# block 1

### Cell area per tile, block 1

The die is cut into 10 by 10 equal tiles; white is low, dark blue is high, 0 to 100% covered.
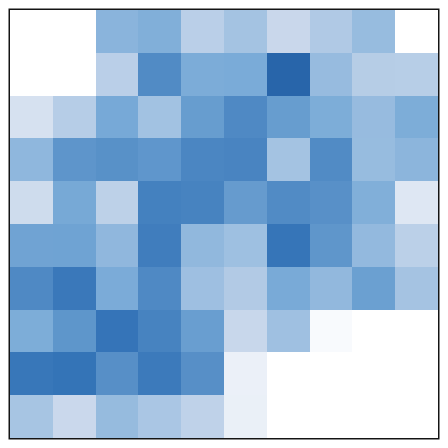
### Placement view, block 1

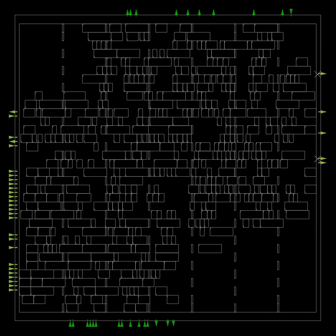
### Signal wires on met1, block 1

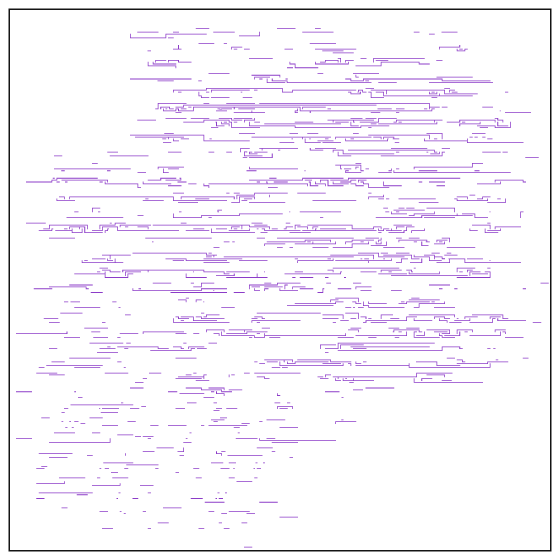
### src/rtl/popcount_stream.sv
// Streaming two-stage population counter with valid/ready on both sides and a frame-accumulate mode.
// Optional feature macro: POPCOUNT_PARITY_EN adds out_parity (XOR of all data bits behind each result).
module popcount_stream #(
    parameter int DATA_W = 32,
    parameter int ACC_W  = 16
) (
    input  logic              clk,
    input  logic              rst_n,
    input  logic              in_valid,
    output logic              in_ready,
    input  logic [DATA_W-1:0] in_data,
    input  logic              in_last,
    input  logic              mode,
    output logic              out_valid,
    input  logic              out_ready,
    output logic [ACC_W-1:0]  out_count,
    output logic              out_sat
`ifdef POPCOUNT_PARITY_EN
    ,
    output logic              out_parity
`endif
);

    localparam int CNT_W = $clog2(DATA_W + 1);
    localparam logic [ACC_W-1:0] ACC_MAX = {ACC_W{1'b1}};

    function automatic logic [CNT_W-1:0] f_popcount(input logic [DATA_W-1:0] d);
        logic [CNT_W-1:0] c;
        c = {CNT_W{1'b0}};
        for (int i = 0; i < DATA_W; i++) begin
            c = c + {{(CNT_W-1){1'b0}}, d[i]};
        end
        return c;
    endfunction

`ifdef POPCOUNT_PARITY_EN
    function automatic logic f_parity(input logic [DATA_W-1:0] d);
        return ^d;
    endfunction
`endif

    logic             r_s1_valid;
    logic [CNT_W-1:0] r_s1_cnt;
    logic             r_s1_last;
    logic             r_s1_frame;
    logic             r_frame_open;
    logic [ACC_W-1:0] r_acc;
    logic             r_sat;
    logic             r_out_valid;
    logic [ACC_W-1:0] r_out_count;
    logic             r_out_sat;
`ifdef POPCOUNT_PARITY_EN
    logic             r_s1_par;
    logic             r_acc_par;
    logic             r_out_parity;
    logic             w_res_par;
`endif

    logic             w_eff_frame;
    logic             w_s1_accum;
    logic             w_s2_take;
    logic             w_accept;
    logic             w_s1_fire;
    logic [ACC_W-1:0] w_cnt_ext;
    logic [ACC_W:0]   w_sum;
    logic [ACC_W-1:0] w_sum_sat;
    logic [ACC_W-1:0] w_res_count;
    logic             w_res_sat;

    // Handshake and datapath decode; mid-frame words always drain into the accumulator.
    always_comb begin
        w_eff_frame = r_frame_open | mode;
        w_s1_accum  = r_s1_valid & r_s1_frame & ~r_s1_last;
        w_s2_take   = w_s1_accum | ~r_out_valid | out_ready;
        in_ready    = rst_n & (~r_s1_valid | w_s2_take);
        w_accept    = in_valid & in_ready;
        w_s1_fire   = r_s1_valid & w_s2_take;
        w_cnt_ext   = ACC_W'(r_s1_cnt);
        w_sum       = {1'b0, r_acc} + {1'b0, w_cnt_ext};
        if (w_sum[ACC_W]) begin
            w_sum_sat = ACC_MAX;
        end else begin
            w_sum_sat = w_sum[ACC_W-1:0];
        end
        if (r_s1_frame) begin
            w_res_count = w_sum_sat;
            w_res_sat   = r_sat | w_sum[ACC_W];
        end else begin
            w_res_count = w_cnt_ext;
            w_res_sat   = 1'b0;
        end
`ifdef POPCOUNT_PARITY_EN
        if (r_s1_frame) begin
            w_res_par = r_acc_par ^ r_s1_par;
        end else begin
            w_res_par = r_s1_par;
        end
`endif
    end

    // Stage 1: capture the word's count and latch the effective mode for the frame.
    always_ff @(posedge clk) begin
        if (!rst_n) begin
            r_s1_valid   <= 1'b0;
            r_s1_cnt     <= {CNT_W{1'b0}};
            r_s1_last    <= 1'b0;
            r_s1_frame   <= 1'b0;
            r_frame_open <= 1'b0;
`ifdef POPCOUNT_PARITY_EN
            r_s1_par     <= 1'b0;
`endif
        end else if (w_accept) begin
            r_s1_valid   <= 1'b1;
            r_s1_cnt     <= f_popcount(in_data);
            r_s1_last    <= in_last;
            r_s1_frame   <= w_eff_frame;
            r_frame_open <= w_eff_frame & ~in_last;
`ifdef POPCOUNT_PARITY_EN
            r_s1_par     <= f_parity(in_data);
`endif
        end else if (w_s1_fire) begin
            r_s1_valid <= 1'b0;
        end else begin
            r_s1_valid <= r_s1_valid;
        end
    end

    // Stage 2: accumulate mid-frame words, or present a result and restart the accumulator.
    always_ff @(posedge clk) begin
        if (!rst_n) begin
            r_acc       <= {ACC_W{1'b0}};
            r_sat       <= 1'b0;
            r_out_valid <= 1'b0;
            r_out_count <= {ACC_W{1'b0}};
            r_out_sat   <= 1'b0;
`ifdef POPCOUNT_PARITY_EN
            r_acc_par    <= 1'b0;
            r_out_parity <= 1'b0;
`endif
        end else if (w_s1_fire && !w_s1_accum) begin
            r_out_valid <= 1'b1;
            r_out_count <= w_res_count;
            r_out_sat   <= w_res_sat;
            r_acc       <= {ACC_W{1'b0}};
            r_sat       <= 1'b0;
`ifdef POPCOUNT_PARITY_EN
            r_out_parity <= w_res_par;
            r_acc_par    <= 1'b0;
`endif
        end else begin
            if (out_ready) begin
                r_out_valid <= 1'b0;
            end
            if (w_s1_fire) begin
                r_acc <= w_sum_sat;
                r_sat <= r_sat | w_sum[ACC_W];
`ifdef POPCOUNT_PARITY_EN
                r_acc_par <= r_acc_par ^ r_s1_par;
`endif
            end
        end
    end

    assign out_valid = r_out_valid;
    assign out_count = r_out_count;
    assign out_sat   = r_out_sat;
`ifdef POPCOUNT_PARITY_EN
    assign out_parity = r_out_parity;
`endif

endmodule

### config.mk
export PLATFORM = sky130hd
export DESIGN_NAME = popcount_stream
export DESIGN_NICKNAME = d
export VERILOG_FILES = /design/src/rtl/popcount_stream.sv
export SDC_FILE = /design/constraint.sdc
export NUM_CORES = 1
export LEC_CHECK = 0
export ABC_AREA = 1
export CORE_UTILIZATION = 35
export CTS_BUF_LIST = sky130_fd_sc_hd__clkbuf_8
export DETAILED_ROUTE_END_ITERATION = 16
export HOLD_SLACK_MARGIN = 0.03
export PLACE_DENSITY = 0.58
export SYNTH_ARGS = -nofsm -noshare
export SYNTH_HDL_FRONTEND = slang
export SYNTH_SLANG_ARGS = --single-unit
### constraint.sdc
create_clock -name clk -period 13.3 [get_ports clk]
set_clock_uncertainty 0.05 [all_clocks]
set_input_delay 2.66 -clock clk [delete_from_list [all_inputs] [get_ports clk]]
set_output_delay 2.66 -clock clk [all_outputs]
set_load 0.01 [all_outputs]
==> results.txt <==
Implementation status.

- The flow ran to the end, but the final reports show violations.
- The checks that failed: DRC.
- Looking at the global route congestion table, the highest-usage layer is met2.
- The number of cells in the yosys synthesis report is about 430.
- The signal arrival time at the worst endpoint is roughly 7.4 ns.
- The max capacitance violation total is 0.
- Signal routing reaches up to met4.
- The H-tree depth reported by CTS is 2.
- The type of element launching the critical path is an input port.
- The post-layout period usage of the worst path is 54.6%.
- The global-route wire length before repair is roughly 12000 um.
- The met1 capacity usage during global routing is between 10% and 20%.
- On the worst path, the slowest cell contributes a delay of roughly 0.54 ns.
- The hold path endpoint is out_count[11].
- In the power breakdown, the internal column shows ~0.32 mW.
- Across every metal layer, demand over resource in global routing totals between 10% and 20%.
- Per the synth stats, the flop cell with the highest instance count is dfxtp_1.
- For this run, design rule violations remaining after detail routing come to 2.
- The synthesized netlist handed to floorplanning was reported with a cell count of around 430.
- The library cells used most frequently in the layout, excluding fill and tap cells, are nand2_1 (102), inv_1 (80), clkdlybuf4s50_1 (56).
- The routed design has approximately 6600 um of wire.
- Summed over all layers, the global routing overflow is 0.
- The critical path ends at r_s1_cnt[4].
- The most critical hold endpoint after final layout shows a slack of a little over 0.4 ns.
- The clock-pin slew on the worst setup and hold paths is ~0.090 ns.
- The cell sequence reported for the critical path is clkdlybuf4s50_1 -> inv_1 -> fa_1 -> inv_1 -> fa_1 -> fa_1 -> fa_1 -> fa_1 -> inv_1 -> fa_1 -> inv_1 -> ha_1 -> fa_1 -> a21oi_1 -> nor2_1 -> nor2_1 -> xor2_1 -> o21ai_0.
- The average wire length per cell after detail routing is roughly 11 um.
- The via-per-instance ratio is around 4.6.
- The number of pins exceeding their max-slew limit in the final report is 0.
- The count of routing violations after the opening detailed-route iteration is between 60 and 70.
## Picture notes: 'Cell area per tile' of block 1
nearly empty tiles: 15%
emptiest ninth of the die: bottom right
fullest tile: 79%
tiles over 75% full: 1.0%

## Picture notes: 'Placement view' of block 1
tally of filler cells in the layout: 908
FF+latch count: 45
Core Area: 8810 um2
core utilization of the finished layout: 44.8%
count of non-filler cells in the finished layout: 595

## Picture notes: 'Signal wires on met1' of block 1
wire length on this layer: 3160 um
main direction: horizontal
longest straight run: 35.0 um
share of all routed wire: 48%
nets with wire on the layer: 513

==> registers in the layout, indices dropped and copies added (netlist names) <==
register	cells
r_s1_cnt	6
r_s1_valid	1
out_sat	1
r_s1_frame	1
r_frame_open	1
out_count	16
r_sat	1
r_s1_last	1
out_valid	1
r_acc	16
==> kinds of logic after synthesis <==
kind of cell	share of synthesized area (%)
xor+xnor	1.90
compound gates	7.91
buf+inv	12.1
fa+ha+maj	20.5
flops	27.9
simple gates	29.6

# block 2

### Cell area per tile, block 2

The die is cut into 10 by 10 equal tiles; white is low, dark blue is high, 0 to 100% covered.
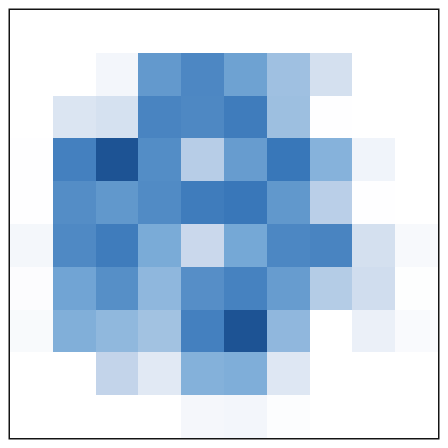
### The metal 2 layer, block 2

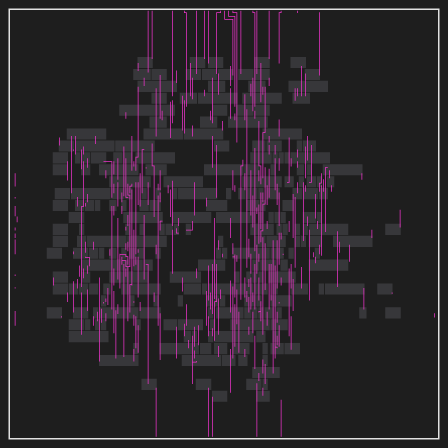
### Signal wires on met1, block 2

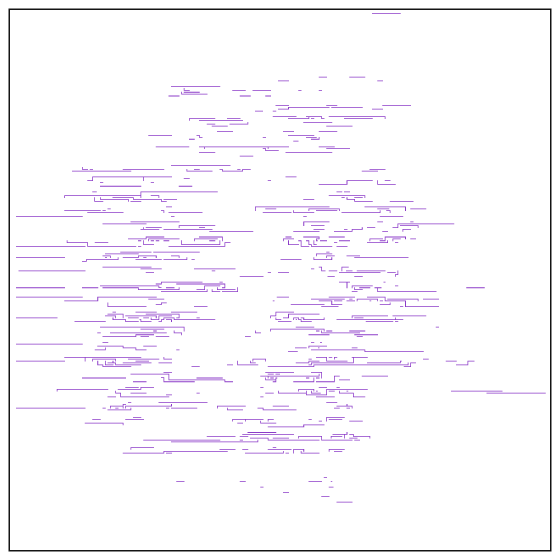
$ cat src/rtl/bus_xfer_ctrl.sv
// Transceiver sequencer: setup/strobe/hold phases per byte,
// with a dead turnaround whenever the bus direction flips.
module bus_xfer_ctrl #(
  parameter int unsigned SETUP_CYC  = 1,
  parameter int unsigned STROBE_CYC = 2,
  parameter int unsigned HOLD_CYC   = 1,
  parameter int unsigned TURN_CYC   = 1
) (
  input  logic       clk,
  input  logic       rst_n,
  input  logic       req_valid,
  output logic       req_ready,
  input  logic       req_wr,
  input  logic [7:0] req_wdata,
  output logic       rsp_valid,
  output logic [7:0] rsp_rdata,
  output logic [7:0] bus_dout,
  output logic       bus_drv,
  input  logic [7:0] bus_din,
  output logic       buf_dir,
  output logic       buf_oe,
  output logic       buf_sel
);

  typedef enum logic [2:0] {
    IDLE, TURN1, TURN2, SETUP, STROBE, HOLD, RESP
  } state_t;

  localparam logic [7:0] SETUP_LD  = 8'(SETUP_CYC - 1);
  localparam logic [7:0] STROBE_LD = 8'(STROBE_CYC - 1);
  localparam logic [7:0] HOLD_LD   = 8'(HOLD_CYC - 1);
  localparam logic [7:0] TURN_LD   = 8'(TURN_CYC - 1);

  state_t     state_q, state_d;
  logic [7:0] cnt_q, cnt_d;
  logic       wr_q, wr_d;
  logic [7:0] wdata_q, wdata_d;
  logic       rsp_valid_q, rsp_valid_d;
  logic [7:0] rsp_rdata_q, rsp_rdata_d;
  logic [7:0] bus_dout_q, bus_dout_d;
  logic       bus_drv_q, bus_drv_d;
  logic       buf_dir_q, buf_dir_d;
  logic       buf_oe_q, buf_oe_d;
  logic       buf_sel_q, buf_sel_d;
  logic       done;
  logic       phase;

  assign done = (cnt_q == 8'd0);

  always_comb begin
    state_d     = state_q;
    wr_d        = wr_q;
    wdata_d     = wdata_q;
    rsp_rdata_d = rsp_rdata_q;
    unique case (state_q)
      IDLE: begin
        if (req_valid) begin
          wr_d    = req_wr;
          wdata_d = req_wdata;
          state_d = (req_wr == buf_dir_q) ? SETUP : TURN1;
        end
      end
      TURN1: state_d = TURN2;
      TURN2: if (done) state_d = SETUP;
      SETUP: if (done) state_d = STROBE;
      STROBE: begin
        if (done) begin
          state_d = HOLD;
          if (!wr_q) rsp_rdata_d = bus_din;
        end
      end
      HOLD: if (done) state_d = RESP;
      RESP: state_d = IDLE;
      default: state_d = IDLE;
    endcase
  end

  always_comb begin
    cnt_d = done ? cnt_q : cnt_q - 8'd1;
    if (state_d != state_q) begin
      unique case (1'b1)
        state_d == TURN2:  cnt_d = TURN_LD;
        state_d == SETUP:  cnt_d = SETUP_LD;
        state_d == STROBE: cnt_d = STROBE_LD;
        state_d == HOLD:   cnt_d = HOLD_LD;
        default:           cnt_d = 8'd0;
      endcase
    end
  end

  // Outputs are decoded from the next state so they are registered
  // and line up with the state they belong to.
  always_comb begin
    phase       = (state_d == SETUP) || (state_d == STROBE)
               || (state_d == HOLD);
    buf_sel_d   = phase;
    buf_oe_d    = (state_d == STROBE);
    bus_drv_d   = phase && wr_d;
    rsp_valid_d = (state_d == RESP);
    buf_dir_d   = buf_dir_q;
    bus_dout_d  = bus_dout_q;
    if (state_d == TURN2) buf_dir_d = wr_d;
    if (phase && wr_d) bus_dout_d = wdata_d;
  end

  always_ff @(posedge clk or negedge rst_n) begin
    if (!rst_n) begin
      state_q     <= IDLE;
      cnt_q       <= 8'd0;
      wr_q        <= 1'b0;
      wdata_q     <= 8'h00;
      rsp_valid_q <= 1'b0;
      rsp_rdata_q <= 8'h00;
      bus_dout_q  <= 8'h00;
      bus_drv_q   <= 1'b0;
      buf_dir_q   <= 1'b0;
      buf_oe_q    <= 1'b0;
      buf_sel_q   <= 1'b0;
    end else begin
      state_q     <= state_d;
      cnt_q       <= cnt_d;
      wr_q        <= wr_d;
      wdata_q     <= wdata_d;
      rsp_valid_q <= rsp_valid_d;
      rsp_rdata_q <= rsp_rdata_d;
      bus_dout_q  <= bus_dout_d;
      bus_drv_q   <= bus_drv_d;
      buf_dir_q   <= buf_dir_d;
      buf_oe_q    <= buf_oe_d;
      buf_sel_q   <= buf_sel_d;
    end
  end

  assign req_ready = (state_q == IDLE);
  assign rsp_valid = rsp_valid_q;
  assign rsp_rdata = rsp_rdata_q;
  assign bus_dout  = bus_dout_q;
  assign bus_drv   = bus_drv_q;
  assign buf_dir   = buf_dir_q;
  assign buf_oe    = buf_oe_q;
  assign buf_sel   = buf_sel_q;

endmodule
$ cat config.mk
export PLATFORM = sky130hd
export DESIGN_NAME = bus_xfer_ctrl
export DESIGN_NICKNAME = d
export VERILOG_FILES = /design/src/rtl/bus_xfer_ctrl.sv
export SDC_FILE = /design/constraint.sdc
export NUM_CORES = 1
export LEC_CHECK = 0
export ABC_AREA = 1
export CORE_MARGIN = 8
export CORE_UTILIZATION = 30
export CTS_BUF_LIST = sky130_fd_sc_hd__clkbuf_4 sky130_fd_sc_hd__clkbuf_8
export CTS_CLUSTER_DIAMETER = 30
export DETAILED_ROUTE_END_ITERATION = 6
export PLACE_DENSITY = 0.59
export SYNTH_ARGS = -nofsm -noshare
export SYNTH_HDL_FRONTEND = slang
export SYNTH_SLANG_ARGS = --single-unit
$ cat constraint.sdc
create_clock -name clk -period 2 [get_ports clk]
set_input_delay 0.3 -clock clk [delete_from_list [all_inputs] [get_ports clk]]
set_output_delay 0.3 -clock clk [all_outputs]
set_load 0.02 [all_outputs]
==> results.txt <==
Implementation status.

- The flow ran to the end, and the final reports show no timing, DRC or antenna violations.
- The count of flip-flops with a built-in enable after synthesis is 0.
- The number of detailed-routing iterations run before antenna repair is 4.
- The filler cell count is roughly 650.
- The synthesized netlist occupies a cell area of 2000 um2.
- For this design, the slowest cell found on the critical path is dfrtp_1.
- For met2 alone, demand over resource in global routing was between 15 and 20%.
- The number of pins exceeding their max-slew limit in the final report is 0.
- The post-synthesis xor/xnor area fraction is under 10%.
- The type of element launching the critical path is a flip-flop.
- The critical path ends at bus_dout[1].
- The chip area line in the Yosys stat output reads between 2000 and 2500 um2.
- The leading area contributor after synthesis is dfrtp_1.
- The number of placed instances, taps included is 320.
- Per the OpenROAD floorplan log, the area of the die is roughly 9500 um2.
- The proportion of power drawn by combinational gates is about 56%.
- The worst path uses 91.0% of the clock period.
- The largest cell class by area is flip-flops and latches.
- The busiest metal layer after global routing is met2.
- Clock tree synthesis selected as its root buffer the cell clkbuf_8.
Notes on 'Cell area per tile' of block 2 above:
mean over tiles: 27%
densest ninth of the die: middle
fullest tile: 86%
emptiest ninth of the die: bottom right
nearly empty tiles: 39%

Notes on 'The metal 2 layer' of block 2 above:
nets with wire on the layer: 222
wire length on this layer: 2050 um
main direction: vertical
share of all routed wire: 49%
longest straight run: 36.0 um

Notes on 'Signal wires on met1' of block 2 above:
share of all routed wire: 45%
wire length on this layer: 1870 um
nets with wire on the layer: 242
longest straight run: 17.0 um
main direction: horizontal
Global Route met1 Usage: 11.1%
number of vias after detailed routing: 1455
wire length reported by the detailed router: 4180 um

[critical path, delay by kind of cell, from the launching register on]
| family | cells | cell delay (ns) |
|---|---|---|
| buffers and inverters | 3 | 0.24 |
| and+or+nand+nor | 9 | 0.86 |
| DFF | 1 | 0.40 |
| adders and majority gates | 1 | 0.20 |
[stage by stage]
stage          worst slack, ns  hold slack (ns)
6_report                 0.179            0.476
5_1_grt                 0.0109            0.513
4_1_cts                 0.0673            0.487
3_5_place_dp            0.0882            0.284
3_3_place_gp             0.151            0.268
2_1_floorplan            0.315          0.00441

# block 3

`config.mk`:
```
export PLATFORM = sky130hd
export DESIGN_NAME = rgb_status_arbiter
export DESIGN_NICKNAME = d
export VERILOG_FILES = /design/src/rtl/rgb_arb_pkg.sv /design/src/rtl/rgb_status_arbiter_ms_tick_gen.sv /design/src/rtl/rgb_status_arbiter.sv
export SDC_FILE = /design/constraint.sdc
export NUM_CORES = 1
export LEC_CHECK = 0
export CAP_MARGIN = 20
export CORE_MARGIN = 2
export CORE_UTILIZATION = 28
export DETAILED_ROUTE_END_ITERATION = 10
export HOLD_SLACK_MARGIN = 0.03
export PLACE_DENSITY = 0.49
export SLEW_MARGIN = 20
export SYNTH_ARGS = -nofsm -noshare
export SYNTH_HDL_FRONTEND = slang
export SYNTH_SLANG_ARGS = --single-unit
```
`constraint.sdc`:
```
create_clock -name clk -period 3.5 [get_ports clk]
set_clock_uncertainty 0.1 [all_clocks]
set_input_delay 0.7 -clock clk [delete_from_list [all_inputs] [get_ports clk]]
set_output_delay 0.7 -clock clk [all_outputs]
set_load 0.02 [all_outputs]
```
`src/rtl/rgb_arb_pkg.sv`:
```
// Shared definitions for the RGB status arbiter: state codes, level width,
// captured-level record and the fixed-priority pick helper.
package rgb_arb_pkg;

    localparam int LVL_W   = 8;
    localparam int MAX_REQ = 32;

    localparam logic [0:0] ST_IDLE = 1'b0;
    localparam logic [0:0] ST_SHOW = 1'b1;

    typedef struct packed {
        logic [LVL_W-1:0] r;
        logic [LVL_W-1:0] g;
        logic [LVL_W-1:0] b;
    } rgb_lvl_t;

    // Isolates the lowest set bit: index 0 is the highest priority.
    function automatic logic [MAX_REQ-1:0] prio_onehot(input logic [MAX_REQ-1:0] vec);
        return vec & (~vec + MAX_REQ'(1));
    endfunction

endpackage

```
`src/rtl/rgb_status_arbiter_ms_tick_gen.sv`:
```
// Millisecond tick-enable generator: one-cycle pulse every CLK_HZ/1000 cycles.
module ms_tick_gen #(
    parameter int CLK_HZ = 100_000_000
) (
    input  logic clk,
    input  logic rst_n,
    output logic ms_tick
);

    localparam int              DIV = (CLK_HZ / 1000 < 1) ? 1 : CLK_HZ / 1000;
    localparam int              CW  = (DIV > 1) ? $clog2(DIV) : 1;
    localparam logic [CW-1:0]   TC  = CW'(DIV - 1);

    logic [CW-1:0] cnt;

    assign ms_tick = (cnt == TC);

    always_ff @(posedge clk or negedge rst_n) begin
        if (!rst_n) begin
            cnt <= '0;
        end else if (ms_tick) begin
            cnt <= '0;
        end else begin
            cnt <= cnt + CW'(1);
        end
    end

endmodule

```
`src/rtl/rgb_status_arbiter.sv`:
```
// Fixed-priority owner of the shared RGB LED with minimum dwell, optional blink
// and an 8-bit PWM drive.
//   state   | meaning
//   ST_IDLE | no owner, LED dark, grant all-zero
//   ST_SHOW | grant_q owns the LED, levels tracked live from its slice
module rgb_status_arbiter
    import rgb_arb_pkg::*;
#(
    parameter int CLK_HZ   = 100_000_000,
    parameter int N_REQ    = 3,
    parameter int DWELL_MS = 500,
    parameter int BLINK_MS = 250
) (
    input  logic                   clk,
    input  logic                   rst_n,
    input  logic [N_REQ-1:0]       req,
    input  logic [N_REQ-1:0]       blink,
    input  logic [LVL_W*N_REQ-1:0] r_lvl,
    input  logic [LVL_W*N_REQ-1:0] g_lvl,
    input  logic [LVL_W*N_REQ-1:0] b_lvl,
    output logic [N_REQ-1:0]       grant,
    output logic                   busy,
    output logic                   rgb_r,
    output logic                   rgb_g,
    output logic                   rgb_b
);

    localparam int            BLINK_EFF = (BLINK_MS < 1) ? 1 : BLINK_MS;
    localparam int            BW        = (BLINK_EFF > 1) ? $clog2(BLINK_EFF) : 1;
    localparam int            DW        = (DWELL_MS > 0) ? $clog2(DWELL_MS + 1) : 1;
    localparam logic [BW-1:0] BLINK_TC  = BW'(BLINK_EFF - 1);
    localparam logic [DW-1:0] DWELL_MAX = DW'(DWELL_MS);

    logic                 ms_tick;
    logic [0:0]           state_q, state_d;
    logic [N_REQ-1:0]     grant_q, grant_d;
    logic                 new_grant;
    logic [MAX_REQ-1:0]   pend_oh_w;
    logic [N_REQ-1:0]     pend_oh;
    logic                 unused_pend_hi;
    logic                 owner_live;
    logic [N_REQ-1:0]     higher;
    logic [DW-1:0]        dwell_cnt;
    logic                 dwell_done;
    logic [BW-1:0]        blink_cnt;
    logic                 blink_on;
    logic                 blink_q;
    rgb_lvl_t             lvl_q, sel_lvl;
    logic                 sel_blink;
    logic [LVL_W-1:0]     pwm_cnt;

    ms_tick_gen #(.CLK_HZ(CLK_HZ)) u_ms_tick (
        .clk     (clk),
        .rst_n   (rst_n),
        .ms_tick (ms_tick)
    );

    assign pend_oh_w      = prio_onehot(MAX_REQ'(req));
    assign pend_oh        = pend_oh_w[N_REQ-1:0];
    assign unused_pend_hi = ^pend_oh_w[MAX_REQ-1:N_REQ];
    assign owner_live     = |(req & grant_q);
    // grant_q is one-hot in SHOW, so grant_q-1 masks every higher-priority index.
    assign higher         = req & (grant_q - N_REQ'(1));
    assign dwell_done     = (dwell_cnt == DWELL_MAX);

    always_comb begin
        state_d   = state_q;
        grant_d   = grant_q;
        new_grant = 1'b0;
        case (state_q)
            ST_IDLE: begin
                if (|req) begin
                    state_d   = ST_SHOW;
                    grant_d   = pend_oh;
                    new_grant = 1'b1;
                end
            end
            default: begin
                if (!owner_live) begin
                    if (|req) begin
                        grant_d   = pend_oh;
                        new_grant = 1'b1;
                    end else begin
                        state_d = ST_IDLE;
                        grant_d = '0;
                    end
                end else if (|higher && dwell_done) begin
                    grant_d   = pend_oh;
                    new_grant = 1'b1;
                end
            end
        endcase
    end

    always_comb begin
        sel_lvl   = '0;
        sel_blink = 1'b0;
        for (int i = 0; i < N_REQ; i++) begin
            if (grant_q[i]) begin
                sel_lvl.r = r_lvl[i*LVL_W +: LVL_W];
                sel_lvl.g = g_lvl[i*LVL_W +: LVL_W];
                sel_lvl.b = b_lvl[i*LVL_W +: LVL_W];
                sel_blink = blink[i];
            end
        end
    end

    always_ff @(posedge clk or negedge rst_n) begin
        if (!rst_n) begin
            state_q   <= ST_IDLE;
            grant_q   <= '0;
            dwell_cnt <= '0;
            pwm_cnt   <= '0;
        end else begin
            state_q <= state_d;
            grant_q <= grant_d;
            pwm_cnt <= pwm_cnt + LVL_W'(1);
            if (new_grant) begin
                dwell_cnt <= '0;
            end else if (state_q == ST_SHOW && ms_tick && !dwell_done) begin
                dwell_cnt <= dwell_cnt + DW'(1);
            end
        end
    end

    // Blink half-period is a reloading down-counter; phase restarts on every new grant.
    always_ff @(posedge clk or negedge rst_n) begin
        if (!rst_n) begin
            blink_cnt <= '0;
            blink_on  <= 1'b1;
        end else if (new_grant || state_q != ST_SHOW || !blink_q) begin
            blink_cnt <= BLINK_TC;
            blink_on  <= 1'b1;
        end else if (ms_tick) begin
            if (blink_cnt == '0) begin
                blink_cnt <= BLINK_TC;
                blink_on  <= ~blink_on;
            end else begin
                blink_cnt <= blink_cnt - BW'(1);
            end
        end
    end

    always_ff @(posedge clk or negedge rst_n) begin
        if (!rst_n) begin
            lvl_q   <= '0;
            blink_q <= 1'b0;
        end else if (state_q == ST_SHOW) begin
            lvl_q   <= sel_lvl;
            blink_q <= sel_blink;
        end else begin
            lvl_q   <= '0;
            blink_q <= 1'b0;
        end
    end

    assign grant = grant_q;
    assign busy  = (state_q == ST_SHOW);
    assign rgb_r = busy & blink_on & (pwm_cnt < lvl_q.r);
    assign rgb_g = busy & blink_on & (pwm_cnt < lvl_q.g);
    assign rgb_b = busy & blink_on & (pwm_cnt < lvl_q.b);

    grant_onehot0: assert property (@(posedge clk) disable iff (!rst_n) $onehot0(grant_q));

endmodule

```
==> results.txt <==
Implementation status.

- The net switching power of the design is approximately 0.67 mW.
- The top register by number of flip-flops is lvl_q.
- The proportion of synthesized area in mux cells is 0.996%.
- The most instantiated library cell after synthesis is dfrtp_1.
- The mean instance size in the synthesized netlist is 9.50 um2.
- In the detailed route, the total length drawn on met2 is between 4000 and 5000 um.
- The clock-pin slew on the worst setup and hold paths is around 0.06 ns.
- The post-synthesis xor/xnor area fraction is 6.34%.
- The sequential cells in the finished layout cover a total of roughly 1800 um2.
- The layout cell share with drive strength beyond 1 is about 6.7%.
- The number of global-route vias before repair is between 3000 and 4000.
- The flow ran to the end, and the final reports show no timing, DRC or antenna violations.
- Of all the cell area in the finished design, the clock network holds around 6.2%.
- After layout, the worst setup slack is between 0.15 and 0.2 ns.
- The post-route minimum period is about 3.3 ns.
- The weighted congestion at the end of routability-driven global placement is ~0.8.
[repair_timing]
item / in CTS / in global routing
cloned: 0 / 0
endpoints found under the setup margin: 1 / 3
hold buffers: 0 / 0
gates resized: 1 / 4
[worst max-delay path, stage by stage, from the launching register on]
cell	delay, ns
dfrtp_1	0.45
ha_1	0.31
o2111a_1	0.24
o31ai_1	0.06
a21oi_1	0.08
a2111oi_2	0.36
clkdlybuf4s50_1	0.68
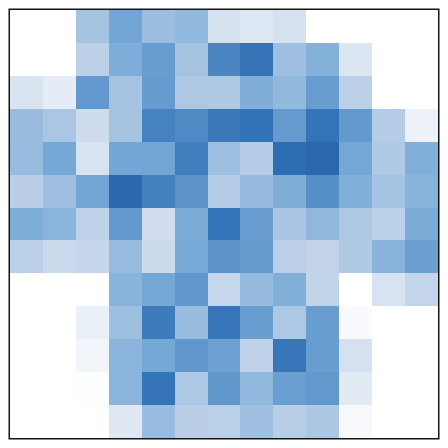
*Cell area per tile, block 3*
The die is cut into 13 by 13 equal tiles; white is low, dark blue is high, 0 to 100% covered.
emptiest ninth of the die: bottom left
tiles over 75% full: 1.8%
fullest tile: 77%
nearly empty tiles: 20%
mean over tiles: 34%
Core Area: 14500 um2
core utilization of the finished layout: 38.3%
FP Util: 28.6%

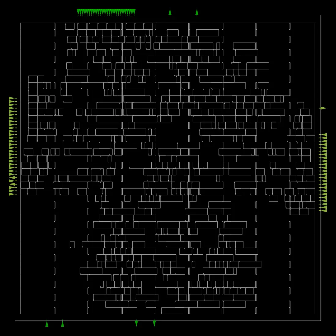
*Placement view, block 3*
count of non-filler cells in the finished layout: 709
flop share of the area: 32.5%
Std-Cell Rows: 44
tally of filler cells in the layout: 1451
FF+latch count: 72


# block 4

### Placement view, block 4

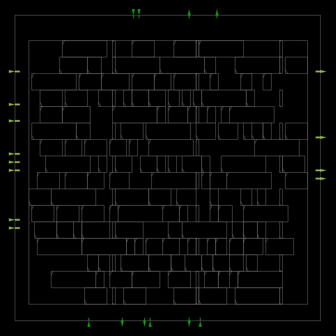
### Signal wires on met1, block 4

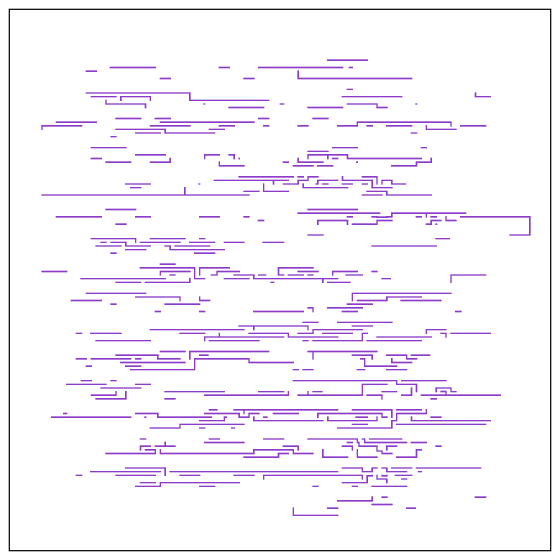
<file path="src/rtl/serial_subtractor.sv">
// Bit-serial subtractor: computes (s_in - a_in) mod 2^(N+1) one bit per
// cycle, LSB first, with a valid/ready handshake on both sides.
// The final difference and borrow are latched only when the last bit is
// processed, so d_out/borrow_out never show a partial result.
module serial_subtractor #(
    parameter int N = 4
) (
    input  logic         clk,
    input  logic         rst,
    input  logic         in_valid,
    output logic         in_ready,
    input  logic [N:0]   s_in,
    input  logic [N-1:0] a_in,
    output logic         out_valid,
    input  logic         out_ready,
    output logic [N:0]   d_out,
    output logic         borrow_out,
    output logic         busy
);

    // Counter wide enough to hold index N without wrapping.
    localparam int              CW       = $clog2(N + 1);
    localparam logic [CW-1:0]   LAST_BIT = CW'(N);

    typedef enum logic [1:0] {
        ST_IDLE = 2'd0,
        ST_RUN  = 2'd1,
        ST_DONE = 2'd2
    } state_t;

    state_t        r_state;
    state_t        w_next_state;

    logic [N:0]    r_s;          // minuend shift register
    logic [N:0]    r_a;          // zero-extended subtrahend shift register
    logic          r_b;          // running borrow
    logic [CW-1:0] r_cnt;        // index of the bit being processed
    logic [N:0]    r_res;        // partial difference, filled from the MSB end
    logic [N:0]    r_d_out;      // last completed difference
    logic          r_borrow_out; // last completed borrow

    logic          w_s_bit;
    logic          w_a_bit;
    logic          w_diff_bit;
    logic          w_borrow_nxt;
    logic          w_last;

    assign w_s_bit      = r_s[0];
    assign w_a_bit      = r_a[0];
    assign w_diff_bit   = w_s_bit ^ w_a_bit ^ r_b;
    assign w_borrow_nxt = (~w_s_bit & w_a_bit) | (~w_s_bit & r_b) | (w_a_bit & r_b);
    assign w_last       = (r_cnt == LAST_BIT);

    assign d_out      = r_d_out;
    assign borrow_out = r_borrow_out;

    // State register with synchronous reset.
    always_ff @(posedge clk) begin
        if (rst) begin
            r_state <= ST_IDLE;
        end else begin
            r_state <= w_next_state;
        end
    end

    // Next-state logic: accept in IDLE, run N+1 bits, hold DONE until taken.
    always_comb begin
        w_next_state = r_state;
        case (r_state)
            ST_IDLE: begin
                if (in_valid) begin
                    w_next_state = ST_RUN;
                end else begin
                    w_next_state = ST_IDLE;
                end
            end
            ST_RUN: begin
                if (w_last) begin
                    w_next_state = ST_DONE;
                end else begin
                    w_next_state = ST_RUN;
                end
            end
            ST_DONE: begin
                if (out_ready) begin
                    w_next_state = ST_IDLE;
                end else begin
                    w_next_state = ST_DONE;
                end
            end
            default: begin
                w_next_state = ST_IDLE;
            end
        endcase
    end

    // Handshake/status outputs decoded from the registered state.
    always_comb begin
        in_ready  = 1'b0;
        out_valid = 1'b0;
        busy      = 1'b0;
        case (r_state)
            ST_IDLE: begin
                in_ready = 1'b1;
            end
            ST_RUN: begin
                busy = 1'b1;
            end
            ST_DONE: begin
                out_valid = 1'b1;
                busy      = 1'b1;
            end
            default: begin
                in_ready  = 1'b0;
                out_valid = 1'b0;
                busy      = 1'b0;
            end
        endcase
    end

    // Datapath: capture operands, shift one bit per RUN cycle, latch result.
    always_ff @(posedge clk) begin
        if (rst) begin
            r_s          <= {(N+1){1'b0}};
            r_a          <= {(N+1){1'b0}};
            r_b          <= 1'b0;
            r_cnt        <= {CW{1'b0}};
            r_res        <= {(N+1){1'b0}};
            r_d_out      <= {(N+1){1'b0}};
            r_borrow_out <= 1'b0;
        end else begin
            case (r_state)
                ST_IDLE: begin
                    if (in_valid) begin
                        r_s   <= s_in;
                        r_a   <= {1'b0, a_in};
                        r_b   <= 1'b0;
                        r_cnt <= {CW{1'b0}};
                        r_res <= {(N+1){1'b0}};
                    end
                end
                ST_RUN: begin
                    r_s   <= {1'b0, r_s[N:1]};
                    r_a   <= {1'b0, r_a[N:1]};
                    r_b   <= w_borrow_nxt;
                    r_res <= {w_diff_bit, r_res[N:1]};
                    // Hold the counter on the last bit so it can never wrap.
                    if (w_last) begin
                        r_d_out      <= {w_diff_bit, r_res[N:1]};
                        r_borrow_out <= w_borrow_nxt;
                    end else begin
                        r_cnt <= r_cnt + CW'(1);
                    end
                end
                ST_DONE: begin
                    r_cnt <= r_cnt;
                end
                default: begin
                    r_cnt <= {CW{1'b0}};
                end
            endcase
        end
    end

endmodule

</file>
<file path="config.mk">
export PLATFORM = sky130hd
export DESIGN_NAME = serial_subtractor
export DESIGN_NICKNAME = d
export VERILOG_FILES = /design/src/rtl/serial_subtractor.sv
export SDC_FILE = /design/constraint.sdc
export NUM_CORES = 1
export LEC_CHECK = 0
export CORE_MARGIN = 2
export CORE_UTILIZATION = 54
export DETAILED_ROUTE_END_ITERATION = 10
export PLACE_DENSITY_LB_ADDON = 0.25
export RECOVER_POWER = 50
export SLEW_MARGIN = 25
export SYNTH_ARGS = -nofsm -noshare
export SYNTH_HDL_FRONTEND = slang
export SYNTH_SLANG_ARGS = --single-unit
</file>
<file path="constraint.sdc">
create_clock -name clk -period 2.6 [get_ports clk]
set_input_delay 0.39 -clock clk [delete_from_list [all_inputs] [get_ports clk]]
set_output_delay 0.39 -clock clk [all_outputs]
set_load 0.005 [all_outputs]
</file>
==> results.txt <==
Implementation status.

- The run finished with clean final reports.
- The maximum fanout along the worst path is 7.
- Synthesis handed over a netlist of roughly 120 instances.
- The final-report setup violation count is 0.
- The synthesis-to-layout area growth is 19.0%.
- The number of global-route vias before repair is between 800 and 900.
- The weighted congestion at the end of routability-driven global placement is around 0.79.
- In this run switching power makes up a little over a quarter of total power.
- The signal arrival time at the worst endpoint is between 1.5 and 2 ns.
- The flip-flop and latch area is 500 um2.
- The finished cells cover approximately 1400 um2.
- The H-tree depth reported by CTS is 1.
- The kind of critical path is reg -> out.
- Counting the warning lines in the Yosys log gives 0.
- The average wire length per cell after detail routing is roughly 12 um.
## Picture notes: 'Placement view' of block 4
FF+latch count: 25
flop share of the area: 36.1%
Std-Cell Rows: 16
tally of filler cells in the layout: 166

## Picture notes: 'Signal wires on met1' of block 4
nets with wire on the layer: 136
share of all routed wire: 47%
wire length on this layer: 977 um
longest straight run: 19.3 um

==> synth_stat cells, types with 2 or more instances <==
cell	number	share of area, %
a32oi_1	5	3.8
a211oi_1	5	3.2
a31oi_1	2	1.1
clkbuf_1	3	0.97
a21oi_1	7	3.0
nor2_1	12	3.9
ha_1	6	6.5
mux2i_1	8	6.9
nor2_2	3	1.6
dfxtp_1	25	43
nor3_1	3	1.3
a22oi_1	3	1.9
nand2_1	12	3.9
buf_2	2	0.86
inv_1	7	2.3
a211oi_2	3	3.2
==> layer usage <==
layer  wire length [um]  vias up
li1                   -      470
met1                976      432
met3                 83        2
met4                 17        0
met2                983       24
met5                  0        -

# block 5

### Cell area per tile, block 5

The die is cut into 9 by 9 equal tiles; white is low, dark blue is high, 0 to 100% covered.
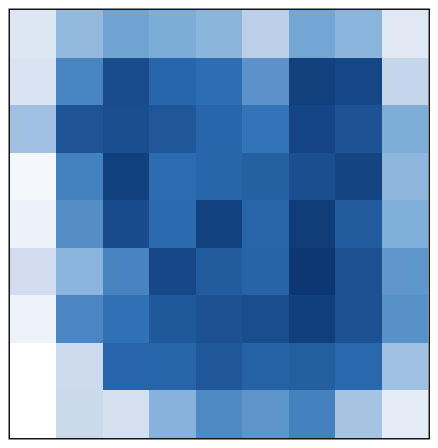
==> src/rtl/uart_boot_loader_p_if.sv <==
// RAM-side bus of the UART boot loader: the loader drives strobe, direction, address
// and write data; the RAM returns read data one cycle after a read strobe.
interface uart_boot_loader_p_if #(
  parameter int ADDR_WIDTH = 8,
  parameter int DATA_WIDTH = 8
);
  logic                  ram_enable;
  logic                  ram_rw;
  logic [ADDR_WIDTH-1:0] ram_adr;
  logic [DATA_WIDTH-1:0] ram_in;
  logic [DATA_WIDTH-1:0] ram_out;

  modport master (
    output ram_enable, ram_rw, ram_adr, ram_in,
    input  ram_out
  );

  modport slave (
    input  ram_enable, ram_rw, ram_adr, ram_in,
    output ram_out
  );
endinterface

==> src/rtl/uart_boot_loader_p.sv <==
// UART boot loader: receives a memory image over rx, packs bytes into RAM words and
// writes them sequentially; in run mode a scan_memory edge dumps the RAM out over tx.
module uart_boot_loader_p #(
  parameter int CLK_DIV    = 16,
  parameter int ADDR_WIDTH = 8,
  parameter int WORD_BYTES = 1
) (
  input  logic                 clk,
  input  logic                 rst_n,
  input  logic                 ce,
  input  logic                 rx,
  input  logic                 scan_memory,
  output logic                 tx,
  output logic                 boot,
  output logic                 frame_err,
  uart_boot_loader_p_if.master ram
);
  localparam int DATA_WIDTH = 8 * WORD_BYTES;
  localparam int CW = $clog2(CLK_DIV);
  localparam int BW = (WORD_BYTES > 1) ? $clog2(WORD_BYTES) : 1;
  localparam logic [CW-1:0] BIT_LAST  = CW'(CLK_DIV - 1);
  localparam logic [CW-1:0] HALF_LAST = CW'(CLK_DIV / 2 - 1);
  localparam logic [BW-1:0] BYTE_LAST = BW'(WORD_BYTES - 1);

  typedef enum logic [1:0] {RX_IDLE, RX_START, RX_DATA, RX_STOP} rx_state_t;
  typedef enum logic [2:0] {TX_IDLE, TX_READ, TX_LATCH, TX_START, TX_DATA, TX_STOP} tx_state_t;

  // synchronisers and edge detectors
  logic rx_s1, rx_s2, rx_d;
  logic sc_s1, sc_s2, sc_d;
  logic rx_fall, scan_rise;

  assign rx_fall   = rx_d & ~rx_s2;
  assign scan_rise = sc_s2 & ~sc_d;

  // receiver
  rx_state_t     rx_state, rx_state_nx;
  logic [CW-1:0] rx_cnt, rx_cnt_nx;
  logic [2:0]    rx_bit, rx_bit_nx;
  logic [7:0]    rx_shift, rx_shift_nx;
  logic          byte_ok, byte_bad;

  always_comb begin
    rx_state_nx = rx_state;
    rx_cnt_nx   = rx_cnt + 1'b1;
    rx_bit_nx   = rx_bit;
    rx_shift_nx = rx_shift;
    byte_ok     = 1'b0;
    byte_bad    = 1'b0;
    case (rx_state)
      RX_IDLE: begin
        rx_cnt_nx = '0;
        if (rx_fall) rx_state_nx = RX_START;
      end
      RX_START: begin
        if (rx_cnt == HALF_LAST) begin
          rx_cnt_nx   = '0;
          rx_bit_nx   = '0;
          rx_state_nx = rx_s2 ? RX_IDLE : RX_DATA;
        end
      end
      RX_DATA: begin
        if (rx_cnt == BIT_LAST) begin
          rx_cnt_nx   = '0;
          rx_shift_nx = {rx_s2, rx_shift[7:1]};
          if (rx_bit == 3'd7) rx_state_nx = RX_STOP;
          else                rx_bit_nx   = rx_bit + 3'd1;
        end
      end
      RX_STOP: begin
        if (rx_cnt == BIT_LAST) begin
          rx_cnt_nx   = '0;
          byte_ok     = rx_s2;
          byte_bad    = ~rx_s2;
          rx_state_nx = RX_IDLE;
        end
      end
      default: rx_state_nx = RX_IDLE;
    endcase
  end

  always_ff @(posedge clk or negedge rst_n) begin
    if (!rst_n) begin
      rx_state <= RX_IDLE;
      rx_cnt   <= '0;
      rx_bit   <= '0;
      rx_shift <= '0;
    end else if (ce) begin
      rx_state <= rx_state_nx;
      rx_cnt   <= rx_cnt_nx;
      rx_bit   <= rx_bit_nx;
      rx_shift <= rx_shift_nx;
    end
  end

  // loader / scanner
  tx_state_t             tx_state, tx_state_nx;
  logic [CW-1:0]         tx_cnt, tx_cnt_nx;
  logic [2:0]            tx_bit, tx_bit_nx;
  logic [BW-1:0]         tx_byte, tx_byte_nx;
  logic [DATA_WIDTH-1:0] tx_word, tx_word_nx;
  logic [BW-1:0]         byte_cnt, byte_cnt_nx;
  logic [DATA_WIDTH-1:0] asm_word, asm_word_nx, merged;
  logic                  tx_nx, boot_nx, frame_err_nx;
  logic                  ram_enable_nx, ram_rw_nx;
  logic [ADDR_WIDTH-1:0] ram_adr_nx;
  logic [DATA_WIDTH-1:0] ram_in_nx;

  always_comb begin
    tx_state_nx   = tx_state;
    tx_cnt_nx     = tx_cnt + 1'b1;
    tx_bit_nx     = tx_bit;
    tx_byte_nx    = tx_byte;
    tx_word_nx    = tx_word;
    tx_nx         = tx;
    byte_cnt_nx   = byte_cnt;
    asm_word_nx   = asm_word;
    boot_nx       = boot;
    frame_err_nx  = frame_err | byte_bad;
    // every strobe, read or write, lives exactly one enabled cycle
    ram_enable_nx = 1'b0;
    ram_rw_nx     = 1'b0;
    ram_adr_nx    = ram.ram_adr;
    ram_in_nx     = ram.ram_in;

    merged = asm_word;
    for (int unsigned i = 0; i < WORD_BYTES; i++)
      if (byte_cnt == BW'(i)) merged[i*8 +: 8] = rx_shift;

    if (ram.ram_enable && ram.ram_rw) begin
      ram_adr_nx = ram.ram_adr + 1'b1;
      if (ram.ram_adr == '1) boot_nx = 1'b0;
    end

    if (byte_ok && boot) begin
      asm_word_nx = merged;
      if (byte_cnt == BYTE_LAST) begin
        byte_cnt_nx   = '0;
        ram_in_nx     = merged;
        ram_enable_nx = 1'b1;
        ram_rw_nx     = 1'b1;
      end else begin
        byte_cnt_nx = byte_cnt + 1'b1;
      end
    end

    case (tx_state)
      TX_IDLE: begin
        tx_cnt_nx = '0;
        if (scan_rise && !boot) begin
          ram_enable_nx = 1'b1;
          tx_state_nx   = TX_READ;
        end
      end
      TX_READ: tx_state_nx = TX_LATCH;
      TX_LATCH: begin
        tx_word_nx  = ram.ram_out;
        tx_nx       = 1'b0;
        tx_cnt_nx   = '0;
        tx_byte_nx  = '0;
        tx_state_nx = TX_START;
      end
      TX_START: begin
        if (tx_cnt == BIT_LAST) begin
          tx_cnt_nx   = '0;
          tx_bit_nx   = '0;
          tx_nx       = tx_word[0];
          tx_state_nx = TX_DATA;
        end
      end
      TX_DATA: begin
        // the word shifts right one bit per data bit, so the next byte lands in [7:0]
        if (tx_cnt == BIT_LAST) begin
          tx_cnt_nx  = '0;
          tx_word_nx = tx_word >> 1;
          if (tx_bit == 3'd7) begin
            tx_nx       = 1'b1;
            tx_state_nx = TX_STOP;
          end else begin
            tx_bit_nx = tx_bit + 3'd1;
            tx_nx     = tx_word[1];
          end
        end
      end
      TX_STOP: begin
        if (tx_cnt == BIT_LAST) begin
          tx_cnt_nx = '0;
          if (tx_byte != BYTE_LAST) begin
            tx_byte_nx  = tx_byte + 1'b1;
            tx_nx       = 1'b0;
            tx_state_nx = TX_START;
          end else if (ram.ram_adr == '1) begin
            ram_adr_nx  = '0;
            tx_state_nx = TX_IDLE;
          end else begin
            ram_adr_nx    = ram.ram_adr + 1'b1;
            ram_enable_nx = 1'b1;
            tx_state_nx   = TX_READ;
          end
        end
      end
      default: tx_state_nx = TX_IDLE;
    endcase
  end

  always_ff @(posedge clk or negedge rst_n) begin
    if (!rst_n) begin
      rx_s1          <= 1'b0;
      rx_s2          <= 1'b0;
      rx_d           <= 1'b0;
      sc_s1          <= 1'b0;
      sc_s2          <= 1'b0;
      sc_d           <= 1'b0;
      tx_state       <= TX_IDLE;
      tx_cnt         <= '0;
      tx_bit         <= '0;
      tx_byte        <= '0;
      tx_word        <= '0;
      byte_cnt       <= '0;
      asm_word       <= '0;
      tx             <= 1'b1;
      boot           <= 1'b1;
      frame_err      <= 1'b0;
      ram.ram_enable <= 1'b0;
      ram.ram_rw     <= 1'b0;
      ram.ram_adr    <= '0;
      ram.ram_in     <= '0;
    end else if (ce) begin
      rx_s1          <= rx;
      rx_s2          <= rx_s1;
      rx_d           <= rx_s2;
      sc_s1          <= scan_memory;
      sc_s2          <= sc_s1;
      sc_d           <= sc_s2;
      tx_state       <= tx_state_nx;
      tx_cnt         <= tx_cnt_nx;
      tx_bit         <= tx_bit_nx;
      tx_byte        <= tx_byte_nx;
      tx_word        <= tx_word_nx;
      byte_cnt       <= byte_cnt_nx;
      asm_word       <= asm_word_nx;
      tx             <= tx_nx;
      boot           <= boot_nx;
      frame_err      <= frame_err_nx;
      ram.ram_enable <= ram_enable_nx;
      ram.ram_rw     <= ram_rw_nx;
      ram.ram_adr    <= ram_adr_nx;
      ram.ram_in     <= ram_in_nx;
    end
  end
endmodule

==> src/flat_wrapper.sv <==
// flat-port wrapper written by rule: the top's interface ports become plain ports
module uart_boot_loader_p_flat 
#(
  parameter int CLK_DIV    = 16,
  parameter int ADDR_WIDTH = 8,
  parameter int WORD_BYTES = 1
)
  (clk, rst_n, ce, rx, scan_memory, tx, boot, frame_err, ram_ram_enable, ram_ram_rw, ram_ram_adr, ram_ram_in, ram_ram_out);
  uart_boot_loader_p_if #(.ADDR_WIDTH(ADDR_WIDTH), .DATA_WIDTH((16))) ram_i ();
  input  logic clk;
  input  logic rst_n;
  input  logic ce;
  input  logic rx;
  input  logic scan_memory;
  output logic tx;
  output logic boot;
  output logic frame_err;
  output wire logic [$bits(ram_i.ram_enable)-1:0] ram_ram_enable;
  output wire logic [$bits(ram_i.ram_rw)-1:0] ram_ram_rw;
  output wire logic [$bits(ram_i.ram_adr)-1:0] ram_ram_adr;
  output wire logic [$bits(ram_i.ram_in)-1:0] ram_ram_in;
  input wire logic [$bits(ram_i.ram_out)-1:0] ram_ram_out;
  assign ram_ram_enable = ram_i.ram_enable;
  assign ram_ram_rw = ram_i.ram_rw;
  assign ram_ram_adr = ram_i.ram_adr;
  assign ram_ram_in = ram_i.ram_in;
  assign ram_i.ram_out = ram_ram_out;
  uart_boot_loader_p #(.CLK_DIV(CLK_DIV), .ADDR_WIDTH(ADDR_WIDTH), .WORD_BYTES(WORD_BYTES)) u_core (.clk(clk), .rst_n(rst_n), .ce(ce), .rx(rx), .scan_memory(scan_memory), .tx(tx), .boot(boot), .frame_err(frame_err), .ram(ram_i));
endmodule
==> config.mk <==
export PLATFORM = sky130hd
export DESIGN_NAME = uart_boot_loader_p_flat
export DESIGN_NICKNAME = d
export VERILOG_FILES = /design/src/rtl/uart_boot_loader_p_if.sv /design/src/rtl/uart_boot_loader_p.sv /design/src/flat_wrapper.sv
export SDC_FILE = /design/constraint.sdc
export NUM_CORES = 1
export LEC_CHECK = 0
export ABC_AREA = 1
export CORE_AREA = 2 2 85 87
export CTS_CLUSTER_DIAMETER = 150
export DETAILED_ROUTE_END_ITERATION = 10
export DIE_AREA = 0 0 87 89
export PLACE_DENSITY_LB_ADDON = 0.25
export SLEW_MARGIN = 20
export SYNTH_ARGS = -nofsm -noshare
export SYNTH_HDL_FRONTEND = slang
export SYNTH_SLANG_ARGS = --single-unit
==> constraint.sdc <==
create_clock -name clk -period 1.3 [get_ports clk]
set_input_delay 0.26 -clock clk [delete_from_list [all_inputs] [get_ports clk]]
set_output_delay 0.26 -clock clk [all_outputs]
set_load 0.01 [all_outputs]
==> results.txt <==
Implementation status.

- The routed design shows a wire length per standard cell of 12.9 um.
- The cell count after synthesis came out at slightly below 400.
- The routed layout reports a DRC error count of 0.
- Per the layout report, the design carries between 40 and 50 non-clock inverters.
- The library cell contributing the largest single delay on the critical path is dfrtp_1.
- The row count is 30.
- The clock passes through at most 2 buffers.
- Once placement completed, the tool counted placed cells totaling between 500 and 600.
- The power consumption is slightly below 7 mW.
- In this run the static leakage power is 2.46 nW.
- The number of hold buffers added after CTS is 1.
- The power attributed to sequential cells is around 2.6 mW.
- The number of placed I/O pins is roughly 50.
- The number of pins exceeding their max-slew limit in the final report is 0.
- The critical path runs through a total of 9 cells.
- For the completed layout, the total cell area is recorded as 4880 um2.
- The commonest cells after synthesis are nand2_1 (117), dfrtp_1 (60), inv_1 (40), o21ai_0 (33).
- Dividing the synthesized area by the synthesized cell count gives about 8.1 um2.
- The CTS tree is built.
- The checks that failed: setup timing.
- 0 antenna diodes ended up in the layout.
- The final-report setup violation count is roughly 42.
- The synthesized netlist occupies a cell area of approximately 3200 um2.
- The clock share of power is about 25%.
- The first global-routing pass estimated 11900 um of wire.
- The run finished, with violations left.
- During synthesis, Yosys emitted a total of 0 warnings.
- The post-route worst setup slack is -0.130 ns.
Notes on 'Cell area per tile' of block 5 above:
mean over tiles: 62%
nearly empty tiles: 2.5%
emptiest ninth of the die: bottom left
fullest tile: 97%
tiles over 75% full: 48%
core utilization of the finished layout: 72.7%
Core Area: 6720 um2

## registers in the layout, indices dropped and copies added, names as in the netlist, 3 cells and up, named ones only
register	flops
u_core.ram.ram_adr	8
u_core.tx_cnt	4
u_core.tx_bit	3
u_core.rx_shift	8
u_core.rx_bit	3
u_core.asm_word	7
u_core.rx_cnt	4
u_core.tx_word	8
u_core.tx_state	3
## logic make-up (layout without fill, tap and decap cells)
kind of cell	count (synthesis)	after routing	synth area share [%]
compound gates	66	66	11.4
other cells	1	8	0.119
simple gates	186	187	25.3
flops	62	62	49.3
fa+ha+maj	7	7	2.78
buf+inv	64	173	9.80
xor+xnor	4	4	1.35

# block 6

### Cell area per tile, block 6

The die is cut into 14 by 14 equal tiles; white is low, dark blue is high, 0 to 100% covered.
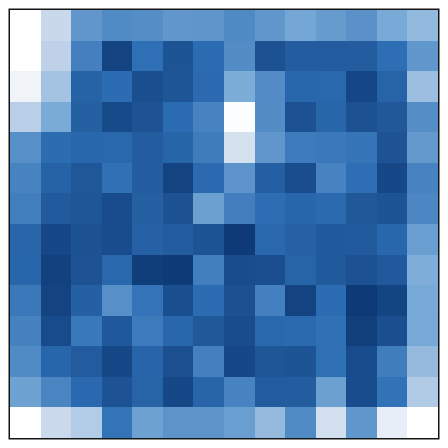
### Sequential cells coloured by netlist name, block 6

Other sequential cells in the stronger grey, the rest of the logic in the fainter grey.
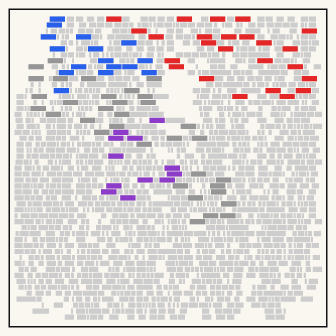
**config.mk**
```make
export PLATFORM = sky130hd
export DESIGN_NAME = gh_video_gen
export DESIGN_NICKNAME = d
export VERILOG_FILES = /design/src/rtl/gh_video_gen.sv
export SDC_FILE = /design/constraint.sdc
export NUM_CORES = 1
export LEC_CHECK = 0
export CORE_MARGIN = 1.5
export CORE_UTILIZATION = 52
export CTS_CLUSTER_DIAMETER = 30
export DETAILED_ROUTE_END_ITERATION = 12
export GPL_ROUTABILITY_DRIVEN = 1
export PLACE_DENSITY = 0.8
export SETUP_SLACK_MARGIN = 0.15
export SYNTH_ARGS = -nofsm -noshare
export SYNTH_HDL_FRONTEND = slang
export SYNTH_SLANG_ARGS = --single-unit
export TNS_END_PERCENT = 100
```
**constraint.sdc**
```tcl
create_clock -name CLK -period 4.35 [get_ports CLK]
set_input_delay 0.435 -clock CLK [delete_from_list [all_inputs] [get_ports CLK]]
set_output_delay 0.435 -clock CLK [all_outputs]
set_load 0.01 [all_outputs]
```
**src/rtl/gh_video_gen.sv**
```systemverilog
// gh_video_gen: synthetic raster source painting five fret boxes lit by a scripted note stream.
// Video outputs are registered one cycle behind the counters; notes switch only at frame boundaries.
module gh_video_gen #(
    parameter int H_ACTIVE = 640,
    parameter int H_FP     = 16,
    parameter int H_SYNC   = 96,
    parameter int H_BP     = 48,
    parameter int V_ACTIVE = 480,
    parameter int V_FP     = 10,
    parameter int V_SYNC   = 2,
    parameter int V_BP     = 33,
    parameter bit SYNC_POL = 1'b1,
    parameter int BOX      = 8
) (
    input  logic        CLK,
    input  logic        RST,
    input  logic        Enable,
    input  logic [23:0] GreenPos,
    input  logic [23:0] RedPos,
    input  logic [23:0] YellowPos,
    input  logic [23:0] BluePos,
    input  logic [23:0] OrangePos,
    input  logic [23:0] ColourOn,
    input  logic [23:0] ColourOff,
    input  logic [23:0] Background,
    input  logic [4:0]  NoteFrets,
    input  logic [3:0]  NoteFrames,
    input  logic        NoteLoad,
    output logic        NoteReady,
    output logic [4:0]  NoteActive,
    output logic        HSync,
    output logic        VSync,
    output logic        VDE,
    output logic [23:0] RGB,
    output logic [15:0] FrameCount
);
    localparam logic [11:0] HA  = 12'(H_ACTIVE);
    localparam logic [11:0] HS0 = 12'(H_ACTIVE + H_FP);
    localparam logic [11:0] HS1 = 12'(H_ACTIVE + H_FP + H_SYNC);
    localparam logic [11:0] HL  = 12'(H_ACTIVE + H_FP + H_SYNC + H_BP - 1);
    localparam logic [11:0] VA  = 12'(V_ACTIVE);
    localparam logic [11:0] VS0 = 12'(V_ACTIVE + V_FP);
    localparam logic [11:0] VS1 = 12'(V_ACTIVE + V_FP + V_SYNC);
    localparam logic [11:0] VL  = 12'(V_ACTIVE + V_FP + V_SYNC + V_BP - 1);
    localparam logic [11:0] BE  = 12'(BOX - 1);

    logic [11:0]      h_cnt, v_cnt;
    logic [4:0][23:0] pos;
    logic             active, last, hit;
    logic [2:0]       lane;
    logic [23:0]      pix;
    logic             pend_valid;
    logic [4:0]       pend_frets;
    logic [3:0]       pend_frames, hold;

    assign pos = {OrangePos, BluePos, YellowPos, RedPos, GreenPos};
    assign NoteReady = !pend_valid;

    // Lanes scanned high to low so the lowest-index hit is the one left standing.
    always_comb begin
        active = h_cnt < HA && v_cnt < VA;
        last = h_cnt == HL && v_cnt == VL;
        hit = 1'b0;
        lane = 3'd0;
        for (int i = 4; i >= 0; i--)
            if (h_cnt >= {1'b0, pos[i][10:0]} && h_cnt <= {1'b0, pos[i][10:0]} + BE &&
                v_cnt >= {2'b0, pos[i][21:12]} && v_cnt <= {2'b0, pos[i][21:12]} + BE) begin
                hit = 1'b1;
                lane = 3'(i);
            end
        pix = !active ? 24'd0 : !hit ? Background : NoteActive[lane] ? ColourOn : ColourOff;
    end

    always_ff @(posedge CLK) begin
        if (RST) begin
            h_cnt <= '0;
            v_cnt <= '0;
            HSync <= ~SYNC_POL;
            VSync <= ~SYNC_POL;
            VDE <= 1'b0;
            RGB <= '0;
            FrameCount <= '0;
            NoteActive <= '0;
            hold <= '0;
            pend_valid <= 1'b0;
            pend_frets <= '0;
            pend_frames <= '0;
        end else begin
            if (Enable) begin
                h_cnt <= h_cnt == HL ? 12'd0 : h_cnt + 12'd1;
                if (h_cnt == HL)
                    v_cnt <= v_cnt == VL ? 12'd0 : v_cnt + 12'd1;
                HSync <= (h_cnt >= HS0 && h_cnt < HS1) ? SYNC_POL : ~SYNC_POL;
                VSync <= (v_cnt >= VS0 && v_cnt < VS1) ? SYNC_POL : ~SYNC_POL;
                VDE <= active;
                RGB <= pix;
            end else begin
                h_cnt <= '0;
                v_cnt <= '0;
                HSync <= ~SYNC_POL;
                VSync <= ~SYNC_POL;
                VDE <= 1'b0;
                RGB <= '0;
            end
            if (NoteLoad && !pend_valid) begin
                pend_valid <= 1'b1;
                pend_frets <= NoteFrets;
                pend_frames <= NoteFrames;
            end
            // A waiting note takes the boundary even if the current one expires there.
            if (Enable && last) begin
                FrameCount <= FrameCount + 16'd1;
                if (pend_valid) begin
                    NoteActive <= pend_frets;
                    hold <= pend_frames == 4'd0 ? 4'd1 : pend_frames;
                    pend_valid <= 1'b0;
                end else if (hold != 4'd0) begin
                    hold <= hold - 4'd1;
                    if (hold == 4'd1)
                        NoteActive <= '0;
                end
            end
        end
    end
endmodule

```
==> results.txt <==
Implementation status.

- With fillers left out, the area of the finished cells amounts to approximately 15000 um2.
- The flow ran to the end, and the final reports show no timing, DRC or antenna violations.
- The number of placed instances, taps included is about 1900.
- Of the post-synthesis cell area, the dominant cell type holds between 20% and 30%.
- The H-tree depth reported by CTS is 3.
- The layout multi-input combinational cell count is approximately 1100.
- The post-route minimum period is 4.08 ns.
- Per report_power, the top consumer among the power groups is sequential cells.
- The critical path is of the in -> reg type.
- The number of buffers on the longest clock path is 2.
- For this run, the final setup violation count is recorded as 0.
- Looking at the critical path, the highest net fanout was 6.
- The met1 capacity usage during global routing is between 30% and 40%.
- The total of cells resized after clock tree synthesis is 26.
- The design has ~86 sequential cells.
- The post-route worst setup slack is 0.267 ns.
- The placed instances occupy a cell area of 13700 um2.
- The die covers slightly above 20000 um2.
- The wire length on met1 is about 14000 um.
- The well tap count is about 270.
- The weighted congestion at the end of routability-driven global placement is ~0.94.
- Of all the cell area in the finished design, the clock network holds 2.00%.
- The CTS tree is built.
- The mean instance size in the synthesized netlist is 8.03 um2.
- The global router reports that the layer with the highest usage is met2.
Notes on 'Cell area per tile' of block 6 above:
emptiest ninth of the die: top left
fullest tile: 96%
mean over tiles: 70%
nearly empty tiles: 2.6%
tiles over 75% full: 56%

Notes on 'Sequential cells coloured by netlist name' of block 6 above:
[purple] h_cnt | placed flops: 12 | where: middle
[blue] FrameCount | placed flops: 16 | where: top left
[red] RGB | placed flops: 24
not coloured: 34

-- sequential cells by signal, summed over array words and instances, names as in the netlist --
signal / count
RGB: 24
FrameCount: 16
h_cnt: 12
v_cnt: 12
NoteActive: 5
pend_frets: 5
hold: 4
pend_frames: 4
HSync: 1
VDE: 1
VSync: 1
pend_valid: 1
-- cells by family after synthesis --
logic type / after synthesis / synth area share (%)
AOI/OAI and AO/OA: 238 / 14.9
xor gates and xnor gates: 120 / 10.1
adders and majority gates: 238 / 28.7
buffers and inverters: 149 / 5.95
DFF: 86 / 16.6
muxes: 28 / 2.71
and+or+nand+nor: 433 / 21.0

# block 7

### Cell area per tile, block 7

The die is cut into 18 by 18 equal tiles; white is low, dark blue is high, 0 to 100% covered.
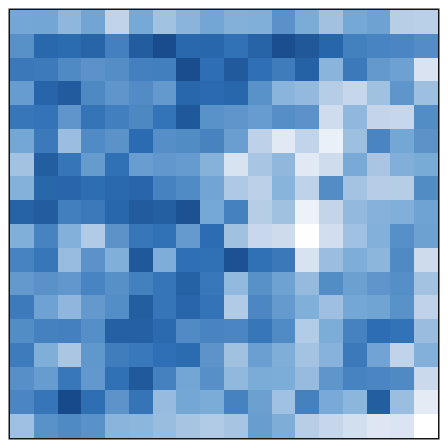
### Signal wires on met1, block 7

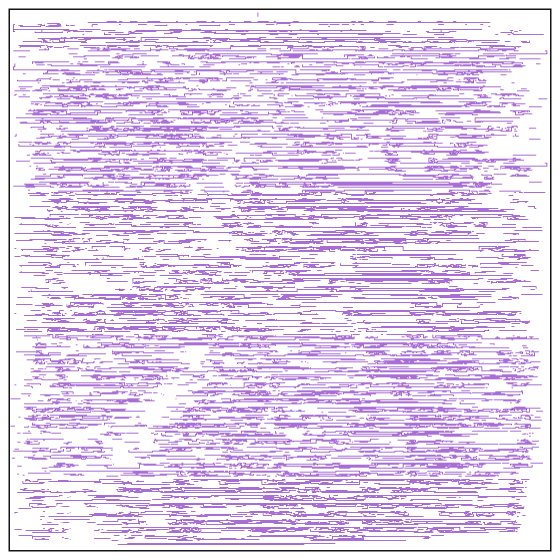
==> src/rtl/hilo_muldiv_pkg.sv <==
// Shared constants for the HI/LO multiply/divide unit: R-type funct codes,
// FSM state encoding and the iteration count.
package constants;
  localparam logic [5:0] FN_MFHI  = 6'h10;
  localparam logic [5:0] FN_MTHI  = 6'h11;
  localparam logic [5:0] FN_MFLO  = 6'h12;
  localparam logic [5:0] FN_MTLO  = 6'h13;
  localparam logic [5:0] FN_MULT  = 6'h18;
  localparam logic [5:0] FN_MULTU = 6'h19;
  localparam logic [5:0] FN_DIV   = 6'h1A;
  localparam logic [5:0] FN_DIVU  = 6'h1B;

  localparam int MD_ITERS = 32;

  typedef enum logic [1:0] {MD_IDLE, MD_MUL, MD_DIV, MD_FIX} md_state_t;
endpackage

==> src/rtl/hilo_muldiv_if.sv <==
// Issue/result bundle between the execute stage (master) and the
// multiply/divide unit (slave).
interface hilo_muldiv_if #(parameter int XLEN = 32);
  logic            start;
  logic [5:0]      funct;
  logic [XLEN-1:0] rs_val;
  logic [XLEN-1:0] rt_val;
  logic            flush;
  logic            busy;
  logic            done;
  logic [XLEN-1:0] hi;
  logic [XLEN-1:0] lo;

  modport master (output start, funct, rs_val, rt_val, flush,
                  input  busy, done, hi, lo);
  modport slave  (input  start, funct, rs_val, rt_val, flush,
                  output busy, done, hi, lo);
endinterface

==> src/rtl/hilo_muldiv_step.sv <==
// One iteration of the unsigned multiply (shift-add) or restoring divide.
// Mul: i_acc = {partial product, remaining multiplier bits}. Div: i_acc = {remainder, dividend/quotient}.
module muldiv_step #(
  parameter int XLEN = 32
) (
  input  logic              i_mode,   // 0 = multiply, 1 = divide
  input  logic [2*XLEN-1:0] i_acc,
  input  logic [XLEN-1:0]   i_opb,
  output logic [2*XLEN-1:0] o_acc
);
  logic [XLEN:0]   w_sum;
  logic [XLEN:0]   w_rem_sh;
  logic [XLEN-1:0] w_diff;
  logic            w_ge;

  always_comb begin
    w_sum    = {1'b0, i_acc[2*XLEN-1:XLEN]} + (i_acc[0] ? {1'b0, i_opb} : '0);
    w_rem_sh = i_acc[2*XLEN-1:XLEN-1];
    w_ge     = (w_rem_sh >= {1'b0, i_opb});
    // When w_ge holds the true difference is below 2^XLEN, so truncation is exact.
    w_diff   = w_rem_sh[XLEN-1:0] - i_opb;
    if (!i_mode)
      o_acc = {w_sum, i_acc[XLEN-1:1]};
    else
      o_acc = {(w_ge ? w_diff : w_rem_sh[XLEN-1:0]), i_acc[XLEN-2:0], w_ge};
  end
endmodule

==> src/rtl/hilo_muldiv.sv <==
// Iterative MULT/MULTU/DIV/DIVU unit owning HI/LO; also services MTHI/MTLO.
// Operands are reduced to magnitudes on issue and signs are applied in FIX.
module hilo_muldiv
  import constants::*;
#(
  parameter int XLEN  = 32,
  parameter int ITERS = MD_ITERS
) (
  input  logic          clk,
  input  logic          rst_n,
  hilo_muldiv_if.slave  bus
);
  localparam int CW = $clog2(ITERS);
  localparam logic [CW-1:0] LAST = CW'(ITERS - 1);

  md_state_t         r_state, w_next;
  logic [CW-1:0]     r_cnt;
  logic [2*XLEN-1:0] r_acc;
  logic [2*XLEN-1:0] w_step;
  logic [XLEN-1:0]   r_opb, r_rs, r_hi, r_lo;
  logic              r_is_div, r_neg_q, r_neg_r, r_div0, r_done;

  logic                   w_accept, w_is_mul, w_is_div, w_signed, w_sa, w_sb;
  logic signed [XLEN-1:0] w_rs_s, w_rt_s;
  logic [XLEN-1:0]        w_mag_a, w_mag_b;

  function automatic logic [2*XLEN-1:0] neg_wide(input logic n, input logic [2*XLEN-1:0] v);
    return n ? -v : v;
  endfunction

  function automatic logic [XLEN-1:0] neg_word(input logic n, input logic [XLEN-1:0] v);
    return n ? -v : v;
  endfunction

  assign w_accept = (r_state == MD_IDLE) && bus.start && !bus.flush;
  assign w_is_mul = (bus.funct == FN_MULT) || (bus.funct == FN_MULTU);
  assign w_is_div = (bus.funct == FN_DIV)  || (bus.funct == FN_DIVU);
  assign w_signed = (bus.funct == FN_MULT) || (bus.funct == FN_DIV);
  assign w_rs_s   = bus.rs_val;
  assign w_rt_s   = bus.rt_val;
  assign w_sa     = w_signed && w_rs_s[XLEN-1];
  assign w_sb     = w_signed && w_rt_s[XLEN-1];
  // -(0x8000_0000) wraps to itself, which is the correct unsigned magnitude.
  assign w_mag_a  = w_sa ? -bus.rs_val : bus.rs_val;
  assign w_mag_b  = w_sb ? -bus.rt_val : bus.rt_val;

  muldiv_step #(.XLEN(XLEN)) u_step (
    .i_mode (r_is_div),
    .i_acc  (r_acc),
    .i_opb  (r_opb),
    .o_acc  (w_step)
  );

  always_comb begin
    w_next = r_state;
    case (r_state)
      MD_IDLE: if (w_accept && w_is_mul)      w_next = MD_MUL;
               else if (w_accept && w_is_div) w_next = MD_DIV;
      MD_MUL:  if (r_cnt == LAST) w_next = MD_FIX;
      MD_DIV:  if (r_cnt == LAST) w_next = MD_FIX;
      MD_FIX:  w_next = MD_IDLE;
      default: w_next = MD_IDLE;
    endcase
    if (bus.flush) w_next = MD_IDLE;
  end

  always_ff @(posedge clk or negedge rst_n) begin
    if (!rst_n) r_state <= MD_IDLE;
    else        r_state <= w_next;
  end

  always_ff @(posedge clk or negedge rst_n) begin
    if (!rst_n) begin
      r_cnt  <= '0;
      r_done <= 1'b0;
      r_hi   <= '0;
      r_lo   <= '0;
    end else begin
      r_done <= (r_state == MD_FIX) && !bus.flush;
      if (w_accept) r_cnt <= '0;
      else if (r_state == MD_MUL || r_state == MD_DIV) r_cnt <= r_cnt + 1'b1;
      if (w_accept && bus.funct == FN_MTHI) r_hi <= bus.rs_val;
      if (w_accept && bus.funct == FN_MTLO) r_lo <= bus.rs_val;
      if (r_state == MD_FIX && !bus.flush) begin
        if (!r_is_div) begin
          {r_hi, r_lo} <= neg_wide(r_neg_q, r_acc);
        end else if (r_div0) begin
          r_lo <= '1;
          r_hi <= r_rs;
        end else begin
          r_lo <= neg_word(r_neg_q, r_acc[XLEN-1:0]);
          r_hi <= neg_word(r_neg_r, r_acc[2*XLEN-1:XLEN]);
        end
      end
    end
  end

  // Operand/sign latches are pure data and need no reset.
  always_ff @(posedge clk) begin
    if (w_accept && (w_is_mul || w_is_div)) begin
      r_is_div <= w_is_div;
      r_neg_q  <= w_sa ^ w_sb;
      r_neg_r  <= w_sa;
      r_div0   <= (bus.rt_val == '0);
      r_rs     <= bus.rs_val;
      r_acc    <= {{XLEN{1'b0}}, (w_is_div ? w_mag_a : w_mag_b)};
      r_opb    <= w_is_div ? w_mag_b : w_mag_a;
    end else if (r_state == MD_MUL || r_state == MD_DIV) begin
      r_acc <= w_step;
    end
  end

  assign bus.busy = (r_state != MD_IDLE);
  assign bus.done = r_done;
  assign bus.hi   = r_hi;
  assign bus.lo   = r_lo;
endmodule

==> src/flat_wrapper.sv <==
// flat-port wrapper written by rule: the top's interface ports become plain ports
module hilo_muldiv_flat import constants::*;
#(
  parameter int XLEN  = 32,
  parameter int ITERS = MD_ITERS
)
  (clk, rst_n, bus_start, bus_funct, bus_rs_val, bus_rt_val, bus_flush, bus_busy, bus_done, bus_hi, bus_lo);
  hilo_muldiv_if #(.XLEN(XLEN)) bus_i ();
  input  logic clk;
  input  logic rst_n;
  input wire logic [$bits(bus_i.start)-1:0] bus_start;
  input wire logic [$bits(bus_i.funct)-1:0] bus_funct;
  input wire logic [$bits(bus_i.rs_val)-1:0] bus_rs_val;
  input wire logic [$bits(bus_i.rt_val)-1:0] bus_rt_val;
  input wire logic [$bits(bus_i.flush)-1:0] bus_flush;
  output wire logic [$bits(bus_i.busy)-1:0] bus_busy;
  output wire logic [$bits(bus_i.done)-1:0] bus_done;
  output wire logic [$bits(bus_i.hi)-1:0] bus_hi;
  output wire logic [$bits(bus_i.lo)-1:0] bus_lo;
  assign bus_i.start = bus_start;
  assign bus_i.funct = bus_funct;
  assign bus_i.rs_val = bus_rs_val;
  assign bus_i.rt_val = bus_rt_val;
  assign bus_i.flush = bus_flush;
  assign bus_busy = bus_i.busy;
  assign bus_done = bus_i.done;
  assign bus_hi = bus_i.hi;
  assign bus_lo = bus_i.lo;
  hilo_muldiv #(.XLEN(XLEN), .ITERS(ITERS)) u_core (.clk(clk), .rst_n(rst_n), .bus(bus_i));
endmodule
==> config.mk <==
export PLATFORM = sky130hd
export DESIGN_NAME = hilo_muldiv_flat
export DESIGN_NICKNAME = d
export VERILOG_FILES = /design/src/rtl/hilo_muldiv_pkg.sv /design/src/rtl/hilo_muldiv_if.sv /design/src/rtl/hilo_muldiv_step.sv /design/src/rtl/hilo_muldiv.sv /design/src/flat_wrapper.sv
export SDC_FILE = /design/constraint.sdc
export NUM_CORES = 1
export LEC_CHECK = 0
export CAP_MARGIN = 20
export CORE_MARGIN = 1
export CORE_UTILIZATION = 50
export CTS_CLUSTER_SIZE = 30
export DETAILED_ROUTE_END_ITERATION = 16
export GPL_TIMING_DRIVEN = 0
export PLACE_DENSITY = 0.74
export SETUP_SLACK_MARGIN = 0.4
export SYNTH_ARGS = -nofsm -noshare
export SYNTH_HDL_FRONTEND = slang
export SYNTH_SLANG_ARGS = --single-unit
==> constraint.sdc <==
create_clock -name clk -period 5.8 [get_ports clk]
set_input_delay 1.16 -clock clk [delete_from_list [all_inputs] [get_ports clk]]
set_output_delay 1.16 -clock clk [all_outputs]
set_load 0.01 [all_outputs]
==> results.txt <==
Implementation status.

- The flow ran to the end, and the final reports show no timing, DRC or antenna violations.
- For this run, the number of standard cells in the final layout without fillers is between 2000 and 3000.
- The family with the most delay on the worst path is AND-OR/OR-AND gates.
- Counting the buffers created by CTS gives 24.
- The final instance area is 19100 um2.
- The kind of path behind the tightest hold check is in -> async.
- The max capacitance violation total is 0.
- The data required time at the worst endpoint is roughly 6.3 ns.
- In this run the count of I/O pins placed on the die edge is between 100 and 150.
- At the pin with the least slew margin, the transition time is roughly 1.0 ns.
- Yosys printed 0 warnings.
- Of the available clock period, the critical path in the final layout requires between 90 and 100%.
- The number of warnings the tools reported is 27.
- The clock distribution area overhead in the final layout is 3.77%.
- The type of element launching the critical path is a flip-flop.
- The worst VDD IR drop from the latest analysis is between 0.3 and 0.4 mV.
- Compared with the post-synthesis result, the final layout area differs by 16.7%.
- Entering global routing, the biggest net connects 59 pins.
- The cell area after technology mapping is roughly 16000 um2.
- The critical path starts at u_core.r_acc[0].
- The fraction of post-synthesis cell area in the top cell type by area is a little under a fifth.
## Picture notes: 'Cell area per tile' of block 7
fullest tile: 90%
nearly empty tiles: 0.60%
mean over tiles: 56%
tiles over 75% full: 14%
core utilization of the finished layout: 60.0%
FP Util: 51.4%

## Picture notes: 'Signal wires on met1' of block 7
longest straight run: 136 um
main direction: horizontal
wire length on this layer: 27.7 mm
nets with wire on the layer: 2150
share of all routed wire: 40%
number of vias after detailed routing: 17000
Global Route met1 Usage: 55.1%
wire length reported by the detailed router: 68500 um

-- sequential cells by signal, summed over array words and instances, names as in the netlist --
signal	flops
u_core.r_neg_r	1
u_core.r_acc	64
u_core.bus.done	1
u_core.r_neg_q	1
u_core.bus.hi	32
u_core.bus.lo	32
u_core.r_div0	1
u_core.r_opb	32
u_core.r_cnt	5
u_core.r_state	2
u_core.r_is_div	1
u_core.r_rs	32
-- routing by layer --
metal  vias to the layer above  routed length, um
met1                      8200              27700
met5                         -                 13
met2                      1048              29700
met4                         2               4350
met3                       243               6670
li1                       7536                  -

# block 8

## src/rtl/mem_port_arb_pkg.sv

```systemverilog
// Shared constants and helpers for the memory-port round-robin arbiter.
// Latency: n/a (package only).
// Backpressure: n/a (package only).
package mem_port_arb_pkg;

    localparam int SRC_IMEM  = 0;
    localparam int SRC_DMEM  = 1;
    localparam int SRC_DBG   = 2;
    localparam int SRC_NBITS = 2;
    localparam int NUM_SRC   = 3;

    // Next requester in the cyclic order 0 -> 1 -> 2 -> 0
    function automatic logic [SRC_NBITS-1:0] rr_next(input logic [SRC_NBITS-1:0] src);
        return (src == SRC_NBITS'(SRC_DBG)) ? SRC_NBITS'(SRC_IMEM) : (src + 2'd1);
    endfunction

    // One-hot requester vector for a source index
    function automatic logic [NUM_SRC-1:0] src_onehot(input logic [SRC_NBITS-1:0] src);
        return 3'b001 << src;
    endfunction

endpackage

```

## src/rtl/mem_port_arb_src_tracker.sv

```systemverilog
// In-order FIFO of source IDs for requests in flight on the shared memory port.
// Latency: head reflects a push one cycle later; full/empty are registered state.
// Backpressure: pushes while full and pops while empty are ignored; the caller gates them.
module mem_port_arb_src_tracker
    import mem_port_arb_pkg::*;
#(
    parameter int p_depth = 4
)(
    input  logic                 clk,
    input  logic                 reset,
    input  logic                 push_i,
    input  logic [SRC_NBITS-1:0] push_src_i,
    input  logic                 pop_i,
    output logic [SRC_NBITS-1:0] head_o,
    output logic                 full_o,
    output logic                 empty_o
);

    localparam int PTR_W = $clog2(p_depth);
    localparam int CNT_W = PTR_W + 1;

    logic [SRC_NBITS-1:0] slot_q [p_depth];
    logic [PTR_W-1:0]     head_q, head_d;
    logic [PTR_W-1:0]     tail_q, tail_d;
    logic [CNT_W-1:0]     count_q, count_d;
    logic                 push_ok, pop_ok;

    assign full_o  = (count_q == CNT_W'(p_depth));
    assign empty_o = (count_q == '0);
    assign head_o  = slot_q[head_q];
    assign push_ok = push_i && !full_o;
    assign pop_ok  = pop_i && !empty_o;

    // Pointer and occupancy next-state; pointers wrap naturally (power-of-2 depth)
    always_comb begin
        head_d  = head_q;
        tail_d  = tail_q;
        count_d = count_q;
        if (push_ok) tail_d = tail_q + 1'b1;
        if (pop_ok)  head_d = head_q + 1'b1;
        case ({push_ok, pop_ok})
            2'b10:   count_d = count_q + 1'b1;
            2'b01:   count_d = count_q - 1'b1;
            default: count_d = count_q;
        endcase
    end

    // Storage and pointer registers; reset discards everything in flight
    always_ff @(posedge clk or posedge reset) begin
        if (reset) begin
            head_q  <= '0;
            tail_q  <= '0;
            count_q <= '0;
            for (int i = 0; i < p_depth; i++) slot_q[i] <= '0;
        end else begin
            head_q  <= head_d;
            tail_q  <= tail_d;
            count_q <= count_d;
            if (push_ok) slot_q[tail_q] <= push_src_i;
        end
    end

endmodule

```

## src/rtl/mem_port_rr_arbiter.sv

```systemverilog
// Round-robin share of one memory port among imem/dmem/debug, with in-order response routing.
// Latency: zero cycles on both request and response paths; nothing is buffered.
// Backpressure: stalls all requesters when the tracker is full or (MEM_PORT_ARB_DOMAIN_DRAIN_EN) a domain switch is draining.
module mem_port_rr_arbiter
    import mem_port_arb_pkg::*;
#(
    parameter int p_req_nbits  = 77,
    parameter int p_resp_nbits = 47,
    parameter int p_max_out    = 4
)(
    input  logic                     clk,
    input  logic                     reset,
    input  logic                     req_domain,
    input  logic [3*p_req_nbits-1:0] in_req_msg,
    input  logic [2:0]               in_req_val,
    output logic [2:0]               in_req_rdy,
    output logic [p_resp_nbits-1:0]  in_resp_msg,
    output logic [2:0]               in_resp_val,
    input  logic [2:0]               in_resp_rdy,
    output logic [p_req_nbits-1:0]   mem_req_msg,
    output logic                     mem_req_val,
    input  logic                     mem_req_rdy,
    input  logic [p_resp_nbits-1:0]  mem_resp_msg,
    input  logic                     mem_resp_val,
    output logic                     mem_resp_rdy,
    output logic                     mem_domain,
    output logic                     err_stray
);

    logic [SRC_NBITS-1:0] rr_ptr_q, rr_ptr_d;
    logic                 err_stray_q, err_stray_d;
    logic [SRC_NBITS-1:0] ptr_p1, ptr_p2;
    logic [SRC_NBITS-1:0] grant_idx;
    logic [SRC_NBITS-1:0] head_src;
    logic                 any_val, can_issue, blocked;
    logic                 trk_full, trk_empty;
    logic                 req_fire, resp_fire, stray;

    assign ptr_p1  = rr_next(rr_ptr_q);
    assign ptr_p2  = rr_next(ptr_p1);
    assign any_val = |in_req_val;

    // Cyclic priority search: the valid requester closest at/after rr_ptr wins
    always_comb begin
        grant_idx = rr_ptr_q;
        if (in_req_val[ptr_p2])   grant_idx = ptr_p2;
        if (in_req_val[ptr_p1])   grant_idx = ptr_p1;
        if (in_req_val[rr_ptr_q]) grant_idx = rr_ptr_q;
    end

    // Steer the granted requester's message onto the shared port
    always_comb begin
        case (grant_idx)
            2'd0:    mem_req_msg = in_req_msg[0*p_req_nbits +: p_req_nbits];
            2'd1:    mem_req_msg = in_req_msg[1*p_req_nbits +: p_req_nbits];
            default: mem_req_msg = in_req_msg[2*p_req_nbits +: p_req_nbits];
        endcase
    end

    // Full is registered occupancy, so a same-cycle pop does not free a slot
    assign can_issue   = !trk_full && !blocked;
    assign mem_req_val = !reset && any_val && can_issue;
    assign in_req_rdy  = (!reset && any_val && can_issue && mem_req_rdy) ? src_onehot(grant_idx) : 3'b000;
    assign req_fire    = mem_req_val && mem_req_rdy;

    // Responses go to the oldest outstanding source; with nothing outstanding they are sunk
    assign in_resp_msg  = mem_resp_msg;
    assign in_resp_val  = (!reset && mem_resp_val && !trk_empty) ? src_onehot(head_src) : 3'b000;
    assign mem_resp_rdy = !reset && (trk_empty || in_resp_rdy[head_src]);
    assign resp_fire    = mem_resp_val && !trk_empty && in_resp_rdy[head_src];
    assign stray        = mem_resp_val && trk_empty;

    mem_port_arb_src_tracker #(
        .p_depth    (p_max_out)
    ) u_src_tracker (
        .clk        (clk),
        .reset      (reset),
        .push_i     (req_fire),
        .push_src_i (grant_idx),
        .pop_i      (resp_fire),
        .head_o     (head_src),
        .full_o     (trk_full),
        .empty_o    (trk_empty)
    );

    // Pointer advances past the winner only when a request actually fires
    always_comb begin
        rr_ptr_d    = req_fire ? rr_next(grant_idx) : rr_ptr_q;
        err_stray_d = err_stray_q || stray;
    end

    // Arbitration pointer and sticky stray-response flag
    always_ff @(posedge clk or posedge reset) begin
        if (reset) begin
            rr_ptr_q    <= SRC_NBITS'(SRC_IMEM);
            err_stray_q <= 1'b0;
        end else begin
            rr_ptr_q    <= rr_ptr_d;
            err_stray_q <= err_stray_d;
        end
    end

    assign err_stray = err_stray_q;

`ifdef MEM_PORT_ARB_DOMAIN_DRAIN_EN
    logic cur_domain_q, cur_domain_d;

    // A domain change waits for all in-flight requests to return before adopting the new tag
    assign blocked      = (req_domain != cur_domain_q);
    assign cur_domain_d = (blocked && trk_empty) ? req_domain : cur_domain_q;
    assign mem_domain   = cur_domain_q;

    // Domain tag currently owning the shared port
    always_ff @(posedge clk or posedge reset) begin
        if (reset) cur_domain_q <= 1'b0;
        else       cur_domain_q <= cur_domain_d;
    end
`else
    assign blocked    = 1'b0;
    assign mem_domain = req_domain;
`endif

endmodule

```

## config.mk

```make
export PLATFORM = sky130hd
export DESIGN_NAME = mem_port_rr_arbiter
export DESIGN_NICKNAME = d
export VERILOG_FILES = /design/src/rtl/mem_port_arb_pkg.sv /design/src/rtl/mem_port_arb_src_tracker.sv /design/src/rtl/mem_port_rr_arbiter.sv
export SDC_FILE = /design/constraint.sdc
export NUM_CORES = 1
export LEC_CHECK = 0
export CAP_MARGIN = 20
export CORE_AREA = 4 4 162 164
export CTS_CLUSTER_SIZE = 25
export DETAILED_ROUTE_END_ITERATION = 16
export DIE_AREA = 0 0 166 168
export HOLD_SLACK_MARGIN = 0.1
export PLACE_DENSITY = 0.5
export SYNTH_ARGS = -nofsm -noshare
export SYNTH_HDL_FRONTEND = slang
export SYNTH_HIERARCHICAL = 1
export SYNTH_SLANG_ARGS = --single-unit
```

## constraint.sdc

```tcl
create_clock -name clk -period 2.8 [get_ports clk]
set_input_delay 0.56 -clock clk [delete_from_list [all_inputs] [get_ports clk]]
set_output_delay 0.56 -clock clk [all_outputs]
set_load 0.005 [all_outputs]
```

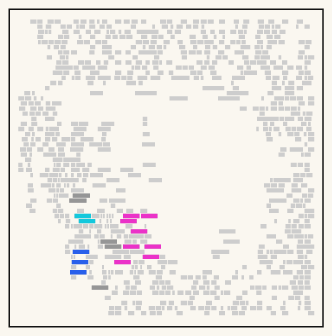
*Sequential cells coloured by netlist name, block 8*
Other sequential cells in the stronger grey, the rest of the logic in the fainter grey.
[blue] u_src_tracker/count_q | placed flops: 3
[magenta] u_src_tracker/slot_q | placed flops: 8 | where: bottom middle
[cyan] u_src_tracker/tail_q | placed flops: 2

==> results.txt <==
Implementation status.

- Per the final timing report, the hold violations number 0.
- The post-synthesis register bit count is 18.
- STA classifies the critical path startpoint as an input port.
- The most instantiated library cell after synthesis is o21ai_0.
- Summed over all nets, the half-perimeter wirelength after detailed placement is approximately 18000 um.
- In this run the number of cells on the critical path is 9.
- STA lists the maximum fanout along the critical path as 8.
- After its last routability iteration, the placer logged a weighted congestion of ~0.87.
- In this run the number of H-tree levels came out at 1.
- The library cell contributing the largest single delay on the critical path is a311oi_1.
- Setup repair after global routing could not meet its margin everywhere.
- The most critical hold endpoint after final layout shows a slack of about 0.46 ns.
- The sum of negative setup slack is 0 ns.
- The flow ran to the end, and the final reports show no timing, DRC or antenna violations.
- The met2 demand-to-capacity share in global routing is 29.5%.
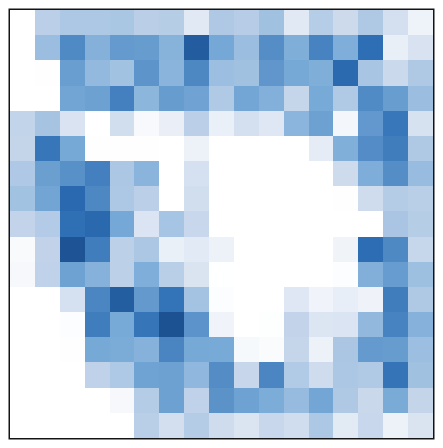
*Cell area per tile, block 8*
The die is cut into 17 by 17 equal tiles; white is low, dark blue is high, 0 to 100% covered.
fullest tile: 87%
tiles over 75% full: 2.8%
nearly empty tiles: 24%
emptiest ninth of the die: middle
mean over tiles: 30%

==> registers in the layout, indices dropped and copies added, names as in the netlist <==
| name | count |
|---|---|
| err_stray | 1 |
| rr_ptr_q | 2 |
| u_src_tracker/count_q | 3 |
| u_src_tracker/head_q | 2 |
| u_src_tracker/slot_q | 8 |
| u_src_tracker/tail_q | 2 |
==> report_power, final <==
| part | switching, mW | internal, mW |
|---|---|---|
| Combinational | 2.36 | 3.11 |
| Clock | 0.0959 | 0.217 |
| Sequential | 0.112 | 0.397 |
| Total | 2.57 | 3.73 |

# block 9

### Cell area per tile, block 9

The die is cut into 20 by 30 equal tiles; white is low, dark blue is high, 0 to 100% covered.
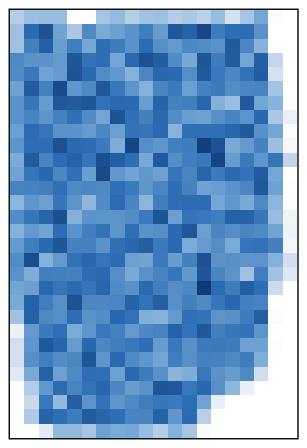
File: src/rtl/led_display_receiver.sv
// rtl/led_display_receiver.sv - LED panel receive model: captures shifted rows, commits on latch, registered read port.
// Optional LED_RX_SYNC_EN: 2-flop synchronizer per input instead of a single input register.
module led_display_receiver #(
    parameter int NUM_COLS = 64,
    parameter int ADDR_W   = 3,
    localparam int COL_W   = $clog2(NUM_COLS + 1)
) (
    input  logic              clk_in,
    input  logic              reset_in,
    input  logic              bit_clk_in,
    input  logic [2:0]        rgb_top_in,
    input  logic [2:0]        rgb_bot_in,
    input  logic              latch_enable_in,
    input  logic              output_enable_in,
    input  logic [ADDR_W-1:0] addr_in,
    output logic              row_valid_out,
    output logic [ADDR_W-1:0] row_addr_out,
    output logic [COL_W-1:0]  row_count_out,
    output logic              row_short_out,
    output logic              row_overflow_out,
    output logic              row_oe_out,
    output logic              frame_done_out,
    input  logic [COL_W-1:0]  rd_col_in,
    output logic [2:0]        rd_top_out,
    output logic [2:0]        rd_bot_out
);
    localparam int IN_W   = 9 + ADDR_W;
    localparam int CIDX_W = (NUM_COLS > 1) ? $clog2(NUM_COLS) : 1;
`ifdef LED_RX_SYNC_EN
    localparam int STAGES = 2;
`else
    localparam int STAGES = 1;
`endif

    // Every input travels the same pipeline so data stays aligned with detected edges.
    logic [IN_W-1:0] in_bus;
    logic [IN_W-1:0] stage_q [STAGES];
    logic [IN_W-1:0] cur_q;
    logic            bclk_prev_q, le_prev_q;

    assign in_bus = {bit_clk_in, latch_enable_in, output_enable_in, rgb_top_in, rgb_bot_in, addr_in};

    always_ff @(posedge clk_in) begin
        if (reset_in) begin
            for (int i = 0; i < STAGES; i++) stage_q[i] <= '0;
            cur_q       <= '0;
            bclk_prev_q <= 1'b0;
            le_prev_q   <= 1'b0;
        end else begin
            stage_q[0] <= in_bus;
            for (int i = 1; i < STAGES; i++) stage_q[i] <= stage_q[i-1];
            cur_q       <= stage_q[STAGES-1];
            bclk_prev_q <= cur_q[IN_W-1];
            le_prev_q   <= cur_q[IN_W-2];
        end
    end

    logic              bit_rise, latch_rise, cur_oe;
    logic [5:0]        cur_px;
    logic [ADDR_W-1:0] cur_addr;

    assign bit_rise   = cur_q[IN_W-1] & ~bclk_prev_q;
    assign latch_rise = cur_q[IN_W-2] & ~le_prev_q;
    assign cur_oe     = cur_q[IN_W-3];
    assign cur_px     = cur_q[ADDR_W+5:ADDR_W];
    assign cur_addr   = cur_q[ADDR_W-1:0];

    logic [5:0]        cap_q [NUM_COLS];
    logic [5:0]        cap_d [NUM_COLS];
    logic [5:0]        com_q [NUM_COLS];
    logic [5:0]        com_d [NUM_COLS];
    logic [COL_W-1:0]  idx_q, idx_d, count_q, count_d;
    logic              ovf_q, ovf_d, valid_q, valid_d, frame_q, frame_d;
    logic              short_q, short_d, rovf_q, rovf_d, oe_q, oe_d;
    logic [ADDR_W-1:0] addr_q, addr_d;
    logic [5:0]        rd_q, rd_d;

    always_comb begin
        cap_d   = cap_q;
        com_d   = com_q;
        idx_d   = idx_q;
        ovf_d   = ovf_q;
        count_d = count_q;
        short_d = short_q;
        rovf_d  = rovf_q;
        oe_d    = oe_q;
        addr_d  = addr_q;
        valid_d = 1'b0;
        frame_d = 1'b0;
        rd_d    = 6'd0;

        if (bit_rise) begin
            if (idx_q < COL_W'(NUM_COLS)) begin
                cap_d[idx_q[CIDX_W-1:0]] = cur_px;
                idx_d = idx_q + 1'b1;
            end else begin
                ovf_d = 1'b1;
            end
        end

        // Commit sees the post-capture view, so a coincident bit lands in the committed row.
        if (latch_rise) begin
            com_d   = cap_d;
            count_d = idx_d;
            short_d = (idx_d < COL_W'(NUM_COLS));
            rovf_d  = ovf_d;
            addr_d  = cur_addr;
            oe_d    = cur_oe;
            valid_d = 1'b1;
            frame_d = &cur_addr;
            for (int i = 0; i < NUM_COLS; i++) cap_d[i] = 6'd0;
            idx_d   = '0;
            ovf_d   = 1'b0;
        end

        if (rd_col_in < COL_W'(NUM_COLS)) rd_d = com_q[rd_col_in[CIDX_W-1:0]];
    end

    always_ff @(posedge clk_in) begin
        if (reset_in) begin
            for (int i = 0; i < NUM_COLS; i++) begin
                cap_q[i] <= 6'd0;
                com_q[i] <= 6'd0;
            end
            idx_q   <= '0;
            ovf_q   <= 1'b0;
            count_q <= '0;
            short_q <= 1'b0;
            rovf_q  <= 1'b0;
            oe_q    <= 1'b0;
            addr_q  <= '0;
            valid_q <= 1'b0;
            frame_q <= 1'b0;
            rd_q    <= 6'd0;
        end else begin
            cap_q   <= cap_d;
            com_q   <= com_d;
            idx_q   <= idx_d;
            ovf_q   <= ovf_d;
            count_q <= count_d;
            short_q <= short_d;
            rovf_q  <= rovf_d;
            oe_q    <= oe_d;
            addr_q  <= addr_d;
            valid_q <= valid_d;
            frame_q <= frame_d;
            rd_q    <= rd_d;
        end
    end

    assign row_valid_out    = valid_q;
    assign row_addr_out     = addr_q;
    assign row_count_out    = count_q;
    assign row_short_out    = short_q;
    assign row_overflow_out = rovf_q;
    assign row_oe_out       = oe_q;
    assign frame_done_out   = frame_q;
    assign rd_top_out       = rd_q[5:3];
    assign rd_bot_out       = rd_q[2:0];
endmodule
File: config.mk
export PLATFORM = sky130hd
export DESIGN_NAME = led_display_receiver
export DESIGN_NICKNAME = d
export VERILOG_FILES = /design/src/rtl/led_display_receiver.sv
export SDC_FILE = /design/constraint.sdc
export NUM_CORES = 1
export LEC_CHECK = 0
export ABC_AREA = 1
export CORE_ASPECT_RATIO = 1.5
export CORE_MARGIN = 2
export CORE_UTILIZATION = 55
export DETAILED_ROUTE_END_ITERATION = 6
export HOLD_SLACK_MARGIN = 0.15
export PLACE_DENSITY = 0.71
export SETUP_SLACK_MARGIN = 0.5
export SLEW_MARGIN = 20
export SYNTH_ARGS = -nofsm -noshare
export SYNTH_HDL_FRONTEND = slang
export SYNTH_SLANG_ARGS = --single-unit
File: constraint.sdc
create_clock -name clk_in -period 3.7 [get_ports clk_in]
set_input_delay 1.11 -clock clk_in [delete_from_list [all_inputs] [get_ports clk_in]]
set_output_delay 1.11 -clock clk_in [all_outputs]
set_load 0.05 [all_outputs]
==> results.txt <==
Implementation status.

- The flow ran to the end, and the final reports show no timing, DRC or antenna violations.
- On the final layout, the worst hold slack is 0.400 ns.
- STA classifies the critical path startpoint as a flip-flop.
- Adding up every negative setup slack in the final design gives 0 ns.
- The buffer count excluding the clock tree in the final layout is 104.
- The die width is between 150 and 200 um.
- The headroom to the max-slew limit is about a quarter.
- Looking at the hold checks, the worst path lands on cur_q[3].
- As reported, the later end of the worst-skew pair has a clock insertion delay of around 0.63 ns.
- Yosys reported that registers with async set or reset make up 0%.
- The layout report gives the multi-input gate share of total cell area as between 30% and 40%.
- The worst setup path is captured at a primary output.
- The mapped netlist covers just over 30000 um2.
- For this run, the detailed router reports a per-instance via density of approximately 5.7.
- The number of antenna violations at the first check in global routing was 1.
- Detailed routing placed a total of approximately 42000 um of wire on met2.
- The source of the critical timing path is rd_q[0].
## Picture notes: 'Cell area per tile' of block 9
nearly empty tiles: 8.5%
tiles over 75% full: 20%
emptiest ninth of the die: bottom right
mean over tiles: 57%
fullest tile: 96%
core utilization of the finished layout: 61.7%
FP Util: 55.8%
Core Area: 55800 um2

[through the flow]
step                      instance area [um2]  setup WS, ns  cells
after floorplan                         31200          1.32   4172
after global placement                  31900         0.696   4673
after detailed placement                31900         0.648   4673
after CTS                               34500         0.613   4805
after global routing                    34500         0.644   4805
final                                   34500         0.610   4805
[power by group]
| part | switching [mW] | internal, mW |
|---|---|---|
| Sequential | 0.0159 | 8.88 |
| Combinational | 0.683 | 0.178 |
| Clock | 3.38 | 4.69 |
| Total | 4.08 | 13.7 |

# block 10

<file path="config.mk">
export PLATFORM = sky130hd
export DESIGN_NAME = ripple_tap_sequencer
export DESIGN_NICKNAME = d
export VERILOG_FILES = /design/src/rtl/ripple_tap_sequencer.sv
export SDC_FILE = /design/constraint.sdc
export NUM_CORES = 1
export LEC_CHECK = 0
export ABC_CLOCK_PERIOD_IN_PS = 2300
export CAP_MARGIN = 20
export CORE_ASPECT_RATIO = 0.9
export CORE_MARGIN = 2
export CORE_UTILIZATION = 50
export CTS_CLUSTER_SIZE = 8
export DETAILED_ROUTE_END_ITERATION = 16
export MAX_ROUTING_LAYER = met4
export PLACE_DENSITY = 0.79
export SETUP_SLACK_MARGIN = 0.5
export SYNTH_ARGS = -nofsm -noshare
export SYNTH_HDL_FRONTEND = slang
export SYNTH_SLANG_ARGS = --single-unit
</file>
<file path="constraint.sdc">
create_clock -name clk -period 2.3 [get_ports clk]
set_input_delay 0.345 -clock clk [delete_from_list [all_inputs] [get_ports clk]]
set_output_delay 0.345 -clock clk [all_outputs]
set_load 0.005 [all_outputs]
</file>
<file path="src/rtl/ripple_tap_sequencer.sv">
// Synchronizes one divider tap into clk, turns its rising edges into ticks, and steps an LED pattern.
// Latency tap_in rise -> led change: SYNC_STAGES+2 edges; no backpressure, the tap is sampled every cycle.
module ripple_tap_sequencer #(
  parameter int SYNC_STAGES = 2,  // 2..4
  parameter int LED_WIDTH   = 8
) (
  input  logic                 clk,
  input  logic                 reset,
  input  logic                 tap_in,
  input  logic                 enable,
  input  logic [1:0]           mode,
  output logic                 tick,
  output logic [LED_WIDTH-1:0] led,
  output logic                 dir
);

  typedef enum logic [1:0] {
    MODE_COUNT  = 2'b00,
    MODE_SHIFT  = 2'b01,
    MODE_BOUNCE = 2'b10,
    MODE_HOLD   = 2'b11
  } mode_t;

  localparam logic [LED_WIDTH-1:0] LED_ONE     = LED_WIDTH'(1);
  localparam logic [LED_WIDTH-1:0] LED_TWO     = LED_WIDTH'(2);
  localparam logic [LED_WIDTH-1:0] LED_MSB     = LED_ONE << (LED_WIDTH - 1);
  localparam logic [LED_WIDTH-1:0] LED_MSB_LO1 = LED_ONE << (LED_WIDTH - 2);

  logic [SYNC_STAGES-1:0] sync_q;
  logic                   sync_lvl;
  logic                   prev_q;
  logic [2:0]             arm_cnt;
  logic                   armed;
  mode_t                  mode_q;
  mode_t                  mode_in;
  logic                   mode_change;
  logic                   led_onehot;

  assign sync_lvl    = sync_q[SYNC_STAGES-1];
  assign mode_in     = mode_t'(mode);
  assign mode_change = (mode_in != mode_q);
  assign led_onehot  = (led != '0) && ((led & (led - LED_ONE)) == '0);

  // The arm window covers the synchronizer fill so a tap already high at release is not seen as an edge.
  always_ff @(posedge clk) begin
    if (reset) begin
      sync_q  <= '0;
      prev_q  <= 1'b0;
      tick    <= 1'b0;
      arm_cnt <= '0;
      armed   <= 1'b0;
    end else begin
      sync_q <= {sync_q[SYNC_STAGES-2:0], tap_in};
      prev_q <= sync_lvl;
      tick   <= armed & sync_lvl & ~prev_q;
      if (!armed) begin
        if (arm_cnt == 3'(SYNC_STAGES)) begin
          armed <= 1'b1;
        end else begin
          arm_cnt <= arm_cnt + 3'd1;
        end
      end
    end
  end

  always_ff @(posedge clk) begin
    if (reset) begin
      mode_q <= MODE_COUNT;
      led    <= '0;
      dir    <= 1'b0;
    end else begin
      mode_q <= mode_in;
      if (mode_change) begin
        case (mode_in)
          MODE_COUNT: led <= '0;
          MODE_SHIFT: led <= LED_ONE;
          MODE_BOUNCE: begin
            led <= LED_ONE;
            dir <= 1'b0;
          end
          MODE_HOLD: ;
        endcase
      end else if (tick && enable) begin
        case (mode_q)
          MODE_COUNT: led <= led + LED_ONE;
          MODE_SHIFT: begin
            if (!led_onehot) begin
              led <= LED_ONE;
              dir <= 1'b0;
            end else begin
              led <= {led[LED_WIDTH-2:0], led[LED_WIDTH-1]};
            end
          end
          MODE_BOUNCE: begin
            // Direction flips on the step that leaves an end position, so each end is shown once.
            if (!led_onehot) begin
              led <= LED_ONE;
              dir <= 1'b0;
            end else if (!dir) begin
              if (led == LED_MSB) begin
                led <= LED_MSB_LO1;
                dir <= 1'b1;
              end else begin
                led <= led << 1;
              end
            end else begin
              if (led == LED_ONE) begin
                led <= LED_TWO;
                dir <= 1'b0;
              end else begin
                led <= led >> 1;
              end
            end
          end
          MODE_HOLD: ;
        endcase
      end
    end
  end

endmodule

</file>
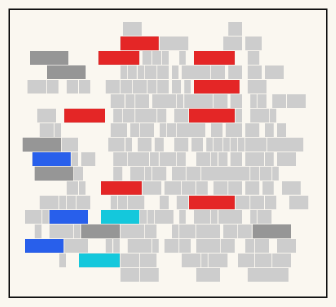
*Sequential cells coloured by netlist name, block 10*
Other sequential cells in the stronger grey, the rest of the logic in the fainter grey.
[blue] arm_cnt | placed flops: 3
[red] led | placed flops: 8
[cyan] mode_q | placed flops: 2

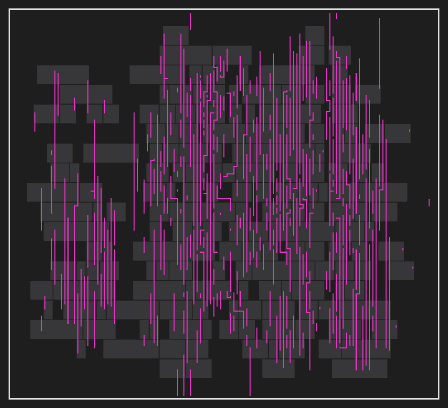
*The metal 2 layer, block 10*
main direction: vertical
nets with wire on the layer: 186
wire length on this layer: 1830 um
longest straight run: 28.9 um
GR met2 Demand/Resource: 46.0%
wire length reported by the detailed router: 3700 um
number of vias after detailed routing: 1394

path summary, 6_finish.rpt:
kind / end / cells past startpoint / slack (ns)
worst min register to register: sync_q[1] / 1 / 0.47
worst min-delay path: sync_q[1] / 1 / 0.47
worst max-delay path: led[5] / 6 / 0.24
worst max register to register: led[5] / 6 / 0.24
critical path, cell delays in order, from the launching register on:
cell	delay, ns
dfxtp_4	0.40
ha_2	0.22
a21oi_2	0.13
o2111ai_1	0.14
or4_4	0.55
or3_4	0.40
o221ai_2	0.16
what timing repair did:
item,4_1_cts,5_1_grt
pin swaps,4,1
gates resized,8,8
buffers inserted,8,1
endpoints found under the setup margin,12,12
==> results.txt <==
Implementation status.

- Pin placement for this block handled 16 I/O pins.
- The global-route wire length before repair is ~6200 um.
- The main area contributors are dfxtp_1 (28%), ha_1 (9.1%), nor2_1 (4.1%).
- The top layer reached by signal wires is met4.
- The number of hold buffers added after CTS was 0.
- In the synthesized netlist, the number of instances is roughly 170.
- The layer flagged by global routing as most heavily used is met2.
- Summed over all nets, wire length on met2 after detailed routing comes to ~1800 um.
- The flow ran to the end, and the final reports show no timing, DRC or antenna violations.
- The power attributed to sequential cells is a little under 0.4 mW.
- The fraction of cell area in sequential cells is reported as a little under a quarter.
- In the final layout, the multi-input gates occupy about 900 um2.
- The number of multi-input combinational cells in the layout is ~130.
- For this design, Yosys synthesis ends with a cell count of about 170.
- Clock-pin slew was measured on the worst setup and hold paths at roughly 0.12 ns.
- Using the TritonRoute via totals, the vias-per-cell ratio works out to between 6 and 7.
- The number of hold violations in the final report is 0.
- Prior to clock tree synthesis, the placed netlist has a worst setup slack of ~0.11 ns.
- In this run, the synthesized area fraction spent on xor and xnor cells is recorded as ~3.2%.
- The net count of the finished layout is around 210.
- The largest power group is sequential cells.
- Counting only logic cells after layout, the most numerous master is buf_4.
- The area of the core is roughly 2700 um2.
- The source-to-sink clock delay at the later pin of the worst-skew pair is roughly 0.3 ns.
- The kind of critical path is reg -> reg.
- Per the run report, area growth between synthesis and finish was 24.8%.

# block 11

### Sequential cells coloured by netlist name, block 11

Other sequential cells in the stronger grey, the rest of the logic in the fainter grey.
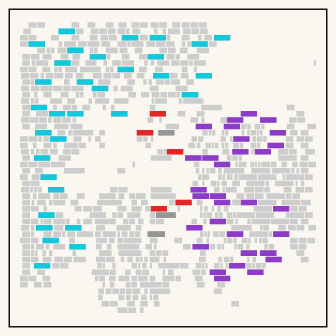
### Placement view, block 11

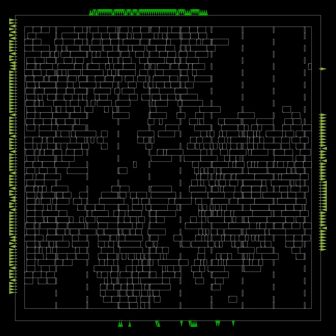
==> config.mk <==
export PLATFORM = sky130hd
export DESIGN_NAME = rf_wb_arbiter
export DESIGN_NICKNAME = d
export VERILOG_FILES = /design/src/rtl/rf_pkg.sv /design/src/rtl/rr_arbiter.sv /design/src/rtl/rf_wb_arbiter.sv
export SDC_FILE = /design/constraint.sdc
export NUM_CORES = 1
export LEC_CHECK = 0
export CORE_MARGIN = 4
export CORE_UTILIZATION = 28
export DETAILED_ROUTE_END_ITERATION = 6
export PLACE_DENSITY = 0.72
export SKIP_CTS_REPAIR_TIMING = 1
export SYNTH_ARGS = -nofsm -noshare
export SYNTH_HDL_FRONTEND = slang
export SYNTH_SLANG_ARGS = --single-unit
==> constraint.sdc <==
create_clock -name clk -period 2.9 [get_ports clk]
set_clock_uncertainty 0.2 [all_clocks]
set_input_delay 0.435 -clock clk [delete_from_list [all_inputs] [get_ports clk]]
set_output_delay 0.435 -clock clk [all_outputs]
set_load 0.005 [all_outputs]
==> src/rtl/rf_pkg.sv <==
// rtl/rf_pkg.sv - shared register-file write-back types and constants
package rf_pkg;

    localparam int RF_D_WIDTH       = 32;
    localparam int RF_ADDRESS_WIDTH = 5;

    localparam logic [RF_ADDRESS_WIDTH-1:0] REG_ZERO = '0;

    typedef struct packed {
        logic [RF_ADDRESS_WIDTH-1:0] addr;
        logic [RF_D_WIDTH-1:0]       data;
    } rf_wr_t;

    localparam int WB_ALU = 0;
    localparam int WB_LSU = 1;
    localparam int WB_MUL = 2;

endpackage

==> src/rtl/rr_arbiter.sv <==
// rtl/rr_arbiter.sv - round-robin one-hot arbiter with rotating priority pointer
module rr_arbiter
    import rf_pkg::*;
#(
    parameter int N = 3
) (
    input  logic         clk,
    input  logic         rst_n,
    input  logic [N-1:0] req,
    input  logic         advance,
    output logic [N-1:0] gnt
);

    localparam int PW = (N > 1) ? $clog2(N) : 1;
    localparam logic [PW:0]   N_W  = (PW+1)'(N);
    localparam logic [PW-1:0] LAST = PW'(N - 1);

    logic [PW-1:0] ptr_q, ptr_d;
    logic [PW-1:0] gnt_idx;
    logic          found;

    // Scan from the pointer upward, wrapping, and take the first active request.
    always_comb begin
        gnt     = '0;
        found   = 1'b0;
        gnt_idx = '0;
        for (int k = 0; k < N; k++) begin
            logic [PW:0]   sum;
            logic [PW-1:0] idx;
            sum = {1'b0, ptr_q} + (PW+1)'(k);
            if (sum >= N_W) begin
                sum = sum - N_W;
            end
            idx = sum[PW-1:0];
            if (!found && req[idx]) begin
                found   = 1'b1;
                gnt_idx = idx;
            end
        end
        if (rst_n && found) begin
            gnt[gnt_idx] = 1'b1;
        end
    end

    always_comb begin
        ptr_d = ptr_q;
        if (advance && found) begin
            ptr_d = (gnt_idx == LAST) ? '0 : gnt_idx + PW'(1);
        end
    end

    always_ff @(posedge clk) begin
        if (!rst_n) begin
            ptr_q <= '0;
        end else begin
            ptr_q <= ptr_d;
        end
    end

endmodule

==> src/rtl/rf_wb_arbiter.sv <==
// rtl/rf_wb_arbiter.sv - round-robin write-back port arbiter with pending-write scoreboard
module rf_wb_arbiter
    import rf_pkg::*;
#(
    parameter int D_WIDTH       = RF_D_WIDTH,
    parameter int ADDRESS_WIDTH = RF_ADDRESS_WIDTH,
    parameter int NUM_REQ       = 3
) (
    input  logic                             clk,
    input  logic                             rst_n,
    input  logic [NUM_REQ-1:0]               req_valid,
    input  logic [NUM_REQ*ADDRESS_WIDTH-1:0] req_addr,
    input  logic [NUM_REQ*D_WIDTH-1:0]       req_data,
    output logic [NUM_REQ-1:0]               req_ready,
    output logic                             wr_en,
    output logic [ADDRESS_WIDTH-1:0]         wr_addr,
    output logic [D_WIDTH-1:0]               din,
    input  logic                             sb_set,
    input  logic [ADDRESS_WIDTH-1:0]         sb_addr,
    input  logic [ADDRESS_WIDTH-1:0]         rs1_addr,
    input  logic [ADDRESS_WIDTH-1:0]         rs2_addr,
    output logic                             stall,
    output logic [(1<<ADDRESS_WIDTH)-1:0]    busy
);

    localparam int NREG = 1 << ADDRESS_WIDTH;
    localparam logic [ADDRESS_WIDTH-1:0] ZERO_A = ADDRESS_WIDTH'(REG_ZERO);

    logic                     transfer;
    logic [ADDRESS_WIDTH-1:0] sel_addr;
    logic [D_WIDTH-1:0]       sel_data;

    logic                     wr_en_q, wr_en_d;
    logic [ADDRESS_WIDTH-1:0] wr_addr_q, wr_addr_d;
    logic [D_WIDTH-1:0]       din_q, din_d;
    logic [NREG-1:0]          busy_q, busy_d;

    rr_arbiter #(.N(NUM_REQ)) u_arb (
        .clk     (clk),
        .rst_n   (rst_n),
        .req     (req_valid),
        .advance (transfer),
        .gnt     (req_ready)
    );

    assign transfer = |(req_valid & req_ready);

    always_comb begin
        sel_addr = '0;
        sel_data = '0;
        for (int i = 0; i < NUM_REQ; i++) begin
            if (req_ready[i]) begin
                sel_addr = req_addr[i*ADDRESS_WIDTH +: ADDRESS_WIDTH];
                sel_data = req_data[i*D_WIDTH +: D_WIDTH];
            end
        end
    end

    // x0 writes are consumed here so the register file never sees them.
    always_comb begin
        wr_en_d   = transfer && (sel_addr != ZERO_A);
        wr_addr_d = transfer ? sel_addr : wr_addr_q;
        din_d     = transfer ? sel_data : din_q;
    end

    // Set is applied after clear so a newly issued writer of the same register stays pending.
    always_comb begin
        busy_d = busy_q;
        if (wr_en_q) begin
            busy_d[wr_addr_q] = 1'b0;
        end
        if (sb_set && (sb_addr != ZERO_A)) begin
            busy_d[sb_addr] = 1'b1;
        end
        busy_d[0] = 1'b0;
    end

    always_ff @(posedge clk) begin
        if (!rst_n) begin
            wr_en_q   <= 1'b0;
            wr_addr_q <= '0;
            din_q     <= '0;
            busy_q    <= '0;
        end else begin
            wr_en_q   <= wr_en_d;
            wr_addr_q <= wr_addr_d;
            din_q     <= din_d;
            busy_q    <= busy_d;
        end
    end

    assign wr_en   = wr_en_q;
    assign wr_addr = wr_addr_q;
    assign din     = din_q;
    assign busy    = busy_q;
    assign stall   = busy_q[rs1_addr] | busy_q[rs2_addr];

endmodule

==> results.txt <==
Implementation status.

- The flow ran to the end, but the final reports show violations.
- The checks that failed: setup timing.
- The routed layout has between 4000 and 5000 vias.
- The final-report setup violation count is 16.
- The startpoint identified for the worst register-to-register timing path is u_arb.ptr_q[0].
- The filler cell count is 1486.
- The wire length on met1 is 7180 um.
- The final timing report derives a shortest allowable period of a little under 3 ns.
- The chip height is 136 um.
- The worst setup path is captured at a flip-flop.
- The power consumption is roughly 7 mW.
- The number of global-route vias before repair is approximately 4800.
- The H-tree depth reported by CTS is 3.
- The post-route worst setup slack is -0.0370 ns.
- The sequential group share of total power is about 22%.
- STA shows the worst min-delay path finishing at wr_addr[1].
- The kind of path behind the tightest hold check is reg -> reg.
Notes on 'Sequential cells coloured by netlist name' of block 11 above:
[cyan] din | placed flops: 32
[red] wr_addr | placed flops: 5 | where: middle
[purple] busy | placed flops: 31
not coloured: 3
flop share of the area: 18.4%
area taken by flip-flops and latches: 1430 um2
core utilization of the finished layout: 48.6%
sequential power: 1.49 mW

Notes on 'Placement view' of block 11 above:
Std-Cell Rows: 46
count of non-filler cells in the finished layout: 934
tapcell count: 216

==> per-stage QoR <==
stage	hold WS, ns	instance area [um2]	worst slack [ns]	TNS (ns)	utilization (%)
after global routing	0.345	7740	-0.169	-3.11	48.6
after detailed placement	0.323	7070	-0.480	-14.48	44.4
after global placement	0.309	7070	-0.433	-12.52	44.4
after CTS	0.329	7400	-0.492	-5.68	46.4
final	0.320	7740	-0.0370	-0.318	48.6
after floorplan	0.291	4560	0.0663	0	-
==> sequential cells by signal, summed over array words and instances (netlist names) <==
name,cells
u_arb.ptr_q,2
wr_addr,5
busy,31
wr_en,1
din,32

# block 12

### The metal 2 layer, block 12

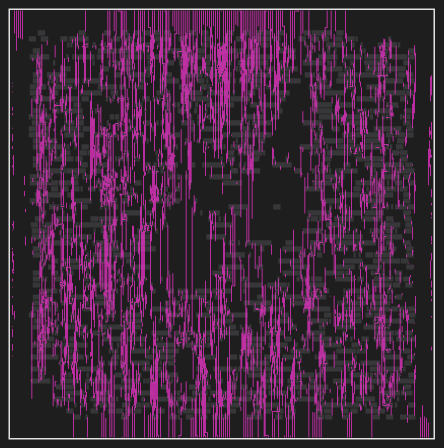
### Signal wires on met1, block 12

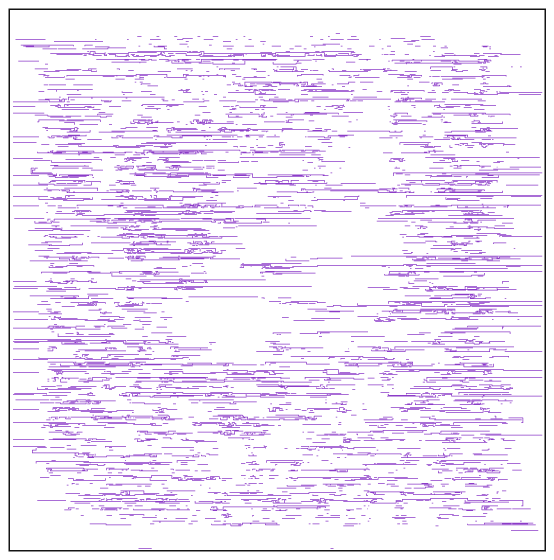
--- config.mk ---
export PLATFORM = sky130hd
export DESIGN_NAME = mem_stage
export DESIGN_NICKNAME = d
export VERILOG_FILES = /design/src/rtl/mem_pkg.sv /design/src/rtl/mem_lane_align.sv /design/src/rtl/mem_stage.sv
export SDC_FILE = /design/constraint.sdc
export NUM_CORES = 1
export LEC_CHECK = 0
export ABC_AREA = 1
export CELL_PAD_IN_SITES_DETAIL_PLACEMENT = 0
export CELL_PAD_IN_SITES_GLOBAL_PLACEMENT = 1
export CORE_AREA = 8 8 184 186
export DETAILED_ROUTE_END_ITERATION = 12
export DIE_AREA = 0 0 192 194
export PLACE_DENSITY_LB_ADDON = 0.25
export SYNTH_ARGS = -nofsm -noshare
export SYNTH_HDL_FRONTEND = slang
export SYNTH_SLANG_ARGS = --single-unit
--- constraint.sdc ---
create_clock -name CLK -period 9.4 [get_ports CLK]
set_clock_uncertainty 0.15 [all_clocks]
set_input_delay 2.82 -clock CLK [delete_from_list [all_inputs] [get_ports CLK]]
set_output_delay 2.82 -clock CLK [all_outputs]
set_load 0.01 [all_outputs]
--- src/rtl/mem_pkg.sv ---
// Shared definitions for the MEM pipeline stage: memory sub-op codes,
// FSM state encoding, access sizes and big-endian byte-lane constants.
package mem_pkg;

    // Memory sub-op codes carried on ALU_Control
    localparam logic [5:0] OP_LB  = 6'h20;
    localparam logic [5:0] OP_LH  = 6'h21;
    localparam logic [5:0] OP_LW  = 6'h23;
    localparam logic [5:0] OP_LBU = 6'h24;
    localparam logic [5:0] OP_LHU = 6'h25;
    localparam logic [5:0] OP_SB  = 6'h28;
    localparam logic [5:0] OP_SH  = 6'h29;
    localparam logic [5:0] OP_SW  = 6'h2B;

    // Transaction FSM states
    typedef enum logic [0:0] {
        IDLE = 1'b0,
        WAIT = 1'b1
    } mem_state_e;

    // Access width decoded from the sub-op
    typedef enum logic [1:0] {
        SZ_BYTE = 2'd0,
        SZ_HALF = 2'd1,
        SZ_WORD = 2'd2
    } mem_size_e;

    // Big-endian lane masks at offset 0 (bit 3 = byte at offset 0)
    localparam logic [3:0] LANE_BE_BYTE = 4'b1000;
    localparam logic [3:0] LANE_BE_HALF = 4'b1100;
    localparam logic [3:0] LANE_BE_WORD = 4'b1111;

    // Map unknown codes onto LW/SW so every memory access has a defined size
    function automatic logic [5:0] norm_sub_op(input logic [5:0] code,
                                               input logic       rd,
                                               input logic       wr);
        logic [5:0] op;
        op = code;
        if (wr) begin
            if (!(code == OP_SB || code == OP_SH || code == OP_SW)) begin
                op = OP_SW;
            end else begin
                op = code;
            end
        end else if (rd) begin
            if (!(code == OP_LB || code == OP_LH || code == OP_LW ||
                  code == OP_LBU || code == OP_LHU)) begin
                op = OP_LW;
            end else begin
                op = code;
            end
        end else begin
            op = code;
        end
        return op;
    endfunction

endpackage

--- src/rtl/mem_lane_align.sv ---
// Combinational byte-lane logic for the MEM stage: store byte enables and
// data replication, load lane extraction with extension, and the
// alignment check. Big-endian: offset 0 is bits [31:24].
module mem_lane_align
    import mem_pkg::*;
(
    input  logic [5:0]  sub_op,
    input  logic [1:0]  off,
    input  logic [31:0] st_data,
    input  logic [31:0] rdata,
    output logic [3:0]  be,
    output logic [31:0] wdata,
    output logic [31:0] ld_data,
    output logic        misaligned
);

    mem_size_e   size_s;
    logic        sign_s;
    logic [7:0]  byte_s;
    logic [15:0] half_s;

    // Decode access width and signedness from the normalised sub-op
    always_comb begin
        size_s = SZ_WORD;
        sign_s = 1'b0;
        case (sub_op)
            OP_LB:         begin size_s = SZ_BYTE; sign_s = 1'b1; end
            OP_LBU, OP_SB: begin size_s = SZ_BYTE; sign_s = 1'b0; end
            OP_LH:         begin size_s = SZ_HALF; sign_s = 1'b1; end
            OP_LHU, OP_SH: begin size_s = SZ_HALF; sign_s = 1'b0; end
            default:       begin size_s = SZ_WORD; sign_s = 1'b0; end
        endcase
    end

    // Bytes are always aligned; halves need an even offset; words offset 0
    always_comb begin
        misaligned = 1'b0;
        case (size_s)
            SZ_BYTE: misaligned = 1'b0;
            SZ_HALF: misaligned = off[0];
            default: misaligned = (off != 2'b00);
        endcase
    end

    // Store side: lane enables and replicated write data
    always_comb begin
        be    = LANE_BE_WORD;
        wdata = st_data;
        case (size_s)
            SZ_BYTE: begin
                be    = LANE_BE_BYTE >> off;
                wdata = {4{st_data[7:0]}};
            end
            SZ_HALF: begin
                be    = LANE_BE_HALF >> off;
                wdata = {2{st_data[15:0]}};
            end
            default: begin
                be    = LANE_BE_WORD;
                wdata = st_data;
            end
        endcase
    end

    // Load side: pick the addressed lane and extend to 32 bits
    always_comb begin
        byte_s  = 8'h00;
        half_s  = 16'h0000;
        ld_data = rdata;
        case (off)
            2'd0:    byte_s = rdata[31:24];
            2'd1:    byte_s = rdata[23:16];
            2'd2:    byte_s = rdata[15:8];
            default: byte_s = rdata[7:0];
        endcase
        if (off[1]) begin
            half_s = rdata[15:0];
        end else begin
            half_s = rdata[31:16];
        end
        case (size_s)
            SZ_BYTE: ld_data = {{24{sign_s & byte_s[7]}}, byte_s};
            SZ_HALF: ld_data = {{16{sign_s & half_s[15]}}, half_s};
            default: ld_data = rdata;
        endcase
    end

endmodule

--- src/rtl/mem_stage.sv ---
// MEM pipeline stage. Non-memory results pass to WB in one cycle. Legal
// loads/stores run one req/ack transaction with the data memory while the
// upstream pipeline is stalled; misaligned or contradictory accesses are
// dropped with a one-cycle AddrErr pulse.
module mem_stage
    import mem_pkg::*;
(
    input  logic        CLK,
    input  logic        RESET,
    input  logic [31:0] Instr1_IN,
    input  logic [31:0] Instr1_PC_IN,
    input  logic [31:0] ALU_result1_IN,
    input  logic [4:0]  WriteRegister1_IN,
    input  logic [31:0] MemWriteData1_IN,
    input  logic        RegWrite1_IN,
    input  logic        MemRead1_IN,
    input  logic        MemWrite1_IN,
    input  logic [5:0]  ALU_Control1_IN,
    output logic        Stall_OUT,
    output logic        dmem_req,
    output logic        dmem_we,
    output logic [31:0] dmem_addr,
    output logic [31:0] dmem_wdata,
    output logic [3:0]  dmem_be,
    input  logic [31:0] dmem_rdata,
    input  logic        dmem_ack,
    output logic [31:0] Instr1_OUT,
    output logic [31:0] Instr1_PC_OUT,
    output logic [31:0] WriteData1_OUT,
    output logic [4:0]  WriteRegister1_OUT,
    output logic        RegWrite1_OUT,
    output logic        AddrErr_OUT
);

    // FSM and memory interface registers
    mem_state_e  state_q, state_d;
    logic        dmem_req_q, dmem_req_d;
    logic        dmem_we_q, dmem_we_d;
    logic [31:0] dmem_addr_q, dmem_addr_d;
    logic [31:0] dmem_wdata_q, dmem_wdata_d;
    logic [3:0]  dmem_be_q, dmem_be_d;

    // Instruction context held for the duration of a transaction
    logic [5:0]  op_q, op_d;
    logic [1:0]  off_q, off_d;
    logic        is_load_q, is_load_d;
    logic        rw_lat_q, rw_lat_d;
    logic [4:0]  wreg_lat_q, wreg_lat_d;
    logic [31:0] instr_lat_q, instr_lat_d;
    logic [31:0] pc_lat_q, pc_lat_d;

    // WB output registers
    logic [31:0] instr_out_q, instr_out_d;
    logic [31:0] pc_out_q, pc_out_d;
    logic [31:0] wdata_out_q, wdata_out_d;
    logic [4:0]  wreg_out_q, wreg_out_d;
    logic        rw_out_q, rw_out_d;
    logic        addrerr_q, addrerr_d;

    // Decode of the incoming instruction
    logic        mem_op_s;
    logic        both_s;
    logic        legal_s;
    logic        err_s;
    logic [5:0]  live_op_s;
    logic [5:0]  align_op_s;
    logic [1:0]  align_off_s;
    logic [3:0]  be_s;
    logic [31:0] wdata_s;
    logic [31:0] ld_data_s;
    logic        misaligned_s;

    assign mem_op_s  = MemRead1_IN | MemWrite1_IN;
    assign both_s    = MemRead1_IN & MemWrite1_IN;
    assign live_op_s = norm_sub_op(ALU_Control1_IN, MemRead1_IN, MemWrite1_IN);

    // One lane aligner serves both phases: issue uses the live instruction,
    // completion uses the context captured at issue.
    assign align_op_s  = (state_q == WAIT) ? op_q  : live_op_s;
    assign align_off_s = (state_q == WAIT) ? off_q : ALU_result1_IN[1:0];

    mem_lane_align u_align (
        .sub_op     (align_op_s),
        .off        (align_off_s),
        .st_data    (MemWriteData1_IN),
        .rdata      (dmem_rdata),
        .be         (be_s),
        .wdata      (wdata_s),
        .ld_data    (ld_data_s),
        .misaligned (misaligned_s)
    );

    assign legal_s = mem_op_s & ~both_s & ~misaligned_s;
    assign err_s   = mem_op_s & (both_s | misaligned_s);

    // Stall while a legal access is issuing or awaiting ack; forced low in reset
    assign Stall_OUT = RESET & (((state_q == IDLE) & legal_s) |
                                ((state_q == WAIT) & ~dmem_ack));

    // Next-state, memory request and WB output computation
    always_comb begin
        state_d      = state_q;
        dmem_req_d   = dmem_req_q;
        dmem_we_d    = dmem_we_q;
        dmem_addr_d  = dmem_addr_q;
        dmem_wdata_d = dmem_wdata_q;
        dmem_be_d    = dmem_be_q;
        op_d         = op_q;
        off_d        = off_q;
        is_load_d    = is_load_q;
        rw_lat_d     = rw_lat_q;
        wreg_lat_d   = wreg_lat_q;
        instr_lat_d  = instr_lat_q;
        pc_lat_d     = pc_lat_q;
        // Bubble unless a branch below produces a real result
        instr_out_d  = 32'h0000_0000;
        pc_out_d     = 32'h0000_0000;
        wdata_out_d  = 32'h0000_0000;
        wreg_out_d   = 5'd0;
        rw_out_d     = 1'b0;
        addrerr_d    = 1'b0;
        case (state_q)
            IDLE: begin
                if (legal_s) begin
                    state_d      = WAIT;
                    dmem_req_d   = 1'b1;
                    dmem_we_d    = MemWrite1_IN;
                    dmem_addr_d  = {ALU_result1_IN[31:2], 2'b00};
                    dmem_wdata_d = MemWrite1_IN ? wdata_s : 32'h0000_0000;
                    dmem_be_d    = be_s;
                    op_d         = live_op_s;
                    off_d        = ALU_result1_IN[1:0];
                    is_load_d    = MemRead1_IN;
                    rw_lat_d     = RegWrite1_IN;
                    wreg_lat_d   = WriteRegister1_IN;
                    instr_lat_d  = Instr1_IN;
                    pc_lat_d     = Instr1_PC_IN;
                end else if (err_s) begin
                    instr_out_d = Instr1_IN;
                    pc_out_d    = Instr1_PC_IN;
                    wdata_out_d = ALU_result1_IN;
                    wreg_out_d  = WriteRegister1_IN;
                    rw_out_d    = 1'b0;
                    addrerr_d   = 1'b1;
                end else begin
                    instr_out_d = Instr1_IN;
                    pc_out_d    = Instr1_PC_IN;
                    wdata_out_d = ALU_result1_IN;
                    wreg_out_d  = WriteRegister1_IN;
                    rw_out_d    = RegWrite1_IN;
                end
            end
            WAIT: begin
                if (dmem_ack) begin
                    state_d      = IDLE;
                    dmem_req_d   = 1'b0;
                    dmem_we_d    = 1'b0;
                    dmem_addr_d  = 32'h0000_0000;
                    dmem_wdata_d = 32'h0000_0000;
                    dmem_be_d    = 4'b0000;
                    instr_out_d  = instr_lat_q;
                    pc_out_d     = pc_lat_q;
                    wreg_out_d   = wreg_lat_q;
                    rw_out_d     = is_load_q & rw_lat_q;
                    wdata_out_d  = is_load_q ? ld_data_s : 32'h0000_0000;
                end else begin
                    state_d = WAIT;
                end
            end
            default: begin
                state_d    = IDLE;
                dmem_req_d = 1'b0;
            end
        endcase
    end

    // All state registers; asynchronous reset abandons any transaction
    always_ff @(posedge CLK or negedge RESET) begin
        if (!RESET) begin
            state_q      <= IDLE;
            dmem_req_q   <= 1'b0;
            dmem_we_q    <= 1'b0;
            dmem_addr_q  <= 32'h0000_0000;
            dmem_wdata_q <= 32'h0000_0000;
            dmem_be_q    <= 4'b0000;
            op_q         <= 6'h00;
            off_q        <= 2'b00;
            is_load_q    <= 1'b0;
            rw_lat_q     <= 1'b0;
            wreg_lat_q   <= 5'd0;
            instr_lat_q  <= 32'h0000_0000;
            pc_lat_q     <= 32'h0000_0000;
            instr_out_q  <= 32'h0000_0000;
            pc_out_q     <= 32'h0000_0000;
            wdata_out_q  <= 32'h0000_0000;
            wreg_out_q   <= 5'd0;
            rw_out_q     <= 1'b0;
            addrerr_q    <= 1'b0;
        end else begin
            state_q      <= state_d;
            dmem_req_q   <= dmem_req_d;
            dmem_we_q    <= dmem_we_d;
            dmem_addr_q  <= dmem_addr_d;
            dmem_wdata_q <= dmem_wdata_d;
            dmem_be_q    <= dmem_be_d;
            op_q         <= op_d;
            off_q        <= off_d;
            is_load_q    <= is_load_d;
            rw_lat_q     <= rw_lat_d;
            wreg_lat_q   <= wreg_lat_d;
            instr_lat_q  <= instr_lat_d;
            pc_lat_q     <= pc_lat_d;
            instr_out_q  <= instr_out_d;
            pc_out_q     <= pc_out_d;
            wdata_out_q  <= wdata_out_d;
            wreg_out_q   <= wreg_out_d;
            rw_out_q     <= rw_out_d;
            addrerr_q    <= addrerr_d;
        end
    end

    assign dmem_req           = dmem_req_q;
    assign dmem_we            = dmem_we_q;
    assign dmem_addr          = dmem_addr_q;
    assign dmem_wdata         = dmem_wdata_q;
    assign dmem_be            = dmem_be_q;
    assign Instr1_OUT         = instr_out_q;
    assign Instr1_PC_OUT      = pc_out_q;
    assign WriteData1_OUT     = wdata_out_q;
    assign WriteRegister1_OUT = wreg_out_q;
    assign RegWrite1_OUT      = rw_out_q;
    assign AddrErr_OUT        = addrerr_q;

endmodule

==> results.txt <==
Implementation status.

- The flow ran to the end, and the final reports show no timing, DRC or antenna violations.
- The leading area contributor after synthesis is dfrtp_1.
- The maximum fanout along the worst path is 35.
- The number of hold violations in the final report is 0.
- The layout has just under 3000 filler cells.
- The number of detailed-routing iterations run before antenna repair is 7.
- Sequential cells make up between 40% and 50% of the cell area.
- The origin of the worst min-delay path is op_q[4].
- In this run the horizontal extent of the chip is about 190 um.
- The script computed a power per unit cell area of 317 nW/um2.
- The max capacitance violation total is 0.
- The clock buffers instantiated in the layout total between 40 and 50.
- Summing the areas of all compound-gate instances in the mapped netlist gives a little over a tenth of the synthesized area.
- The stage logs contain a warning count of 29.
- The flow reports that sequential cells draw a little over a third of the design power.
- In the layout the tool counted multi-input logic cells amounting to between 800 and 900.
## Picture notes: 'The metal 2 layer' of block 12
main direction: vertical
wire length on this layer: 17000 um
number of vias after detailed routing: 9763
wire length reported by the detailed router: 37000 um
GR met2 Demand/Resource: 30.7%

## Picture notes: 'Signal wires on met1' of block 12
longest straight run: 68.5 um
main direction: horizontal
Global Route met1 Usage: 24.9%

==> through the flow <==
stage / hold slack (ns) / power, mW / util [%] / cell area [um2] / std cells
after floorplan: 0.294 / 2.84 / - / 11000 / 1318
after global placement: 0.308 / 3.84 / 47.2 / 14700 / 2001
after detailed placement: 0.315 / 3.87 / 47.2 / 14700 / 2001
after CTS: 0.330 / 5.02 / 50.2 / 15600 / 2050
after global routing: 0.350 / 5.30 / 50.2 / 15600 / 2052
final: 0.331 / 4.94 / 50.2 / 15600 / 2052

# block 13

**config.mk**
```make
export PLATFORM = sky130hd
export DESIGN_NAME = alu_exec
export DESIGN_NICKNAME = d
export VERILOG_FILES = /design/src/rtl/lc3b_pkg.sv /design/src/rtl/alu_comb.sv /design/src/rtl/alu_exec.sv
export SDC_FILE = /design/constraint.sdc
export NUM_CORES = 1
export LEC_CHECK = 0
export ABC_AREA = 0
export CORE_UTILIZATION = 48
export CTS_CLUSTER_SIZE = 24
export DETAILED_ROUTE_END_ITERATION = 6
export GPL_TIMING_DRIVEN = 0
export PLACE_DENSITY = 0.77
export SYNTH_ARGS = -nofsm -noshare
export SYNTH_HDL_FRONTEND = slang
export SYNTH_SLANG_ARGS = --single-unit
```
**constraint.sdc**
```tcl
create_clock -name clk -period 2.1 [get_ports clk]
set_input_delay 0.42 -clock clk [delete_from_list [all_inputs] [get_ports clk]]
set_output_delay 0.42 -clock clk [all_outputs]
set_load 0.01 [all_outputs]
```
**src/rtl/lc3b_pkg.sv**
```systemverilog
// ============================================================================
// Module      : lc3b_pkg
// Description : Shared ALU opcodes, execute-stage state encoding and
//               condition-code reset values for the LC-3b datapath.
// Revision    : 1.0 - initial release
// ============================================================================
`default_nettype none

package lc3b_pkg;

    localparam int ALU_WIDTH = 16;

    localparam logic [2:0] ALU_ADD   = 3'd0;
    localparam logic [2:0] ALU_AND   = 3'd1;
    localparam logic [2:0] ALU_XOR   = 3'd2;
    localparam logic [2:0] ALU_PASSA = 3'd3;
    localparam logic [2:0] ALU_PASSB = 3'd4;
    localparam logic [2:0] ALU_LSHF  = 3'd5;
    localparam logic [2:0] ALU_RSHFL = 3'd6;
    localparam logic [2:0] ALU_RSHFA = 3'd7;

    typedef enum logic [0:0] {
        ST_IDLE  = 1'b0,
        ST_SHIFT = 1'b1
    } exec_state_e;

    localparam logic CC_N_RST = 1'b0;
    localparam logic CC_Z_RST = 1'b1;
    localparam logic CC_P_RST = 1'b0;

    function automatic logic is_shift(input logic [2:0] op);
        return (op == ALU_LSHF) || (op == ALU_RSHFL) || (op == ALU_RSHFA);
    endfunction

endpackage : lc3b_pkg

`default_nettype wire

```
**src/rtl/alu_comb.sv**
```systemverilog
// ============================================================================
// Module      : alu_comb
// Description : Single-cycle ALU functions plus one 1-bit shift step.
// Revision    : 1.0 - initial release
// ============================================================================
`default_nettype none

module alu_comb
    import lc3b_pkg::*;
#(
    parameter int WIDTH = 16
) (
    input  logic [2:0]       i_op,
    input  logic [WIDTH-1:0] i_a,
    input  logic [WIDTH-1:0] i_b,
    input  logic [2:0]       i_shift_op,
    input  logic [WIDTH-1:0] i_shift_in,
    output logic [WIDTH-1:0] o_result,
    output logic [WIDTH-1:0] o_shift_out
);

    // Shift opcodes fall through to PASSA: a zero-amount shift yields src_a.
    always_comb begin
        o_result = i_a;
        case (i_op)
            ALU_ADD:   o_result = i_a + i_b;
            ALU_AND:   o_result = i_a & i_b;
            ALU_XOR:   o_result = i_a ^ i_b;
            ALU_PASSA: o_result = i_a;
            ALU_PASSB: o_result = i_b;
            default:   o_result = i_a;
        endcase
    end

    always_comb begin
        o_shift_out = i_shift_in;
        case (i_shift_op)
            ALU_LSHF:  o_shift_out = {i_shift_in[WIDTH-2:0], 1'b0};
            ALU_RSHFL: o_shift_out = {1'b0, i_shift_in[WIDTH-1:1]};
            ALU_RSHFA: o_shift_out = {i_shift_in[WIDTH-1], i_shift_in[WIDTH-1:1]};
            default:   o_shift_out = i_shift_in;
        endcase
    end

endmodule : alu_comb

`default_nettype wire

```
**src/rtl/alu_exec.sv**
```systemverilog
// ============================================================================
// Module      : alu_exec
// Description : LC-3b execute-stage ALU with start/done handshake, registered
//               result, iterative shifter and N/Z/P condition codes.
// Revision    : 1.0 - initial release
// ============================================================================
`default_nettype none

module alu_exec
    import lc3b_pkg::*;
#(
    parameter int WIDTH = 16
) (
    input  logic             clk,
    input  logic             rst_n,
    input  logic             start,
    input  logic [2:0]       aluk,
    input  logic [WIDTH-1:0] src_a,
    input  logic [WIDTH-1:0] src_b,
    input  logic             ld_cc,
    output logic             busy,
    output logic             done,
    output logic [WIDTH-1:0] result,
    output logic             n,
    output logic             z,
    output logic             p
);

    exec_state_e      r_state;
    logic [3:0]       r_count;
    logic [WIDTH-1:0] r_result;
    logic             r_done;
    logic [2:0]       r_op;
    logic             r_ldcc;
    logic             r_n;
    logic             r_z;
    logic             r_p;

    exec_state_e      w_state_nxt;
    logic [3:0]       w_count_nxt;
    logic [WIDTH-1:0] w_result_nxt;
    logic             w_done_nxt;
    logic [2:0]       w_op_nxt;
    logic             w_ldcc_nxt;
    logic             w_cc_upd;
    logic [WIDTH-1:0] w_comb_res;
    logic [WIDTH-1:0] w_step_res;
    logic [3:0]       w_amt;
    logic             w_multi;

    alu_comb #(
        .WIDTH (WIDTH)
    ) u_alu_comb (
        .i_op        (aluk),
        .i_a         (src_a),
        .i_b         (src_b),
        .i_shift_op  (r_op),
        .i_shift_in  (r_result),
        .o_result    (w_comb_res),
        .o_shift_out (w_step_res)
    );

    assign w_amt   = src_b[3:0];
    assign w_multi = is_shift(aluk) && (w_amt != 4'd0);

    always_comb begin
        w_state_nxt  = r_state;
        w_count_nxt  = r_count;
        w_result_nxt = r_result;
        w_done_nxt   = 1'b0;
        w_op_nxt     = r_op;
        w_ldcc_nxt   = r_ldcc;
        w_cc_upd     = 1'b0;
        case (r_state)
            ST_IDLE: begin
                if (start) begin
                    if (w_multi) begin
                        w_result_nxt = src_a;
                        w_count_nxt  = w_amt;
                        w_op_nxt     = aluk;
                        w_ldcc_nxt   = ld_cc;
                        w_state_nxt  = ST_SHIFT;
                    end else begin
                        w_result_nxt = w_comb_res;
                        w_done_nxt   = 1'b1;
                        w_cc_upd     = ld_cc;
                    end
                end
            end
            ST_SHIFT: begin
                w_result_nxt = w_step_res;
                w_count_nxt  = r_count - 4'd1;
                if (r_count == 4'd1) begin
                    w_done_nxt  = 1'b1;
                    w_state_nxt = ST_IDLE;
                    w_cc_upd    = r_ldcc;
                end
            end
            default: w_state_nxt = ST_IDLE;
        endcase
    end

    always_ff @(posedge clk or negedge rst_n) begin
        if (!rst_n) begin
            r_state  <= ST_IDLE;
            r_count  <= 4'd0;
            r_result <= '0;
            r_done   <= 1'b0;
            r_op     <= ALU_ADD;
            r_ldcc   <= 1'b0;
        end else begin
            r_state  <= w_state_nxt;
            r_count  <= w_count_nxt;
            r_result <= w_result_nxt;
            r_done   <= w_done_nxt;
            r_op     <= w_op_nxt;
            r_ldcc   <= w_ldcc_nxt;
        end
    end

    // Codes are taken from the value being written on the completing edge.
    always_ff @(posedge clk or negedge rst_n) begin
        if (!rst_n) begin
            r_n <= CC_N_RST;
            r_z <= CC_Z_RST;
            r_p <= CC_P_RST;
        end else if (w_cc_upd) begin
            r_n <= w_result_nxt[WIDTH-1];
            r_z <= (w_result_nxt == '0);
            r_p <= !w_result_nxt[WIDTH-1] && (w_result_nxt != '0);
        end
    end

    assign busy   = (r_state == ST_SHIFT);
    assign done   = r_done;
    assign result = r_result;
    assign n      = r_n;
    assign z      = r_z;
    assign p      = r_p;

endmodule : alu_exec

`default_nettype wire

```
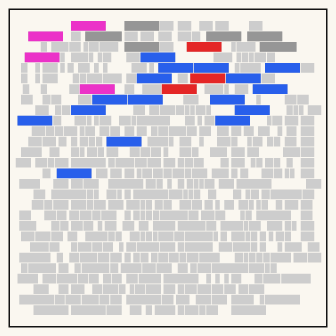
*Sequential cells coloured by netlist name, block 13*
Other sequential cells in the stronger grey, the rest of the logic in the fainter grey.
[magenta] r_count | placed flops: 4 | where: top left
[blue] result | placed flops: 16
[red] r_op | placed flops: 3
not coloured: 6
core utilization of the finished layout: 75.8%
sequential power: 1.14 mW

==> results.txt <==
Implementation status.

- The worst setup path is captured at a flip-flop.
- The busiest metal layer after global routing is met2.
- The estimated wirelength of the detail-placed design is around 8100 um.
- The total of cells resized after clock tree synthesis is ~150.
- Setup repair after global routing could not meet its margin everywhere.
- After synthesis, the share of flip-flops with an asynchronous set or reset is 100%.
- The worst register-to-register path begins at r_op[0].
- The global-route wire length before repair is ~18000 um.
- The final reports fail on setup timing.
- In the finished design, the share of the clock period the worst path needs comes to 136%.
- The count of routing violations after the opening detailed-route iteration is around 450.
- The post-route worst setup slack is -0.748 ns.
- The via-per-instance ratio is 7.10.
- The final-report setup violation count is 8.
- The number of antenna violations at the first check in global routing was 0.
- Per the post-CTS timing run, clock transition at the registers of the reported paths is approximately 0.060 ns.
- STA reports the tightest min-delay check as being of type in -> async.
- The flow ran to the end, but the final reports show violations.
- The number of placed instances, taps included, is 511.
- The synthesized-area fraction occupied by adder cells is between 8 and 9%.
## where the power goes
part           switching (mW)  internal [mW]
combinational            1.49           1.37
sequential              0.308          0.829
clock                   0.196          0.267
## final cells by class
| cell class | instances | area share [%] |
|---|---|---|
| multi-input combinational | 313 | 57.9 |
| timing repair buffer | 85 | 17.5 |
| sequential | 29 | 15.9 |
| buffer | 22 | 3.70 |
| tap | 75 | 2.05 |
| clock buffer | 8 | 1.97 |
| inverter | 11 | 0.904 |
## layer usage
layer	wire [um]	up-vias
li1	-	1647
met1	4640	1833
met2	5680	301
met3	1130	72
met4	652	0
met5	0	-

# block 14

File: src/rtl/clint_timer.sv
// clint_timer: core-local interruptor with a memory-mapped 64-bit machine timer.
//
// Ports
//   clk                        single clock, all state updates on the rising edge
//   rst                        asynchronous, active-low reset
//   mem_read, mem_write        load/store request from the core memory stage
//   data_out_mask[3:0]         store byte enables (bit i enables byte i)
//   data_adr[31:0]             byte address; block hits when [31:16] == BASE_ADR[31:16]
//   data_out[31:0]             store data
//   ext_irq_async              asynchronous external interrupt line
//   rd_data[31:0]              combinational read data, 0 when no read hit
//   rd_hit                     combinational read hit, steers the core's data_in mux
//   machine_software_interrupt registered msip[0]
//   machine_timer_interrupt    registered (mtime >= mtimecmp)
//   machine_external_interrupt ext_irq_async after a two-flop synchronizer
//
// Access semantics: there is no handshake. A request is accepted in the cycle
// it is presented. Reads are answered combinationally in that same cycle with
// the pre-edge register contents; writes commit at the rising edge that ends
// the cycle. A cycle with both mem_read and mem_write performs the write and
// returns the pre-write value.
//
// Register map (offset = data_adr[15:0], data_adr[1:0] ignored):
//   0x0000 msip (bit 0), 0x4000/0x4004 mtimecmp lo/hi, 0xBFF8/0xBFFC mtime lo/hi

module clint_timer #(
  parameter logic [31:0] BASE_ADR = 32'h0200_0000,
  parameter int unsigned PRESCALE = 1
) (
  input  logic        clk,
  input  logic        rst,
  input  logic        mem_read,
  input  logic        mem_write,
  input  logic [3:0]  data_out_mask,
  input  logic [31:0] data_adr,
  input  logic [31:0] data_out,
  input  logic        ext_irq_async,
  output logic [31:0] rd_data,
  output logic        rd_hit,
  output logic        machine_software_interrupt,
  output logic        machine_timer_interrupt,
  output logic        machine_external_interrupt
);

  localparam logic [15:0] OFF_MSIP    = 16'h0000;
  localparam logic [15:0] OFF_CMP_LO  = 16'h4000;
  localparam logic [15:0] OFF_CMP_HI  = 16'h4004;
  localparam logic [15:0] OFF_TIME_LO = 16'hBFF8;
  localparam logic [15:0] OFF_TIME_HI = 16'hBFFC;
  localparam logic [15:0] TICK_LAST   = 16'(PRESCALE - 1);

  logic [15:0] tick_cnt;
  logic [63:0] mtime;
  logic [63:0] mtimecmp;
  logic        msip;
  logic        sync_a;
  logic        sync_b;
  logic        mti_q;
  logic        msi_q;

  logic        in_range;
  logic [15:0] offset;
  logic        wr_en;
  logic        we_msip;
  logic        we_cmp_lo;
  logic        we_cmp_hi;
  logic        we_time_lo;
  logic        we_time_hi;
  logic        tick;
  logic [63:0] mtime_inc;
  logic [63:0] mtime_next;

  // Byte offset bits are don't-care for word-aligned registers.
  logic unused_adr_bits;
  assign unused_adr_bits = ^data_adr[1:0];

  // Byte-lane merge of store data into an existing word.
  function automatic logic [31:0] merge_bytes(input logic [31:0] old_word,
                                              input logic [31:0] new_word,
                                              input logic [3:0]  mask);
    logic [31:0] res;
    res = old_word;
    for (int b = 0; b < 4; b++) begin
      if (mask[b]) res[b*8 +: 8] = new_word[b*8 +: 8];
    end
    return res;
  endfunction

  always_comb begin
    in_range   = (data_adr[31:16] == BASE_ADR[31:16]);
    offset     = {data_adr[15:2], 2'b00};
    wr_en      = mem_write && in_range;
    we_msip    = wr_en && (offset == OFF_MSIP);
    we_cmp_lo  = wr_en && (offset == OFF_CMP_LO);
    we_cmp_hi  = wr_en && (offset == OFF_CMP_HI);
    we_time_lo = wr_en && (offset == OFF_TIME_LO);
    we_time_hi = wr_en && (offset == OFF_TIME_HI);
    tick       = (tick_cnt == TICK_LAST);
  end

  // A written mtime word takes the merged store value and skips the increment;
  // the other word still advances, including the carry out of the old low word.
  always_comb begin
    mtime_inc  = mtime + 64'd1;
    mtime_next = tick ? mtime_inc : mtime;
    if (we_time_lo) mtime_next[31:0]  = merge_bytes(mtime[31:0], data_out, data_out_mask);
    if (we_time_hi) mtime_next[63:32] = merge_bytes(mtime[63:32], data_out, data_out_mask);
  end

  always_comb begin
    rd_hit  = mem_read && in_range;
    rd_data = 32'd0;
    if (rd_hit) begin
      case (offset)
        OFF_MSIP:    rd_data = {31'd0, msip};
        OFF_CMP_LO:  rd_data = mtimecmp[31:0];
        OFF_CMP_HI:  rd_data = mtimecmp[63:32];
        OFF_TIME_LO: rd_data = mtime[31:0];
        OFF_TIME_HI: rd_data = mtime[63:32];
        default:     rd_data = 32'd0;
      endcase
    end
  end

  always_ff @(posedge clk or negedge rst) begin
    if (!rst) begin
      tick_cnt <= 16'd0;
      mtime    <= 64'd0;
      mtimecmp <= 64'hFFFF_FFFF_FFFF_FFFF;
      msip     <= 1'b0;
      sync_a   <= 1'b0;
      sync_b   <= 1'b0;
      mti_q    <= 1'b0;
      msi_q    <= 1'b0;
    end else begin
      // Any mtime store restarts the prescaler so the next increment is a full
      // PRESCALE period after the store.
      if (we_time_lo || we_time_hi) tick_cnt <= 16'd0;
      else if (tick)                tick_cnt <= 16'd0;
      else                          tick_cnt <= tick_cnt + 16'd1;

      mtime <= mtime_next;

      if (we_cmp_lo) mtimecmp[31:0]  <= merge_bytes(mtimecmp[31:0], data_out, data_out_mask);
      if (we_cmp_hi) mtimecmp[63:32] <= merge_bytes(mtimecmp[63:32], data_out, data_out_mask);

      if (we_msip && data_out_mask[0]) msip <= data_out[0];

      sync_a <= ext_irq_async;
      sync_b <= sync_a;

      // Level compare of the current registers; no sticky state.
      mti_q <= (mtime >= mtimecmp);
      msi_q <= msip;
    end
  end

  assign machine_software_interrupt = msi_q;
  assign machine_timer_interrupt    = mti_q;
  assign machine_external_interrupt = sync_b;

endmodule

File: config.mk
export PLATFORM = sky130hd
export DESIGN_NAME = clint_timer
export DESIGN_NICKNAME = d
export VERILOG_FILES = /design/src/rtl/clint_timer.sv
export SDC_FILE = /design/constraint.sdc
export NUM_CORES = 1
export LEC_CHECK = 0
export CAP_MARGIN = 40
export CORE_UTILIZATION = 45
export DETAILED_ROUTE_END_ITERATION = 12
export HOLD_SLACK_MARGIN = 0.08
export PLACE_DENSITY = 0.77
export SLEW_MARGIN = 10
export SYNTH_ARGS = -nofsm -noshare
export SYNTH_HDL_FRONTEND = slang
export SYNTH_SLANG_ARGS = --single-unit
File: constraint.sdc
create_clock -name clk -period 8.9 [get_ports clk]
set_clock_uncertainty 0.15 [all_clocks]
set_input_delay 2.225 -clock clk [delete_from_list [all_inputs] [get_ports clk]]
set_output_delay 2.225 -clock clk [all_outputs]
set_load 0.02 [all_outputs]
==> results.txt <==
Implementation status.

- The run finished with clean final reports.
- In the final timing run, aggregate negative setup slack is 0 ns.
- The net switching power of the design is around 0.34 mW.
- The total via count in the routed design is about 10000.
- The library cell used most frequently in the layout, excluding fill and tap cells, is clkdlybuf4s50_1.
- The source of the critical timing path is data_adr[7].
- The worst path uses approximately 86% of the clock period.
- The post-synth area from yosys stat is ~10000 um2.
- For reference, the clock transition at the flip-flops on the worst setup and hold paths is about 0.06 ns.
- The layout has 23 clock buffers.
- In this run the number of cells on the critical path is 9.
- The floorplan has ~55 rows.
- The power per standard cell area is approximately 120 nW/um2.
- The total area inside the core boundary comes to roughly 23000 um2.
- Entering global routing, the biggest net connects between 80 and 90 pins.
- In this run, post-CTS repair resized a total of 0 instances.
- In the final layout, flip-flops and latches occupy approximately 3800 um2.
- For reference, the top cells by area after synthesis are dfrtp_1 (20%), dfstp_2 (16%), ha_1 (8.1%).
## kinds of logic (layout without fill, tap and decap cells)
family | after synthesis | count (layout) | share of synthesized area (%)
simple gates | 432 | 432 | 22.0
compound gates | 288 | 288 | 19.0
flops | 149 | 149 | 36.6
buf+inv | 145 | 246 | 5.43
mux | 72 | 72 | 7.70
fa+ha+maj | 67 | 67 | 8.05
xor+xnor | 15 | 15 | 1.26
other cells | 0 | 1 | 0
## registers in the layout, indices dropped and copies added, names as in the netlist
name and cells:
mtime 64, mtimecmp 64, tick_cnt 16, machine_external_interrupt 1, machine_software_interrupt 1, machine_timer_interrupt 1
msip 1, sync_a 1
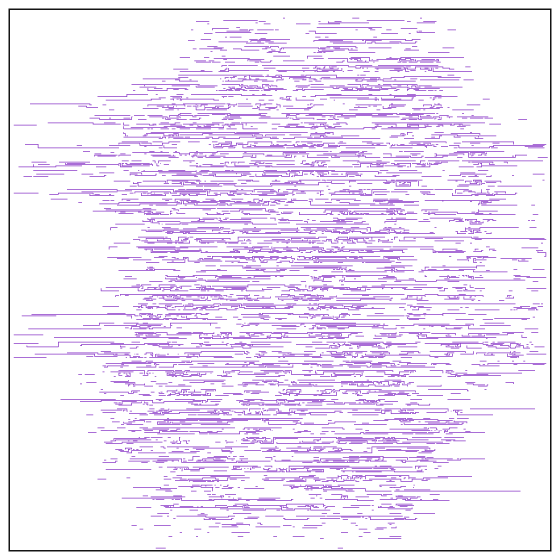
*Signal wires on met1, block 14*
main direction: horizontal
share of all routed wire: 41%
longest straight run: 35.9 um
nets with wire on the layer: 1290

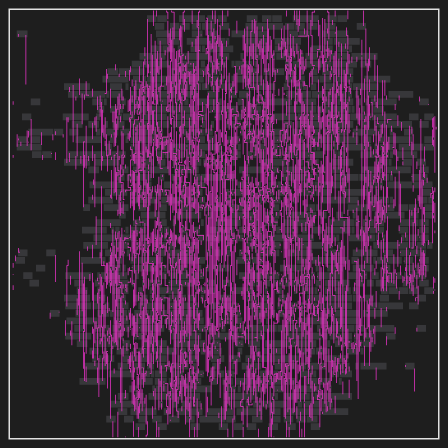
*The metal 2 layer, block 14*
main direction: vertical
nets with wire on the layer: 1184


# block 15

==> src/rtl/noc_pkg.sv <==
// noc_pkg: shared flit/AXI codes, header field positions and NI state type
package noc_pkg;
  localparam int FLIT_W = 16;
  localparam int NODE_W = 6;
  localparam logic [1:0] T_WRREQ = 2'b00, T_RDREQ = 2'b01, T_WRRESP = 2'b10, T_RDRESP = 2'b11;
  localparam logic [1:0] RESP_OKAY = 2'b00, RESP_SLVERR = 2'b10;
  localparam int HDR_DEST_LSB = 10, HDR_TYPE_LSB = 8, HDR_SRC_LSB = 2;
  typedef enum logic [3:0] {
    IDLE, W_WAIT, TX_HDR, TX_INFO, TX_DATA, WAIT_RESP, RX_DATA, B_OUT, R_OUT, ERR_W, ERR_R
  } state_t;
  function automatic logic [FLIT_W-1:0] mk_hdr(input logic [NODE_W-1:0] dest, input logic [1:0] typ,
                                               input logic [NODE_W-1:0] src, input logic [1:0] lo);
    return {dest, typ, src, lo};
  endfunction
endpackage

==> src/rtl/noc_flit_serializer.sv <==
// noc_flit_serializer: sends header, info and optional 4 data flits (MS first) over valid/ready
module noc_flit_serializer
  import noc_pkg::*;
(
  input  logic              ACLK,
  input  logic              ARESETn,
  input  logic              en,
  input  logic [FLIT_W-1:0] hdr,
  input  logic [FLIT_W-1:0] info,
  input  logic [63:0]       word,
  input  logic              has_data,
  input  logic              net_tx_ready,
  output logic [FLIT_W-1:0] net_tx_data,
  output logic              net_tx_valid,
  output logic              hs,
  output logic              done
);
  typedef enum logic [1:0] {P_HDR, P_INFO, P_DATA} phase_t;
  phase_t ph;
  logic [1:0] beat;
  logic [5:0] bsel;
  logic last;
  assign bsel = {beat, 4'b0000};
  assign net_tx_valid = en;
  assign hs = en && net_tx_ready;
  assign last = (ph == P_INFO && !has_data) || (ph == P_DATA && beat == 2'd0);
  assign done = hs && last;
  // inputs are held by the caller for the whole packet, so the flit stays stable under backpressure
  assign net_tx_data = !en ? '0 : ph == P_HDR ? hdr : ph == P_INFO ? info : word[bsel +: FLIT_W];
  always_ff @(posedge ACLK or negedge ARESETn)
    if (!ARESETn) begin
      ph <= P_HDR;
      beat <= 2'd3;
    end else if (hs) begin
      ph <= last ? P_HDR : ph == P_HDR ? P_INFO : P_DATA;
      beat <= ph == P_DATA ? beat - 2'd1 : 2'd3;
    end
endmodule

==> src/rtl/axi_noc_ni.sv <==
// axi_noc_ni: single-outstanding AXI4 slave that packetizes writes/reads into 16-bit NoC flits
module axi_noc_ni
  import noc_pkg::*;
#(
  parameter int NODE_ID  = 27,
  parameter int ADDR_W   = 32,
  parameter int DATA_W   = 64,
  parameter int ID_W     = 4,
  parameter int DEST_LSB = 13
) (
  input  logic              ACLK,
  input  logic              ARESETn,
  input  logic [ID_W-1:0]   S_AWID,
  input  logic [ADDR_W-1:0] S_AWADDR,
  input  logic [7:0]        S_AWLEN,
  input  logic [2:0]        S_AWSIZE,
  input  logic [1:0]        S_AWBURST,
  input  logic              S_AWVALID,
  output logic              S_AWREADY,
  input  logic [DATA_W-1:0] S_WDATA,
  input  logic [7:0]        S_WSTRB,
  input  logic              S_WLAST,
  input  logic              S_WVALID,
  output logic              S_WREADY,
  output logic [ID_W-1:0]   S_BID,
  output logic [1:0]        S_BRESP,
  output logic              S_BVALID,
  input  logic              S_BREADY,
  input  logic [ID_W-1:0]   S_ARID,
  input  logic [ADDR_W-1:0] S_ARADDR,
  input  logic [7:0]        S_ARLEN,
  input  logic [2:0]        S_ARSIZE,
  input  logic [1:0]        S_ARBURST,
  input  logic              S_ARVALID,
  output logic              S_ARREADY,
  output logic [ID_W-1:0]   S_RID,
  output logic [DATA_W-1:0] S_RDATA,
  output logic [1:0]        S_RRESP,
  output logic              S_RLAST,
  output logic              S_RVALID,
  input  logic              S_RREADY,
  output logic [FLIT_W-1:0] net_tx_data,
  output logic              net_tx_valid,
  input  logic              net_tx_ready,
  input  logic [FLIT_W-1:0] net_rx_data,
  input  logic              net_rx_valid,
  output logic              net_rx_ready,
  output logic [7:0]        err_count
);
  localparam logic [NODE_W-1:0] SELF = NODE_W'(NODE_ID);
  state_t state, nxt;
  logic [ID_W-1:0] id_q;
  logic [NODE_W-1:0] dest_q;
  logic [9:0] off_q;
  logic wr_q, aw_rdy, ar_rdy;
  logic [DATA_W-1:0] wdata_q, rdata_q;
  logic [1:0] resp_q;
  logic [7:0] cnt_q;
  logic aw_hs, ar_hs, w_hs, rx_hs, aw_bad, ar_bad, rx_ok, tx_hs, tx_done, tx_en;
  logic unused_ok;
  assign unused_ok = ^{S_AWBURST, S_ARBURST, S_WSTRB, S_AWADDR, S_ARADDR};
  assign S_AWREADY = aw_rdy;
  // a simultaneous write takes priority, so AR must not handshake while AWVALID is up
  assign S_ARREADY = ar_rdy && !S_AWVALID;
  assign aw_hs = S_AWVALID && S_AWREADY;
  assign ar_hs = S_ARVALID && S_ARREADY;
  assign w_hs = S_WVALID && S_WREADY;
  assign rx_hs = net_rx_valid && net_rx_ready;
  assign aw_bad = S_AWLEN != 8'd0 || S_AWSIZE != 3'd3;
  assign ar_bad = S_ARLEN != 8'd0 || S_ARSIZE != 3'd3;
  assign rx_ok = net_rx_data[HDR_DEST_LSB +: NODE_W] == SELF && net_rx_data[HDR_SRC_LSB +: NODE_W] == dest_q
              && net_rx_data[HDR_TYPE_LSB +: 2] == (wr_q ? T_WRRESP : T_RDRESP);
  assign S_WREADY = state == W_WAIT || state == ERR_W;
  assign net_rx_ready = state == WAIT_RESP || state == RX_DATA;
  assign S_BVALID = state == B_OUT;
  assign S_RVALID = state == R_OUT || state == ERR_R;
  assign S_RLAST = state == R_OUT || (state == ERR_R && cnt_q == 8'd0);
  assign S_BID = id_q;
  assign S_RID = id_q;
  assign S_BRESP = resp_q;
  assign S_RRESP = resp_q;
  assign S_RDATA = rdata_q;
  assign tx_en = state == TX_HDR || state == TX_INFO || state == TX_DATA;
  noc_flit_serializer u_ser (
    .ACLK(ACLK), .ARESETn(ARESETn), .en(tx_en),
    .hdr(mk_hdr(dest_q, wr_q ? T_WRREQ : T_RDREQ, SELF, 2'b00)),
    .info({id_q, 2'b00, off_q}), .word(wdata_q), .has_data(wr_q),
    .net_tx_ready(net_tx_ready), .net_tx_data(net_tx_data), .net_tx_valid(net_tx_valid),
    .hs(tx_hs), .done(tx_done)
  );
  always_comb begin
    nxt = state;
    case (state)
      IDLE:      nxt = aw_hs ? (aw_bad ? ERR_W : W_WAIT) : ar_hs ? (ar_bad ? ERR_R : TX_HDR) : IDLE;
      W_WAIT:    nxt = w_hs ? TX_HDR : W_WAIT;
      TX_HDR:    nxt = tx_hs ? TX_INFO : TX_HDR;
      TX_INFO:   nxt = tx_done ? WAIT_RESP : tx_hs ? TX_DATA : TX_INFO;
      TX_DATA:   nxt = tx_done ? WAIT_RESP : TX_DATA;
      WAIT_RESP: nxt = rx_hs && rx_ok ? (wr_q ? B_OUT : RX_DATA) : WAIT_RESP;
      RX_DATA:   nxt = rx_hs && cnt_q == 8'd0 ? R_OUT : RX_DATA;
      B_OUT:     nxt = S_BREADY ? IDLE : B_OUT;
      R_OUT:     nxt = S_RREADY ? IDLE : R_OUT;
      ERR_W:     nxt = w_hs && S_WLAST ? B_OUT : ERR_W;
      ERR_R:     nxt = S_RREADY && cnt_q == 8'd0 ? IDLE : ERR_R;
      default:   nxt = IDLE;
    endcase
  end
  always_ff @(posedge ACLK or negedge ARESETn)
    if (!ARESETn) begin
      state <= IDLE;
      aw_rdy <= 1'b0;
      ar_rdy <= 1'b0;
      id_q <= '0;
      dest_q <= '0;
      off_q <= '0;
      wr_q <= 1'b0;
      wdata_q <= '0;
      rdata_q <= '0;
      resp_q <= '0;
      cnt_q <= '0;
      err_count <= '0;
    end else begin
      state <= nxt;
      aw_rdy <= nxt == IDLE;
      ar_rdy <= nxt == IDLE;
      if (aw_hs) begin
        id_q <= S_AWID;
        dest_q <= S_AWADDR[DEST_LSB +: NODE_W];
        off_q <= S_AWADDR[12:3];
        wr_q <= 1'b1;
        resp_q <= aw_bad ? RESP_SLVERR : RESP_OKAY;
      end else if (ar_hs) begin
        id_q <= S_ARID;
        dest_q <= S_ARADDR[DEST_LSB +: NODE_W];
        off_q <= S_ARADDR[12:3];
        wr_q <= 1'b0;
        resp_q <= ar_bad ? RESP_SLVERR : RESP_OKAY;
        cnt_q <= S_ARLEN;
        rdata_q <= '0;
      end
      if (w_hs && state == W_WAIT) wdata_q <= S_WDATA;
      if (rx_hs && state == WAIT_RESP) begin
        if (rx_ok) begin
          resp_q <= net_rx_data[1:0];
          cnt_q <= 8'd3;
        end else if (err_count != 8'hFF) err_count <= err_count + 8'd1;
      end
      if (rx_hs && state == RX_DATA) begin
        rdata_q <= {rdata_q[DATA_W-FLIT_W-1:0], net_rx_data};
        cnt_q <= cnt_q - 8'd1;
      end
      if (state == ERR_R && S_RREADY) cnt_q <= cnt_q - 8'd1;
    end
endmodule

==> config.mk <==
export PLATFORM = sky130hd
export DESIGN_NAME = axi_noc_ni
export DESIGN_NICKNAME = d
export VERILOG_FILES = /design/src/rtl/noc_pkg.sv /design/src/rtl/noc_flit_serializer.sv /design/src/rtl/axi_noc_ni.sv
export SDC_FILE = /design/constraint.sdc
export NUM_CORES = 1
export LEC_CHECK = 0
export ABC_AREA = 0
export CORE_MARGIN = 3
export CORE_UTILIZATION = 41
export DETAILED_ROUTE_END_ITERATION = 8
export PLACE_DENSITY = 0.75
export REMOVE_ABC_BUFFERS = 1
export SLEW_MARGIN = 30
export SYNTH_ARGS = -nofsm -noshare
export SYNTH_HDL_FRONTEND = slang
export SYNTH_SLANG_ARGS = --single-unit
export TNS_END_PERCENT = 1
==> constraint.sdc <==
create_clock -name ACLK -period 2.2 [get_ports ACLK]
set_input_delay 0.44 -clock ACLK [delete_from_list [all_inputs] [get_ports ACLK]]
set_output_delay 0.44 -clock ACLK [all_outputs]
set_load 0.05 [all_outputs]
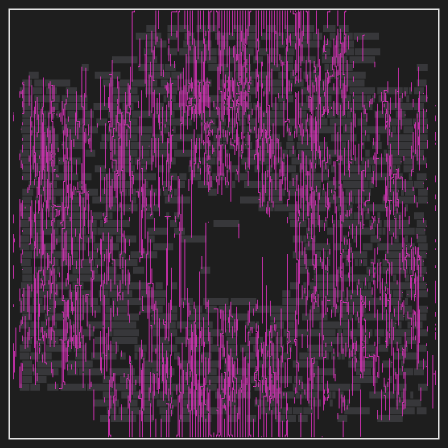
*The metal 2 layer, block 15*
main direction: vertical
share of all routed wire: 49%
wire length on this layer: 11900 um
longest straight run: 46.6 um

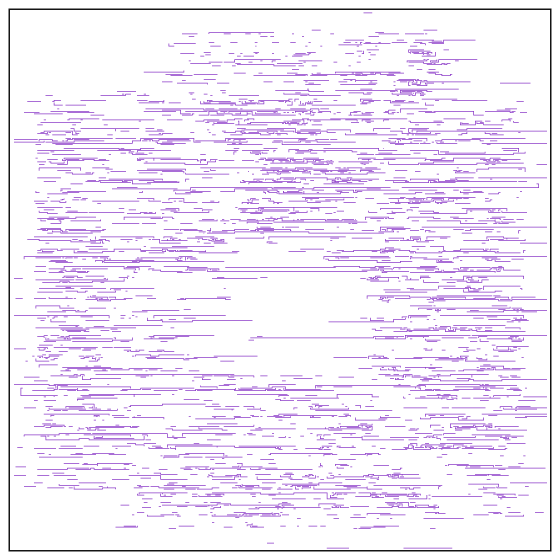
*Signal wires on met1, block 15*
longest straight run: 44.2 um
nets with wire on the layer: 1070
main direction: horizontal
wire length on this layer: 10200 um
share of all routed wire: 42%

==> results.txt <==
Implementation status.

- Among logic cells in the layout, the one with the most instances is clkdlybuf4s50_1.
- The weighted congestion at the end of routability-driven global placement is ~0.9.
- Detailed placement ended at an HPWL of 18000 um.
- The flow ran to the end, but the final reports show violations.
- The destination of the worst register-to-register timing path is cnt_q[6].
- Yosys reported that registers with async set or reset make up 100%.
- The clock-pin slew on the worst setup and hold paths is roughly 0.070 ns.
- For this run, global-route usage on met3 was measured as between 5 and 6%.
- The signal on the critical path passes through buf_12 -> mux4_2 -> a22oi_2 -> nor2_1 -> buf_6.
- The fmax is between 300 and 400 MHz.
- The final reports fail on setup timing.
- The final-report setup violation count is 17.
- With fillers left out, the area of the finished cells amounts to roughly 12000 um2.
- Setup slack on the critical path of the routed design comes to -0.333 ns.
- The proportion of final cell area spent on non-clock buffers is between 20% and 30%.
- Summed over all nets, wire length on met3 after detailed routing comes to ~1800 um.
- According to the timing report, the critical path is launched from u_ser.beat[0].
- Power attributed to sequential cells is around 5.3 mW.
- The count of synthesis-stage warnings from yosys is 0.
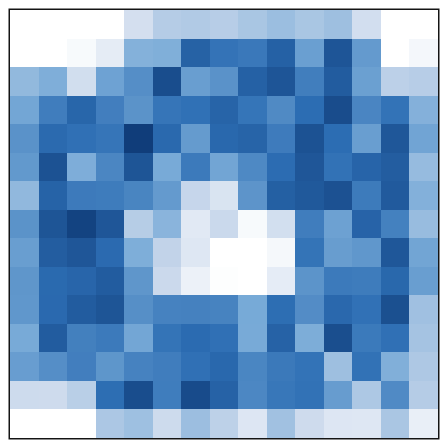
*Cell area per tile, block 15*
The die is cut into 15 by 15 equal tiles; white is low, dark blue is high, 0 to 100% covered.
emptiest ninth of the die: middle
mean over tiles: 54%
tiles over 75% full: 25%
fullest tile: 95%

## logic make-up after synthesis
kind of cell	count (synthesis)	share of synthesized area, %
AND-OR/OR-AND	145	10.5
XOR/XNOR	17	1.77
adder cells (fa/ha/maj)	4	0.595
buffers and inverters	71	3.93
flip-flops	176	52.4
multiplexers	86	13.6
AND/OR/NAND/NOR	317	17.2
## state kept, by name, indices dropped and copies added (netlist names)
signal / flops
dest_q: 6
S_BRESP: 2
u_ser.beat: 2
cnt_q: 8
ar_rdy: 1
err_count: 8
wr_q: 1
wdata_q: 64
u_ser.ph: 2
S_RDATA: 64
off_q: 10
S_BID: 4
state: 4

# block 16

### Sequential cells coloured by netlist name, block 16

Other sequential cells in the stronger grey, the rest of the logic in the fainter grey.
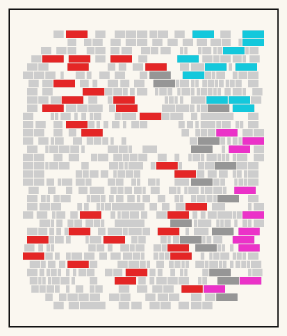
File: config.mk
export PLATFORM = sky130hd
export DESIGN_NAME = inst_encode
export DESIGN_NICKNAME = d
export VERILOG_FILES = /design/src/rtl/inst_encode.sv
export SDC_FILE = /design/constraint.sdc
export NUM_CORES = 1
export LEC_CHECK = 0
export ABC_CLOCK_PERIOD_IN_PS = 2300
export CAP_MARGIN = 10
export CORE_ASPECT_RATIO = 1.2
export CORE_MARGIN = 4
export CORE_UTILIZATION = 46
export DETAILED_ROUTE_END_ITERATION = 10
export PLACE_DENSITY_LB_ADDON = 0.3
export SLEW_MARGIN = 20
export SYNTH_ARGS = -nofsm -noshare
export SYNTH_HDL_FRONTEND = slang
export SYNTH_SLANG_ARGS = --single-unit
File: constraint.sdc
create_clock -name clk_in -period 2.3 [get_ports clk_in]
set_input_delay 0.46 -clock clk_in [delete_from_list [all_inputs] [get_ports clk_in]]
set_output_delay 0.46 -clock clk_in [all_outputs]
set_load 0.01 [all_outputs]
File: src/rtl/inst_encode.sv
// rtl/inst_encode.sv - RV32IM field-to-word encoder that streams a program into instruction memory
// Field enums: iType OP=0 OPIMM=1 LOAD=2 STORE=3 BRANCH=4 JAL=5 JALR=6 LUI=7 AUIPC=8 MUL=9 DIV=10 NOP=11.
module inst_encode #(
  parameter int ADDR_WIDTH = 10,
  parameter int BASE_ADDR  = 0
) (
  input  logic                  clk_in,
  input  logic                  rst_in,
  input  logic                  start_in,
  input  logic                  valid_in,
  output logic                  ready_out,
  input  logic [3:0]            iType_in,
  input  logic [3:0]            aluFunc_in,
  input  logic [2:0]            brFunc_in,
  input  logic [31:0]           imm_in,
  input  logic [4:0]            rs1_in,
  input  logic [4:0]            rs2_in,
  input  logic [4:0]            rd_in,
  input  logic                  last_in,
  output logic                  wr_valid_out,
  input  logic                  wr_ready_in,
  output logic [ADDR_WIDTH-1:0] wr_addr_out,
  output logic [31:0]           wr_data_out,
  output logic [ADDR_WIDTH:0]   count_out,
  output logic                  err_out,
  output logic                  wrap_out,
  output logic                  done_out
);
  localparam logic [3:0] IT_OP = 4'd0, IT_OPIMM = 4'd1, IT_LOAD = 4'd2, IT_STORE = 4'd3,
                         IT_BRANCH = 4'd4, IT_JAL = 4'd5, IT_JALR = 4'd6, IT_LUI = 4'd7,
                         IT_AUIPC = 4'd8, IT_MUL = 4'd9, IT_DIV = 4'd10, IT_NOP = 4'd11;
  // aluFunc 10..15 is NoAlu; brFunc 6..7 is Dbr
  localparam logic [3:0] ALU_ADD = 4'd0, ALU_SUB = 4'd1, ALU_SLL = 4'd2, ALU_SLT = 4'd3,
                         ALU_SLTU = 4'd4, ALU_XOR = 4'd5, ALU_SRL = 4'd6, ALU_SRA = 4'd7,
                         ALU_OR = 4'd8, ALU_AND = 4'd9;
  localparam logic [2:0] BR_EQ = 3'd0, BR_NEQ = 3'd1, BR_LT = 3'd2, BR_GE = 3'd3,
                         BR_LTU = 3'd4, BR_GEU = 3'd5;
  localparam logic [31:0]           NOP_WORD = 32'h0000_0013;
  localparam logic [ADDR_WIDTH-1:0] BASE     = ADDR_WIDTH'(BASE_ADDR);

  typedef enum logic [1:0] {IDLE, LOAD, DRAIN, DONE} state_t;
  state_t state, state_nxt;

  logic [ADDR_WIDTH-1:0] addr;
  logic                  accept, wr_hs, session_start, illegal, alu_ok, br_ok;
  logic [2:0]            alu_f3, br_f3;
  logic [6:0]            alu_f7;
  logic [31:0]           word;

  assign ready_out     = (state == LOAD) && (!wr_valid_out || wr_ready_in);
  assign accept        = valid_in && ready_out;
  assign wr_hs         = wr_valid_out && wr_ready_in;
  assign session_start = start_in && ((state == IDLE) || (state == DONE));
  assign done_out      = (state == DONE);

  always_comb begin
    state_nxt = state;
    case (state)
      IDLE:    if (start_in) state_nxt = LOAD;
      LOAD:    if (accept && last_in) state_nxt = DRAIN;
      DRAIN:   if (wr_hs) state_nxt = DONE;
      DONE:    if (start_in) state_nxt = LOAD;
      default: state_nxt = IDLE;
    endcase
  end

  always_comb begin
    alu_f3 = 3'b000;
    alu_f7 = 7'h00;
    alu_ok = 1'b1;
    case (aluFunc_in)
      ALU_ADD:  alu_f3 = 3'b000;
      ALU_SUB:  alu_f7 = 7'h20;
      ALU_SLL:  alu_f3 = 3'b001;
      ALU_SLT:  alu_f3 = 3'b010;
      ALU_SLTU: alu_f3 = 3'b011;
      ALU_XOR:  alu_f3 = 3'b100;
      ALU_SRL:  alu_f3 = 3'b101;
      ALU_SRA:  begin alu_f3 = 3'b101; alu_f7 = 7'h20; end
      ALU_OR:   alu_f3 = 3'b110;
      ALU_AND:  alu_f3 = 3'b111;
      default:  alu_ok = 1'b0;
    endcase
  end

  always_comb begin
    br_f3 = 3'b000;
    br_ok = 1'b1;
    case (brFunc_in)
      BR_EQ:   br_f3 = 3'b000;
      BR_NEQ:  br_f3 = 3'b001;
      BR_LT:   br_f3 = 3'b100;
      BR_GE:   br_f3 = 3'b101;
      BR_LTU:  br_f3 = 3'b110;
      BR_GEU:  br_f3 = 3'b111;
      default: br_ok = 1'b0;
    endcase
  end

  // Illegal combinations fall back to NOP and raise the sticky error
  always_comb begin
    word    = NOP_WORD;
    illegal = 1'b0;
    case (iType_in)
      IT_OP:
        if (alu_ok) word = {alu_f7, rs2_in, rs1_in, alu_f3, rd_in, 7'b0110011};
        else        illegal = 1'b1;
      IT_MUL: word = {7'h01, rs2_in, rs1_in, 3'b000, rd_in, 7'b0110011};
      IT_DIV: word = {7'h01, rs2_in, rs1_in, 3'b100, rd_in, 7'b0110011};
      IT_OPIMM:
        if (!alu_ok || aluFunc_in == ALU_SUB)
          illegal = 1'b1;
        else if (alu_f3 == 3'b001 || alu_f3 == 3'b101)
          word = {alu_f7, imm_in[4:0], rs1_in, alu_f3, rd_in, 7'b0010011};
        else
          word = {imm_in[11:0], rs1_in, alu_f3, rd_in, 7'b0010011};
      IT_LOAD:  word = {imm_in[11:0], rs1_in, 3'b010, rd_in, 7'b0000011};
      IT_STORE: word = {imm_in[11:5], rs2_in, rs1_in, 3'b010, imm_in[4:0], 7'b0100011};
      IT_BRANCH:
        if (br_ok) word = {imm_in[12], imm_in[10:5], rs2_in, rs1_in, br_f3,
                           imm_in[4:1], imm_in[11], 7'b1100011};
        else       illegal = 1'b1;
      IT_JAL:   word = {imm_in[20], imm_in[10:1], imm_in[11], imm_in[19:12], rd_in, 7'b1101111};
      IT_JALR:  word = {imm_in[11:0], rs1_in, 3'b000, rd_in, 7'b1100111};
      IT_LUI:   word = {imm_in[31:12], rd_in, 7'b0110111};
      IT_AUIPC: word = {imm_in[31:12], rd_in, 7'b0010111};
      IT_NOP:   word = NOP_WORD;
      default:  illegal = 1'b1;
    endcase
  end

  always_ff @(posedge clk_in) begin
    if (rst_in) state <= IDLE;
    else        state <= state_nxt;
  end

  always_ff @(posedge clk_in) begin
    if (rst_in) begin
      wr_valid_out <= 1'b0;
      wr_addr_out  <= '0;
      wr_data_out  <= '0;
      addr         <= '0;
      count_out    <= '0;
      err_out      <= 1'b0;
      wrap_out     <= 1'b0;
    end else if (session_start) begin
      addr      <= BASE;
      count_out <= '0;
      err_out   <= 1'b0;
      wrap_out  <= 1'b0;
    end else begin
      if (accept) begin
        wr_valid_out <= 1'b1;
        wr_addr_out  <= addr;
        wr_data_out  <= word;
        addr         <= addr + 1'b1;
        if (illegal) err_out  <= 1'b1;
        if (&addr)   wrap_out <= 1'b1;
      end else if (wr_hs) begin
        wr_valid_out <= 1'b0;
      end
      if (wr_hs) count_out <= count_out + 1'b1;
    end
  end
endmodule

==> results.txt <==
Implementation status.

- The run finished with clean final reports.
- Routability-driven placement finished with a final weighted congestion of about 0.96.
- The fraction of post-synthesis cell area in the top cell type by area is between 30 and 40%.
- The pin slew with the least headroom to its limit is 0.516 ns.
- The synthesized netlist devotes 25.7% of its cell area to simple gates.
- The largest net degree at the start of global routing is 24.
- In this run the count of I/O pins placed on the die edge is approximately 120.
- The number of buffers inserted by post-CTS setup repair is 0.
- The clock sink count is 67.
- The count of non-CTS inverters in the layout is 9.
- The estimated wirelength of the detail-placed design is between 8000 and 9000 um.
- The detailed router placed about 3800 vias in this run.
- The number of antenna violations at the first check in global routing is 0.
- The well tap count is 90.
- For reference, the top logic cell family by area is simple AND/OR/NAND/NOR gates.
- The clock network power reported by the tool is about 1.1 mW.
- The layer flagged by global routing as most heavily used is met2.
- The routed design uses ~650 um of met3 wire.
- In the synthesized netlist the async set-or-reset flop fraction comes to 0%.
## Picture notes: 'Sequential cells coloured by netlist name' of block 16
[magenta] wr_addr_out | placed flops: 10
[cyan] count_out | placed flops: 11 | where: top right
[red] wr_data_out | placed flops: 31
not coloured: 15

[per-stage QoR]
step | utilization (%) | instance area (um2) | cells | setup WS [ns] | total power [mW]
after global routing | 71.9 | 5320 | 680 | 0.0199 | 3.44
after detailed placement | 68.9 | 5100 | 664 | -0.125 | 2.21
after CTS | 71.8 | 5320 | 680 | 0.0661 | 3.29
after global placement | 68.9 | 5100 | 664 | -0.0406 | 2.19
final | 71.9 | 5320 | 680 | 0.0748 | 3.27
after floorplan | - | 3570 | 437 | 0.465 | 1.78

# block 17

### Placement view, block 17

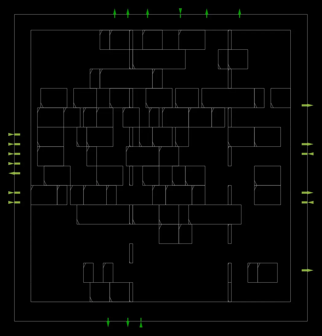
### Signal wires on met1, block 17

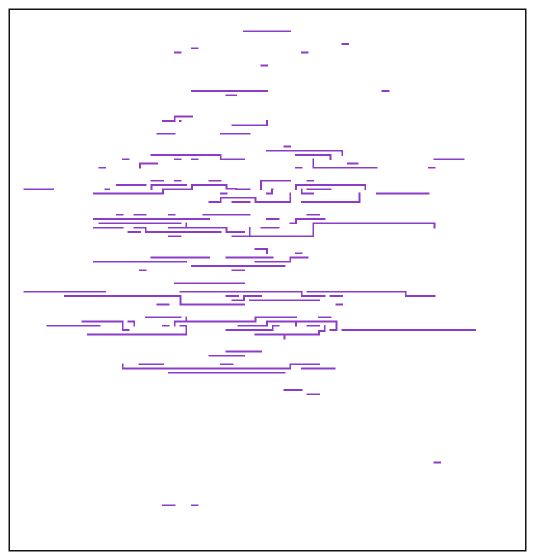
### Gate-type map, block 17

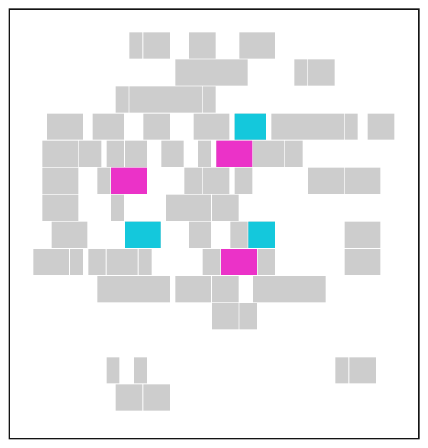
--- src/rtl/pc_pkg.sv ---
// pc_pkg: shared op encoding, request priority decode and default parameters for pc_reg_ras.
package pc_pkg;
    localparam int PC_WIDTH = 4;
    localparam int PC_STEP = 1;
    localparam int PC_RESET_VAL = 0;
    localparam int PC_DEPTH = 4;

    typedef enum logic [2:0] {OP_HOLD, OP_INC, OP_LOAD, OP_CALL, OP_RET, OP_CLEAR} pc_op_t;

    function automatic pc_op_t pc_decode(input logic clear, input logic ret, input logic call,
                                         input logic load, input logic inc);
        return clear ? OP_CLEAR : ret ? OP_RET : call ? OP_CALL : load ? OP_LOAD : inc ? OP_INC : OP_HOLD;
    endfunction
endpackage

--- src/rtl/ras_lifo.sv ---
// ras_lifo: register-array return-address stack with guarded push/pop and synchronous pointer clear.
module ras_lifo #(
    parameter int WIDTH = 4,
    parameter int DEPTH = 4
) (
    input  logic                       clk,
    input  logic                       clear,
    input  logic                       push,
    input  logic                       pop,
    input  logic [WIDTH-1:0]           din,
    output logic [WIDTH-1:0]           dout,
    output logic [$clog2(DEPTH+1)-1:0] depth,
    output logic                       full,
    output logic                       empty
);
    localparam int PW = $clog2(DEPTH + 1);
    localparam int AW = DEPTH > 1 ? $clog2(DEPTH) : 1;

    logic [WIDTH-1:0] mem [DEPTH];

    assign full = depth == PW'(DEPTH);
    assign empty = depth == '0;
    assign dout = mem[AW'(depth - 1'b1)];

    // storage is never cleared; only the pointer defines what is valid
    always_ff @(posedge clk) begin
        if (clear) begin
            depth <= '0;
        end else if (pop && !empty) begin
            depth <= depth - 1'b1;
        end else if (push && !full) begin
            mem[AW'(depth)] <= din;
            depth <= depth + 1'b1;
        end
    end
endmodule

--- src/rtl/pc_reg_ras.sv ---
// pc_reg_ras: parametrised program counter with optional return-address stack.
// The RAS, call/ret semantics and error flags are built only when PC_RAS_EN is defined.
module pc_reg_ras
    import pc_pkg::*;
#(
    parameter int WIDTH = PC_WIDTH,
    parameter int STEP = PC_STEP,
    parameter int RESET_VAL = PC_RESET_VAL,
    parameter int DEPTH = PC_DEPTH
) (
    input  logic                       clk,
    input  logic                       clear,
    input  logic [WIDTH-1:0]           data_in,
    input  logic                       load,
    input  logic                       inc,
    input  logic                       call,
    input  logic                       ret,
    output logic [WIDTH-1:0]           value,
    output logic                       wrap,
    output logic [$clog2(DEPTH+1)-1:0] ras_depth,
    output logic                       ras_full,
    output logic                       ras_empty,
    output logic                       err_ovf,
    output logic                       err_unf
);
    pc_op_t op;
    logic [WIDTH:0] sum;
    logic [WIDTH-1:0] ras_top;
    logic [WIDTH-1:0] next_value;

    assign op = pc_decode(clear, ret, call, load, inc);
    assign sum = {1'b0, value} + (WIDTH + 1)'(STEP);

`ifdef PC_RAS_EN
    localparam bit RAS_ON = 1'b1;

    ras_lifo #(.WIDTH(WIDTH), .DEPTH(DEPTH)) u_ras (
        .clk(clk),
        .clear(op == OP_CLEAR),
        .push(op == OP_CALL),
        .pop(op == OP_RET),
        .din(sum[WIDTH-1:0]),
        .dout(ras_top),
        .depth(ras_depth),
        .full(ras_full),
        .empty(ras_empty)
    );

    always_ff @(posedge clk) begin
        if (op == OP_CLEAR) begin
            err_ovf <= 1'b0;
            err_unf <= 1'b0;
        end else begin
            err_ovf <= err_ovf | (op == OP_CALL && ras_full);
            err_unf <= err_unf | (op == OP_RET && ras_empty);
        end
    end
`else
    localparam bit RAS_ON = 1'b0;

    // an always-empty stack turns ret into hold and leaves call as a plain jump
    assign ras_top = value;
    assign ras_depth = '0;
    assign ras_full = 1'b0;
    assign ras_empty = 1'b1;
    assign err_ovf = 1'b0;
    assign err_unf = 1'b0;
`endif

    always_comb begin
        next_value = op == OP_RET ? (ras_empty ? value : ras_top) :
                     (op == OP_CALL || op == OP_LOAD) ? data_in :
                     op == OP_INC ? sum[WIDTH-1:0] : value;
    end

    always_ff @(posedge clk) begin
        if (op == OP_CLEAR) begin
            value <= WIDTH'(RESET_VAL);
            wrap <= 1'b0;
        end else begin
            value <= next_value;
            wrap <= (op == OP_INC || (RAS_ON && op == OP_CALL)) && sum[WIDTH];
        end
    end
endmodule

--- config.mk ---
export PLATFORM = sky130hd
export DESIGN_NAME = pc_reg_ras
export DESIGN_NICKNAME = d
export VERILOG_FILES = /design/src/rtl/pc_pkg.sv /design/src/rtl/ras_lifo.sv /design/src/rtl/pc_reg_ras.sv
export SDC_FILE = /design/constraint.sdc
export NUM_CORES = 1
export LEC_CHECK = 0
export CORE_AREA = 2 2 39 41
export CTS_BUF_LIST = sky130_fd_sc_hd__clkbuf_4
export DETAILED_ROUTE_END_ITERATION = 16
export DIE_AREA = 0 0 41 43
export GPL_TIMING_DRIVEN = 0
export PLACE_DENSITY = 0.72
export SLEW_MARGIN = 20
export SYNTH_ARGS = -nofsm -noshare
export SYNTH_HDL_FRONTEND = slang
export SYNTH_SLANG_ARGS = --single-unit
--- constraint.sdc ---
create_clock -name clk -period 4.57 [get_ports clk]
set_clock_uncertainty 0.15 [all_clocks]
set_input_delay 0.914 -clock clk [delete_from_list [all_inputs] [get_ports clk]]
set_output_delay 0.914 -clock clk [all_outputs]
set_load 0.01 [all_outputs]
==> results.txt <==
Implementation status.

- The cell area after technology mapping is 355 um2.
- The number of buffers on the longest clock path is 2.
- The signal arrival time at the worst endpoint is around 2.4 ns.
- The skew report gives the latency at the later pin of the worst-skew pair as between 0.2 and 0.25 ns.
- The number of I/O port buffers is 13.
- Per the hold report, the tightest min-delay path originates at value[2].
- Total power for the finished layout comes to ~0.14 mW.
- The busiest metal layer after global routing is met1.
- Of the total synthesized cell area, the portion taken by AND-OR and OR-AND cells is approximately 27%.
- Adding up every negative setup slack in the final design gives 0 ns.
- The top register by number of flip-flops is value.
- The number of warnings the tools reported is 26.
- For this run, the detailed router reports a per-instance via density of between 4 and 5.
- Hold is met by between 0.3 and 0.4 ns.
- The largest single stage delay on the critical path is 0.55 ns.
- The flow ran to the end, and the final reports show no timing, DRC or antenna violations.
- The report lists the number of standard-cell rows as 14.
- The run reported a max-capacitance violation count of 0.
- The final-report setup violation count is 0.
- The met2 routed wirelength is slightly below 400 um.
- The simple-gate share of the synthesized area is approximately 23%.
- Cells with a size suffix above 1 make up roughly a fifth of the layout.
- The count of routing violations after the opening detailed-route iteration is 8.
## Picture notes: 'Placement view' of block 17
tapcell count: 16
core utilization of the finished layout: 40.1%

## Picture notes: 'Signal wires on met1' of block 17
longest straight run: 13.3 um
wire length on this layer: 370 um
nets with wire on the layer: 61
number of vias after detailed routing: 387
wire length reported by the detailed router: 838 um
Global Route met1 Usage: 16.5%

## Picture notes: 'Gate-type map' of block 17
[cyan] AND-OR and OR-AND gates | cells: 3
[magenta] AND and OR gates | cells: 3

## power groups by stage
stage	combinational [mW]	clock [mW]	sequential (mW)
2_1_floorplan	0.0163	0	0.0500
3_3_place_gp	0.0321	0	0.0493
3_5_place_dp	0.0327	0	0.0494
4_1_cts	0.0330	0.0604	0.0486
5_1_grt	0.0363	0.0659	0.0490
6_report	0.0331	0.0576	0.0487
## final cells by class
type / count / area share, %
multi-input combinational: 36 / 39.3
timing repair buffer: 13 / 23.5
sequential: 5 / 18.1
buffer: 8 / 10.2
clock buffer: 4 / 5.42
tap: 16 / 3.61

# block 18

### The metal 2 layer, block 18

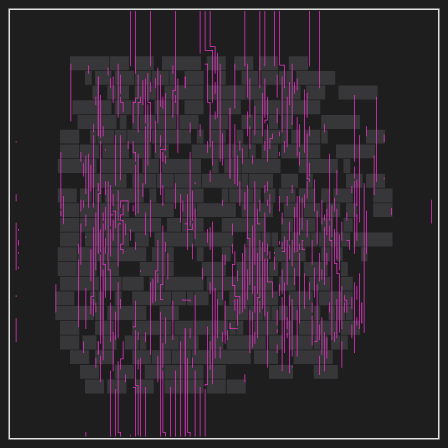
`src/rtl/alu_arbiter.sv`:
```
// Two-requester ALU arbiter: req/done handshake, latched operands, registered EXEC stage.
// Optional round-robin arbitration when ALU_ARB_RR_EN is defined; fixed priority (req0 first) otherwise.
module alu_arbiter #(
  parameter int DATA_W = 4,
  parameter int CNT_W  = 8
) (
  input  logic              clk,
  input  logic              sclr,
  input  logic              req0,
  input  logic [2:0]        op0,
  input  logic [DATA_W-1:0] a0,
  input  logic [DATA_W-1:0] b0,
  input  logic              req1,
  input  logic [2:0]        op1,
  input  logic [DATA_W-1:0] a1,
  input  logic [DATA_W-1:0] b1,
  output logic [1:0]        gnt,
  output logic [1:0]        done,
  output logic [DATA_W-1:0] result,
  output logic              busy,
  output logic [CNT_W-1:0]  cnt0,
  output logic [CNT_W-1:0]  cnt1
);

  typedef enum logic [1:0] {
    ST_IDLE = 2'd0,
    ST_EXEC = 2'd1,
    ST_DONE = 2'd2
  } state_e;

  state_e              state_q, state_d;
  logic [2:0]          op_q, op_d;
  logic [DATA_W-1:0]   a_q, a_d;
  logic [DATA_W-1:0]   b_q, b_d;
  logic                win_q, win_d;
  logic                last_q, last_d;
  logic [1:0]          gnt_q, gnt_d;
  logic [1:0]          done_q, done_d;
  logic [DATA_W-1:0]   result_q, result_d;
  logic                busy_q, busy_d;
  logic [CNT_W-1:0]    cnt0_q, cnt0_d;
  logic [CNT_W-1:0]    cnt1_q, cnt1_d;
  logic                win_s;

  function automatic logic [DATA_W-1:0] alu_fn(
    input logic [2:0]        op,
    input logic [DATA_W-1:0] a,
    input logic [DATA_W-1:0] b
  );
    logic [DATA_W-1:0] r;
    case (op)
      3'd0:    r = {DATA_W{1'b0}};
      3'd1:    r = b - a;
      3'd2:    r = a - b;
      3'd3:    r = a + b;
      3'd4:    r = a ^ b;
      3'd5:    r = a | b;
      3'd6:    r = a & b;
      3'd7:    r = {DATA_W{1'b1}};
      default: r = {DATA_W{1'b0}};
    endcase
    return r;
  endfunction

  // Arbitration: pick the requester to serve (0 or 1) when leaving IDLE.
  always_comb begin
    win_s = 1'b0;
`ifdef ALU_ARB_RR_EN
    if (req0 && req1) begin
      win_s = ~last_q;
    end else if (req0) begin
      win_s = 1'b0;
    end else begin
      win_s = 1'b1;
    end
`else
    // The pointer is tracked in both builds; fixed priority simply never consults it.
    if (req0) begin
      win_s = 1'b0 & last_q;
    end else begin
      win_s = 1'b1;
    end
`endif
  end

  // Next-state and registered-output logic for the IDLE/EXEC/DONE sequence.
  always_comb begin
    state_d  = state_q;
    op_d     = op_q;
    a_d      = a_q;
    b_d      = b_q;
    win_d    = win_q;
    last_d   = last_q;
    gnt_d    = gnt_q;
    done_d   = 2'b00;
    result_d = result_q;
    busy_d   = busy_q;
    cnt0_d   = cnt0_q;
    cnt1_d   = cnt1_q;
    case (state_q)
      ST_IDLE: begin
        if (req0 || req1) begin
          win_d   = win_s;
          op_d    = win_s ? op1 : op0;
          a_d     = win_s ? a1  : a0;
          b_d     = win_s ? b1  : b0;
          gnt_d   = win_s ? 2'b10 : 2'b01;
          busy_d  = 1'b1;
          state_d = ST_EXEC;
        end else begin
          state_d = ST_IDLE;
        end
      end
      ST_EXEC: begin
        result_d = alu_fn(op_q, a_q, b_q);
        done_d   = gnt_q;
        state_d  = ST_DONE;
      end
      ST_DONE: begin
        if (win_q) begin
          cnt1_d = cnt1_q + {{(CNT_W-1){1'b0}}, 1'b1};
        end else begin
          cnt0_d = cnt0_q + {{(CNT_W-1){1'b0}}, 1'b1};
        end
        last_d  = win_q;
        gnt_d   = 2'b00;
        busy_d  = 1'b0;
        state_d = ST_IDLE;
      end
      default: begin
        gnt_d   = 2'b00;
        busy_d  = 1'b0;
        state_d = ST_IDLE;
      end
    endcase
  end

  // State and datapath registers with synchronous clear; an in-flight op is dropped.
  always_ff @(posedge clk) begin
    if (sclr) begin
      state_q  <= ST_IDLE;
      op_q     <= 3'd0;
      a_q      <= {DATA_W{1'b0}};
      b_q      <= {DATA_W{1'b0}};
      win_q    <= 1'b0;
      last_q   <= 1'b1;
      gnt_q    <= 2'b00;
      done_q   <= 2'b00;
      result_q <= {DATA_W{1'b0}};
      busy_q   <= 1'b0;
      cnt0_q   <= {CNT_W{1'b0}};
      cnt1_q   <= {CNT_W{1'b0}};
    end else begin
      state_q  <= state_d;
      op_q     <= op_d;
      a_q      <= a_d;
      b_q      <= b_d;
      win_q    <= win_d;
      last_q   <= last_d;
      gnt_q    <= gnt_d;
      done_q   <= done_d;
      result_q <= result_d;
      busy_q   <= busy_d;
      cnt0_q   <= cnt0_d;
      cnt1_q   <= cnt1_d;
    end
  end

  assign gnt    = gnt_q;
  assign done   = done_q;
  assign result = result_q;
  assign busy   = busy_q;
  assign cnt0   = cnt0_q;
  assign cnt1   = cnt1_q;

endmodule

```
`config.mk`:
```
export PLATFORM = sky130hd
export DESIGN_NAME = alu_arbiter
export DESIGN_NICKNAME = d
export VERILOG_FILES = /design/src/rtl/alu_arbiter.sv
export SDC_FILE = /design/constraint.sdc
export NUM_CORES = 1
export LEC_CHECK = 0
export CAP_MARGIN = 20
export CORE_MARGIN = 8
export CORE_UTILIZATION = 53
export DETAILED_ROUTE_END_ITERATION = 10
export PLACE_DENSITY = 0.85
export SYNTH_ARGS = -nofsm -noshare
export SYNTH_HDL_FRONTEND = slang
export SYNTH_SLANG_ARGS = --single-unit
```
`constraint.sdc`:
```
create_clock -name clk -period 6.9 [get_ports clk]
set_input_delay 0.69 -clock clk [delete_from_list [all_inputs] [get_ports clk]]
set_output_delay 0.69 -clock clk [all_outputs]
set_load 0.02 [all_outputs]
```
==> results.txt <==
Implementation status.

- The run finished with clean final reports.
- roughly 170 cells are multi-input combinational gates.
- Entering global routing, the biggest net connects 39 pins.
- Hold analysis lists the worst path endpoint as result[0].
- The tool warning count for the run is 33.
- Summing all flip-flop and latch instances after layout gives 781 um2.
- The synthesized instance count is 234.
- As reported, the later end of the worst-skew pair has a clock insertion delay of 0.29 ns.
- The pin slew with the least headroom to its limit is about 0.71 ns.
- Global routing used 17.9% of the available met1 tracks.
- Of the total standard cell area in the layout, the sequential portion is around 29%.
- The power report attributes to the sequential group a share of 47.2%.
- The clock passes through at most 2 buffers.
- The number of pins exceeding their max-slew limit in the final report is 0.
- Setup repair after global routing left no endpoint under its margin.
- Logic depth along the worst register-to-register path is recorded as 10.
- The startpoint identified for the worst register-to-register timing path is b_q[1].
- For this run, the post-layout net count is about 320.
- The script logs the mean routed wire length per placed instance as approximately 14 um.
- The clock distribution area overhead in the final layout is 3.12%.
- At the end of routability-driven placement, the weighted congestion stood at ~0.84.
- Leaving out buffers and inverters, the combinational logic in the layout accounts for between 1000 and 1500 um2.
- In this run the layout overhead on the synthesized area is reported as 28.8%.
- The well tap count is roughly 50.
Notes on 'The metal 2 layer' of block 18 above:
main direction: vertical
longest straight run: 29.9 um
share of all routed wire: 50%
nets with wire on the layer: 266
GR met2 Demand/Resource: 26.3%
number of vias after detailed routing: 1742
wire length reported by the detailed router: 4570 um

==> tightest hold or removal path: cells and delay by family (launching register included) <==
family / cells / cell delay, ns
compound gates: 1 / 0.05
simple gates: 1 / 0.06
flops: 1 / 0.32
==> power groups by stage <==
stage	combinational, mW	clock [mW]	sequential (mW)
6_report	0.137	0.152	0.257
3_5_place_dp	0.136	0	0.262
4_1_cts	0.138	0.155	0.257
3_3_place_gp	0.130	0	0.262
5_1_grt	0.153	0.168	0.260
2_1_floorplan	0.0966	0	0.258

# block 19

### Signal wires on met1, block 19

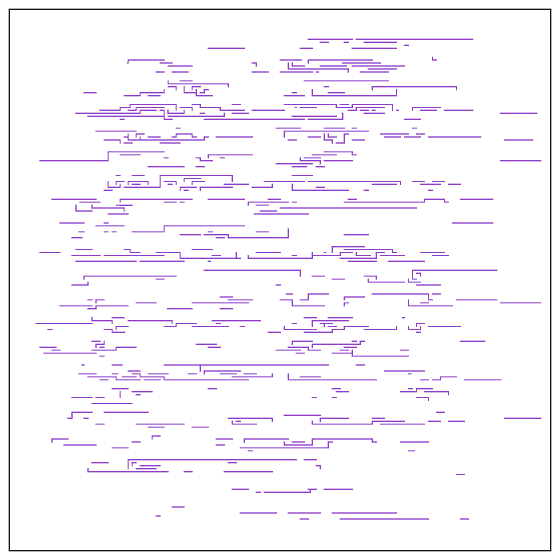
### The metal 2 layer, block 19

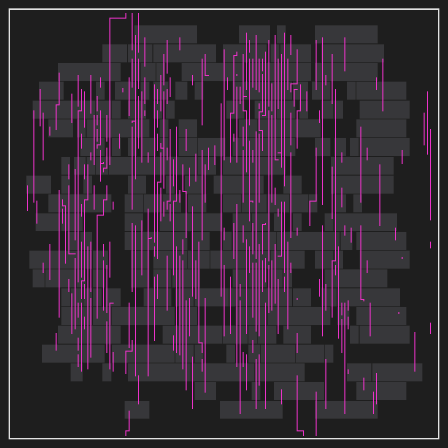
$ cat src/rtl/bin2bcd_seq.sv
// bin2bcd_seq: sequential binary-to-BCD converter using shift-and-add-3,
// one input bit per clock.
//
// A rising edge on start loads din and runs IN_W shift steps, followed by
// one FINISH cycle that publishes the result.
//
// Parameters:
//   IN_W   - binary input width (2..20)
//   DIGITS - number of BCD output digits (1..6)
//   SAT    - 1: an overflowing value shows as all nines
//            0: the result is the value modulo 10^DIGITS
//
// Ports:
//   clk   - system clock, rising edge
//   rst   - asynchronous active-low reset
//   start - conversion request; only its rising edge matters
//   din   - unsigned binary input, sampled on the load cycle
//   busy  - high while a conversion is in progress
//   done  - one-cycle pulse when bcd/ovf have been updated
//   ovf   - last converted value was >= 10^DIGITS
//   bcd   - packed BCD result, units digit at [3:0]
module bin2bcd_seq #(
    parameter int unsigned IN_W   = 7,
    parameter int unsigned DIGITS = 2,
    parameter bit          SAT    = 1'b1
) (
    input  logic                  clk,
    input  logic                  rst,
    input  logic                  start,
    input  logic [IN_W-1:0]       din,
    output logic                  busy,
    output logic                  done,
    output logic                  ovf,
    output logic [4*DIGITS-1:0]   bcd
);

    localparam int unsigned ACC_W = 4 * DIGITS;
    localparam int unsigned CNT_W = $clog2(IN_W + 1);

    function automatic int unsigned pow10(input int unsigned n);
        int unsigned r;
        r = 1;
        for (int unsigned i = 0; i < n; i++) begin
            r = r * 10;
        end
        return r;
    endfunction

    localparam int unsigned        LIMIT    = pow10(DIGITS);
    localparam logic [CNT_W-1:0]   CNT_LOAD = CNT_W'(IN_W);
    localparam logic [ACC_W-1:0]   ALL_NINE = {DIGITS{4'h9}};

    typedef enum logic [1:0] {StIdle, StShift, StFinish} state_t;

    state_t             state_q;
    logic               st0_q, st1_q;
    logic [CNT_W-1:0]   cnt_q;
    logic [IN_W-1:0]    bin_q;
    logic [ACC_W-1:0]   acc_q;
    logic               ovf_int_q;

    logic               start_edge;
    logic [31:0]        din_ext;
    logic               ovf_load;
    logic [ACC_W-1:0]   acc_adj;
    logic [ACC_W-1:0]   acc_shift;
    logic [IN_W-1:0]    bin_shift;

    assign start_edge = st0_q & ~st1_q;
    // Constant compare; folds to 0 when din cannot reach 10^DIGITS.
    assign din_ext  = 32'(din);
    assign ovf_load = (din_ext >= LIMIT);

    // Add 3 to every digit >= 5 so the following left shift carries correctly.
    always_comb begin
        acc_adj = '0;
        for (int unsigned d = 0; d < DIGITS; d++) begin
            if (acc_q[4*d +: 4] >= 4'd5) begin
                acc_adj[4*d +: 4] = acc_q[4*d +: 4] + 4'd3;
            end else begin
                acc_adj[4*d +: 4] = acc_q[4*d +: 4];
            end
        end
    end

    // Accumulator MSB falls off the top, leaving the value modulo 10^DIGITS.
    assign acc_shift = {acc_adj[ACC_W-2:0], bin_q[IN_W-1]};
    assign bin_shift = {bin_q[IN_W-2:0], 1'b0};

    always_ff @(posedge clk or negedge rst) begin
        if (!rst) begin
            state_q   <= StIdle;
            st0_q     <= 1'b0;
            st1_q     <= 1'b0;
            cnt_q     <= '0;
            bin_q     <= '0;
            acc_q     <= '0;
            ovf_int_q <= 1'b0;
            busy      <= 1'b0;
            done      <= 1'b0;
            ovf       <= 1'b0;
            bcd       <= '0;
        end else begin
            st0_q <= start;
            st1_q <= st0_q;
            done  <= 1'b0;
            unique case (state_q)
                StIdle: begin
                    if (start_edge) begin
                        bin_q     <= din;
                        acc_q     <= '0;
                        ovf_int_q <= ovf_load;
                        cnt_q     <= CNT_LOAD;
                        busy      <= 1'b1;
                        state_q   <= StShift;
                    end
                end
                StShift: begin
                    acc_q <= acc_shift;
                    bin_q <= bin_shift;
                    cnt_q <= cnt_q - CNT_W'(1);
                    if (cnt_q == CNT_W'(1)) begin
                        state_q <= StFinish;
                    end
                end
                StFinish: begin
                    bcd     <= (SAT && ovf_int_q) ? ALL_NINE : acc_q;
                    ovf     <= ovf_int_q;
                    done    <= 1'b1;
                    busy    <= 1'b0;
                    state_q <= StIdle;
                end
                default: state_q <= StIdle;
            endcase
        end
    end

endmodule

$ cat config.mk
export PLATFORM = sky130hd
export DESIGN_NAME = bin2bcd_seq
export DESIGN_NICKNAME = d
export VERILOG_FILES = /design/src/rtl/bin2bcd_seq.sv
export SDC_FILE = /design/constraint.sdc
export NUM_CORES = 1
export LEC_CHECK = 0
export CAP_MARGIN = 5
export CORE_MARGIN = 2
export CORE_UTILIZATION = 45
export DETAILED_ROUTE_END_ITERATION = 16
export PLACE_DENSITY = 0.67
export SKIP_CTS_REPAIR_TIMING = 1
export SLEW_MARGIN = 15
export SYNTH_ARGS = -nofsm -noshare
export SYNTH_HDL_FRONTEND = slang
export SYNTH_SLANG_ARGS = --single-unit
$ cat constraint.sdc
create_clock -name clk -period 1.4 [get_ports clk]
set_input_delay 0.14 -clock clk [delete_from_list [all_inputs] [get_ports clk]]
set_output_delay 0.14 -clock clk [all_outputs]
set_load 0.1 [all_outputs]
==> results.txt <==
Implementation status.

- The run finished, with violations left.
- The checks that failed: setup timing.
- Setup repair after global routing could not meet its margin everywhere.
- The post-route worst setup slack is -0.0644 ns.
- The post-synth count of flops with an enable pin is 0.
- The flip-flop and latch area is approximately 850 um2.
- The proportion of synthesized area in mux cells is approximately 1.4%.
- The synthesized instance count is about 150.
- In the finished design the tool counted flip-flops and latches totalling 34.
- The stage logs contain a warning count of 31.
- Setup violations remaining at the end of the flow were counted as 11.
- The source-to-sink clock delay at the later pin of the worst-skew pair is approximately 0.34 ns.
- By area, the class that comes first in the final layout consists of flip-flops and latches.
- Summed over all cells, the static leakage comes to 1.01 nW.
- Of the total synthesized cell area, the portion taken by full adders, half adders and majority gates is 4.95%.
- The filler cell count is 270.
- The routed layout has approximately 1200 vias.
- The met3 usage is 7.45%.
- In this run the maximum-capacitance check reported violations numbering 0.
- The signal on the critical path passes through or4b_4 -> nand2_4 -> o31ai_1 -> a32o_1.
- The largest net degree at the start of global routing is 35.
- The worst slack on hold paths is 0.162 ns.
- Wire segments on met2 add up to roughly 1800 um in the final route.
- The power attributed to sequential cells is about 1.7 mW.
Notes on 'Signal wires on met1' of block 19 above:
share of all routed wire: 40%
nets with wire on the layer: 175
wire length on this layer: 1270 um
longest straight run: 19.3 um
main direction: horizontal

Notes on 'The metal 2 layer' of block 19 above:
nets with wire on the layer: 177
wire length on this layer: 1780 um

placed cells by master, fill, tap and decap left out, drive strengths merged, types with 3 or more instances in the layout:
cell type      instances
buf                   35
dfrtp                 34
nand2                 28
o21ai                 12
nor2                  11
clkdlybuf4s50          9
inv                    8
o31ai                  7
clkbuf                 7
a31oi                  6
ha                     6
nand2b                 6
a21oi                  3
kinds of logic after synthesis:
group           Yosys count
simple gates             51
mux                       2
fa+ha+maj                 6
compound gates           37
xor+xnor                  2
buf+inv                  16
flops                    34

# block 20

### The metal 2 layer, block 20

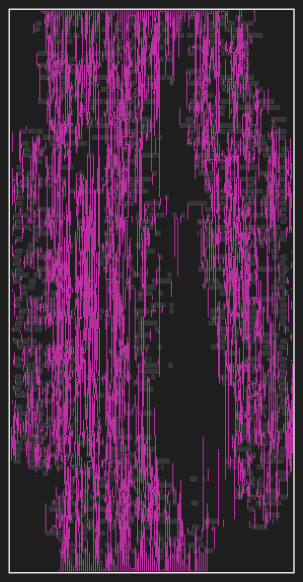
### Sequential cells coloured by netlist name, block 20

Other sequential cells in the stronger grey, the rest of the logic in the fainter grey.
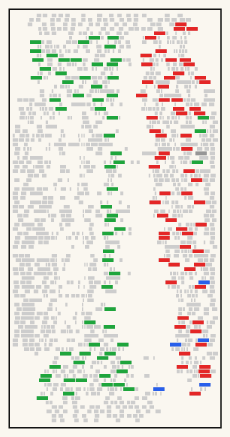
### Signal wires on met1, block 20

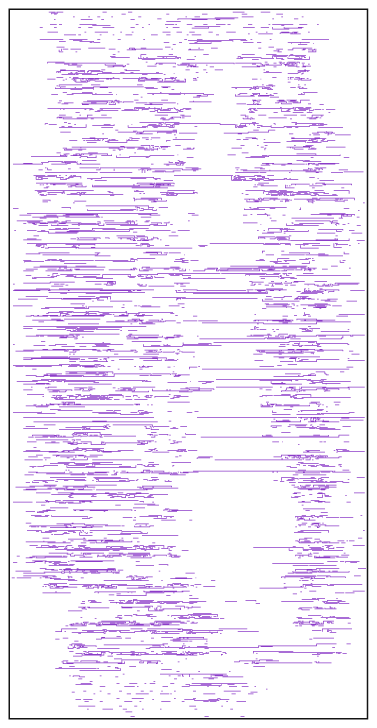
$ cat config.mk
export PLATFORM = sky130hd
export DESIGN_NAME = mem_wb_stage
export DESIGN_NICKNAME = d
export VERILOG_FILES = /design/src/rtl/mem_wb_stage_pkg.sv /design/src/rtl/mem_wb_stage_load_align.sv /design/src/rtl/mem_wb_stage.sv
export SDC_FILE = /design/constraint.sdc
export NUM_CORES = 1
export LEC_CHECK = 0
export CORE_ASPECT_RATIO = 2
export CORE_UTILIZATION = 30
export DETAILED_ROUTE_END_ITERATION = 7
export HOLD_SLACK_MARGIN = 0.08
export MAX_ROUTING_LAYER = met4
export SETUP_SLACK_MARGIN = 0.4
export SLEW_MARGIN = 20
export SYNTH_ARGS = -nofsm -noshare
export SYNTH_HDL_FRONTEND = slang
export SYNTH_HIERARCHICAL = 1
export SYNTH_SLANG_ARGS = --single-unit
$ cat constraint.sdc
create_clock -name Clk -period 3.8 [get_ports Clk]
set_input_delay 0.95 -clock Clk [delete_from_list [all_inputs] [get_ports Clk]]
set_output_delay 0.95 -clock Clk [all_outputs]
set_load 0.02 [all_outputs]
$ cat src/rtl/mem_wb_stage_pkg.sv
// Shared widths, constants and load encodings for the MEM/WB stage.
// Imported by the load aligner and the stage register.
package mem_wb_stage_pkg;

    localparam int XLEN   = 64;
    localparam int REG_AW = 5;

    localparam logic [XLEN-1:0]   ZERO_DATA = '0;
    localparam logic [XLEN-1:0]   ONE_DATA  = {{(XLEN-1){1'b0}}, 1'b1};
    localparam logic [REG_AW-1:0] ZERO_REG  = '0;

    typedef enum logic [2:0] {
        F3_LB  = 3'b000,
        F3_LH  = 3'b001,
        F3_LW  = 3'b010,
        F3_LD  = 3'b011,
        F3_LBU = 3'b100,
        F3_LHU = 3'b101,
        F3_LWU = 3'b110,
        F3_ILL = 3'b111
    } load_f3_e;

    typedef struct packed {
        logic              valid;
        logic              rd_en;
        logic              fault;
        logic [REG_AW-1:0] rd_addr;
        logic [XLEN-1:0]   data;
    } wb_entry_t;

endpackage

$ cat src/rtl/mem_wb_stage_load_align.sv
// Combinational load extraction, sign/zero extension and
// misalign / illegal-funct3 detection.
module load_align
    import mem_wb_stage_pkg::*;
(
    input  logic [2:0]      i_funct3,
    input  logic [2:0]      i_offset,
    input  logic [XLEN-1:0] i_rdata,
    output logic [XLEN-1:0] o_data,
    output logic            o_fault
);

    logic [5:0]      w_shamt;
    logic [XLEN-1:0] w_sh;

    assign w_shamt = {i_offset, 3'b000};
    assign w_sh    = i_rdata >> w_shamt;

    always_comb begin
        o_data  = ZERO_DATA;
        o_fault = 1'b0;
        unique case (i_funct3)
            F3_LB: begin
                o_data = {{(XLEN-8){w_sh[7]}}, w_sh[7:0]};
            end
            F3_LH: begin
                o_data  = {{(XLEN-16){w_sh[15]}}, w_sh[15:0]};
                o_fault = i_offset[0];
            end
            F3_LW: begin
                o_data  = {{(XLEN-32){w_sh[31]}}, w_sh[31:0]};
                o_fault = |i_offset[1:0];
            end
            F3_LD: begin
                o_data  = w_sh;
                o_fault = |i_offset;
            end
            F3_LBU: begin
                o_data = {{(XLEN-8){1'b0}}, w_sh[7:0]};
            end
            F3_LHU: begin
                o_data  = {{(XLEN-16){1'b0}}, w_sh[15:0]};
                o_fault = i_offset[0];
            end
            F3_LWU: begin
                o_data  = {{(XLEN-32){1'b0}}, w_sh[31:0]};
                o_fault = |i_offset[1:0];
            end
            default: begin
                o_fault = 1'b1;
            end
        endcase
    end

endmodule

$ cat src/rtl/mem_wb_stage.sv
// MEM/WB pipeline register: single entry, register-file write port,
// forwarding tap, load-fault pulse and retired-instruction counter.
module mem_wb_stage
    import mem_wb_stage_pkg::*;
(
    input  logic              Clk,
    input  logic              Rst,
    input  logic              MemValid,
    output logic              MemReady,
    input  logic [REG_AW-1:0] MemRdAddr,
    input  logic              MemRdEn,
    input  logic [XLEN-1:0]   MemAluResult,
    input  logic [XLEN-1:0]   MemReadData,
    input  logic              MemLoadEn,
    input  logic [2:0]        MemLoadFunct3,
    input  logic [2:0]        MemAddrOffset,
    input  logic              Stall,
    input  logic              Flush,
    output logic [XLEN-1:0]   RdWriteData,
    output logic [REG_AW-1:0] RdWriteAddr,
    output logic              RdWriteEnable,
    output logic              WbFwdValid,
    output logic [REG_AW-1:0] WbFwdAddr,
    output logic [XLEN-1:0]   WbFwdData,
    output logic              LoadFault,
    output logic [XLEN-1:0]   Instret
);

    wb_entry_t       r_entry;
    logic            r_fault_pulse;
    logic [XLEN-1:0] r_instret;

    logic [XLEN-1:0] w_ld_data;
    logic            w_ld_fault;
    logic            w_fault;
    wb_entry_t       w_next;
    logic            w_wen;

    load_align u_load_align (
        .i_funct3 (MemLoadFunct3),
        .i_offset (MemAddrOffset),
        .i_rdata  (MemReadData),
        .o_data   (w_ld_data),
        .o_fault  (w_ld_fault)
    );

    assign MemReady = Rst & ~Stall;
    assign w_fault  = MemLoadEn & w_ld_fault;

    always_comb begin
        w_next         = '0;
        w_next.valid   = 1'b1;
        w_next.rd_en   = MemRdEn;
        w_next.fault   = w_fault;
        w_next.rd_addr = MemRdAddr;
        if (!w_fault)
            w_next.data = MemLoadEn ? w_ld_data : MemAluResult;
    end

    // Fault flag stays with a held entry to keep the write suppressed,
    // but the LoadFault pulse only lives for the capture cycle.
    always_ff @(posedge Clk) begin
        if (!Rst) begin
            r_entry       <= '0;
            r_fault_pulse <= 1'b0;
            r_instret     <= ZERO_DATA;
        end else if (Flush) begin
            r_entry.valid <= 1'b0;
            r_entry.fault <= 1'b0;
            r_fault_pulse <= 1'b0;
        end else if (Stall) begin
            r_fault_pulse <= 1'b0;
        end else if (MemValid) begin
            r_entry       <= w_next;
            r_fault_pulse <= w_fault;
            if (!w_fault)
                r_instret <= r_instret + ONE_DATA;
        end else begin
            r_entry.valid <= 1'b0;
            r_entry.fault <= 1'b0;
            r_fault_pulse <= 1'b0;
        end
    end

    assign w_wen = r_entry.valid & r_entry.rd_en & ~r_entry.fault
                 & (r_entry.rd_addr != ZERO_REG);

    assign RdWriteEnable = w_wen;
    assign RdWriteAddr   = r_entry.rd_addr;
    assign RdWriteData   = w_wen ? r_entry.data : ZERO_DATA;
    assign WbFwdValid    = w_wen;
    assign WbFwdAddr     = r_entry.rd_addr;
    assign WbFwdData     = w_wen ? r_entry.data : ZERO_DATA;
    assign LoadFault     = r_fault_pulse;
    assign Instret       = r_instret;

endmodule

==> results.txt <==
Implementation status.

- The run finished with clean final reports.
- The pre-placement core utilization is a little over 30%.
- Per the placement log, port buffering inserted 351 buffers.
- The final instance area is around 13000 um2.
- Per the finish-stage timing summary, setup violations number 0.
- The count of flip-flops with a built-in enable after synthesis is 0.
- Across all checked pins, the minimum headroom to the slew limit is a little under a third.
- The number of setup buffers added after CTS is 0.
- The number of antenna violations at the first check in global routing is 1.
- The switching share of total power is 28.0%.
- For this design the total switching power over the nets is between 1 and 1.5 mW.
- For this design, Yosys synthesis ends with a cell count of around 1200.
- According to the cell report, the number of logic gates is between 800 and 900.
- The fmax is ~300 MHz.
- The clock sink count is around 140.
- The power per standard cell area is 294 nW/um2.
- The share of total power dissipated in combinational logic is between 10% and 20%.
- The design has between 100 and 150 sequential cells.
- The synthesized-area fraction occupied by adder cells is less than 1%.
- The transition time recorded at the tightest slew-check pin is approximately 1.0 ns.
- The worst-case reg-to-reg setup slack stands at 1.04 ns.
## Picture notes: 'The metal 2 layer' of block 20
share of all routed wire: 55%
main direction: vertical
wire length reported by the detailed router: 37600 um
number of vias after detailed routing: 9722
GR met2 Demand/Resource: 43.3%

## Picture notes: 'Sequential cells coloured by netlist name' of block 20
[green] r_entry | placed flops: 67
[blue] RdWriteAddr | placed flops: 5 | where: bottom right
[red] Instret | placed flops: 64 | where: a column on the right
not coloured: 1

## Picture notes: 'Signal wires on met1' of block 20
wire length on this layer: 13200 um
nets with wire on the layer: 1362
share of all routed wire: 35%
Global Route met1 Usage: 23.1%

how the worst max path moves through the flow:
stage | slack (ns) | cells after the start | to | startpoint
after floorplan | 0.41 | 13 | Instret[62] | MemAddrOffset[1]
after global placement | 0.18 | 9 | Instret[38] | MemAddrOffset[2]
after detailed placement | 0.16 | 9 | Instret[38] | MemAddrOffset[2]
after CTS | 0.44 | 6 | RdWriteData[60] | RdWriteAddr[0]
after global routing | 0.41 | 5 | RdWriteEnable | RdWriteAddr[2]
final | 0.49 | 6 | RdWriteData[60] | RdWriteAddr[0]

# block 21

File: src/rtl/conn_bus_arbiter.sv
// Round-robin owner of the connector data field: grants one requester, streams its burst, then turns the pins around.
// Optional stall abort is built when CONN_ARB_TIMEOUT_EN is defined.
module conn_bus_arbiter #(
   parameter int NREQ      = 4,
   parameter int DW        = 32,
   parameter int TO_CYCLES = 255
) (
   input  logic                 CLK,
   input  logic                 RESET,
   input  logic [NREQ-1:0]      REQ,
   input  logic [4*NREQ-1:0]    LEN,
   input  logic [DW*NREQ-1:0]   DIN,
   input  logic [NREQ-1:0]      VALID,
   output logic [NREQ-1:0]      READY,
   output logic [NREQ-1:0]      GNT,
   output logic [DW-1:0]        BUS_OUT,
   output logic                 BUS_OE,
   output logic                 BUS_STB,
   output logic                 DONE,
   output logic                 TIMEOUT_ERR
);

   localparam int IW = (NREQ > 2) ? 2 : 1;

   typedef enum logic [1:0] {IDLE, XFER, TURN} state_t;

   state_t            state_q, state_d;
   logic [IW-1:0]     last_q, last_d;
   logic [IW-1:0]     win_q, win_d;
   logic [3:0]        cnt_q, cnt_d;
   logic [NREQ-1:0]   gnt_q, gnt_d;
   logic              oe_q, oe_d;
   logic              stb_q, stb_d;
   logic [DW-1:0]     bus_q, bus_d;
   logic              done_q, done_d;

   logic [DW-1:0]     din_a [NREQ];
   logic [3:0]        len_a [NREQ];
   logic              found;
   logic [IW-1:0]     pick;
   logic              acc;
   logic              to_hit;

   for (genvar g = 0; g < NREQ; g++) begin : g_unpack
      assign din_a[g] = DIN[g*DW +: DW];
      assign len_a[g] = LEN[g*4 +: 4];
   end

   // Search begins one past the previous owner so every requester gets a turn.
   always_comb begin
      found = 1'b0;
      pick  = last_q;
      for (int i = 1; i <= NREQ; i++) begin
         logic [IW-1:0] cand;
         cand = IW'((int'(last_q) + i) % NREQ);
         if (!found && REQ[cand]) begin
            found = 1'b1;
            pick  = cand;
         end
      end
   end

   assign acc = (state_q == XFER) && VALID[win_q];

`ifdef CONN_ARB_TIMEOUT_EN
   logic [7:0] stall_q, stall_d;
   logic       terr_q;

   assign to_hit  = (state_q == XFER) && !acc && (stall_q == 8'(TO_CYCLES - 1));
   assign stall_d = ((state_q == XFER) && !acc) ? stall_q + 8'd1 : 8'd0;

   always_ff @(posedge CLK or posedge RESET) begin
      if (RESET) begin
         stall_q <= 8'd0;
         terr_q  <= 1'b0;
      end else begin
         stall_q <= stall_d;
         if (to_hit) terr_q <= 1'b1;
      end
   end

   assign TIMEOUT_ERR = terr_q;
`else
   logic unused_to;
   assign unused_to   = ^8'(TO_CYCLES);
   assign to_hit      = 1'b0;
   assign TIMEOUT_ERR = 1'b0;
`endif

   always_ff @(posedge CLK or posedge RESET) begin
      if (RESET) begin
         state_q <= IDLE;
         last_q  <= IW'(NREQ - 1);
         win_q   <= '0;
         cnt_q   <= '0;
         gnt_q   <= '0;
         oe_q    <= 1'b0;
         stb_q   <= 1'b0;
         bus_q   <= '0;
         done_q  <= 1'b0;
      end else begin
         state_q <= state_d;
         last_q  <= last_d;
         win_q   <= win_d;
         cnt_q   <= cnt_d;
         gnt_q   <= gnt_d;
         oe_q    <= oe_d;
         stb_q   <= stb_d;
         bus_q   <= bus_d;
         done_q  <= done_d;
      end
   end

   always_comb begin
      state_d = state_q;
      case (state_q)
         IDLE:    if (found) state_d = XFER;
         XFER:    if ((acc && cnt_q == 4'd0) || to_hit) state_d = TURN;
         TURN:    state_d = IDLE;
         default: state_d = IDLE;
      endcase
   end

   always_comb begin
      last_d = last_q;
      win_d  = win_q;
      cnt_d  = cnt_q;
      gnt_d  = gnt_q;
      oe_d   = oe_q;
      stb_d  = 1'b0;
      bus_d  = bus_q;
      done_d = 1'b0;
      case (state_q)
         IDLE: begin
            if (found) begin
               gnt_d = NREQ'(1) << pick;
               oe_d  = 1'b1;
               win_d = pick;
               cnt_d = len_a[pick];
            end
         end
         XFER: begin
            if (acc) begin
               bus_d = din_a[win_q];
               stb_d = 1'b1;
               cnt_d = cnt_q - 4'd1;
               if (cnt_q == 4'd0) begin
                  gnt_d  = '0;
                  last_d = win_q;
                  done_d = 1'b1;
               end
            end else if (to_hit) begin
               // Abort keeps the pins driven through TURN but flags no DONE.
               gnt_d  = '0;
               last_d = win_q;
            end
         end
         TURN: oe_d = 1'b0;
         default: begin
            gnt_d = '0;
            oe_d  = 1'b0;
         end
      endcase
   end

   assign GNT     = gnt_q;
   assign READY   = gnt_q;
   assign BUS_OE  = oe_q;
   assign BUS_STB = stb_q;
   assign BUS_OUT = bus_q;
   assign DONE    = done_q;

endmodule

File: config.mk
export PLATFORM = sky130hd
export DESIGN_NAME = conn_bus_arbiter
export DESIGN_NICKNAME = d
export VERILOG_FILES = /design/src/rtl/conn_bus_arbiter.sv
export SDC_FILE = /design/constraint.sdc
export NUM_CORES = 1
export LEC_CHECK = 0
export CORE_MARGIN = 5
export CORE_UTILIZATION = 33
export CTS_CLUSTER_DIAMETER = 120
export CTS_CLUSTER_SIZE = 10
export DETAILED_ROUTE_END_ITERATION = 10
export PLACE_DENSITY = 0.86
export SYNTH_ARGS = -nofsm -noshare
export SYNTH_HDL_FRONTEND = slang
export SYNTH_SLANG_ARGS = --single-unit
export TNS_END_PERCENT = 5
File: constraint.sdc
create_clock -name CLK -period 1.9 [get_ports CLK]
set_input_delay 0.57 -clock CLK [delete_from_list [all_inputs] [get_ports CLK]]
set_output_delay 0.57 -clock CLK [all_outputs]
set_load 0.01 [all_outputs]
==> results.txt <==
Implementation status.

- The flow ran to the end, and the final reports show no timing, DRC or antenna violations.
- The detailed router used layers up to and including met4.
- Per the detail_route report, vias per standard cell equal ~5.
- The library cells used most frequently in the layout, excluding fill and tap cells, are clkdlybuf4s50_1 (187), nand2_1 (104), dfrtp_1 (46).
- Across the routed clock network, the largest skew measured is between 0.01 and 0.015 ns.
- The clock-pin slew on the worst setup and hold paths is around 0.1 ns.
- The origin of the worst min-delay path is BUS_OUT[5].
- The cell sequence reported for the critical path is clkdlybuf4s50_1.
- Clock tree buffers and inverters occupy about 2.1% of the routed design's cell area.
- The chip occupies between 10000 and 15000 um2.
- The count of flip-flops with a built-in enable after synthesis is 0.
- The first global-routing pass estimated approximately 17000 um of wire.
- The timing report gives the biggest stage delay along the critical path as roughly 0.57 ns.
- The static power due to leakage is about 2.3 nW.
- The synthesis report gives the async set-or-reset register share as 100%.
- The synthesized design devotes to its leading area cell type between 30% and 40% of total area.
- In this run the cell area measured after placement is roughly 5200 um2.
- For this run, global-route usage on met2 was measured as 34.4%.
- The proportion of final cell area spent on non-clock buffers is between 40% and 50%.
- As logged by OpenROAD, the buffers inserted on ports number 196.
-- per-stage QoR --
| stage | hold slack [ns] | TNS, ns |
|---|---|---|
| 2_1_floorplan | 0.508 | 0 |
| 3_3_place_gp | 0.458 | -12.00 |
| 3_5_place_dp | 0.462 | -12.58 |
| 4_1_cts | 0.482 | 0 |
| 5_1_grt | 0.491 | -0.0106 |
| 6_report | 0.479 | 0 |
-- power breakdown --
part           internal [mW]  total (mW)  switching (mW)
clock                  0.430       0.763           0.333
sequential              1.57        1.90           0.333
combinational           2.54        4.66            2.12
total                   4.54        7.32            2.79
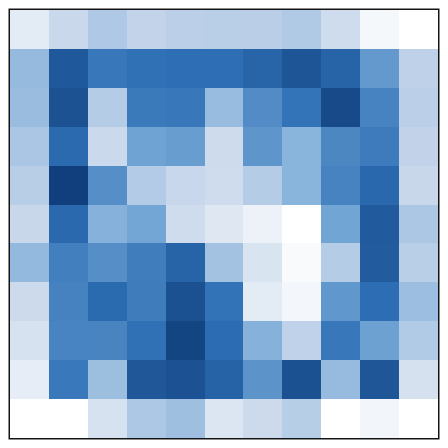
*Cell area per tile, block 21*
The die is cut into 11 by 11 equal tiles; white is low, dark blue is high, 0 to 100% covered.
tiles over 75% full: 19%
nearly empty tiles: 5.0%
emptiest ninth of the die: middle
Core Area: 9150 um2
core utilization of the finished layout: 59.4%
FP Util: 33.5%


# block 22

--- src/rtl/voice_mixer.sv ---
// voice_mixer: per-frame snapshot of N voice samples, one gained MAC per cycle,
// master gain with floor-rounding shift, 16-bit saturation, registered output.
module voice_mixer #(
  parameter int unsigned NUM_VOICES = 4,
  parameter int unsigned GAIN_BITS  = 8
) (
  input  logic                            mclk,
  input  logic                            rst,
  input  logic                            pblrc,
  input  logic [16*NUM_VOICES-1:0]        voice_samples,
  input  logic [GAIN_BITS*NUM_VOICES-1:0] voice_gain,
  input  logic [NUM_VOICES-1:0]           voice_enable,
  input  logic [GAIN_BITS-1:0]            master_gain,
  input  logic                            clip_clear,
  output logic signed [15:0]              mix_out,
  output logic                            mix_valid,
  output logic                            clip,
  output logic                            overrun
);

  localparam int unsigned TW    = 17 + GAIN_BITS;
  localparam int unsigned AW    = TW + $clog2(NUM_VOICES);
  localparam int unsigned PRW   = AW + GAIN_BITS + 1;
  localparam int unsigned SHIFT = 2 * (GAIN_BITS - 1);
  localparam int unsigned IDXW  = (NUM_VOICES > 1) ? $clog2(NUM_VOICES) : 1;

  localparam logic [IDXW-1:0]       LAST_IDX = IDXW'(NUM_VOICES - 1);
  localparam logic signed [PRW-1:0] SAT_MAX  = PRW'(32767);
  localparam logic signed [PRW-1:0] SAT_MIN  = PRW'(-32768);

  typedef enum logic [1:0] {
    S_IDLE,
    S_ACCUM,
    S_SCALE,
    S_OUT
  } state_t;

  state_t r_state, w_next;

  logic                  r_pblrc_d;
  logic                  r_armed;
  logic signed [15:0]    r_samp [NUM_VOICES];
  logic [GAIN_BITS-1:0]  r_gain [NUM_VOICES];
  logic [NUM_VOICES-1:0] r_en;
  logic [GAIN_BITS-1:0]  r_master;
  logic signed [AW-1:0]  r_acc;
  logic [IDXW-1:0]       r_idx;
  logic signed [15:0]    r_mix;
  logic                  r_valid;
  logic                  r_sat_evt;
  logic                  r_clip;
  logic                  r_overrun;

  logic                  w_frame_start;
  logic signed [TW-1:0]  w_term;
  logic signed [PRW-1:0] w_prod;
  logic signed [PRW-1:0] w_shift;
  logic signed [15:0]    w_sat;
  logic                  w_clip_evt;

  // r_armed only rises once pblrc has been seen low, so a pblrc already high
  // when reset releases is not mistaken for a rising edge.
  assign w_frame_start = pblrc & ~r_pblrc_d & r_armed;

  assign mix_out   = r_mix;
  assign mix_valid = r_valid;
  assign clip      = r_clip;
  assign overrun   = r_overrun;

  // State register
  always_ff @(posedge mclk or posedge rst) begin
    if (rst) r_state <= S_IDLE;
    else     r_state <= w_next;
  end

  // Next-state logic
  always_comb begin
    w_next = r_state;
    case (r_state)
      S_IDLE:  if (w_frame_start) w_next = S_ACCUM;
      S_ACCUM: if (r_idx == LAST_IDX) w_next = S_SCALE;
      S_SCALE: w_next = S_OUT;
      S_OUT:   w_next = S_IDLE;
      default: w_next = S_IDLE;
    endcase
  end

  // Gained contribution of the voice currently addressed by r_idx
  always_comb begin
    w_term = '0;
    if (r_en[r_idx])
      w_term = TW'(r_samp[r_idx]) * TW'($signed({1'b0, r_gain[r_idx]}));
  end

  // Master gain, floor-rounding shift and 16-bit saturation
  always_comb begin
    w_prod     = PRW'(r_acc) * PRW'($signed({1'b0, r_master}));
    w_shift    = w_prod >>> SHIFT;
    w_sat      = w_shift[15:0];
    w_clip_evt = 1'b0;
    if (w_shift > SAT_MAX) begin
      w_sat      = 16'sh7fff;
      w_clip_evt = 1'b1;
    end else if (w_shift < SAT_MIN) begin
      w_sat      = -16'sh8000;
      w_clip_evt = 1'b1;
    end
  end

  // Datapath: snapshot, accumulate, output register and status flags
  always_ff @(posedge mclk or posedge rst) begin
    if (rst) begin
      r_pblrc_d <= 1'b0;
      r_armed   <= 1'b0;
      for (int unsigned i = 0; i < NUM_VOICES; i++) begin
        r_samp[i] <= '0;
        r_gain[i] <= '0;
      end
      r_en      <= '0;
      r_master  <= '0;
      r_acc     <= '0;
      r_idx     <= '0;
      r_mix     <= '0;
      r_valid   <= 1'b0;
      r_sat_evt <= 1'b0;
      r_clip    <= 1'b0;
      r_overrun <= 1'b0;
    end else begin
      r_pblrc_d <= pblrc;
      r_armed   <= r_armed | ~pblrc;
      r_valid   <= 1'b0;
      if (w_frame_start && (r_state != S_IDLE)) r_overrun <= 1'b1;
      // The saturation event is registered in SCALE and applied in OUT, so a
      // clip_clear held through OUT meets the set in the same cycle and loses.
      r_clip <= ((r_state == S_OUT) && r_sat_evt) | (r_clip & ~clip_clear);
      case (r_state)
        S_IDLE: begin
          if (w_frame_start) begin
            for (int unsigned i = 0; i < NUM_VOICES; i++) begin
              r_samp[i] <= voice_samples[16*i +: 16];
              r_gain[i] <= voice_gain[GAIN_BITS*i +: GAIN_BITS];
            end
            r_en     <= voice_enable;
            r_master <= master_gain;
            r_acc    <= '0;
            r_idx    <= '0;
          end
        end
        S_ACCUM: begin
          r_acc <= r_acc + AW'(w_term);
          r_idx <= r_idx + 1'b1;
        end
        S_SCALE: begin
          r_mix     <= w_sat;
          r_sat_evt <= w_clip_evt;
          r_valid   <= 1'b1;
        end
        default: ;
      endcase
    end
  end

endmodule

--- config.mk ---
export PLATFORM = sky130hd
export DESIGN_NAME = voice_mixer
export DESIGN_NICKNAME = d
export VERILOG_FILES = /design/src/rtl/voice_mixer.sv
export SDC_FILE = /design/constraint.sdc
export NUM_CORES = 1
export LEC_CHECK = 0
export ABC_CLOCK_PERIOD_IN_PS = 10700
export CAP_MARGIN = 15
export CELL_PAD_IN_SITES_DETAIL_PLACEMENT = 0
export CELL_PAD_IN_SITES_GLOBAL_PLACEMENT = 1
export CORE_AREA = 2 2 225 227
export DETAILED_ROUTE_END_ITERATION = 7
export DIE_AREA = 0 0 227 229
export PLACE_DENSITY = 0.77
export SLEW_MARGIN = 20
export SYNTH_ARGS = -nofsm -noshare
export SYNTH_HDL_FRONTEND = slang
export SYNTH_SLANG_ARGS = --single-unit
--- constraint.sdc ---
create_clock -name mclk -period 10.7 [get_ports mclk]
set_input_delay 1.605 -clock mclk [delete_from_list [all_inputs] [get_ports mclk]]
set_output_delay 1.605 -clock mclk [all_outputs]
set_load 0.05 [all_outputs]
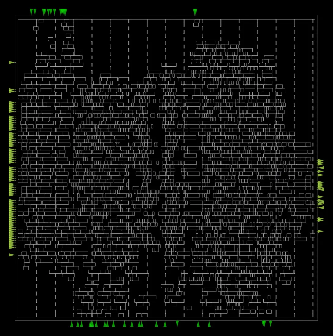
*Placement view, block 22*
tally of filler cells in the layout: 4778
count of non-filler cells in the finished layout: 2770
flop share of the area: 18.1%

## per-stage QoR
stage	std cells	area, um2	utilization [%]
floorplan	1996	19700	-
global placement	2738	21600	43.6
detailed placement	2738	21600	43.6
CTS	2770	22200	44.8
global route	2770	22200	44.8
finish	2770	22200	44.8
## metal layers
metal / global-route usage [%] / vias to the layer above / part of all wire [%]
met5: 0 / - / 0
met4: 4.08 / 0 / 1.3
met3: 2.33 / 29 / 2.8
met2: 28.3 / 208 / 48
met1: 23.1 / 6689 / 48
li1: - / 6565 / -
==> results.txt <==
Implementation status.

- The run finished with clean final reports.
- The headroom to the max-slew limit is between 30% and 40%.
- Looking at hold timing, the worst path starts from r_armed.
- The layout report gives the multi-input gate share of total cell area as 63.1%.
- The number of antenna violations at the first check in global routing was 0.
- The most common logic cells in the final layout are inv_1 (367), fa_1 (270), nand2_1 (207).
- After layout the signal buffers, clock cells excluded, come to approximately 6.1% of cell area.
- Setup repair after global routing left no endpoint under its margin.
- The max capacitance violation total is 0.
- The global-route wire length before repair is between 70000 and 80000 um.
- Per the OpenROAD floorplan log, the area of the core is about 50000 um2.
- STA reports the tightest min-delay check as being of type reg -> reg.
- Walking the critical path from launch to capture passes 27 cell instances.
- The H-tree depth reported by CTS is 4.
- The post-synth count of flops with an enable pin is 0.
- After Yosys synthesis, and, or, nand and nor cells account for between 10% and 20% of the synthesized area.
- After synthesis, the netlist uses around 70 different library cells.
- The tree is rooted in a clkbuf_16.
- The destination of the worst register-to-register timing path is r_acc[25].
- The post-route minimum period is ~8.4 ns.
- The register-to-register setup slack is about 2.3 ns.
- The number of hold buffers added after CTS is 0.
- By count the netlist is led by inv_1 (368), fa_1 (270), nand2_1 (208), and2_1 (192), dfrtp_1 (161).

# block 23

`config.mk`:
```
export PLATFORM = sky130hd
export DESIGN_NAME = uart_top_module
export DESIGN_NICKNAME = d
export VERILOG_FILES = /design/src/rtl/uart_pkg.sv /design/src/rtl/uart_rx.sv /design/src/rtl/uart_tx.sv /design/src/rtl/uart_top_module.sv
export SDC_FILE = /design/constraint.sdc
export NUM_CORES = 1
export LEC_CHECK = 0
export CAP_MARGIN = 15
export CORE_UTILIZATION = 50
export CTS_CLUSTER_SIZE = 12
export DETAILED_ROUTE_END_ITERATION = 10
export PLACE_DENSITY = 0.79
export SLEW_MARGIN = 20
export SYNTH_ARGS = -nofsm -noshare
export SYNTH_HDL_FRONTEND = slang
export SYNTH_SLANG_ARGS = --single-unit
```
`constraint.sdc`:
```
create_clock -name clk -period 2.12 [get_ports clk]
set_input_delay 0.424 -clock clk [delete_from_list [all_inputs] [get_ports clk]]
set_output_delay 0.424 -clock clk [all_outputs]
set_load 0.02 [all_outputs]
```
`src/rtl/uart_pkg.sv`:
```
// Shared definitions for the UART loopback: frame width and FSM state encodings.
package uart_pkg;

  localparam int DATA_BITS = 8;

  typedef enum logic [1:0] {
    TX_IDLE,
    TX_START,
    TX_DATA,
    TX_STOP
  } tx_state_t;

  typedef enum logic [1:0] {
    RX_IDLE,
    RX_START,
    RX_DATA,
    RX_STOP
  } rx_state_t;

endpackage

```
`src/rtl/uart_rx.sv`:
```
// 8N1 receiver with 2-FF synchroniser, start-bit glitch rejection and framing-error discard.
module uart_rx
  import uart_pkg::*;
#(
  parameter int CLKS_PER_BIT = 868
) (
  input  logic       clk,
  input  logic       rst,
  input  logic       rx_line,
  output logic [7:0] data_out,
  output logic       rx_done
);

  localparam int CW = $clog2(CLKS_PER_BIT) + 1;
  localparam logic [CW-1:0] LAST_CNT = CW'(CLKS_PER_BIT - 1);
  localparam logic [CW-1:0] HALF_CNT = CW'(CLKS_PER_BIT / 2 - 1);
  localparam logic [2:0]    LAST_BIT = 3'(DATA_BITS - 1);

  logic            sync1_reg, sync2_reg, prev_reg;
  rx_state_t       state_reg, state_next;
  logic [CW-1:0]   cnt_reg, cnt_next;
  logic [2:0]      idx_reg, idx_next;
  logic [7:0]      shift_reg, shift_next;
  logic [7:0]      data_reg, data_next;
  logic            done_reg, done_next;
  logic            ferr_reg, ferr_next;

  // Synchroniser plus one delayed copy for falling-edge detection; idles high
  always_ff @(posedge clk or negedge rst) begin
    if (!rst) begin
      sync1_reg <= 1'b1;
      sync2_reg <= 1'b1;
      prev_reg  <= 1'b1;
    end else begin
      sync1_reg <= rx_line;
      sync2_reg <= sync1_reg;
      prev_reg  <= sync2_reg;
    end
  end

  // FSM and datapath registers
  always_ff @(posedge clk or negedge rst) begin
    if (!rst) begin
      state_reg <= RX_IDLE;
      cnt_reg   <= '0;
      idx_reg   <= '0;
      shift_reg <= '0;
      data_reg  <= '0;
      done_reg  <= 1'b0;
      ferr_reg  <= 1'b0;
    end else begin
      state_reg <= state_next;
      cnt_reg   <= cnt_next;
      idx_reg   <= idx_next;
      shift_reg <= shift_next;
      data_reg  <= data_next;
      done_reg  <= done_next;
      ferr_reg  <= ferr_next;
    end
  end

  // Next-state logic: sample at bit centres, half a bit after the detected start edge
  always_comb begin
    state_next = state_reg;
    cnt_next   = cnt_reg;
    idx_next   = idx_reg;
    shift_next = shift_reg;
    data_next  = data_reg;
    done_next  = 1'b0;
    ferr_next  = ferr_reg;
    case (state_reg)
      RX_IDLE: begin
        cnt_next  = '0;
        idx_next  = '0;
        ferr_next = 1'b0;
        if (prev_reg && !sync2_reg) begin
          state_next = RX_START;
        end
      end
      RX_START: begin
        if (cnt_reg == HALF_CNT) begin
          cnt_next   = '0;
          idx_next   = '0;
          // A start bit that has gone high again by mid-bit was a glitch
          state_next = sync2_reg ? RX_IDLE : RX_DATA;
        end else begin
          cnt_next = cnt_reg + 1'b1;
        end
      end
      RX_DATA: begin
        if (cnt_reg == LAST_CNT) begin
          cnt_next   = '0;
          shift_next = {sync2_reg, shift_reg[7:1]};
          if (idx_reg == LAST_BIT) begin
            state_next = RX_STOP;
          end else begin
            idx_next = idx_reg + 1'b1;
          end
        end else begin
          cnt_next = cnt_reg + 1'b1;
        end
      end
      RX_STOP: begin
        if (ferr_reg) begin
          // Bad stop bit: hold off until the line returns high so no false start is seen
          if (sync2_reg) begin
            ferr_next  = 1'b0;
            state_next = RX_IDLE;
          end
        end else if (cnt_reg == LAST_CNT) begin
          cnt_next = '0;
          if (sync2_reg) begin
            data_next  = shift_reg;
            done_next  = 1'b1;
            state_next = RX_IDLE;
          end else begin
            ferr_next = 1'b1;
          end
        end else begin
          cnt_next = cnt_reg + 1'b1;
        end
      end
      default: begin
        state_next = RX_IDLE;
      end
    endcase
  end

  assign data_out = data_reg;
  assign rx_done  = done_reg;

endmodule

```
`src/rtl/uart_tx.sv`:
```
// 8N1 transmitter: start bit, 8 data bits LSB first, stop bit, each CLKS_PER_BIT cycles.
// The serial line is registered so it changes exactly on bit boundaries.
module uart_tx
  import uart_pkg::*;
#(
  parameter int CLKS_PER_BIT = 868
) (
  input  logic       clk,
  input  logic       rst,
  input  logic [7:0] data_in,
  input  logic       send,
  output logic       tx_line,
  output logic       tx_done
);

  localparam int CW = $clog2(CLKS_PER_BIT) + 1;
  localparam logic [CW-1:0] LAST_CNT = CW'(CLKS_PER_BIT - 1);
  // tx_done is registered, so it is armed one cycle early to land on the last stop cycle
  localparam logic [CW-1:0] DONE_CNT = CW'(CLKS_PER_BIT - 2);
  localparam logic [2:0]    LAST_BIT = 3'(DATA_BITS - 1);

  tx_state_t       state_reg, state_next;
  logic [CW-1:0]   cnt_reg, cnt_next;
  logic [2:0]      idx_reg, idx_next;
  logic [7:0]      shift_reg, shift_next;
  logic            line_reg, line_next;
  logic            done_reg, done_next;

  // State and datapath registers; reset aborts any frame and idles the line high
  always_ff @(posedge clk or negedge rst) begin
    if (!rst) begin
      state_reg <= TX_IDLE;
      cnt_reg   <= '0;
      idx_reg   <= '0;
      shift_reg <= '0;
      line_reg  <= 1'b1;
      done_reg  <= 1'b0;
    end else begin
      state_reg <= state_next;
      cnt_reg   <= cnt_next;
      idx_reg   <= idx_next;
      shift_reg <= shift_next;
      line_reg  <= line_next;
      done_reg  <= done_next;
    end
  end

  // Next-state logic: the line value for the coming bit is loaded at each bit boundary
  always_comb begin
    state_next = state_reg;
    cnt_next   = cnt_reg;
    idx_next   = idx_reg;
    shift_next = shift_reg;
    line_next  = line_reg;
    done_next  = 1'b0;
    case (state_reg)
      TX_IDLE: begin
        line_next = 1'b1;
        cnt_next  = '0;
        idx_next  = '0;
        if (send) begin
          shift_next = data_in;
          line_next  = 1'b0;
          state_next = TX_START;
        end
      end
      TX_START: begin
        if (cnt_reg == LAST_CNT) begin
          cnt_next   = '0;
          idx_next   = '0;
          line_next  = shift_reg[0];
          shift_next = {1'b0, shift_reg[7:1]};
          state_next = TX_DATA;
        end else begin
          cnt_next = cnt_reg + 1'b1;
        end
      end
      TX_DATA: begin
        if (cnt_reg == LAST_CNT) begin
          cnt_next = '0;
          if (idx_reg == LAST_BIT) begin
            line_next  = 1'b1;
            state_next = TX_STOP;
          end else begin
            idx_next   = idx_reg + 1'b1;
            line_next  = shift_reg[0];
            shift_next = {1'b0, shift_reg[7:1]};
          end
        end else begin
          cnt_next = cnt_reg + 1'b1;
        end
      end
      TX_STOP: begin
        done_next = (cnt_reg == DONE_CNT);
        if (cnt_reg == LAST_CNT) begin
          cnt_next   = '0;
          state_next = TX_IDLE;
        end else begin
          cnt_next = cnt_reg + 1'b1;
        end
      end
      default: begin
        state_next = TX_IDLE;
        line_next  = 1'b1;
      end
    endcase
  end

  assign tx_line = line_reg;
  assign tx_done = done_reg;

endmodule

```
`src/rtl/uart_top_module.sv`:
```
// UART loopback self-test: transmitter output drives the receiver input internally.
module uart_top_module
  import uart_pkg::*;
#(
  parameter int CLKS_PER_BIT = 868
) (
  input  logic       clk,
  input  logic       rst,
  input  logic [7:0] data_in,
  input  logic       send,
  output logic [7:0] data_out,
  output logic       tx_done,
  output logic       rx_done
);

  logic serial_line;

  uart_tx #(
    .CLKS_PER_BIT(CLKS_PER_BIT)
  ) u_tx (
    .clk    (clk),
    .rst    (rst),
    .data_in(data_in),
    .send   (send),
    .tx_line(serial_line),
    .tx_done(tx_done)
  );

  uart_rx #(
    .CLKS_PER_BIT(CLKS_PER_BIT)
  ) u_rx (
    .clk     (clk),
    .rst     (rst),
    .rx_line (serial_line),
    .data_out(data_out),
    .rx_done (rx_done)
  );

endmodule

```
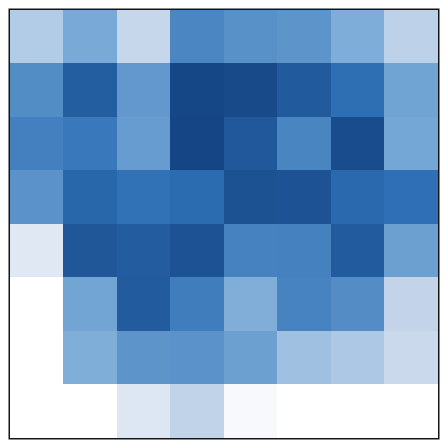
*Cell area per tile, block 23*
The die is cut into 8 by 8 equal tiles; white is low, dark blue is high, 0 to 100% covered.
nearly empty tiles: 11%
fullest tile: 91%
tiles over 75% full: 27%

==> results.txt <==
Implementation status.

- The fmax is around 500 MHz.
- Multiplexer cells account for approximately a tenth of the synthesized area.
- The number of global-route vias before repair is about 2200.
- After Yosys synthesis, and, or, nand and nor cells account for 16.1% of the synthesized area.
- The run finished with clean final reports.
- The placement summary gives the final routability congestion estimate as 0.798.
- The layout cell share with drive strength beyond 1 is roughly 18%.
- The cell at the root of the clock tree is clkbuf_8.
- After layout, the minimum clock period comes to 1.98 ns.
- The final layout report lists a non-clock inverter count of 12.
- The total die area is 6700 um2.
- The total via count in the routed design is about 2200.
- The proportion of final cell area spent on non-clock buffers is under 10%.
- In this run the maximum-capacitance check reported violations numbering 0.
- The design draws about 2.3 mW.
- By instance count, the leading cell after synthesis is dfrtp_1.
- The kind of path behind the tightest hold check is in -> async.
- The clock-pin slew on the worst setup and hold paths is ~0.07 ns.
- The length in cells of the worst reg-to-reg path is 6.
- The endpoint class of the critical path is a flip-flop.
- The data required time at the worst endpoint is approximately 2.4 ns.
- For the completed layout, the total cell area is recorded as ~3700 um2.
## power groups by stage
stage	Combinational (mW)	Clock, mW	Sequential [mW]
2_1_floorplan	0.0127	0	1.24
3_3_place_gp	0.0592	0	1.24
3_5_place_dp	0.0601	0	1.24
6_report	0.0578	1.02	1.21
4_1_cts	0.0602	1.05	1.21
5_1_grt	0.0679	1.11	1.21
## per-layer routing
metal | up-vias | wire (um)
met4 | 0 | 129
li1 | 1098 | -
met2 | 40 | 2760
met5 | - | 0
met1 | 1070 | 2460
met3 | 16 | 220

# block 24

`src/rtl/rom_arbiter.sv`:
```
// rom_arbiter: shares one single-port read-only coefficient ROM among N_REQ
// requesters. One read is accepted per cycle over valid/ready. The ROM's fixed
// read latency is tracked with an ID pipeline, so each returned word is steered
// back to the requester that issued the read.
module rom_arbiter #(
  parameter int    N_REQ       = 4,
  parameter int    ADR_WIDTH   = 8,
  parameter int    DATA_WIDTH  = 16,
  parameter int    ROM_LATENCY = 2,
  parameter string ARB_MODE    = "RR"
) (
  input  logic                       clk,
  input  logic                       rst_n,
  input  logic [N_REQ-1:0]           req_valid,
  input  logic [N_REQ*ADR_WIDTH-1:0] req_adr,
  output logic [N_REQ-1:0]           req_ready,
  output logic [N_REQ-1:0]           rsp_valid,
  output logic [DATA_WIDTH-1:0]      rsp_data,
  output logic [ADR_WIDTH-1:0]       rom_adr,
  input  logic [DATA_WIDTH-1:0]      rom_q
);

  localparam int IDX_W = (N_REQ > 1) ? $clog2(N_REQ) : 1;
  localparam bit IS_RR = (ARB_MODE == "RR");

  if (ARB_MODE != "RR" && ARB_MODE != "FIXED") begin : g_bad_mode
    $error("rom_arbiter: ARB_MODE must be \"RR\" or \"FIXED\"");
  end
  if (N_REQ < 2 || N_REQ > 16) begin : g_bad_nreq
    $error("rom_arbiter: N_REQ must be in 2..16");
  end
  if (ROM_LATENCY < 1 || ROM_LATENCY > 4) begin : g_bad_lat
    $error("rom_arbiter: ROM_LATENCY must be in 1..4");
  end

  // One ID pipeline stage: did a read issue, and for whom.
  typedef struct packed {
    logic             vld;
    logic [IDX_W-1:0] id;
  } id_stage_t;

  logic [IDX_W-1:0]     ptr_q, ptr_d;
  logic [ADR_WIDTH-1:0] rom_adr_q, rom_adr_d;
  id_stage_t            pipe_q [ROM_LATENCY];
  id_stage_t            stage0_d;

  logic                 grant_any;
  logic [IDX_W-1:0]     grant_idx;
  logic [IDX_W:0]       cand_sum;
  logic [IDX_W-1:0]     cand;

  // Pick the winner: first valid requester at or after ptr (wrapping) in RR,
  // lowest valid index in FIXED. Grants are suppressed while in reset.
  always_comb begin
    // NOTE: every variable gets a default first so no path leaves it unassigned, which would infer a latch.
    grant_any = 1'b0;
    grant_idx = '0;
    cand_sum  = '0;
    cand      = '0;
    for (int k = 0; k < N_REQ; k++) begin
      cand_sum = (IS_RR ? {1'b0, ptr_q} : '0) + (IDX_W+1)'(k);
      if (cand_sum >= (IDX_W+1)'(N_REQ)) begin
        cand_sum = cand_sum - (IDX_W+1)'(N_REQ);
      end
      cand = cand_sum[IDX_W-1:0];
      if (rst_n && !grant_any && req_valid[cand]) begin
        grant_any = 1'b1;
        grant_idx = cand;
      end
    end
  end

  // Decode the grant, advance the pointer past the winner, select the address
  // and build the stage-0 entry of the ID pipeline.
  always_comb begin
    for (int i = 0; i < N_REQ; i++) begin
      req_ready[i] = grant_any && (grant_idx == IDX_W'(i));
    end
    ptr_d = ptr_q;
    if (grant_any) begin
      ptr_d = (grant_idx == IDX_W'(N_REQ - 1)) ? '0 : grant_idx + 1'b1;
    end
    rom_adr_d = grant_any ? req_adr[grant_idx*ADR_WIDTH +: ADR_WIDTH] : rom_adr_q;
    stage0_d  = '{vld: grant_any, id: grant_idx};
  end

  assign rom_adr = rom_adr_d;

  // Priority pointer and held ROM address.
  always_ff @(posedge clk or negedge rst_n) begin
    if (!rst_n) begin
      ptr_q     <= '0;
      rom_adr_q <= '0;
    end else begin
      // NOTE: non-blocking assignments so every register samples pre-edge values regardless of statement order.
      ptr_q     <= ptr_d;
      rom_adr_q <= rom_adr_d;
    end
  end

  // ID pipeline matching the ROM read latency.
  always_ff @(posedge clk or negedge rst_n) begin
    if (!rst_n) begin
      // NOTE: every stage is cleared, so reads in flight at reset never produce a response.
      for (int s = 0; s < ROM_LATENCY; s++) begin
        pipe_q[s] <= '0;
      end
    end else begin
      pipe_q[0] <= stage0_d;
      for (int s = 1; s < ROM_LATENCY; s++) begin
        pipe_q[s] <= pipe_q[s-1];
      end
    end
  end

  // Response steering: one-hot decode of the last stage, data straight from ROM.
  always_comb begin
    for (int i = 0; i < N_REQ; i++) begin
      rsp_valid[i] = pipe_q[ROM_LATENCY-1].vld && (pipe_q[ROM_LATENCY-1].id == IDX_W'(i));
    end
  end

  assign rsp_data = rom_q;

endmodule

```
`config.mk`:
```
export PLATFORM = sky130hd
export DESIGN_NAME = rom_arbiter
export DESIGN_NICKNAME = d
export VERILOG_FILES = /design/src/rtl/rom_arbiter.sv
export SDC_FILE = /design/constraint.sdc
export NUM_CORES = 1
export LEC_CHECK = 0
export CORE_MARGIN = 2
export CORE_UTILIZATION = 30
export CTS_BUF_LIST = sky130_fd_sc_hd__clkbuf_2
export DETAILED_ROUTE_END_ITERATION = 6
export GPL_TIMING_DRIVEN = 0
export PLACE_DENSITY = 0.68
export SYNTH_ARGS = -nofsm -noshare
export SYNTH_HDL_FRONTEND = slang
export SYNTH_SLANG_ARGS = --single-unit
```
`constraint.sdc`:
```
create_clock -name clk -period 2.46 [get_ports clk]
set_clock_uncertainty 0.1 [all_clocks]
set_input_delay 0.369 -clock clk [delete_from_list [all_inputs] [get_ports clk]]
set_output_delay 0.369 -clock clk [all_outputs]
set_load 0.01 [all_outputs]
```
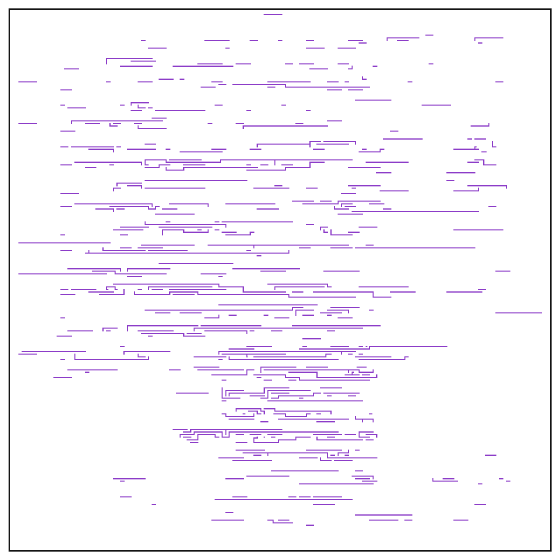
*Signal wires on met1, block 24*
nets with wire on the layer: 230
wire length on this layer: 1560 um
share of all routed wire: 43%
longest straight run: 26.7 um
main direction: horizontal

==> results.txt <==
Implementation status.

- For this design, Yosys synthesis ends with a cell count of about 150.
- The checks that failed: setup timing.
- The CTS tree is built.
- Counting pins that exceed their max-slew limit in the final report gives 0.
- The clock network burns between 5 and 6% of the power.
- The source-to-sink clock delay at the later pin of the worst-skew pair is approximately 0.28 ns.
- The fraction of post-synthesis cell area in the top cell type by area is 29.9%.
- Once routing completed, OpenROAD measured the worst setup slack at -0.379 ns.
- The flow ran to the end, but the final reports show violations.
- The longest clock path from root to sink contains 2 buffers.
- The count of synthesis-stage warnings from yosys is 0.
- The number of hold violations in the final report is 0.
- The end-of-flow timing check tallies setup violations at 12.
- The largest registers in the layout are rom_adr_q: 8 flops, pipe_q: 6 flops, ptr_q: 2 flops.
- The internal power summed over all cells is approximately 1.4 mW.
## critical path, stage by stage (launching register included)
cell     delay (ns)
dfrtp_2        0.45
buf_6          0.12
or4b_1         0.43
o311a_1        0.15
a21o_1         0.19
o221a_4        0.13
buf_8          0.14
buf_6          0.13
nand2_2        0.05
o221a_4        0.18
buf_6          0.10
## area by class of cell
class                   count  area share, %
clock buffers               3          0.631
clock inverters             1          0.158
flip-flops and latches     16           16.9
multi-input cells          97           36.4
repair buffers             81           33.9
well taps                  52           2.73
inverters                   4          0.736
plain buffers              26           8.57

# block 25

### Signal wires on met1, block 25

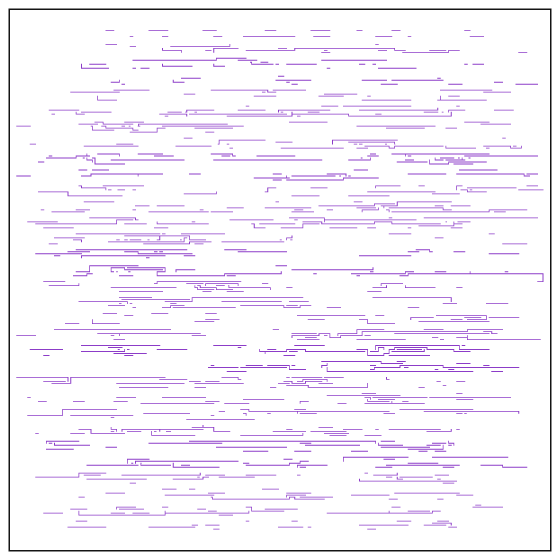
### Cell area per tile, block 25

The die is cut into 9 by 9 equal tiles; white is low, dark blue is high, 0 to 100% covered.
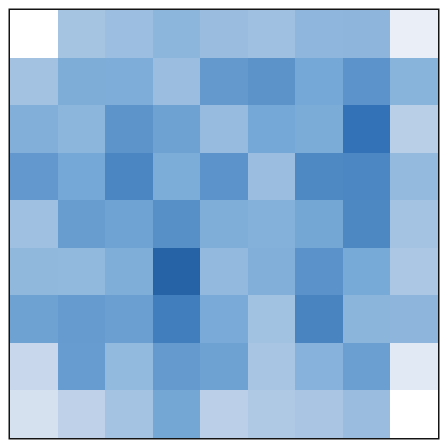
### The metal 2 layer, block 25

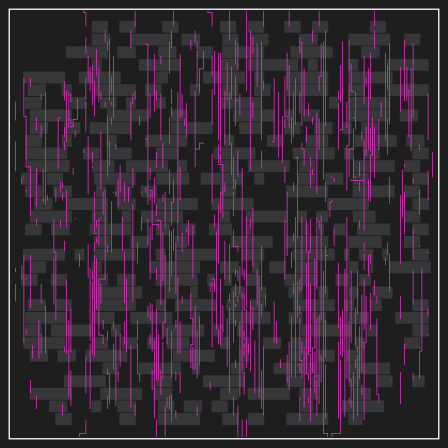
### config.mk
export PLATFORM = sky130hd
export DESIGN_NAME = bserial_src
export DESIGN_NICKNAME = d
export VERILOG_FILES = /design/src/rtl/sha_pkg.sv /design/src/rtl/bclk_gen.sv /design/src/rtl/bserial_src.sv
export SDC_FILE = /design/constraint.sdc
export NUM_CORES = 1
export LEC_CHECK = 0
export CAP_MARGIN = 20
export CELL_PAD_IN_SITES_DETAIL_PLACEMENT = 2
export CELL_PAD_IN_SITES_GLOBAL_PLACEMENT = 2
export CORE_UTILIZATION = 39
export CTS_BUF_LIST = sky130_fd_sc_hd__clkbuf_8
export CTS_CLUSTER_DIAMETER = 80
export DETAILED_ROUTE_END_ITERATION = 6
export PLACE_DENSITY_LB_ADDON = 0.1
export REMOVE_ABC_BUFFERS = 1
export SLEW_MARGIN = 10
export SYNTH_ARGS = -nofsm -noshare
export SYNTH_HDL_FRONTEND = slang
export SYNTH_SLANG_ARGS = --single-unit
### constraint.sdc
create_clock -name clk -period 2.27 [get_ports clk]
set_input_delay 0.454 -clock clk [delete_from_list [all_inputs] [get_ports clk]]
set_output_delay 0.454 -clock clk [all_outputs]
set_load 0.01 [all_outputs]
### src/rtl/sha_pkg.sv
// Shared types for the bit-serial word source.
// Word width default, counter type and FSM states.
package sha_pkg;

  localparam int W_WORD = 32;

  typedef logic [$clog2(W_WORD)-1:0] cnt_t;

  typedef enum logic {
    IDLE = 1'b0,
    RUN  = 1'b1
  } state_t;

endpackage

### src/rtl/bclk_gen.sv
// Bit-clock generator: divides clk by 2*DIV while enabled.
// Emits single-cycle strobes for the edge where bclk rises or falls.
module bclk_gen #(
  parameter int DIV = 1
) (
  input  logic clk,
  input  logic rst_n,
  input  logic en,
  output logic bclk,
  output logic rise,
  output logic fall
);

  localparam int DW = $clog2(DIV + 1);

  logic [DW-1:0] div_q;
  logic          bclk_q;
  logic          tick;

  assign tick = en && (div_q == DW'(DIV - 1));
  assign rise = tick && !bclk_q;
  assign fall = tick && bclk_q;
  assign bclk = bclk_q;

  always_ff @(posedge clk or negedge rst_n) begin
    if (!rst_n) begin
      div_q  <= '0;
      bclk_q <= 1'b0;
    end else if (!en) begin
      div_q  <= '0;
      bclk_q <= 1'b0;
    end else if (tick) begin
      div_q  <= '0;
      bclk_q <= ~bclk_q;
    end else begin
      div_q  <= div_q + DW'(1);
    end
  end

endmodule

### src/rtl/bserial_src.sv
// Parallel-to-serial word source, LSB first, with a one-word holding
// register so consecutive words stream without a bclk gap.
module bserial_src
  import sha_pkg::*;
#(
  parameter int W   = 32,
  parameter int DIV = 1
) (
  input  logic                 clk,
  input  logic                 rst_n,
  input  logic                 in_valid,
  input  logic [W-1:0]         in_data,
  output logic                 in_ready,
  output logic                 bclk,
  output logic [$clog2(W)-1:0] counter,
  output logic                 out,
  output logic                 word_start,
  output logic                 busy
);

  localparam int CW = $clog2(W);

  state_t         state_q, state_d;
  logic [W-1:0]   hold_q;
  logic           hold_full_q;
  logic [W-1:0]   shift_q, shift_d;
  logic [CW-1:0]  cnt_q, cnt_d;
  logic           ws_q;
  logic           load;
  logic           accept;
  logic           last;
  logic           en;
  logic           rise;
  logic           fall;

  assign en     = (state_q == RUN);
  assign accept = in_valid && !hold_full_q;
  assign last   = (cnt_q == CW'(W - 1));

  bclk_gen #(
    .DIV (DIV)
  ) u_bclk (
    .clk   (clk),
    .rst_n (rst_n),
    .en    (en),
    .bclk  (bclk),
    .rise  (rise),
    .fall  (fall)
  );

  always_comb begin
    state_d = state_q;
    shift_d = shift_q;
    cnt_d   = cnt_q;
    load    = 1'b0;
    unique case (state_q)
      IDLE: begin
        if (hold_full_q) begin
          load    = 1'b1;
          state_d = RUN;
        end
      end
      RUN: begin
        if (fall) begin
          if (!last) begin
            cnt_d   = cnt_q + CW'(1);
            shift_d = shift_q >> 1;
          end else if (hold_full_q) begin
            load    = 1'b1;
          end else begin
            state_d = IDLE;
            shift_d = '0;
            cnt_d   = '0;
          end
        end
      end
      default: state_d = IDLE;
    endcase
    // A load always restarts at bit 0, from IDLE or mid-stream
    if (load) begin
      shift_d = hold_q;
      cnt_d   = '0;
    end
  end

  always_ff @(posedge clk or negedge rst_n) begin
    if (!rst_n) begin
      state_q <= IDLE;
      shift_q <= '0;
      cnt_q   <= '0;
      ws_q    <= 1'b0;
    end else begin
      state_q <= state_d;
      shift_q <= shift_d;
      cnt_q   <= cnt_d;
      ws_q    <= load;
    end
  end

  always_ff @(posedge clk or negedge rst_n) begin
    if (!rst_n) begin
      hold_q      <= '0;
      hold_full_q <= 1'b0;
    end else if (accept) begin
      hold_q      <= in_data;
      hold_full_q <= 1'b1;
    end else if (load) begin
      hold_full_q <= 1'b0;
    end
  end

  a_rise_busy: assert property (
    @(posedge clk) disable iff (!rst_n) rise |-> en
  );

  assign in_ready   = !hold_full_q;
  assign out        = shift_q[0];
  assign counter    = cnt_q;
  assign word_start = ws_q;
  assign busy       = en;

endmodule

==> results.txt <==
Implementation status.

- The flow ran to the end, and the final reports show no timing, DRC or antenna violations.
- The overflow left after global routing is 0.
- The family with the most delay on the worst path is AND-OR/OR-AND gates.
- Per the cell usage report, the commonest logic cells after layout are dfrtp_1 (74), clkdlybuf4s50_1 (43), mux2_2 (31).
- Of the total power, the share spent switching nets is between 20 and 30%.
- In this run the count of I/O pins placed on the die edge is about 45.
- Per the CTS log, the maximum H-tree level is 3.
- The number of pins exceeding their max-slew limit in the final report is 0.
- The power attributed to sequential cells is approximately 2.2 mW.
- The number of hold buffers added after CTS is 0.
- The busiest metal layer after global routing is met2.
- The met3 routed wirelength is approximately 220 um.
- The synthesized instance count is about 230.
- After routing the design area is ~4000 um2.
- Between the synthesized netlist and the finished layout, the area growth was recorded as 26.2%.
- The longest clock path from root to sink contains 2 buffers.
- Looking at the power breakdown, sequential logic takes approximately 44% of the total.
- The cell area after technology mapping is about 3200 um2.
- The simple-gate share of the synthesized area is roughly 11%.
- The overall track demand over capacity in global routing is between 10% and 20%.
- According to the tapcell log, the count of inserted taps is 102.
## Picture notes: 'Signal wires on met1' of block 25
nets with wire on the layer: 275
share of all routed wire: 45%
wire length reported by the detailed router: 7270 um
number of vias after detailed routing: 2089

## Picture notes: 'Cell area per tile' of block 25
tiles over 75% full: 1.2%
mean over tiles: 46%
fullest tile: 80%
nearly empty tiles: 2.5%
Core Area: 7770 um2
core utilization of the finished layout: 51.4%

## Picture notes: 'The metal 2 layer' of block 25
share of all routed wire: 50%
nets with wire on the layer: 295
main direction: vertical
wire length on this layer: 3650 um
longest straight run: 34.8 um
GR met2 Demand/Resource: 31.6%

worst paths after layout:
path                              end  startpoint  depth (start not counted)  slack, ns
max                        counter[3]  counter[0]                          6       0.23
min                              busy       rst_n                          1       0.07
max reg2reg                counter[3]  counter[0]                          6       0.23
min reg2reg                shift_q[7]  shift_q[7]                          1       0.51
max in group asynchronous   hold_q[9]       rst_n                          2       1.59
min in group clk           shift_q[7]  shift_q[7]                          1       0.51
worst reg2reg max path, cell delays in order (launching register included):
cell and delay [ns]:
dfrtp_1 0.43, ha_1 0.26, and3_1 0.20, ha_1 0.21
nand2b_1 0.28, a2111oi_0 0.44, a211o_1 0.15


## Gallery

Placement view.
panel A
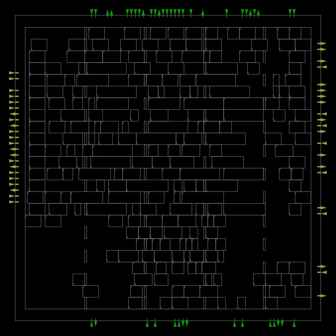
panel B
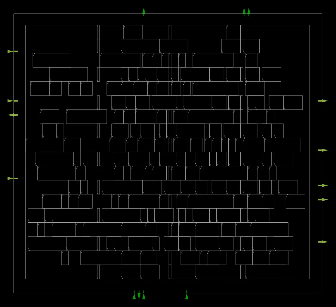
panel C
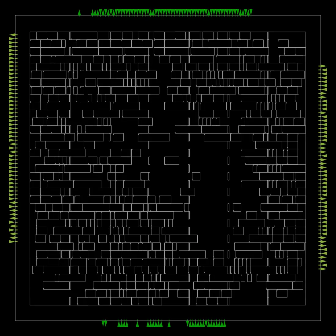
panel D
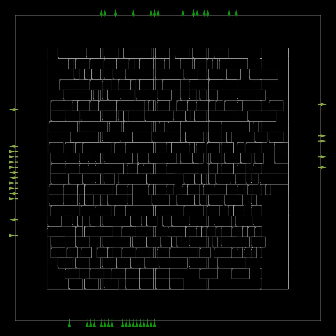
panel E
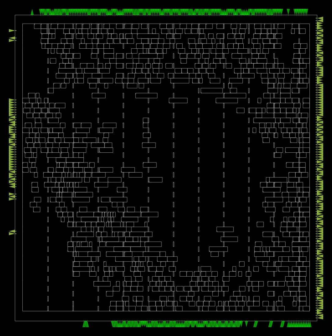
panel F
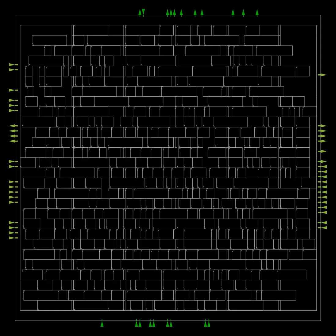
Of these, lowest utilization: panel E
Of these, most cells: panel E
panel F: block 13
panel E: block 8
panel A: block 24
panel B: block 10
panel C: block 21
panel D: block 18


==> notes/layouts.md <==
Pictures saved along the way, in no particular order.

Cell area per tile.
(a)
The die is cut into 19 by 19 equal tiles; white is low, dark blue is high, 0 to 100% covered.
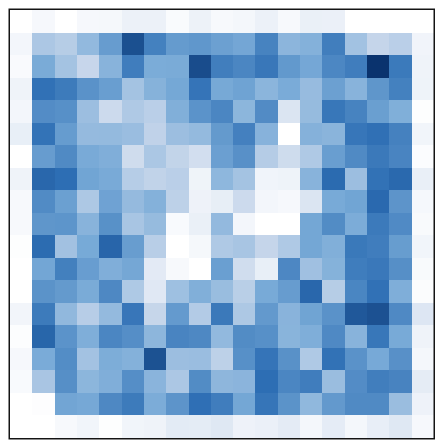
(b)
The die is cut into 7 by 7 equal tiles; white is low, dark blue is high, 0 to 100% covered.
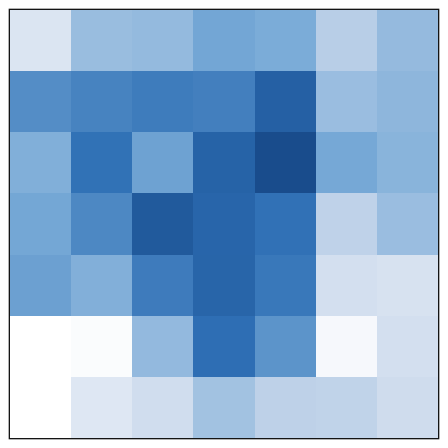
(c)
The die is cut into 10 by 10 equal tiles; white is low, dark blue is high, 0 to 100% covered.
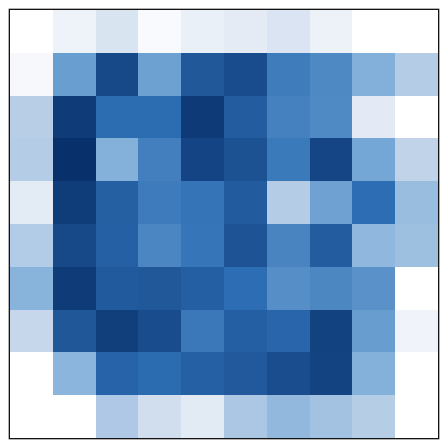
(d)
The die is cut into 8 by 9 equal tiles; white is low, dark blue is high, 0 to 100% covered.
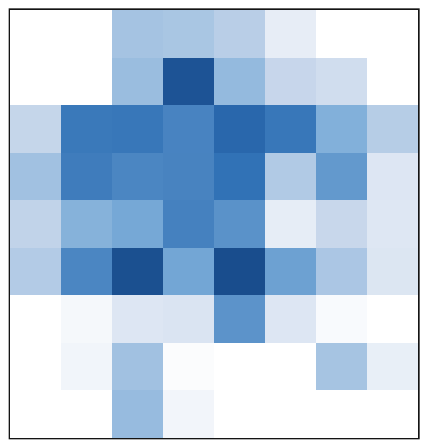
(e)
The die is cut into 23 by 23 equal tiles; white is low, dark blue is high, 0 to 100% covered.
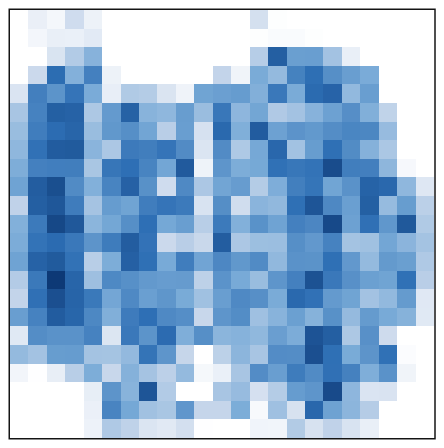
(f)
The die is cut into 8 by 8 equal tiles; white is low, dark blue is high, 0 to 100% covered.
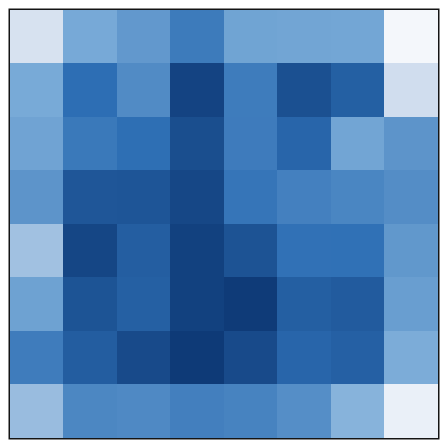
(f): block 13
(d): block 17
(a): block 12
(c): block 4
(b): block 24
(e): block 22

Key to (a):
mean over tiles: 41%
tiles over 75% full: 4.2%
fullest tile: 99%
nearly empty tiles: 6.6%
emptiest ninth of the die: middle

No activity file was given, so power comes from the tool's default toggle rates.
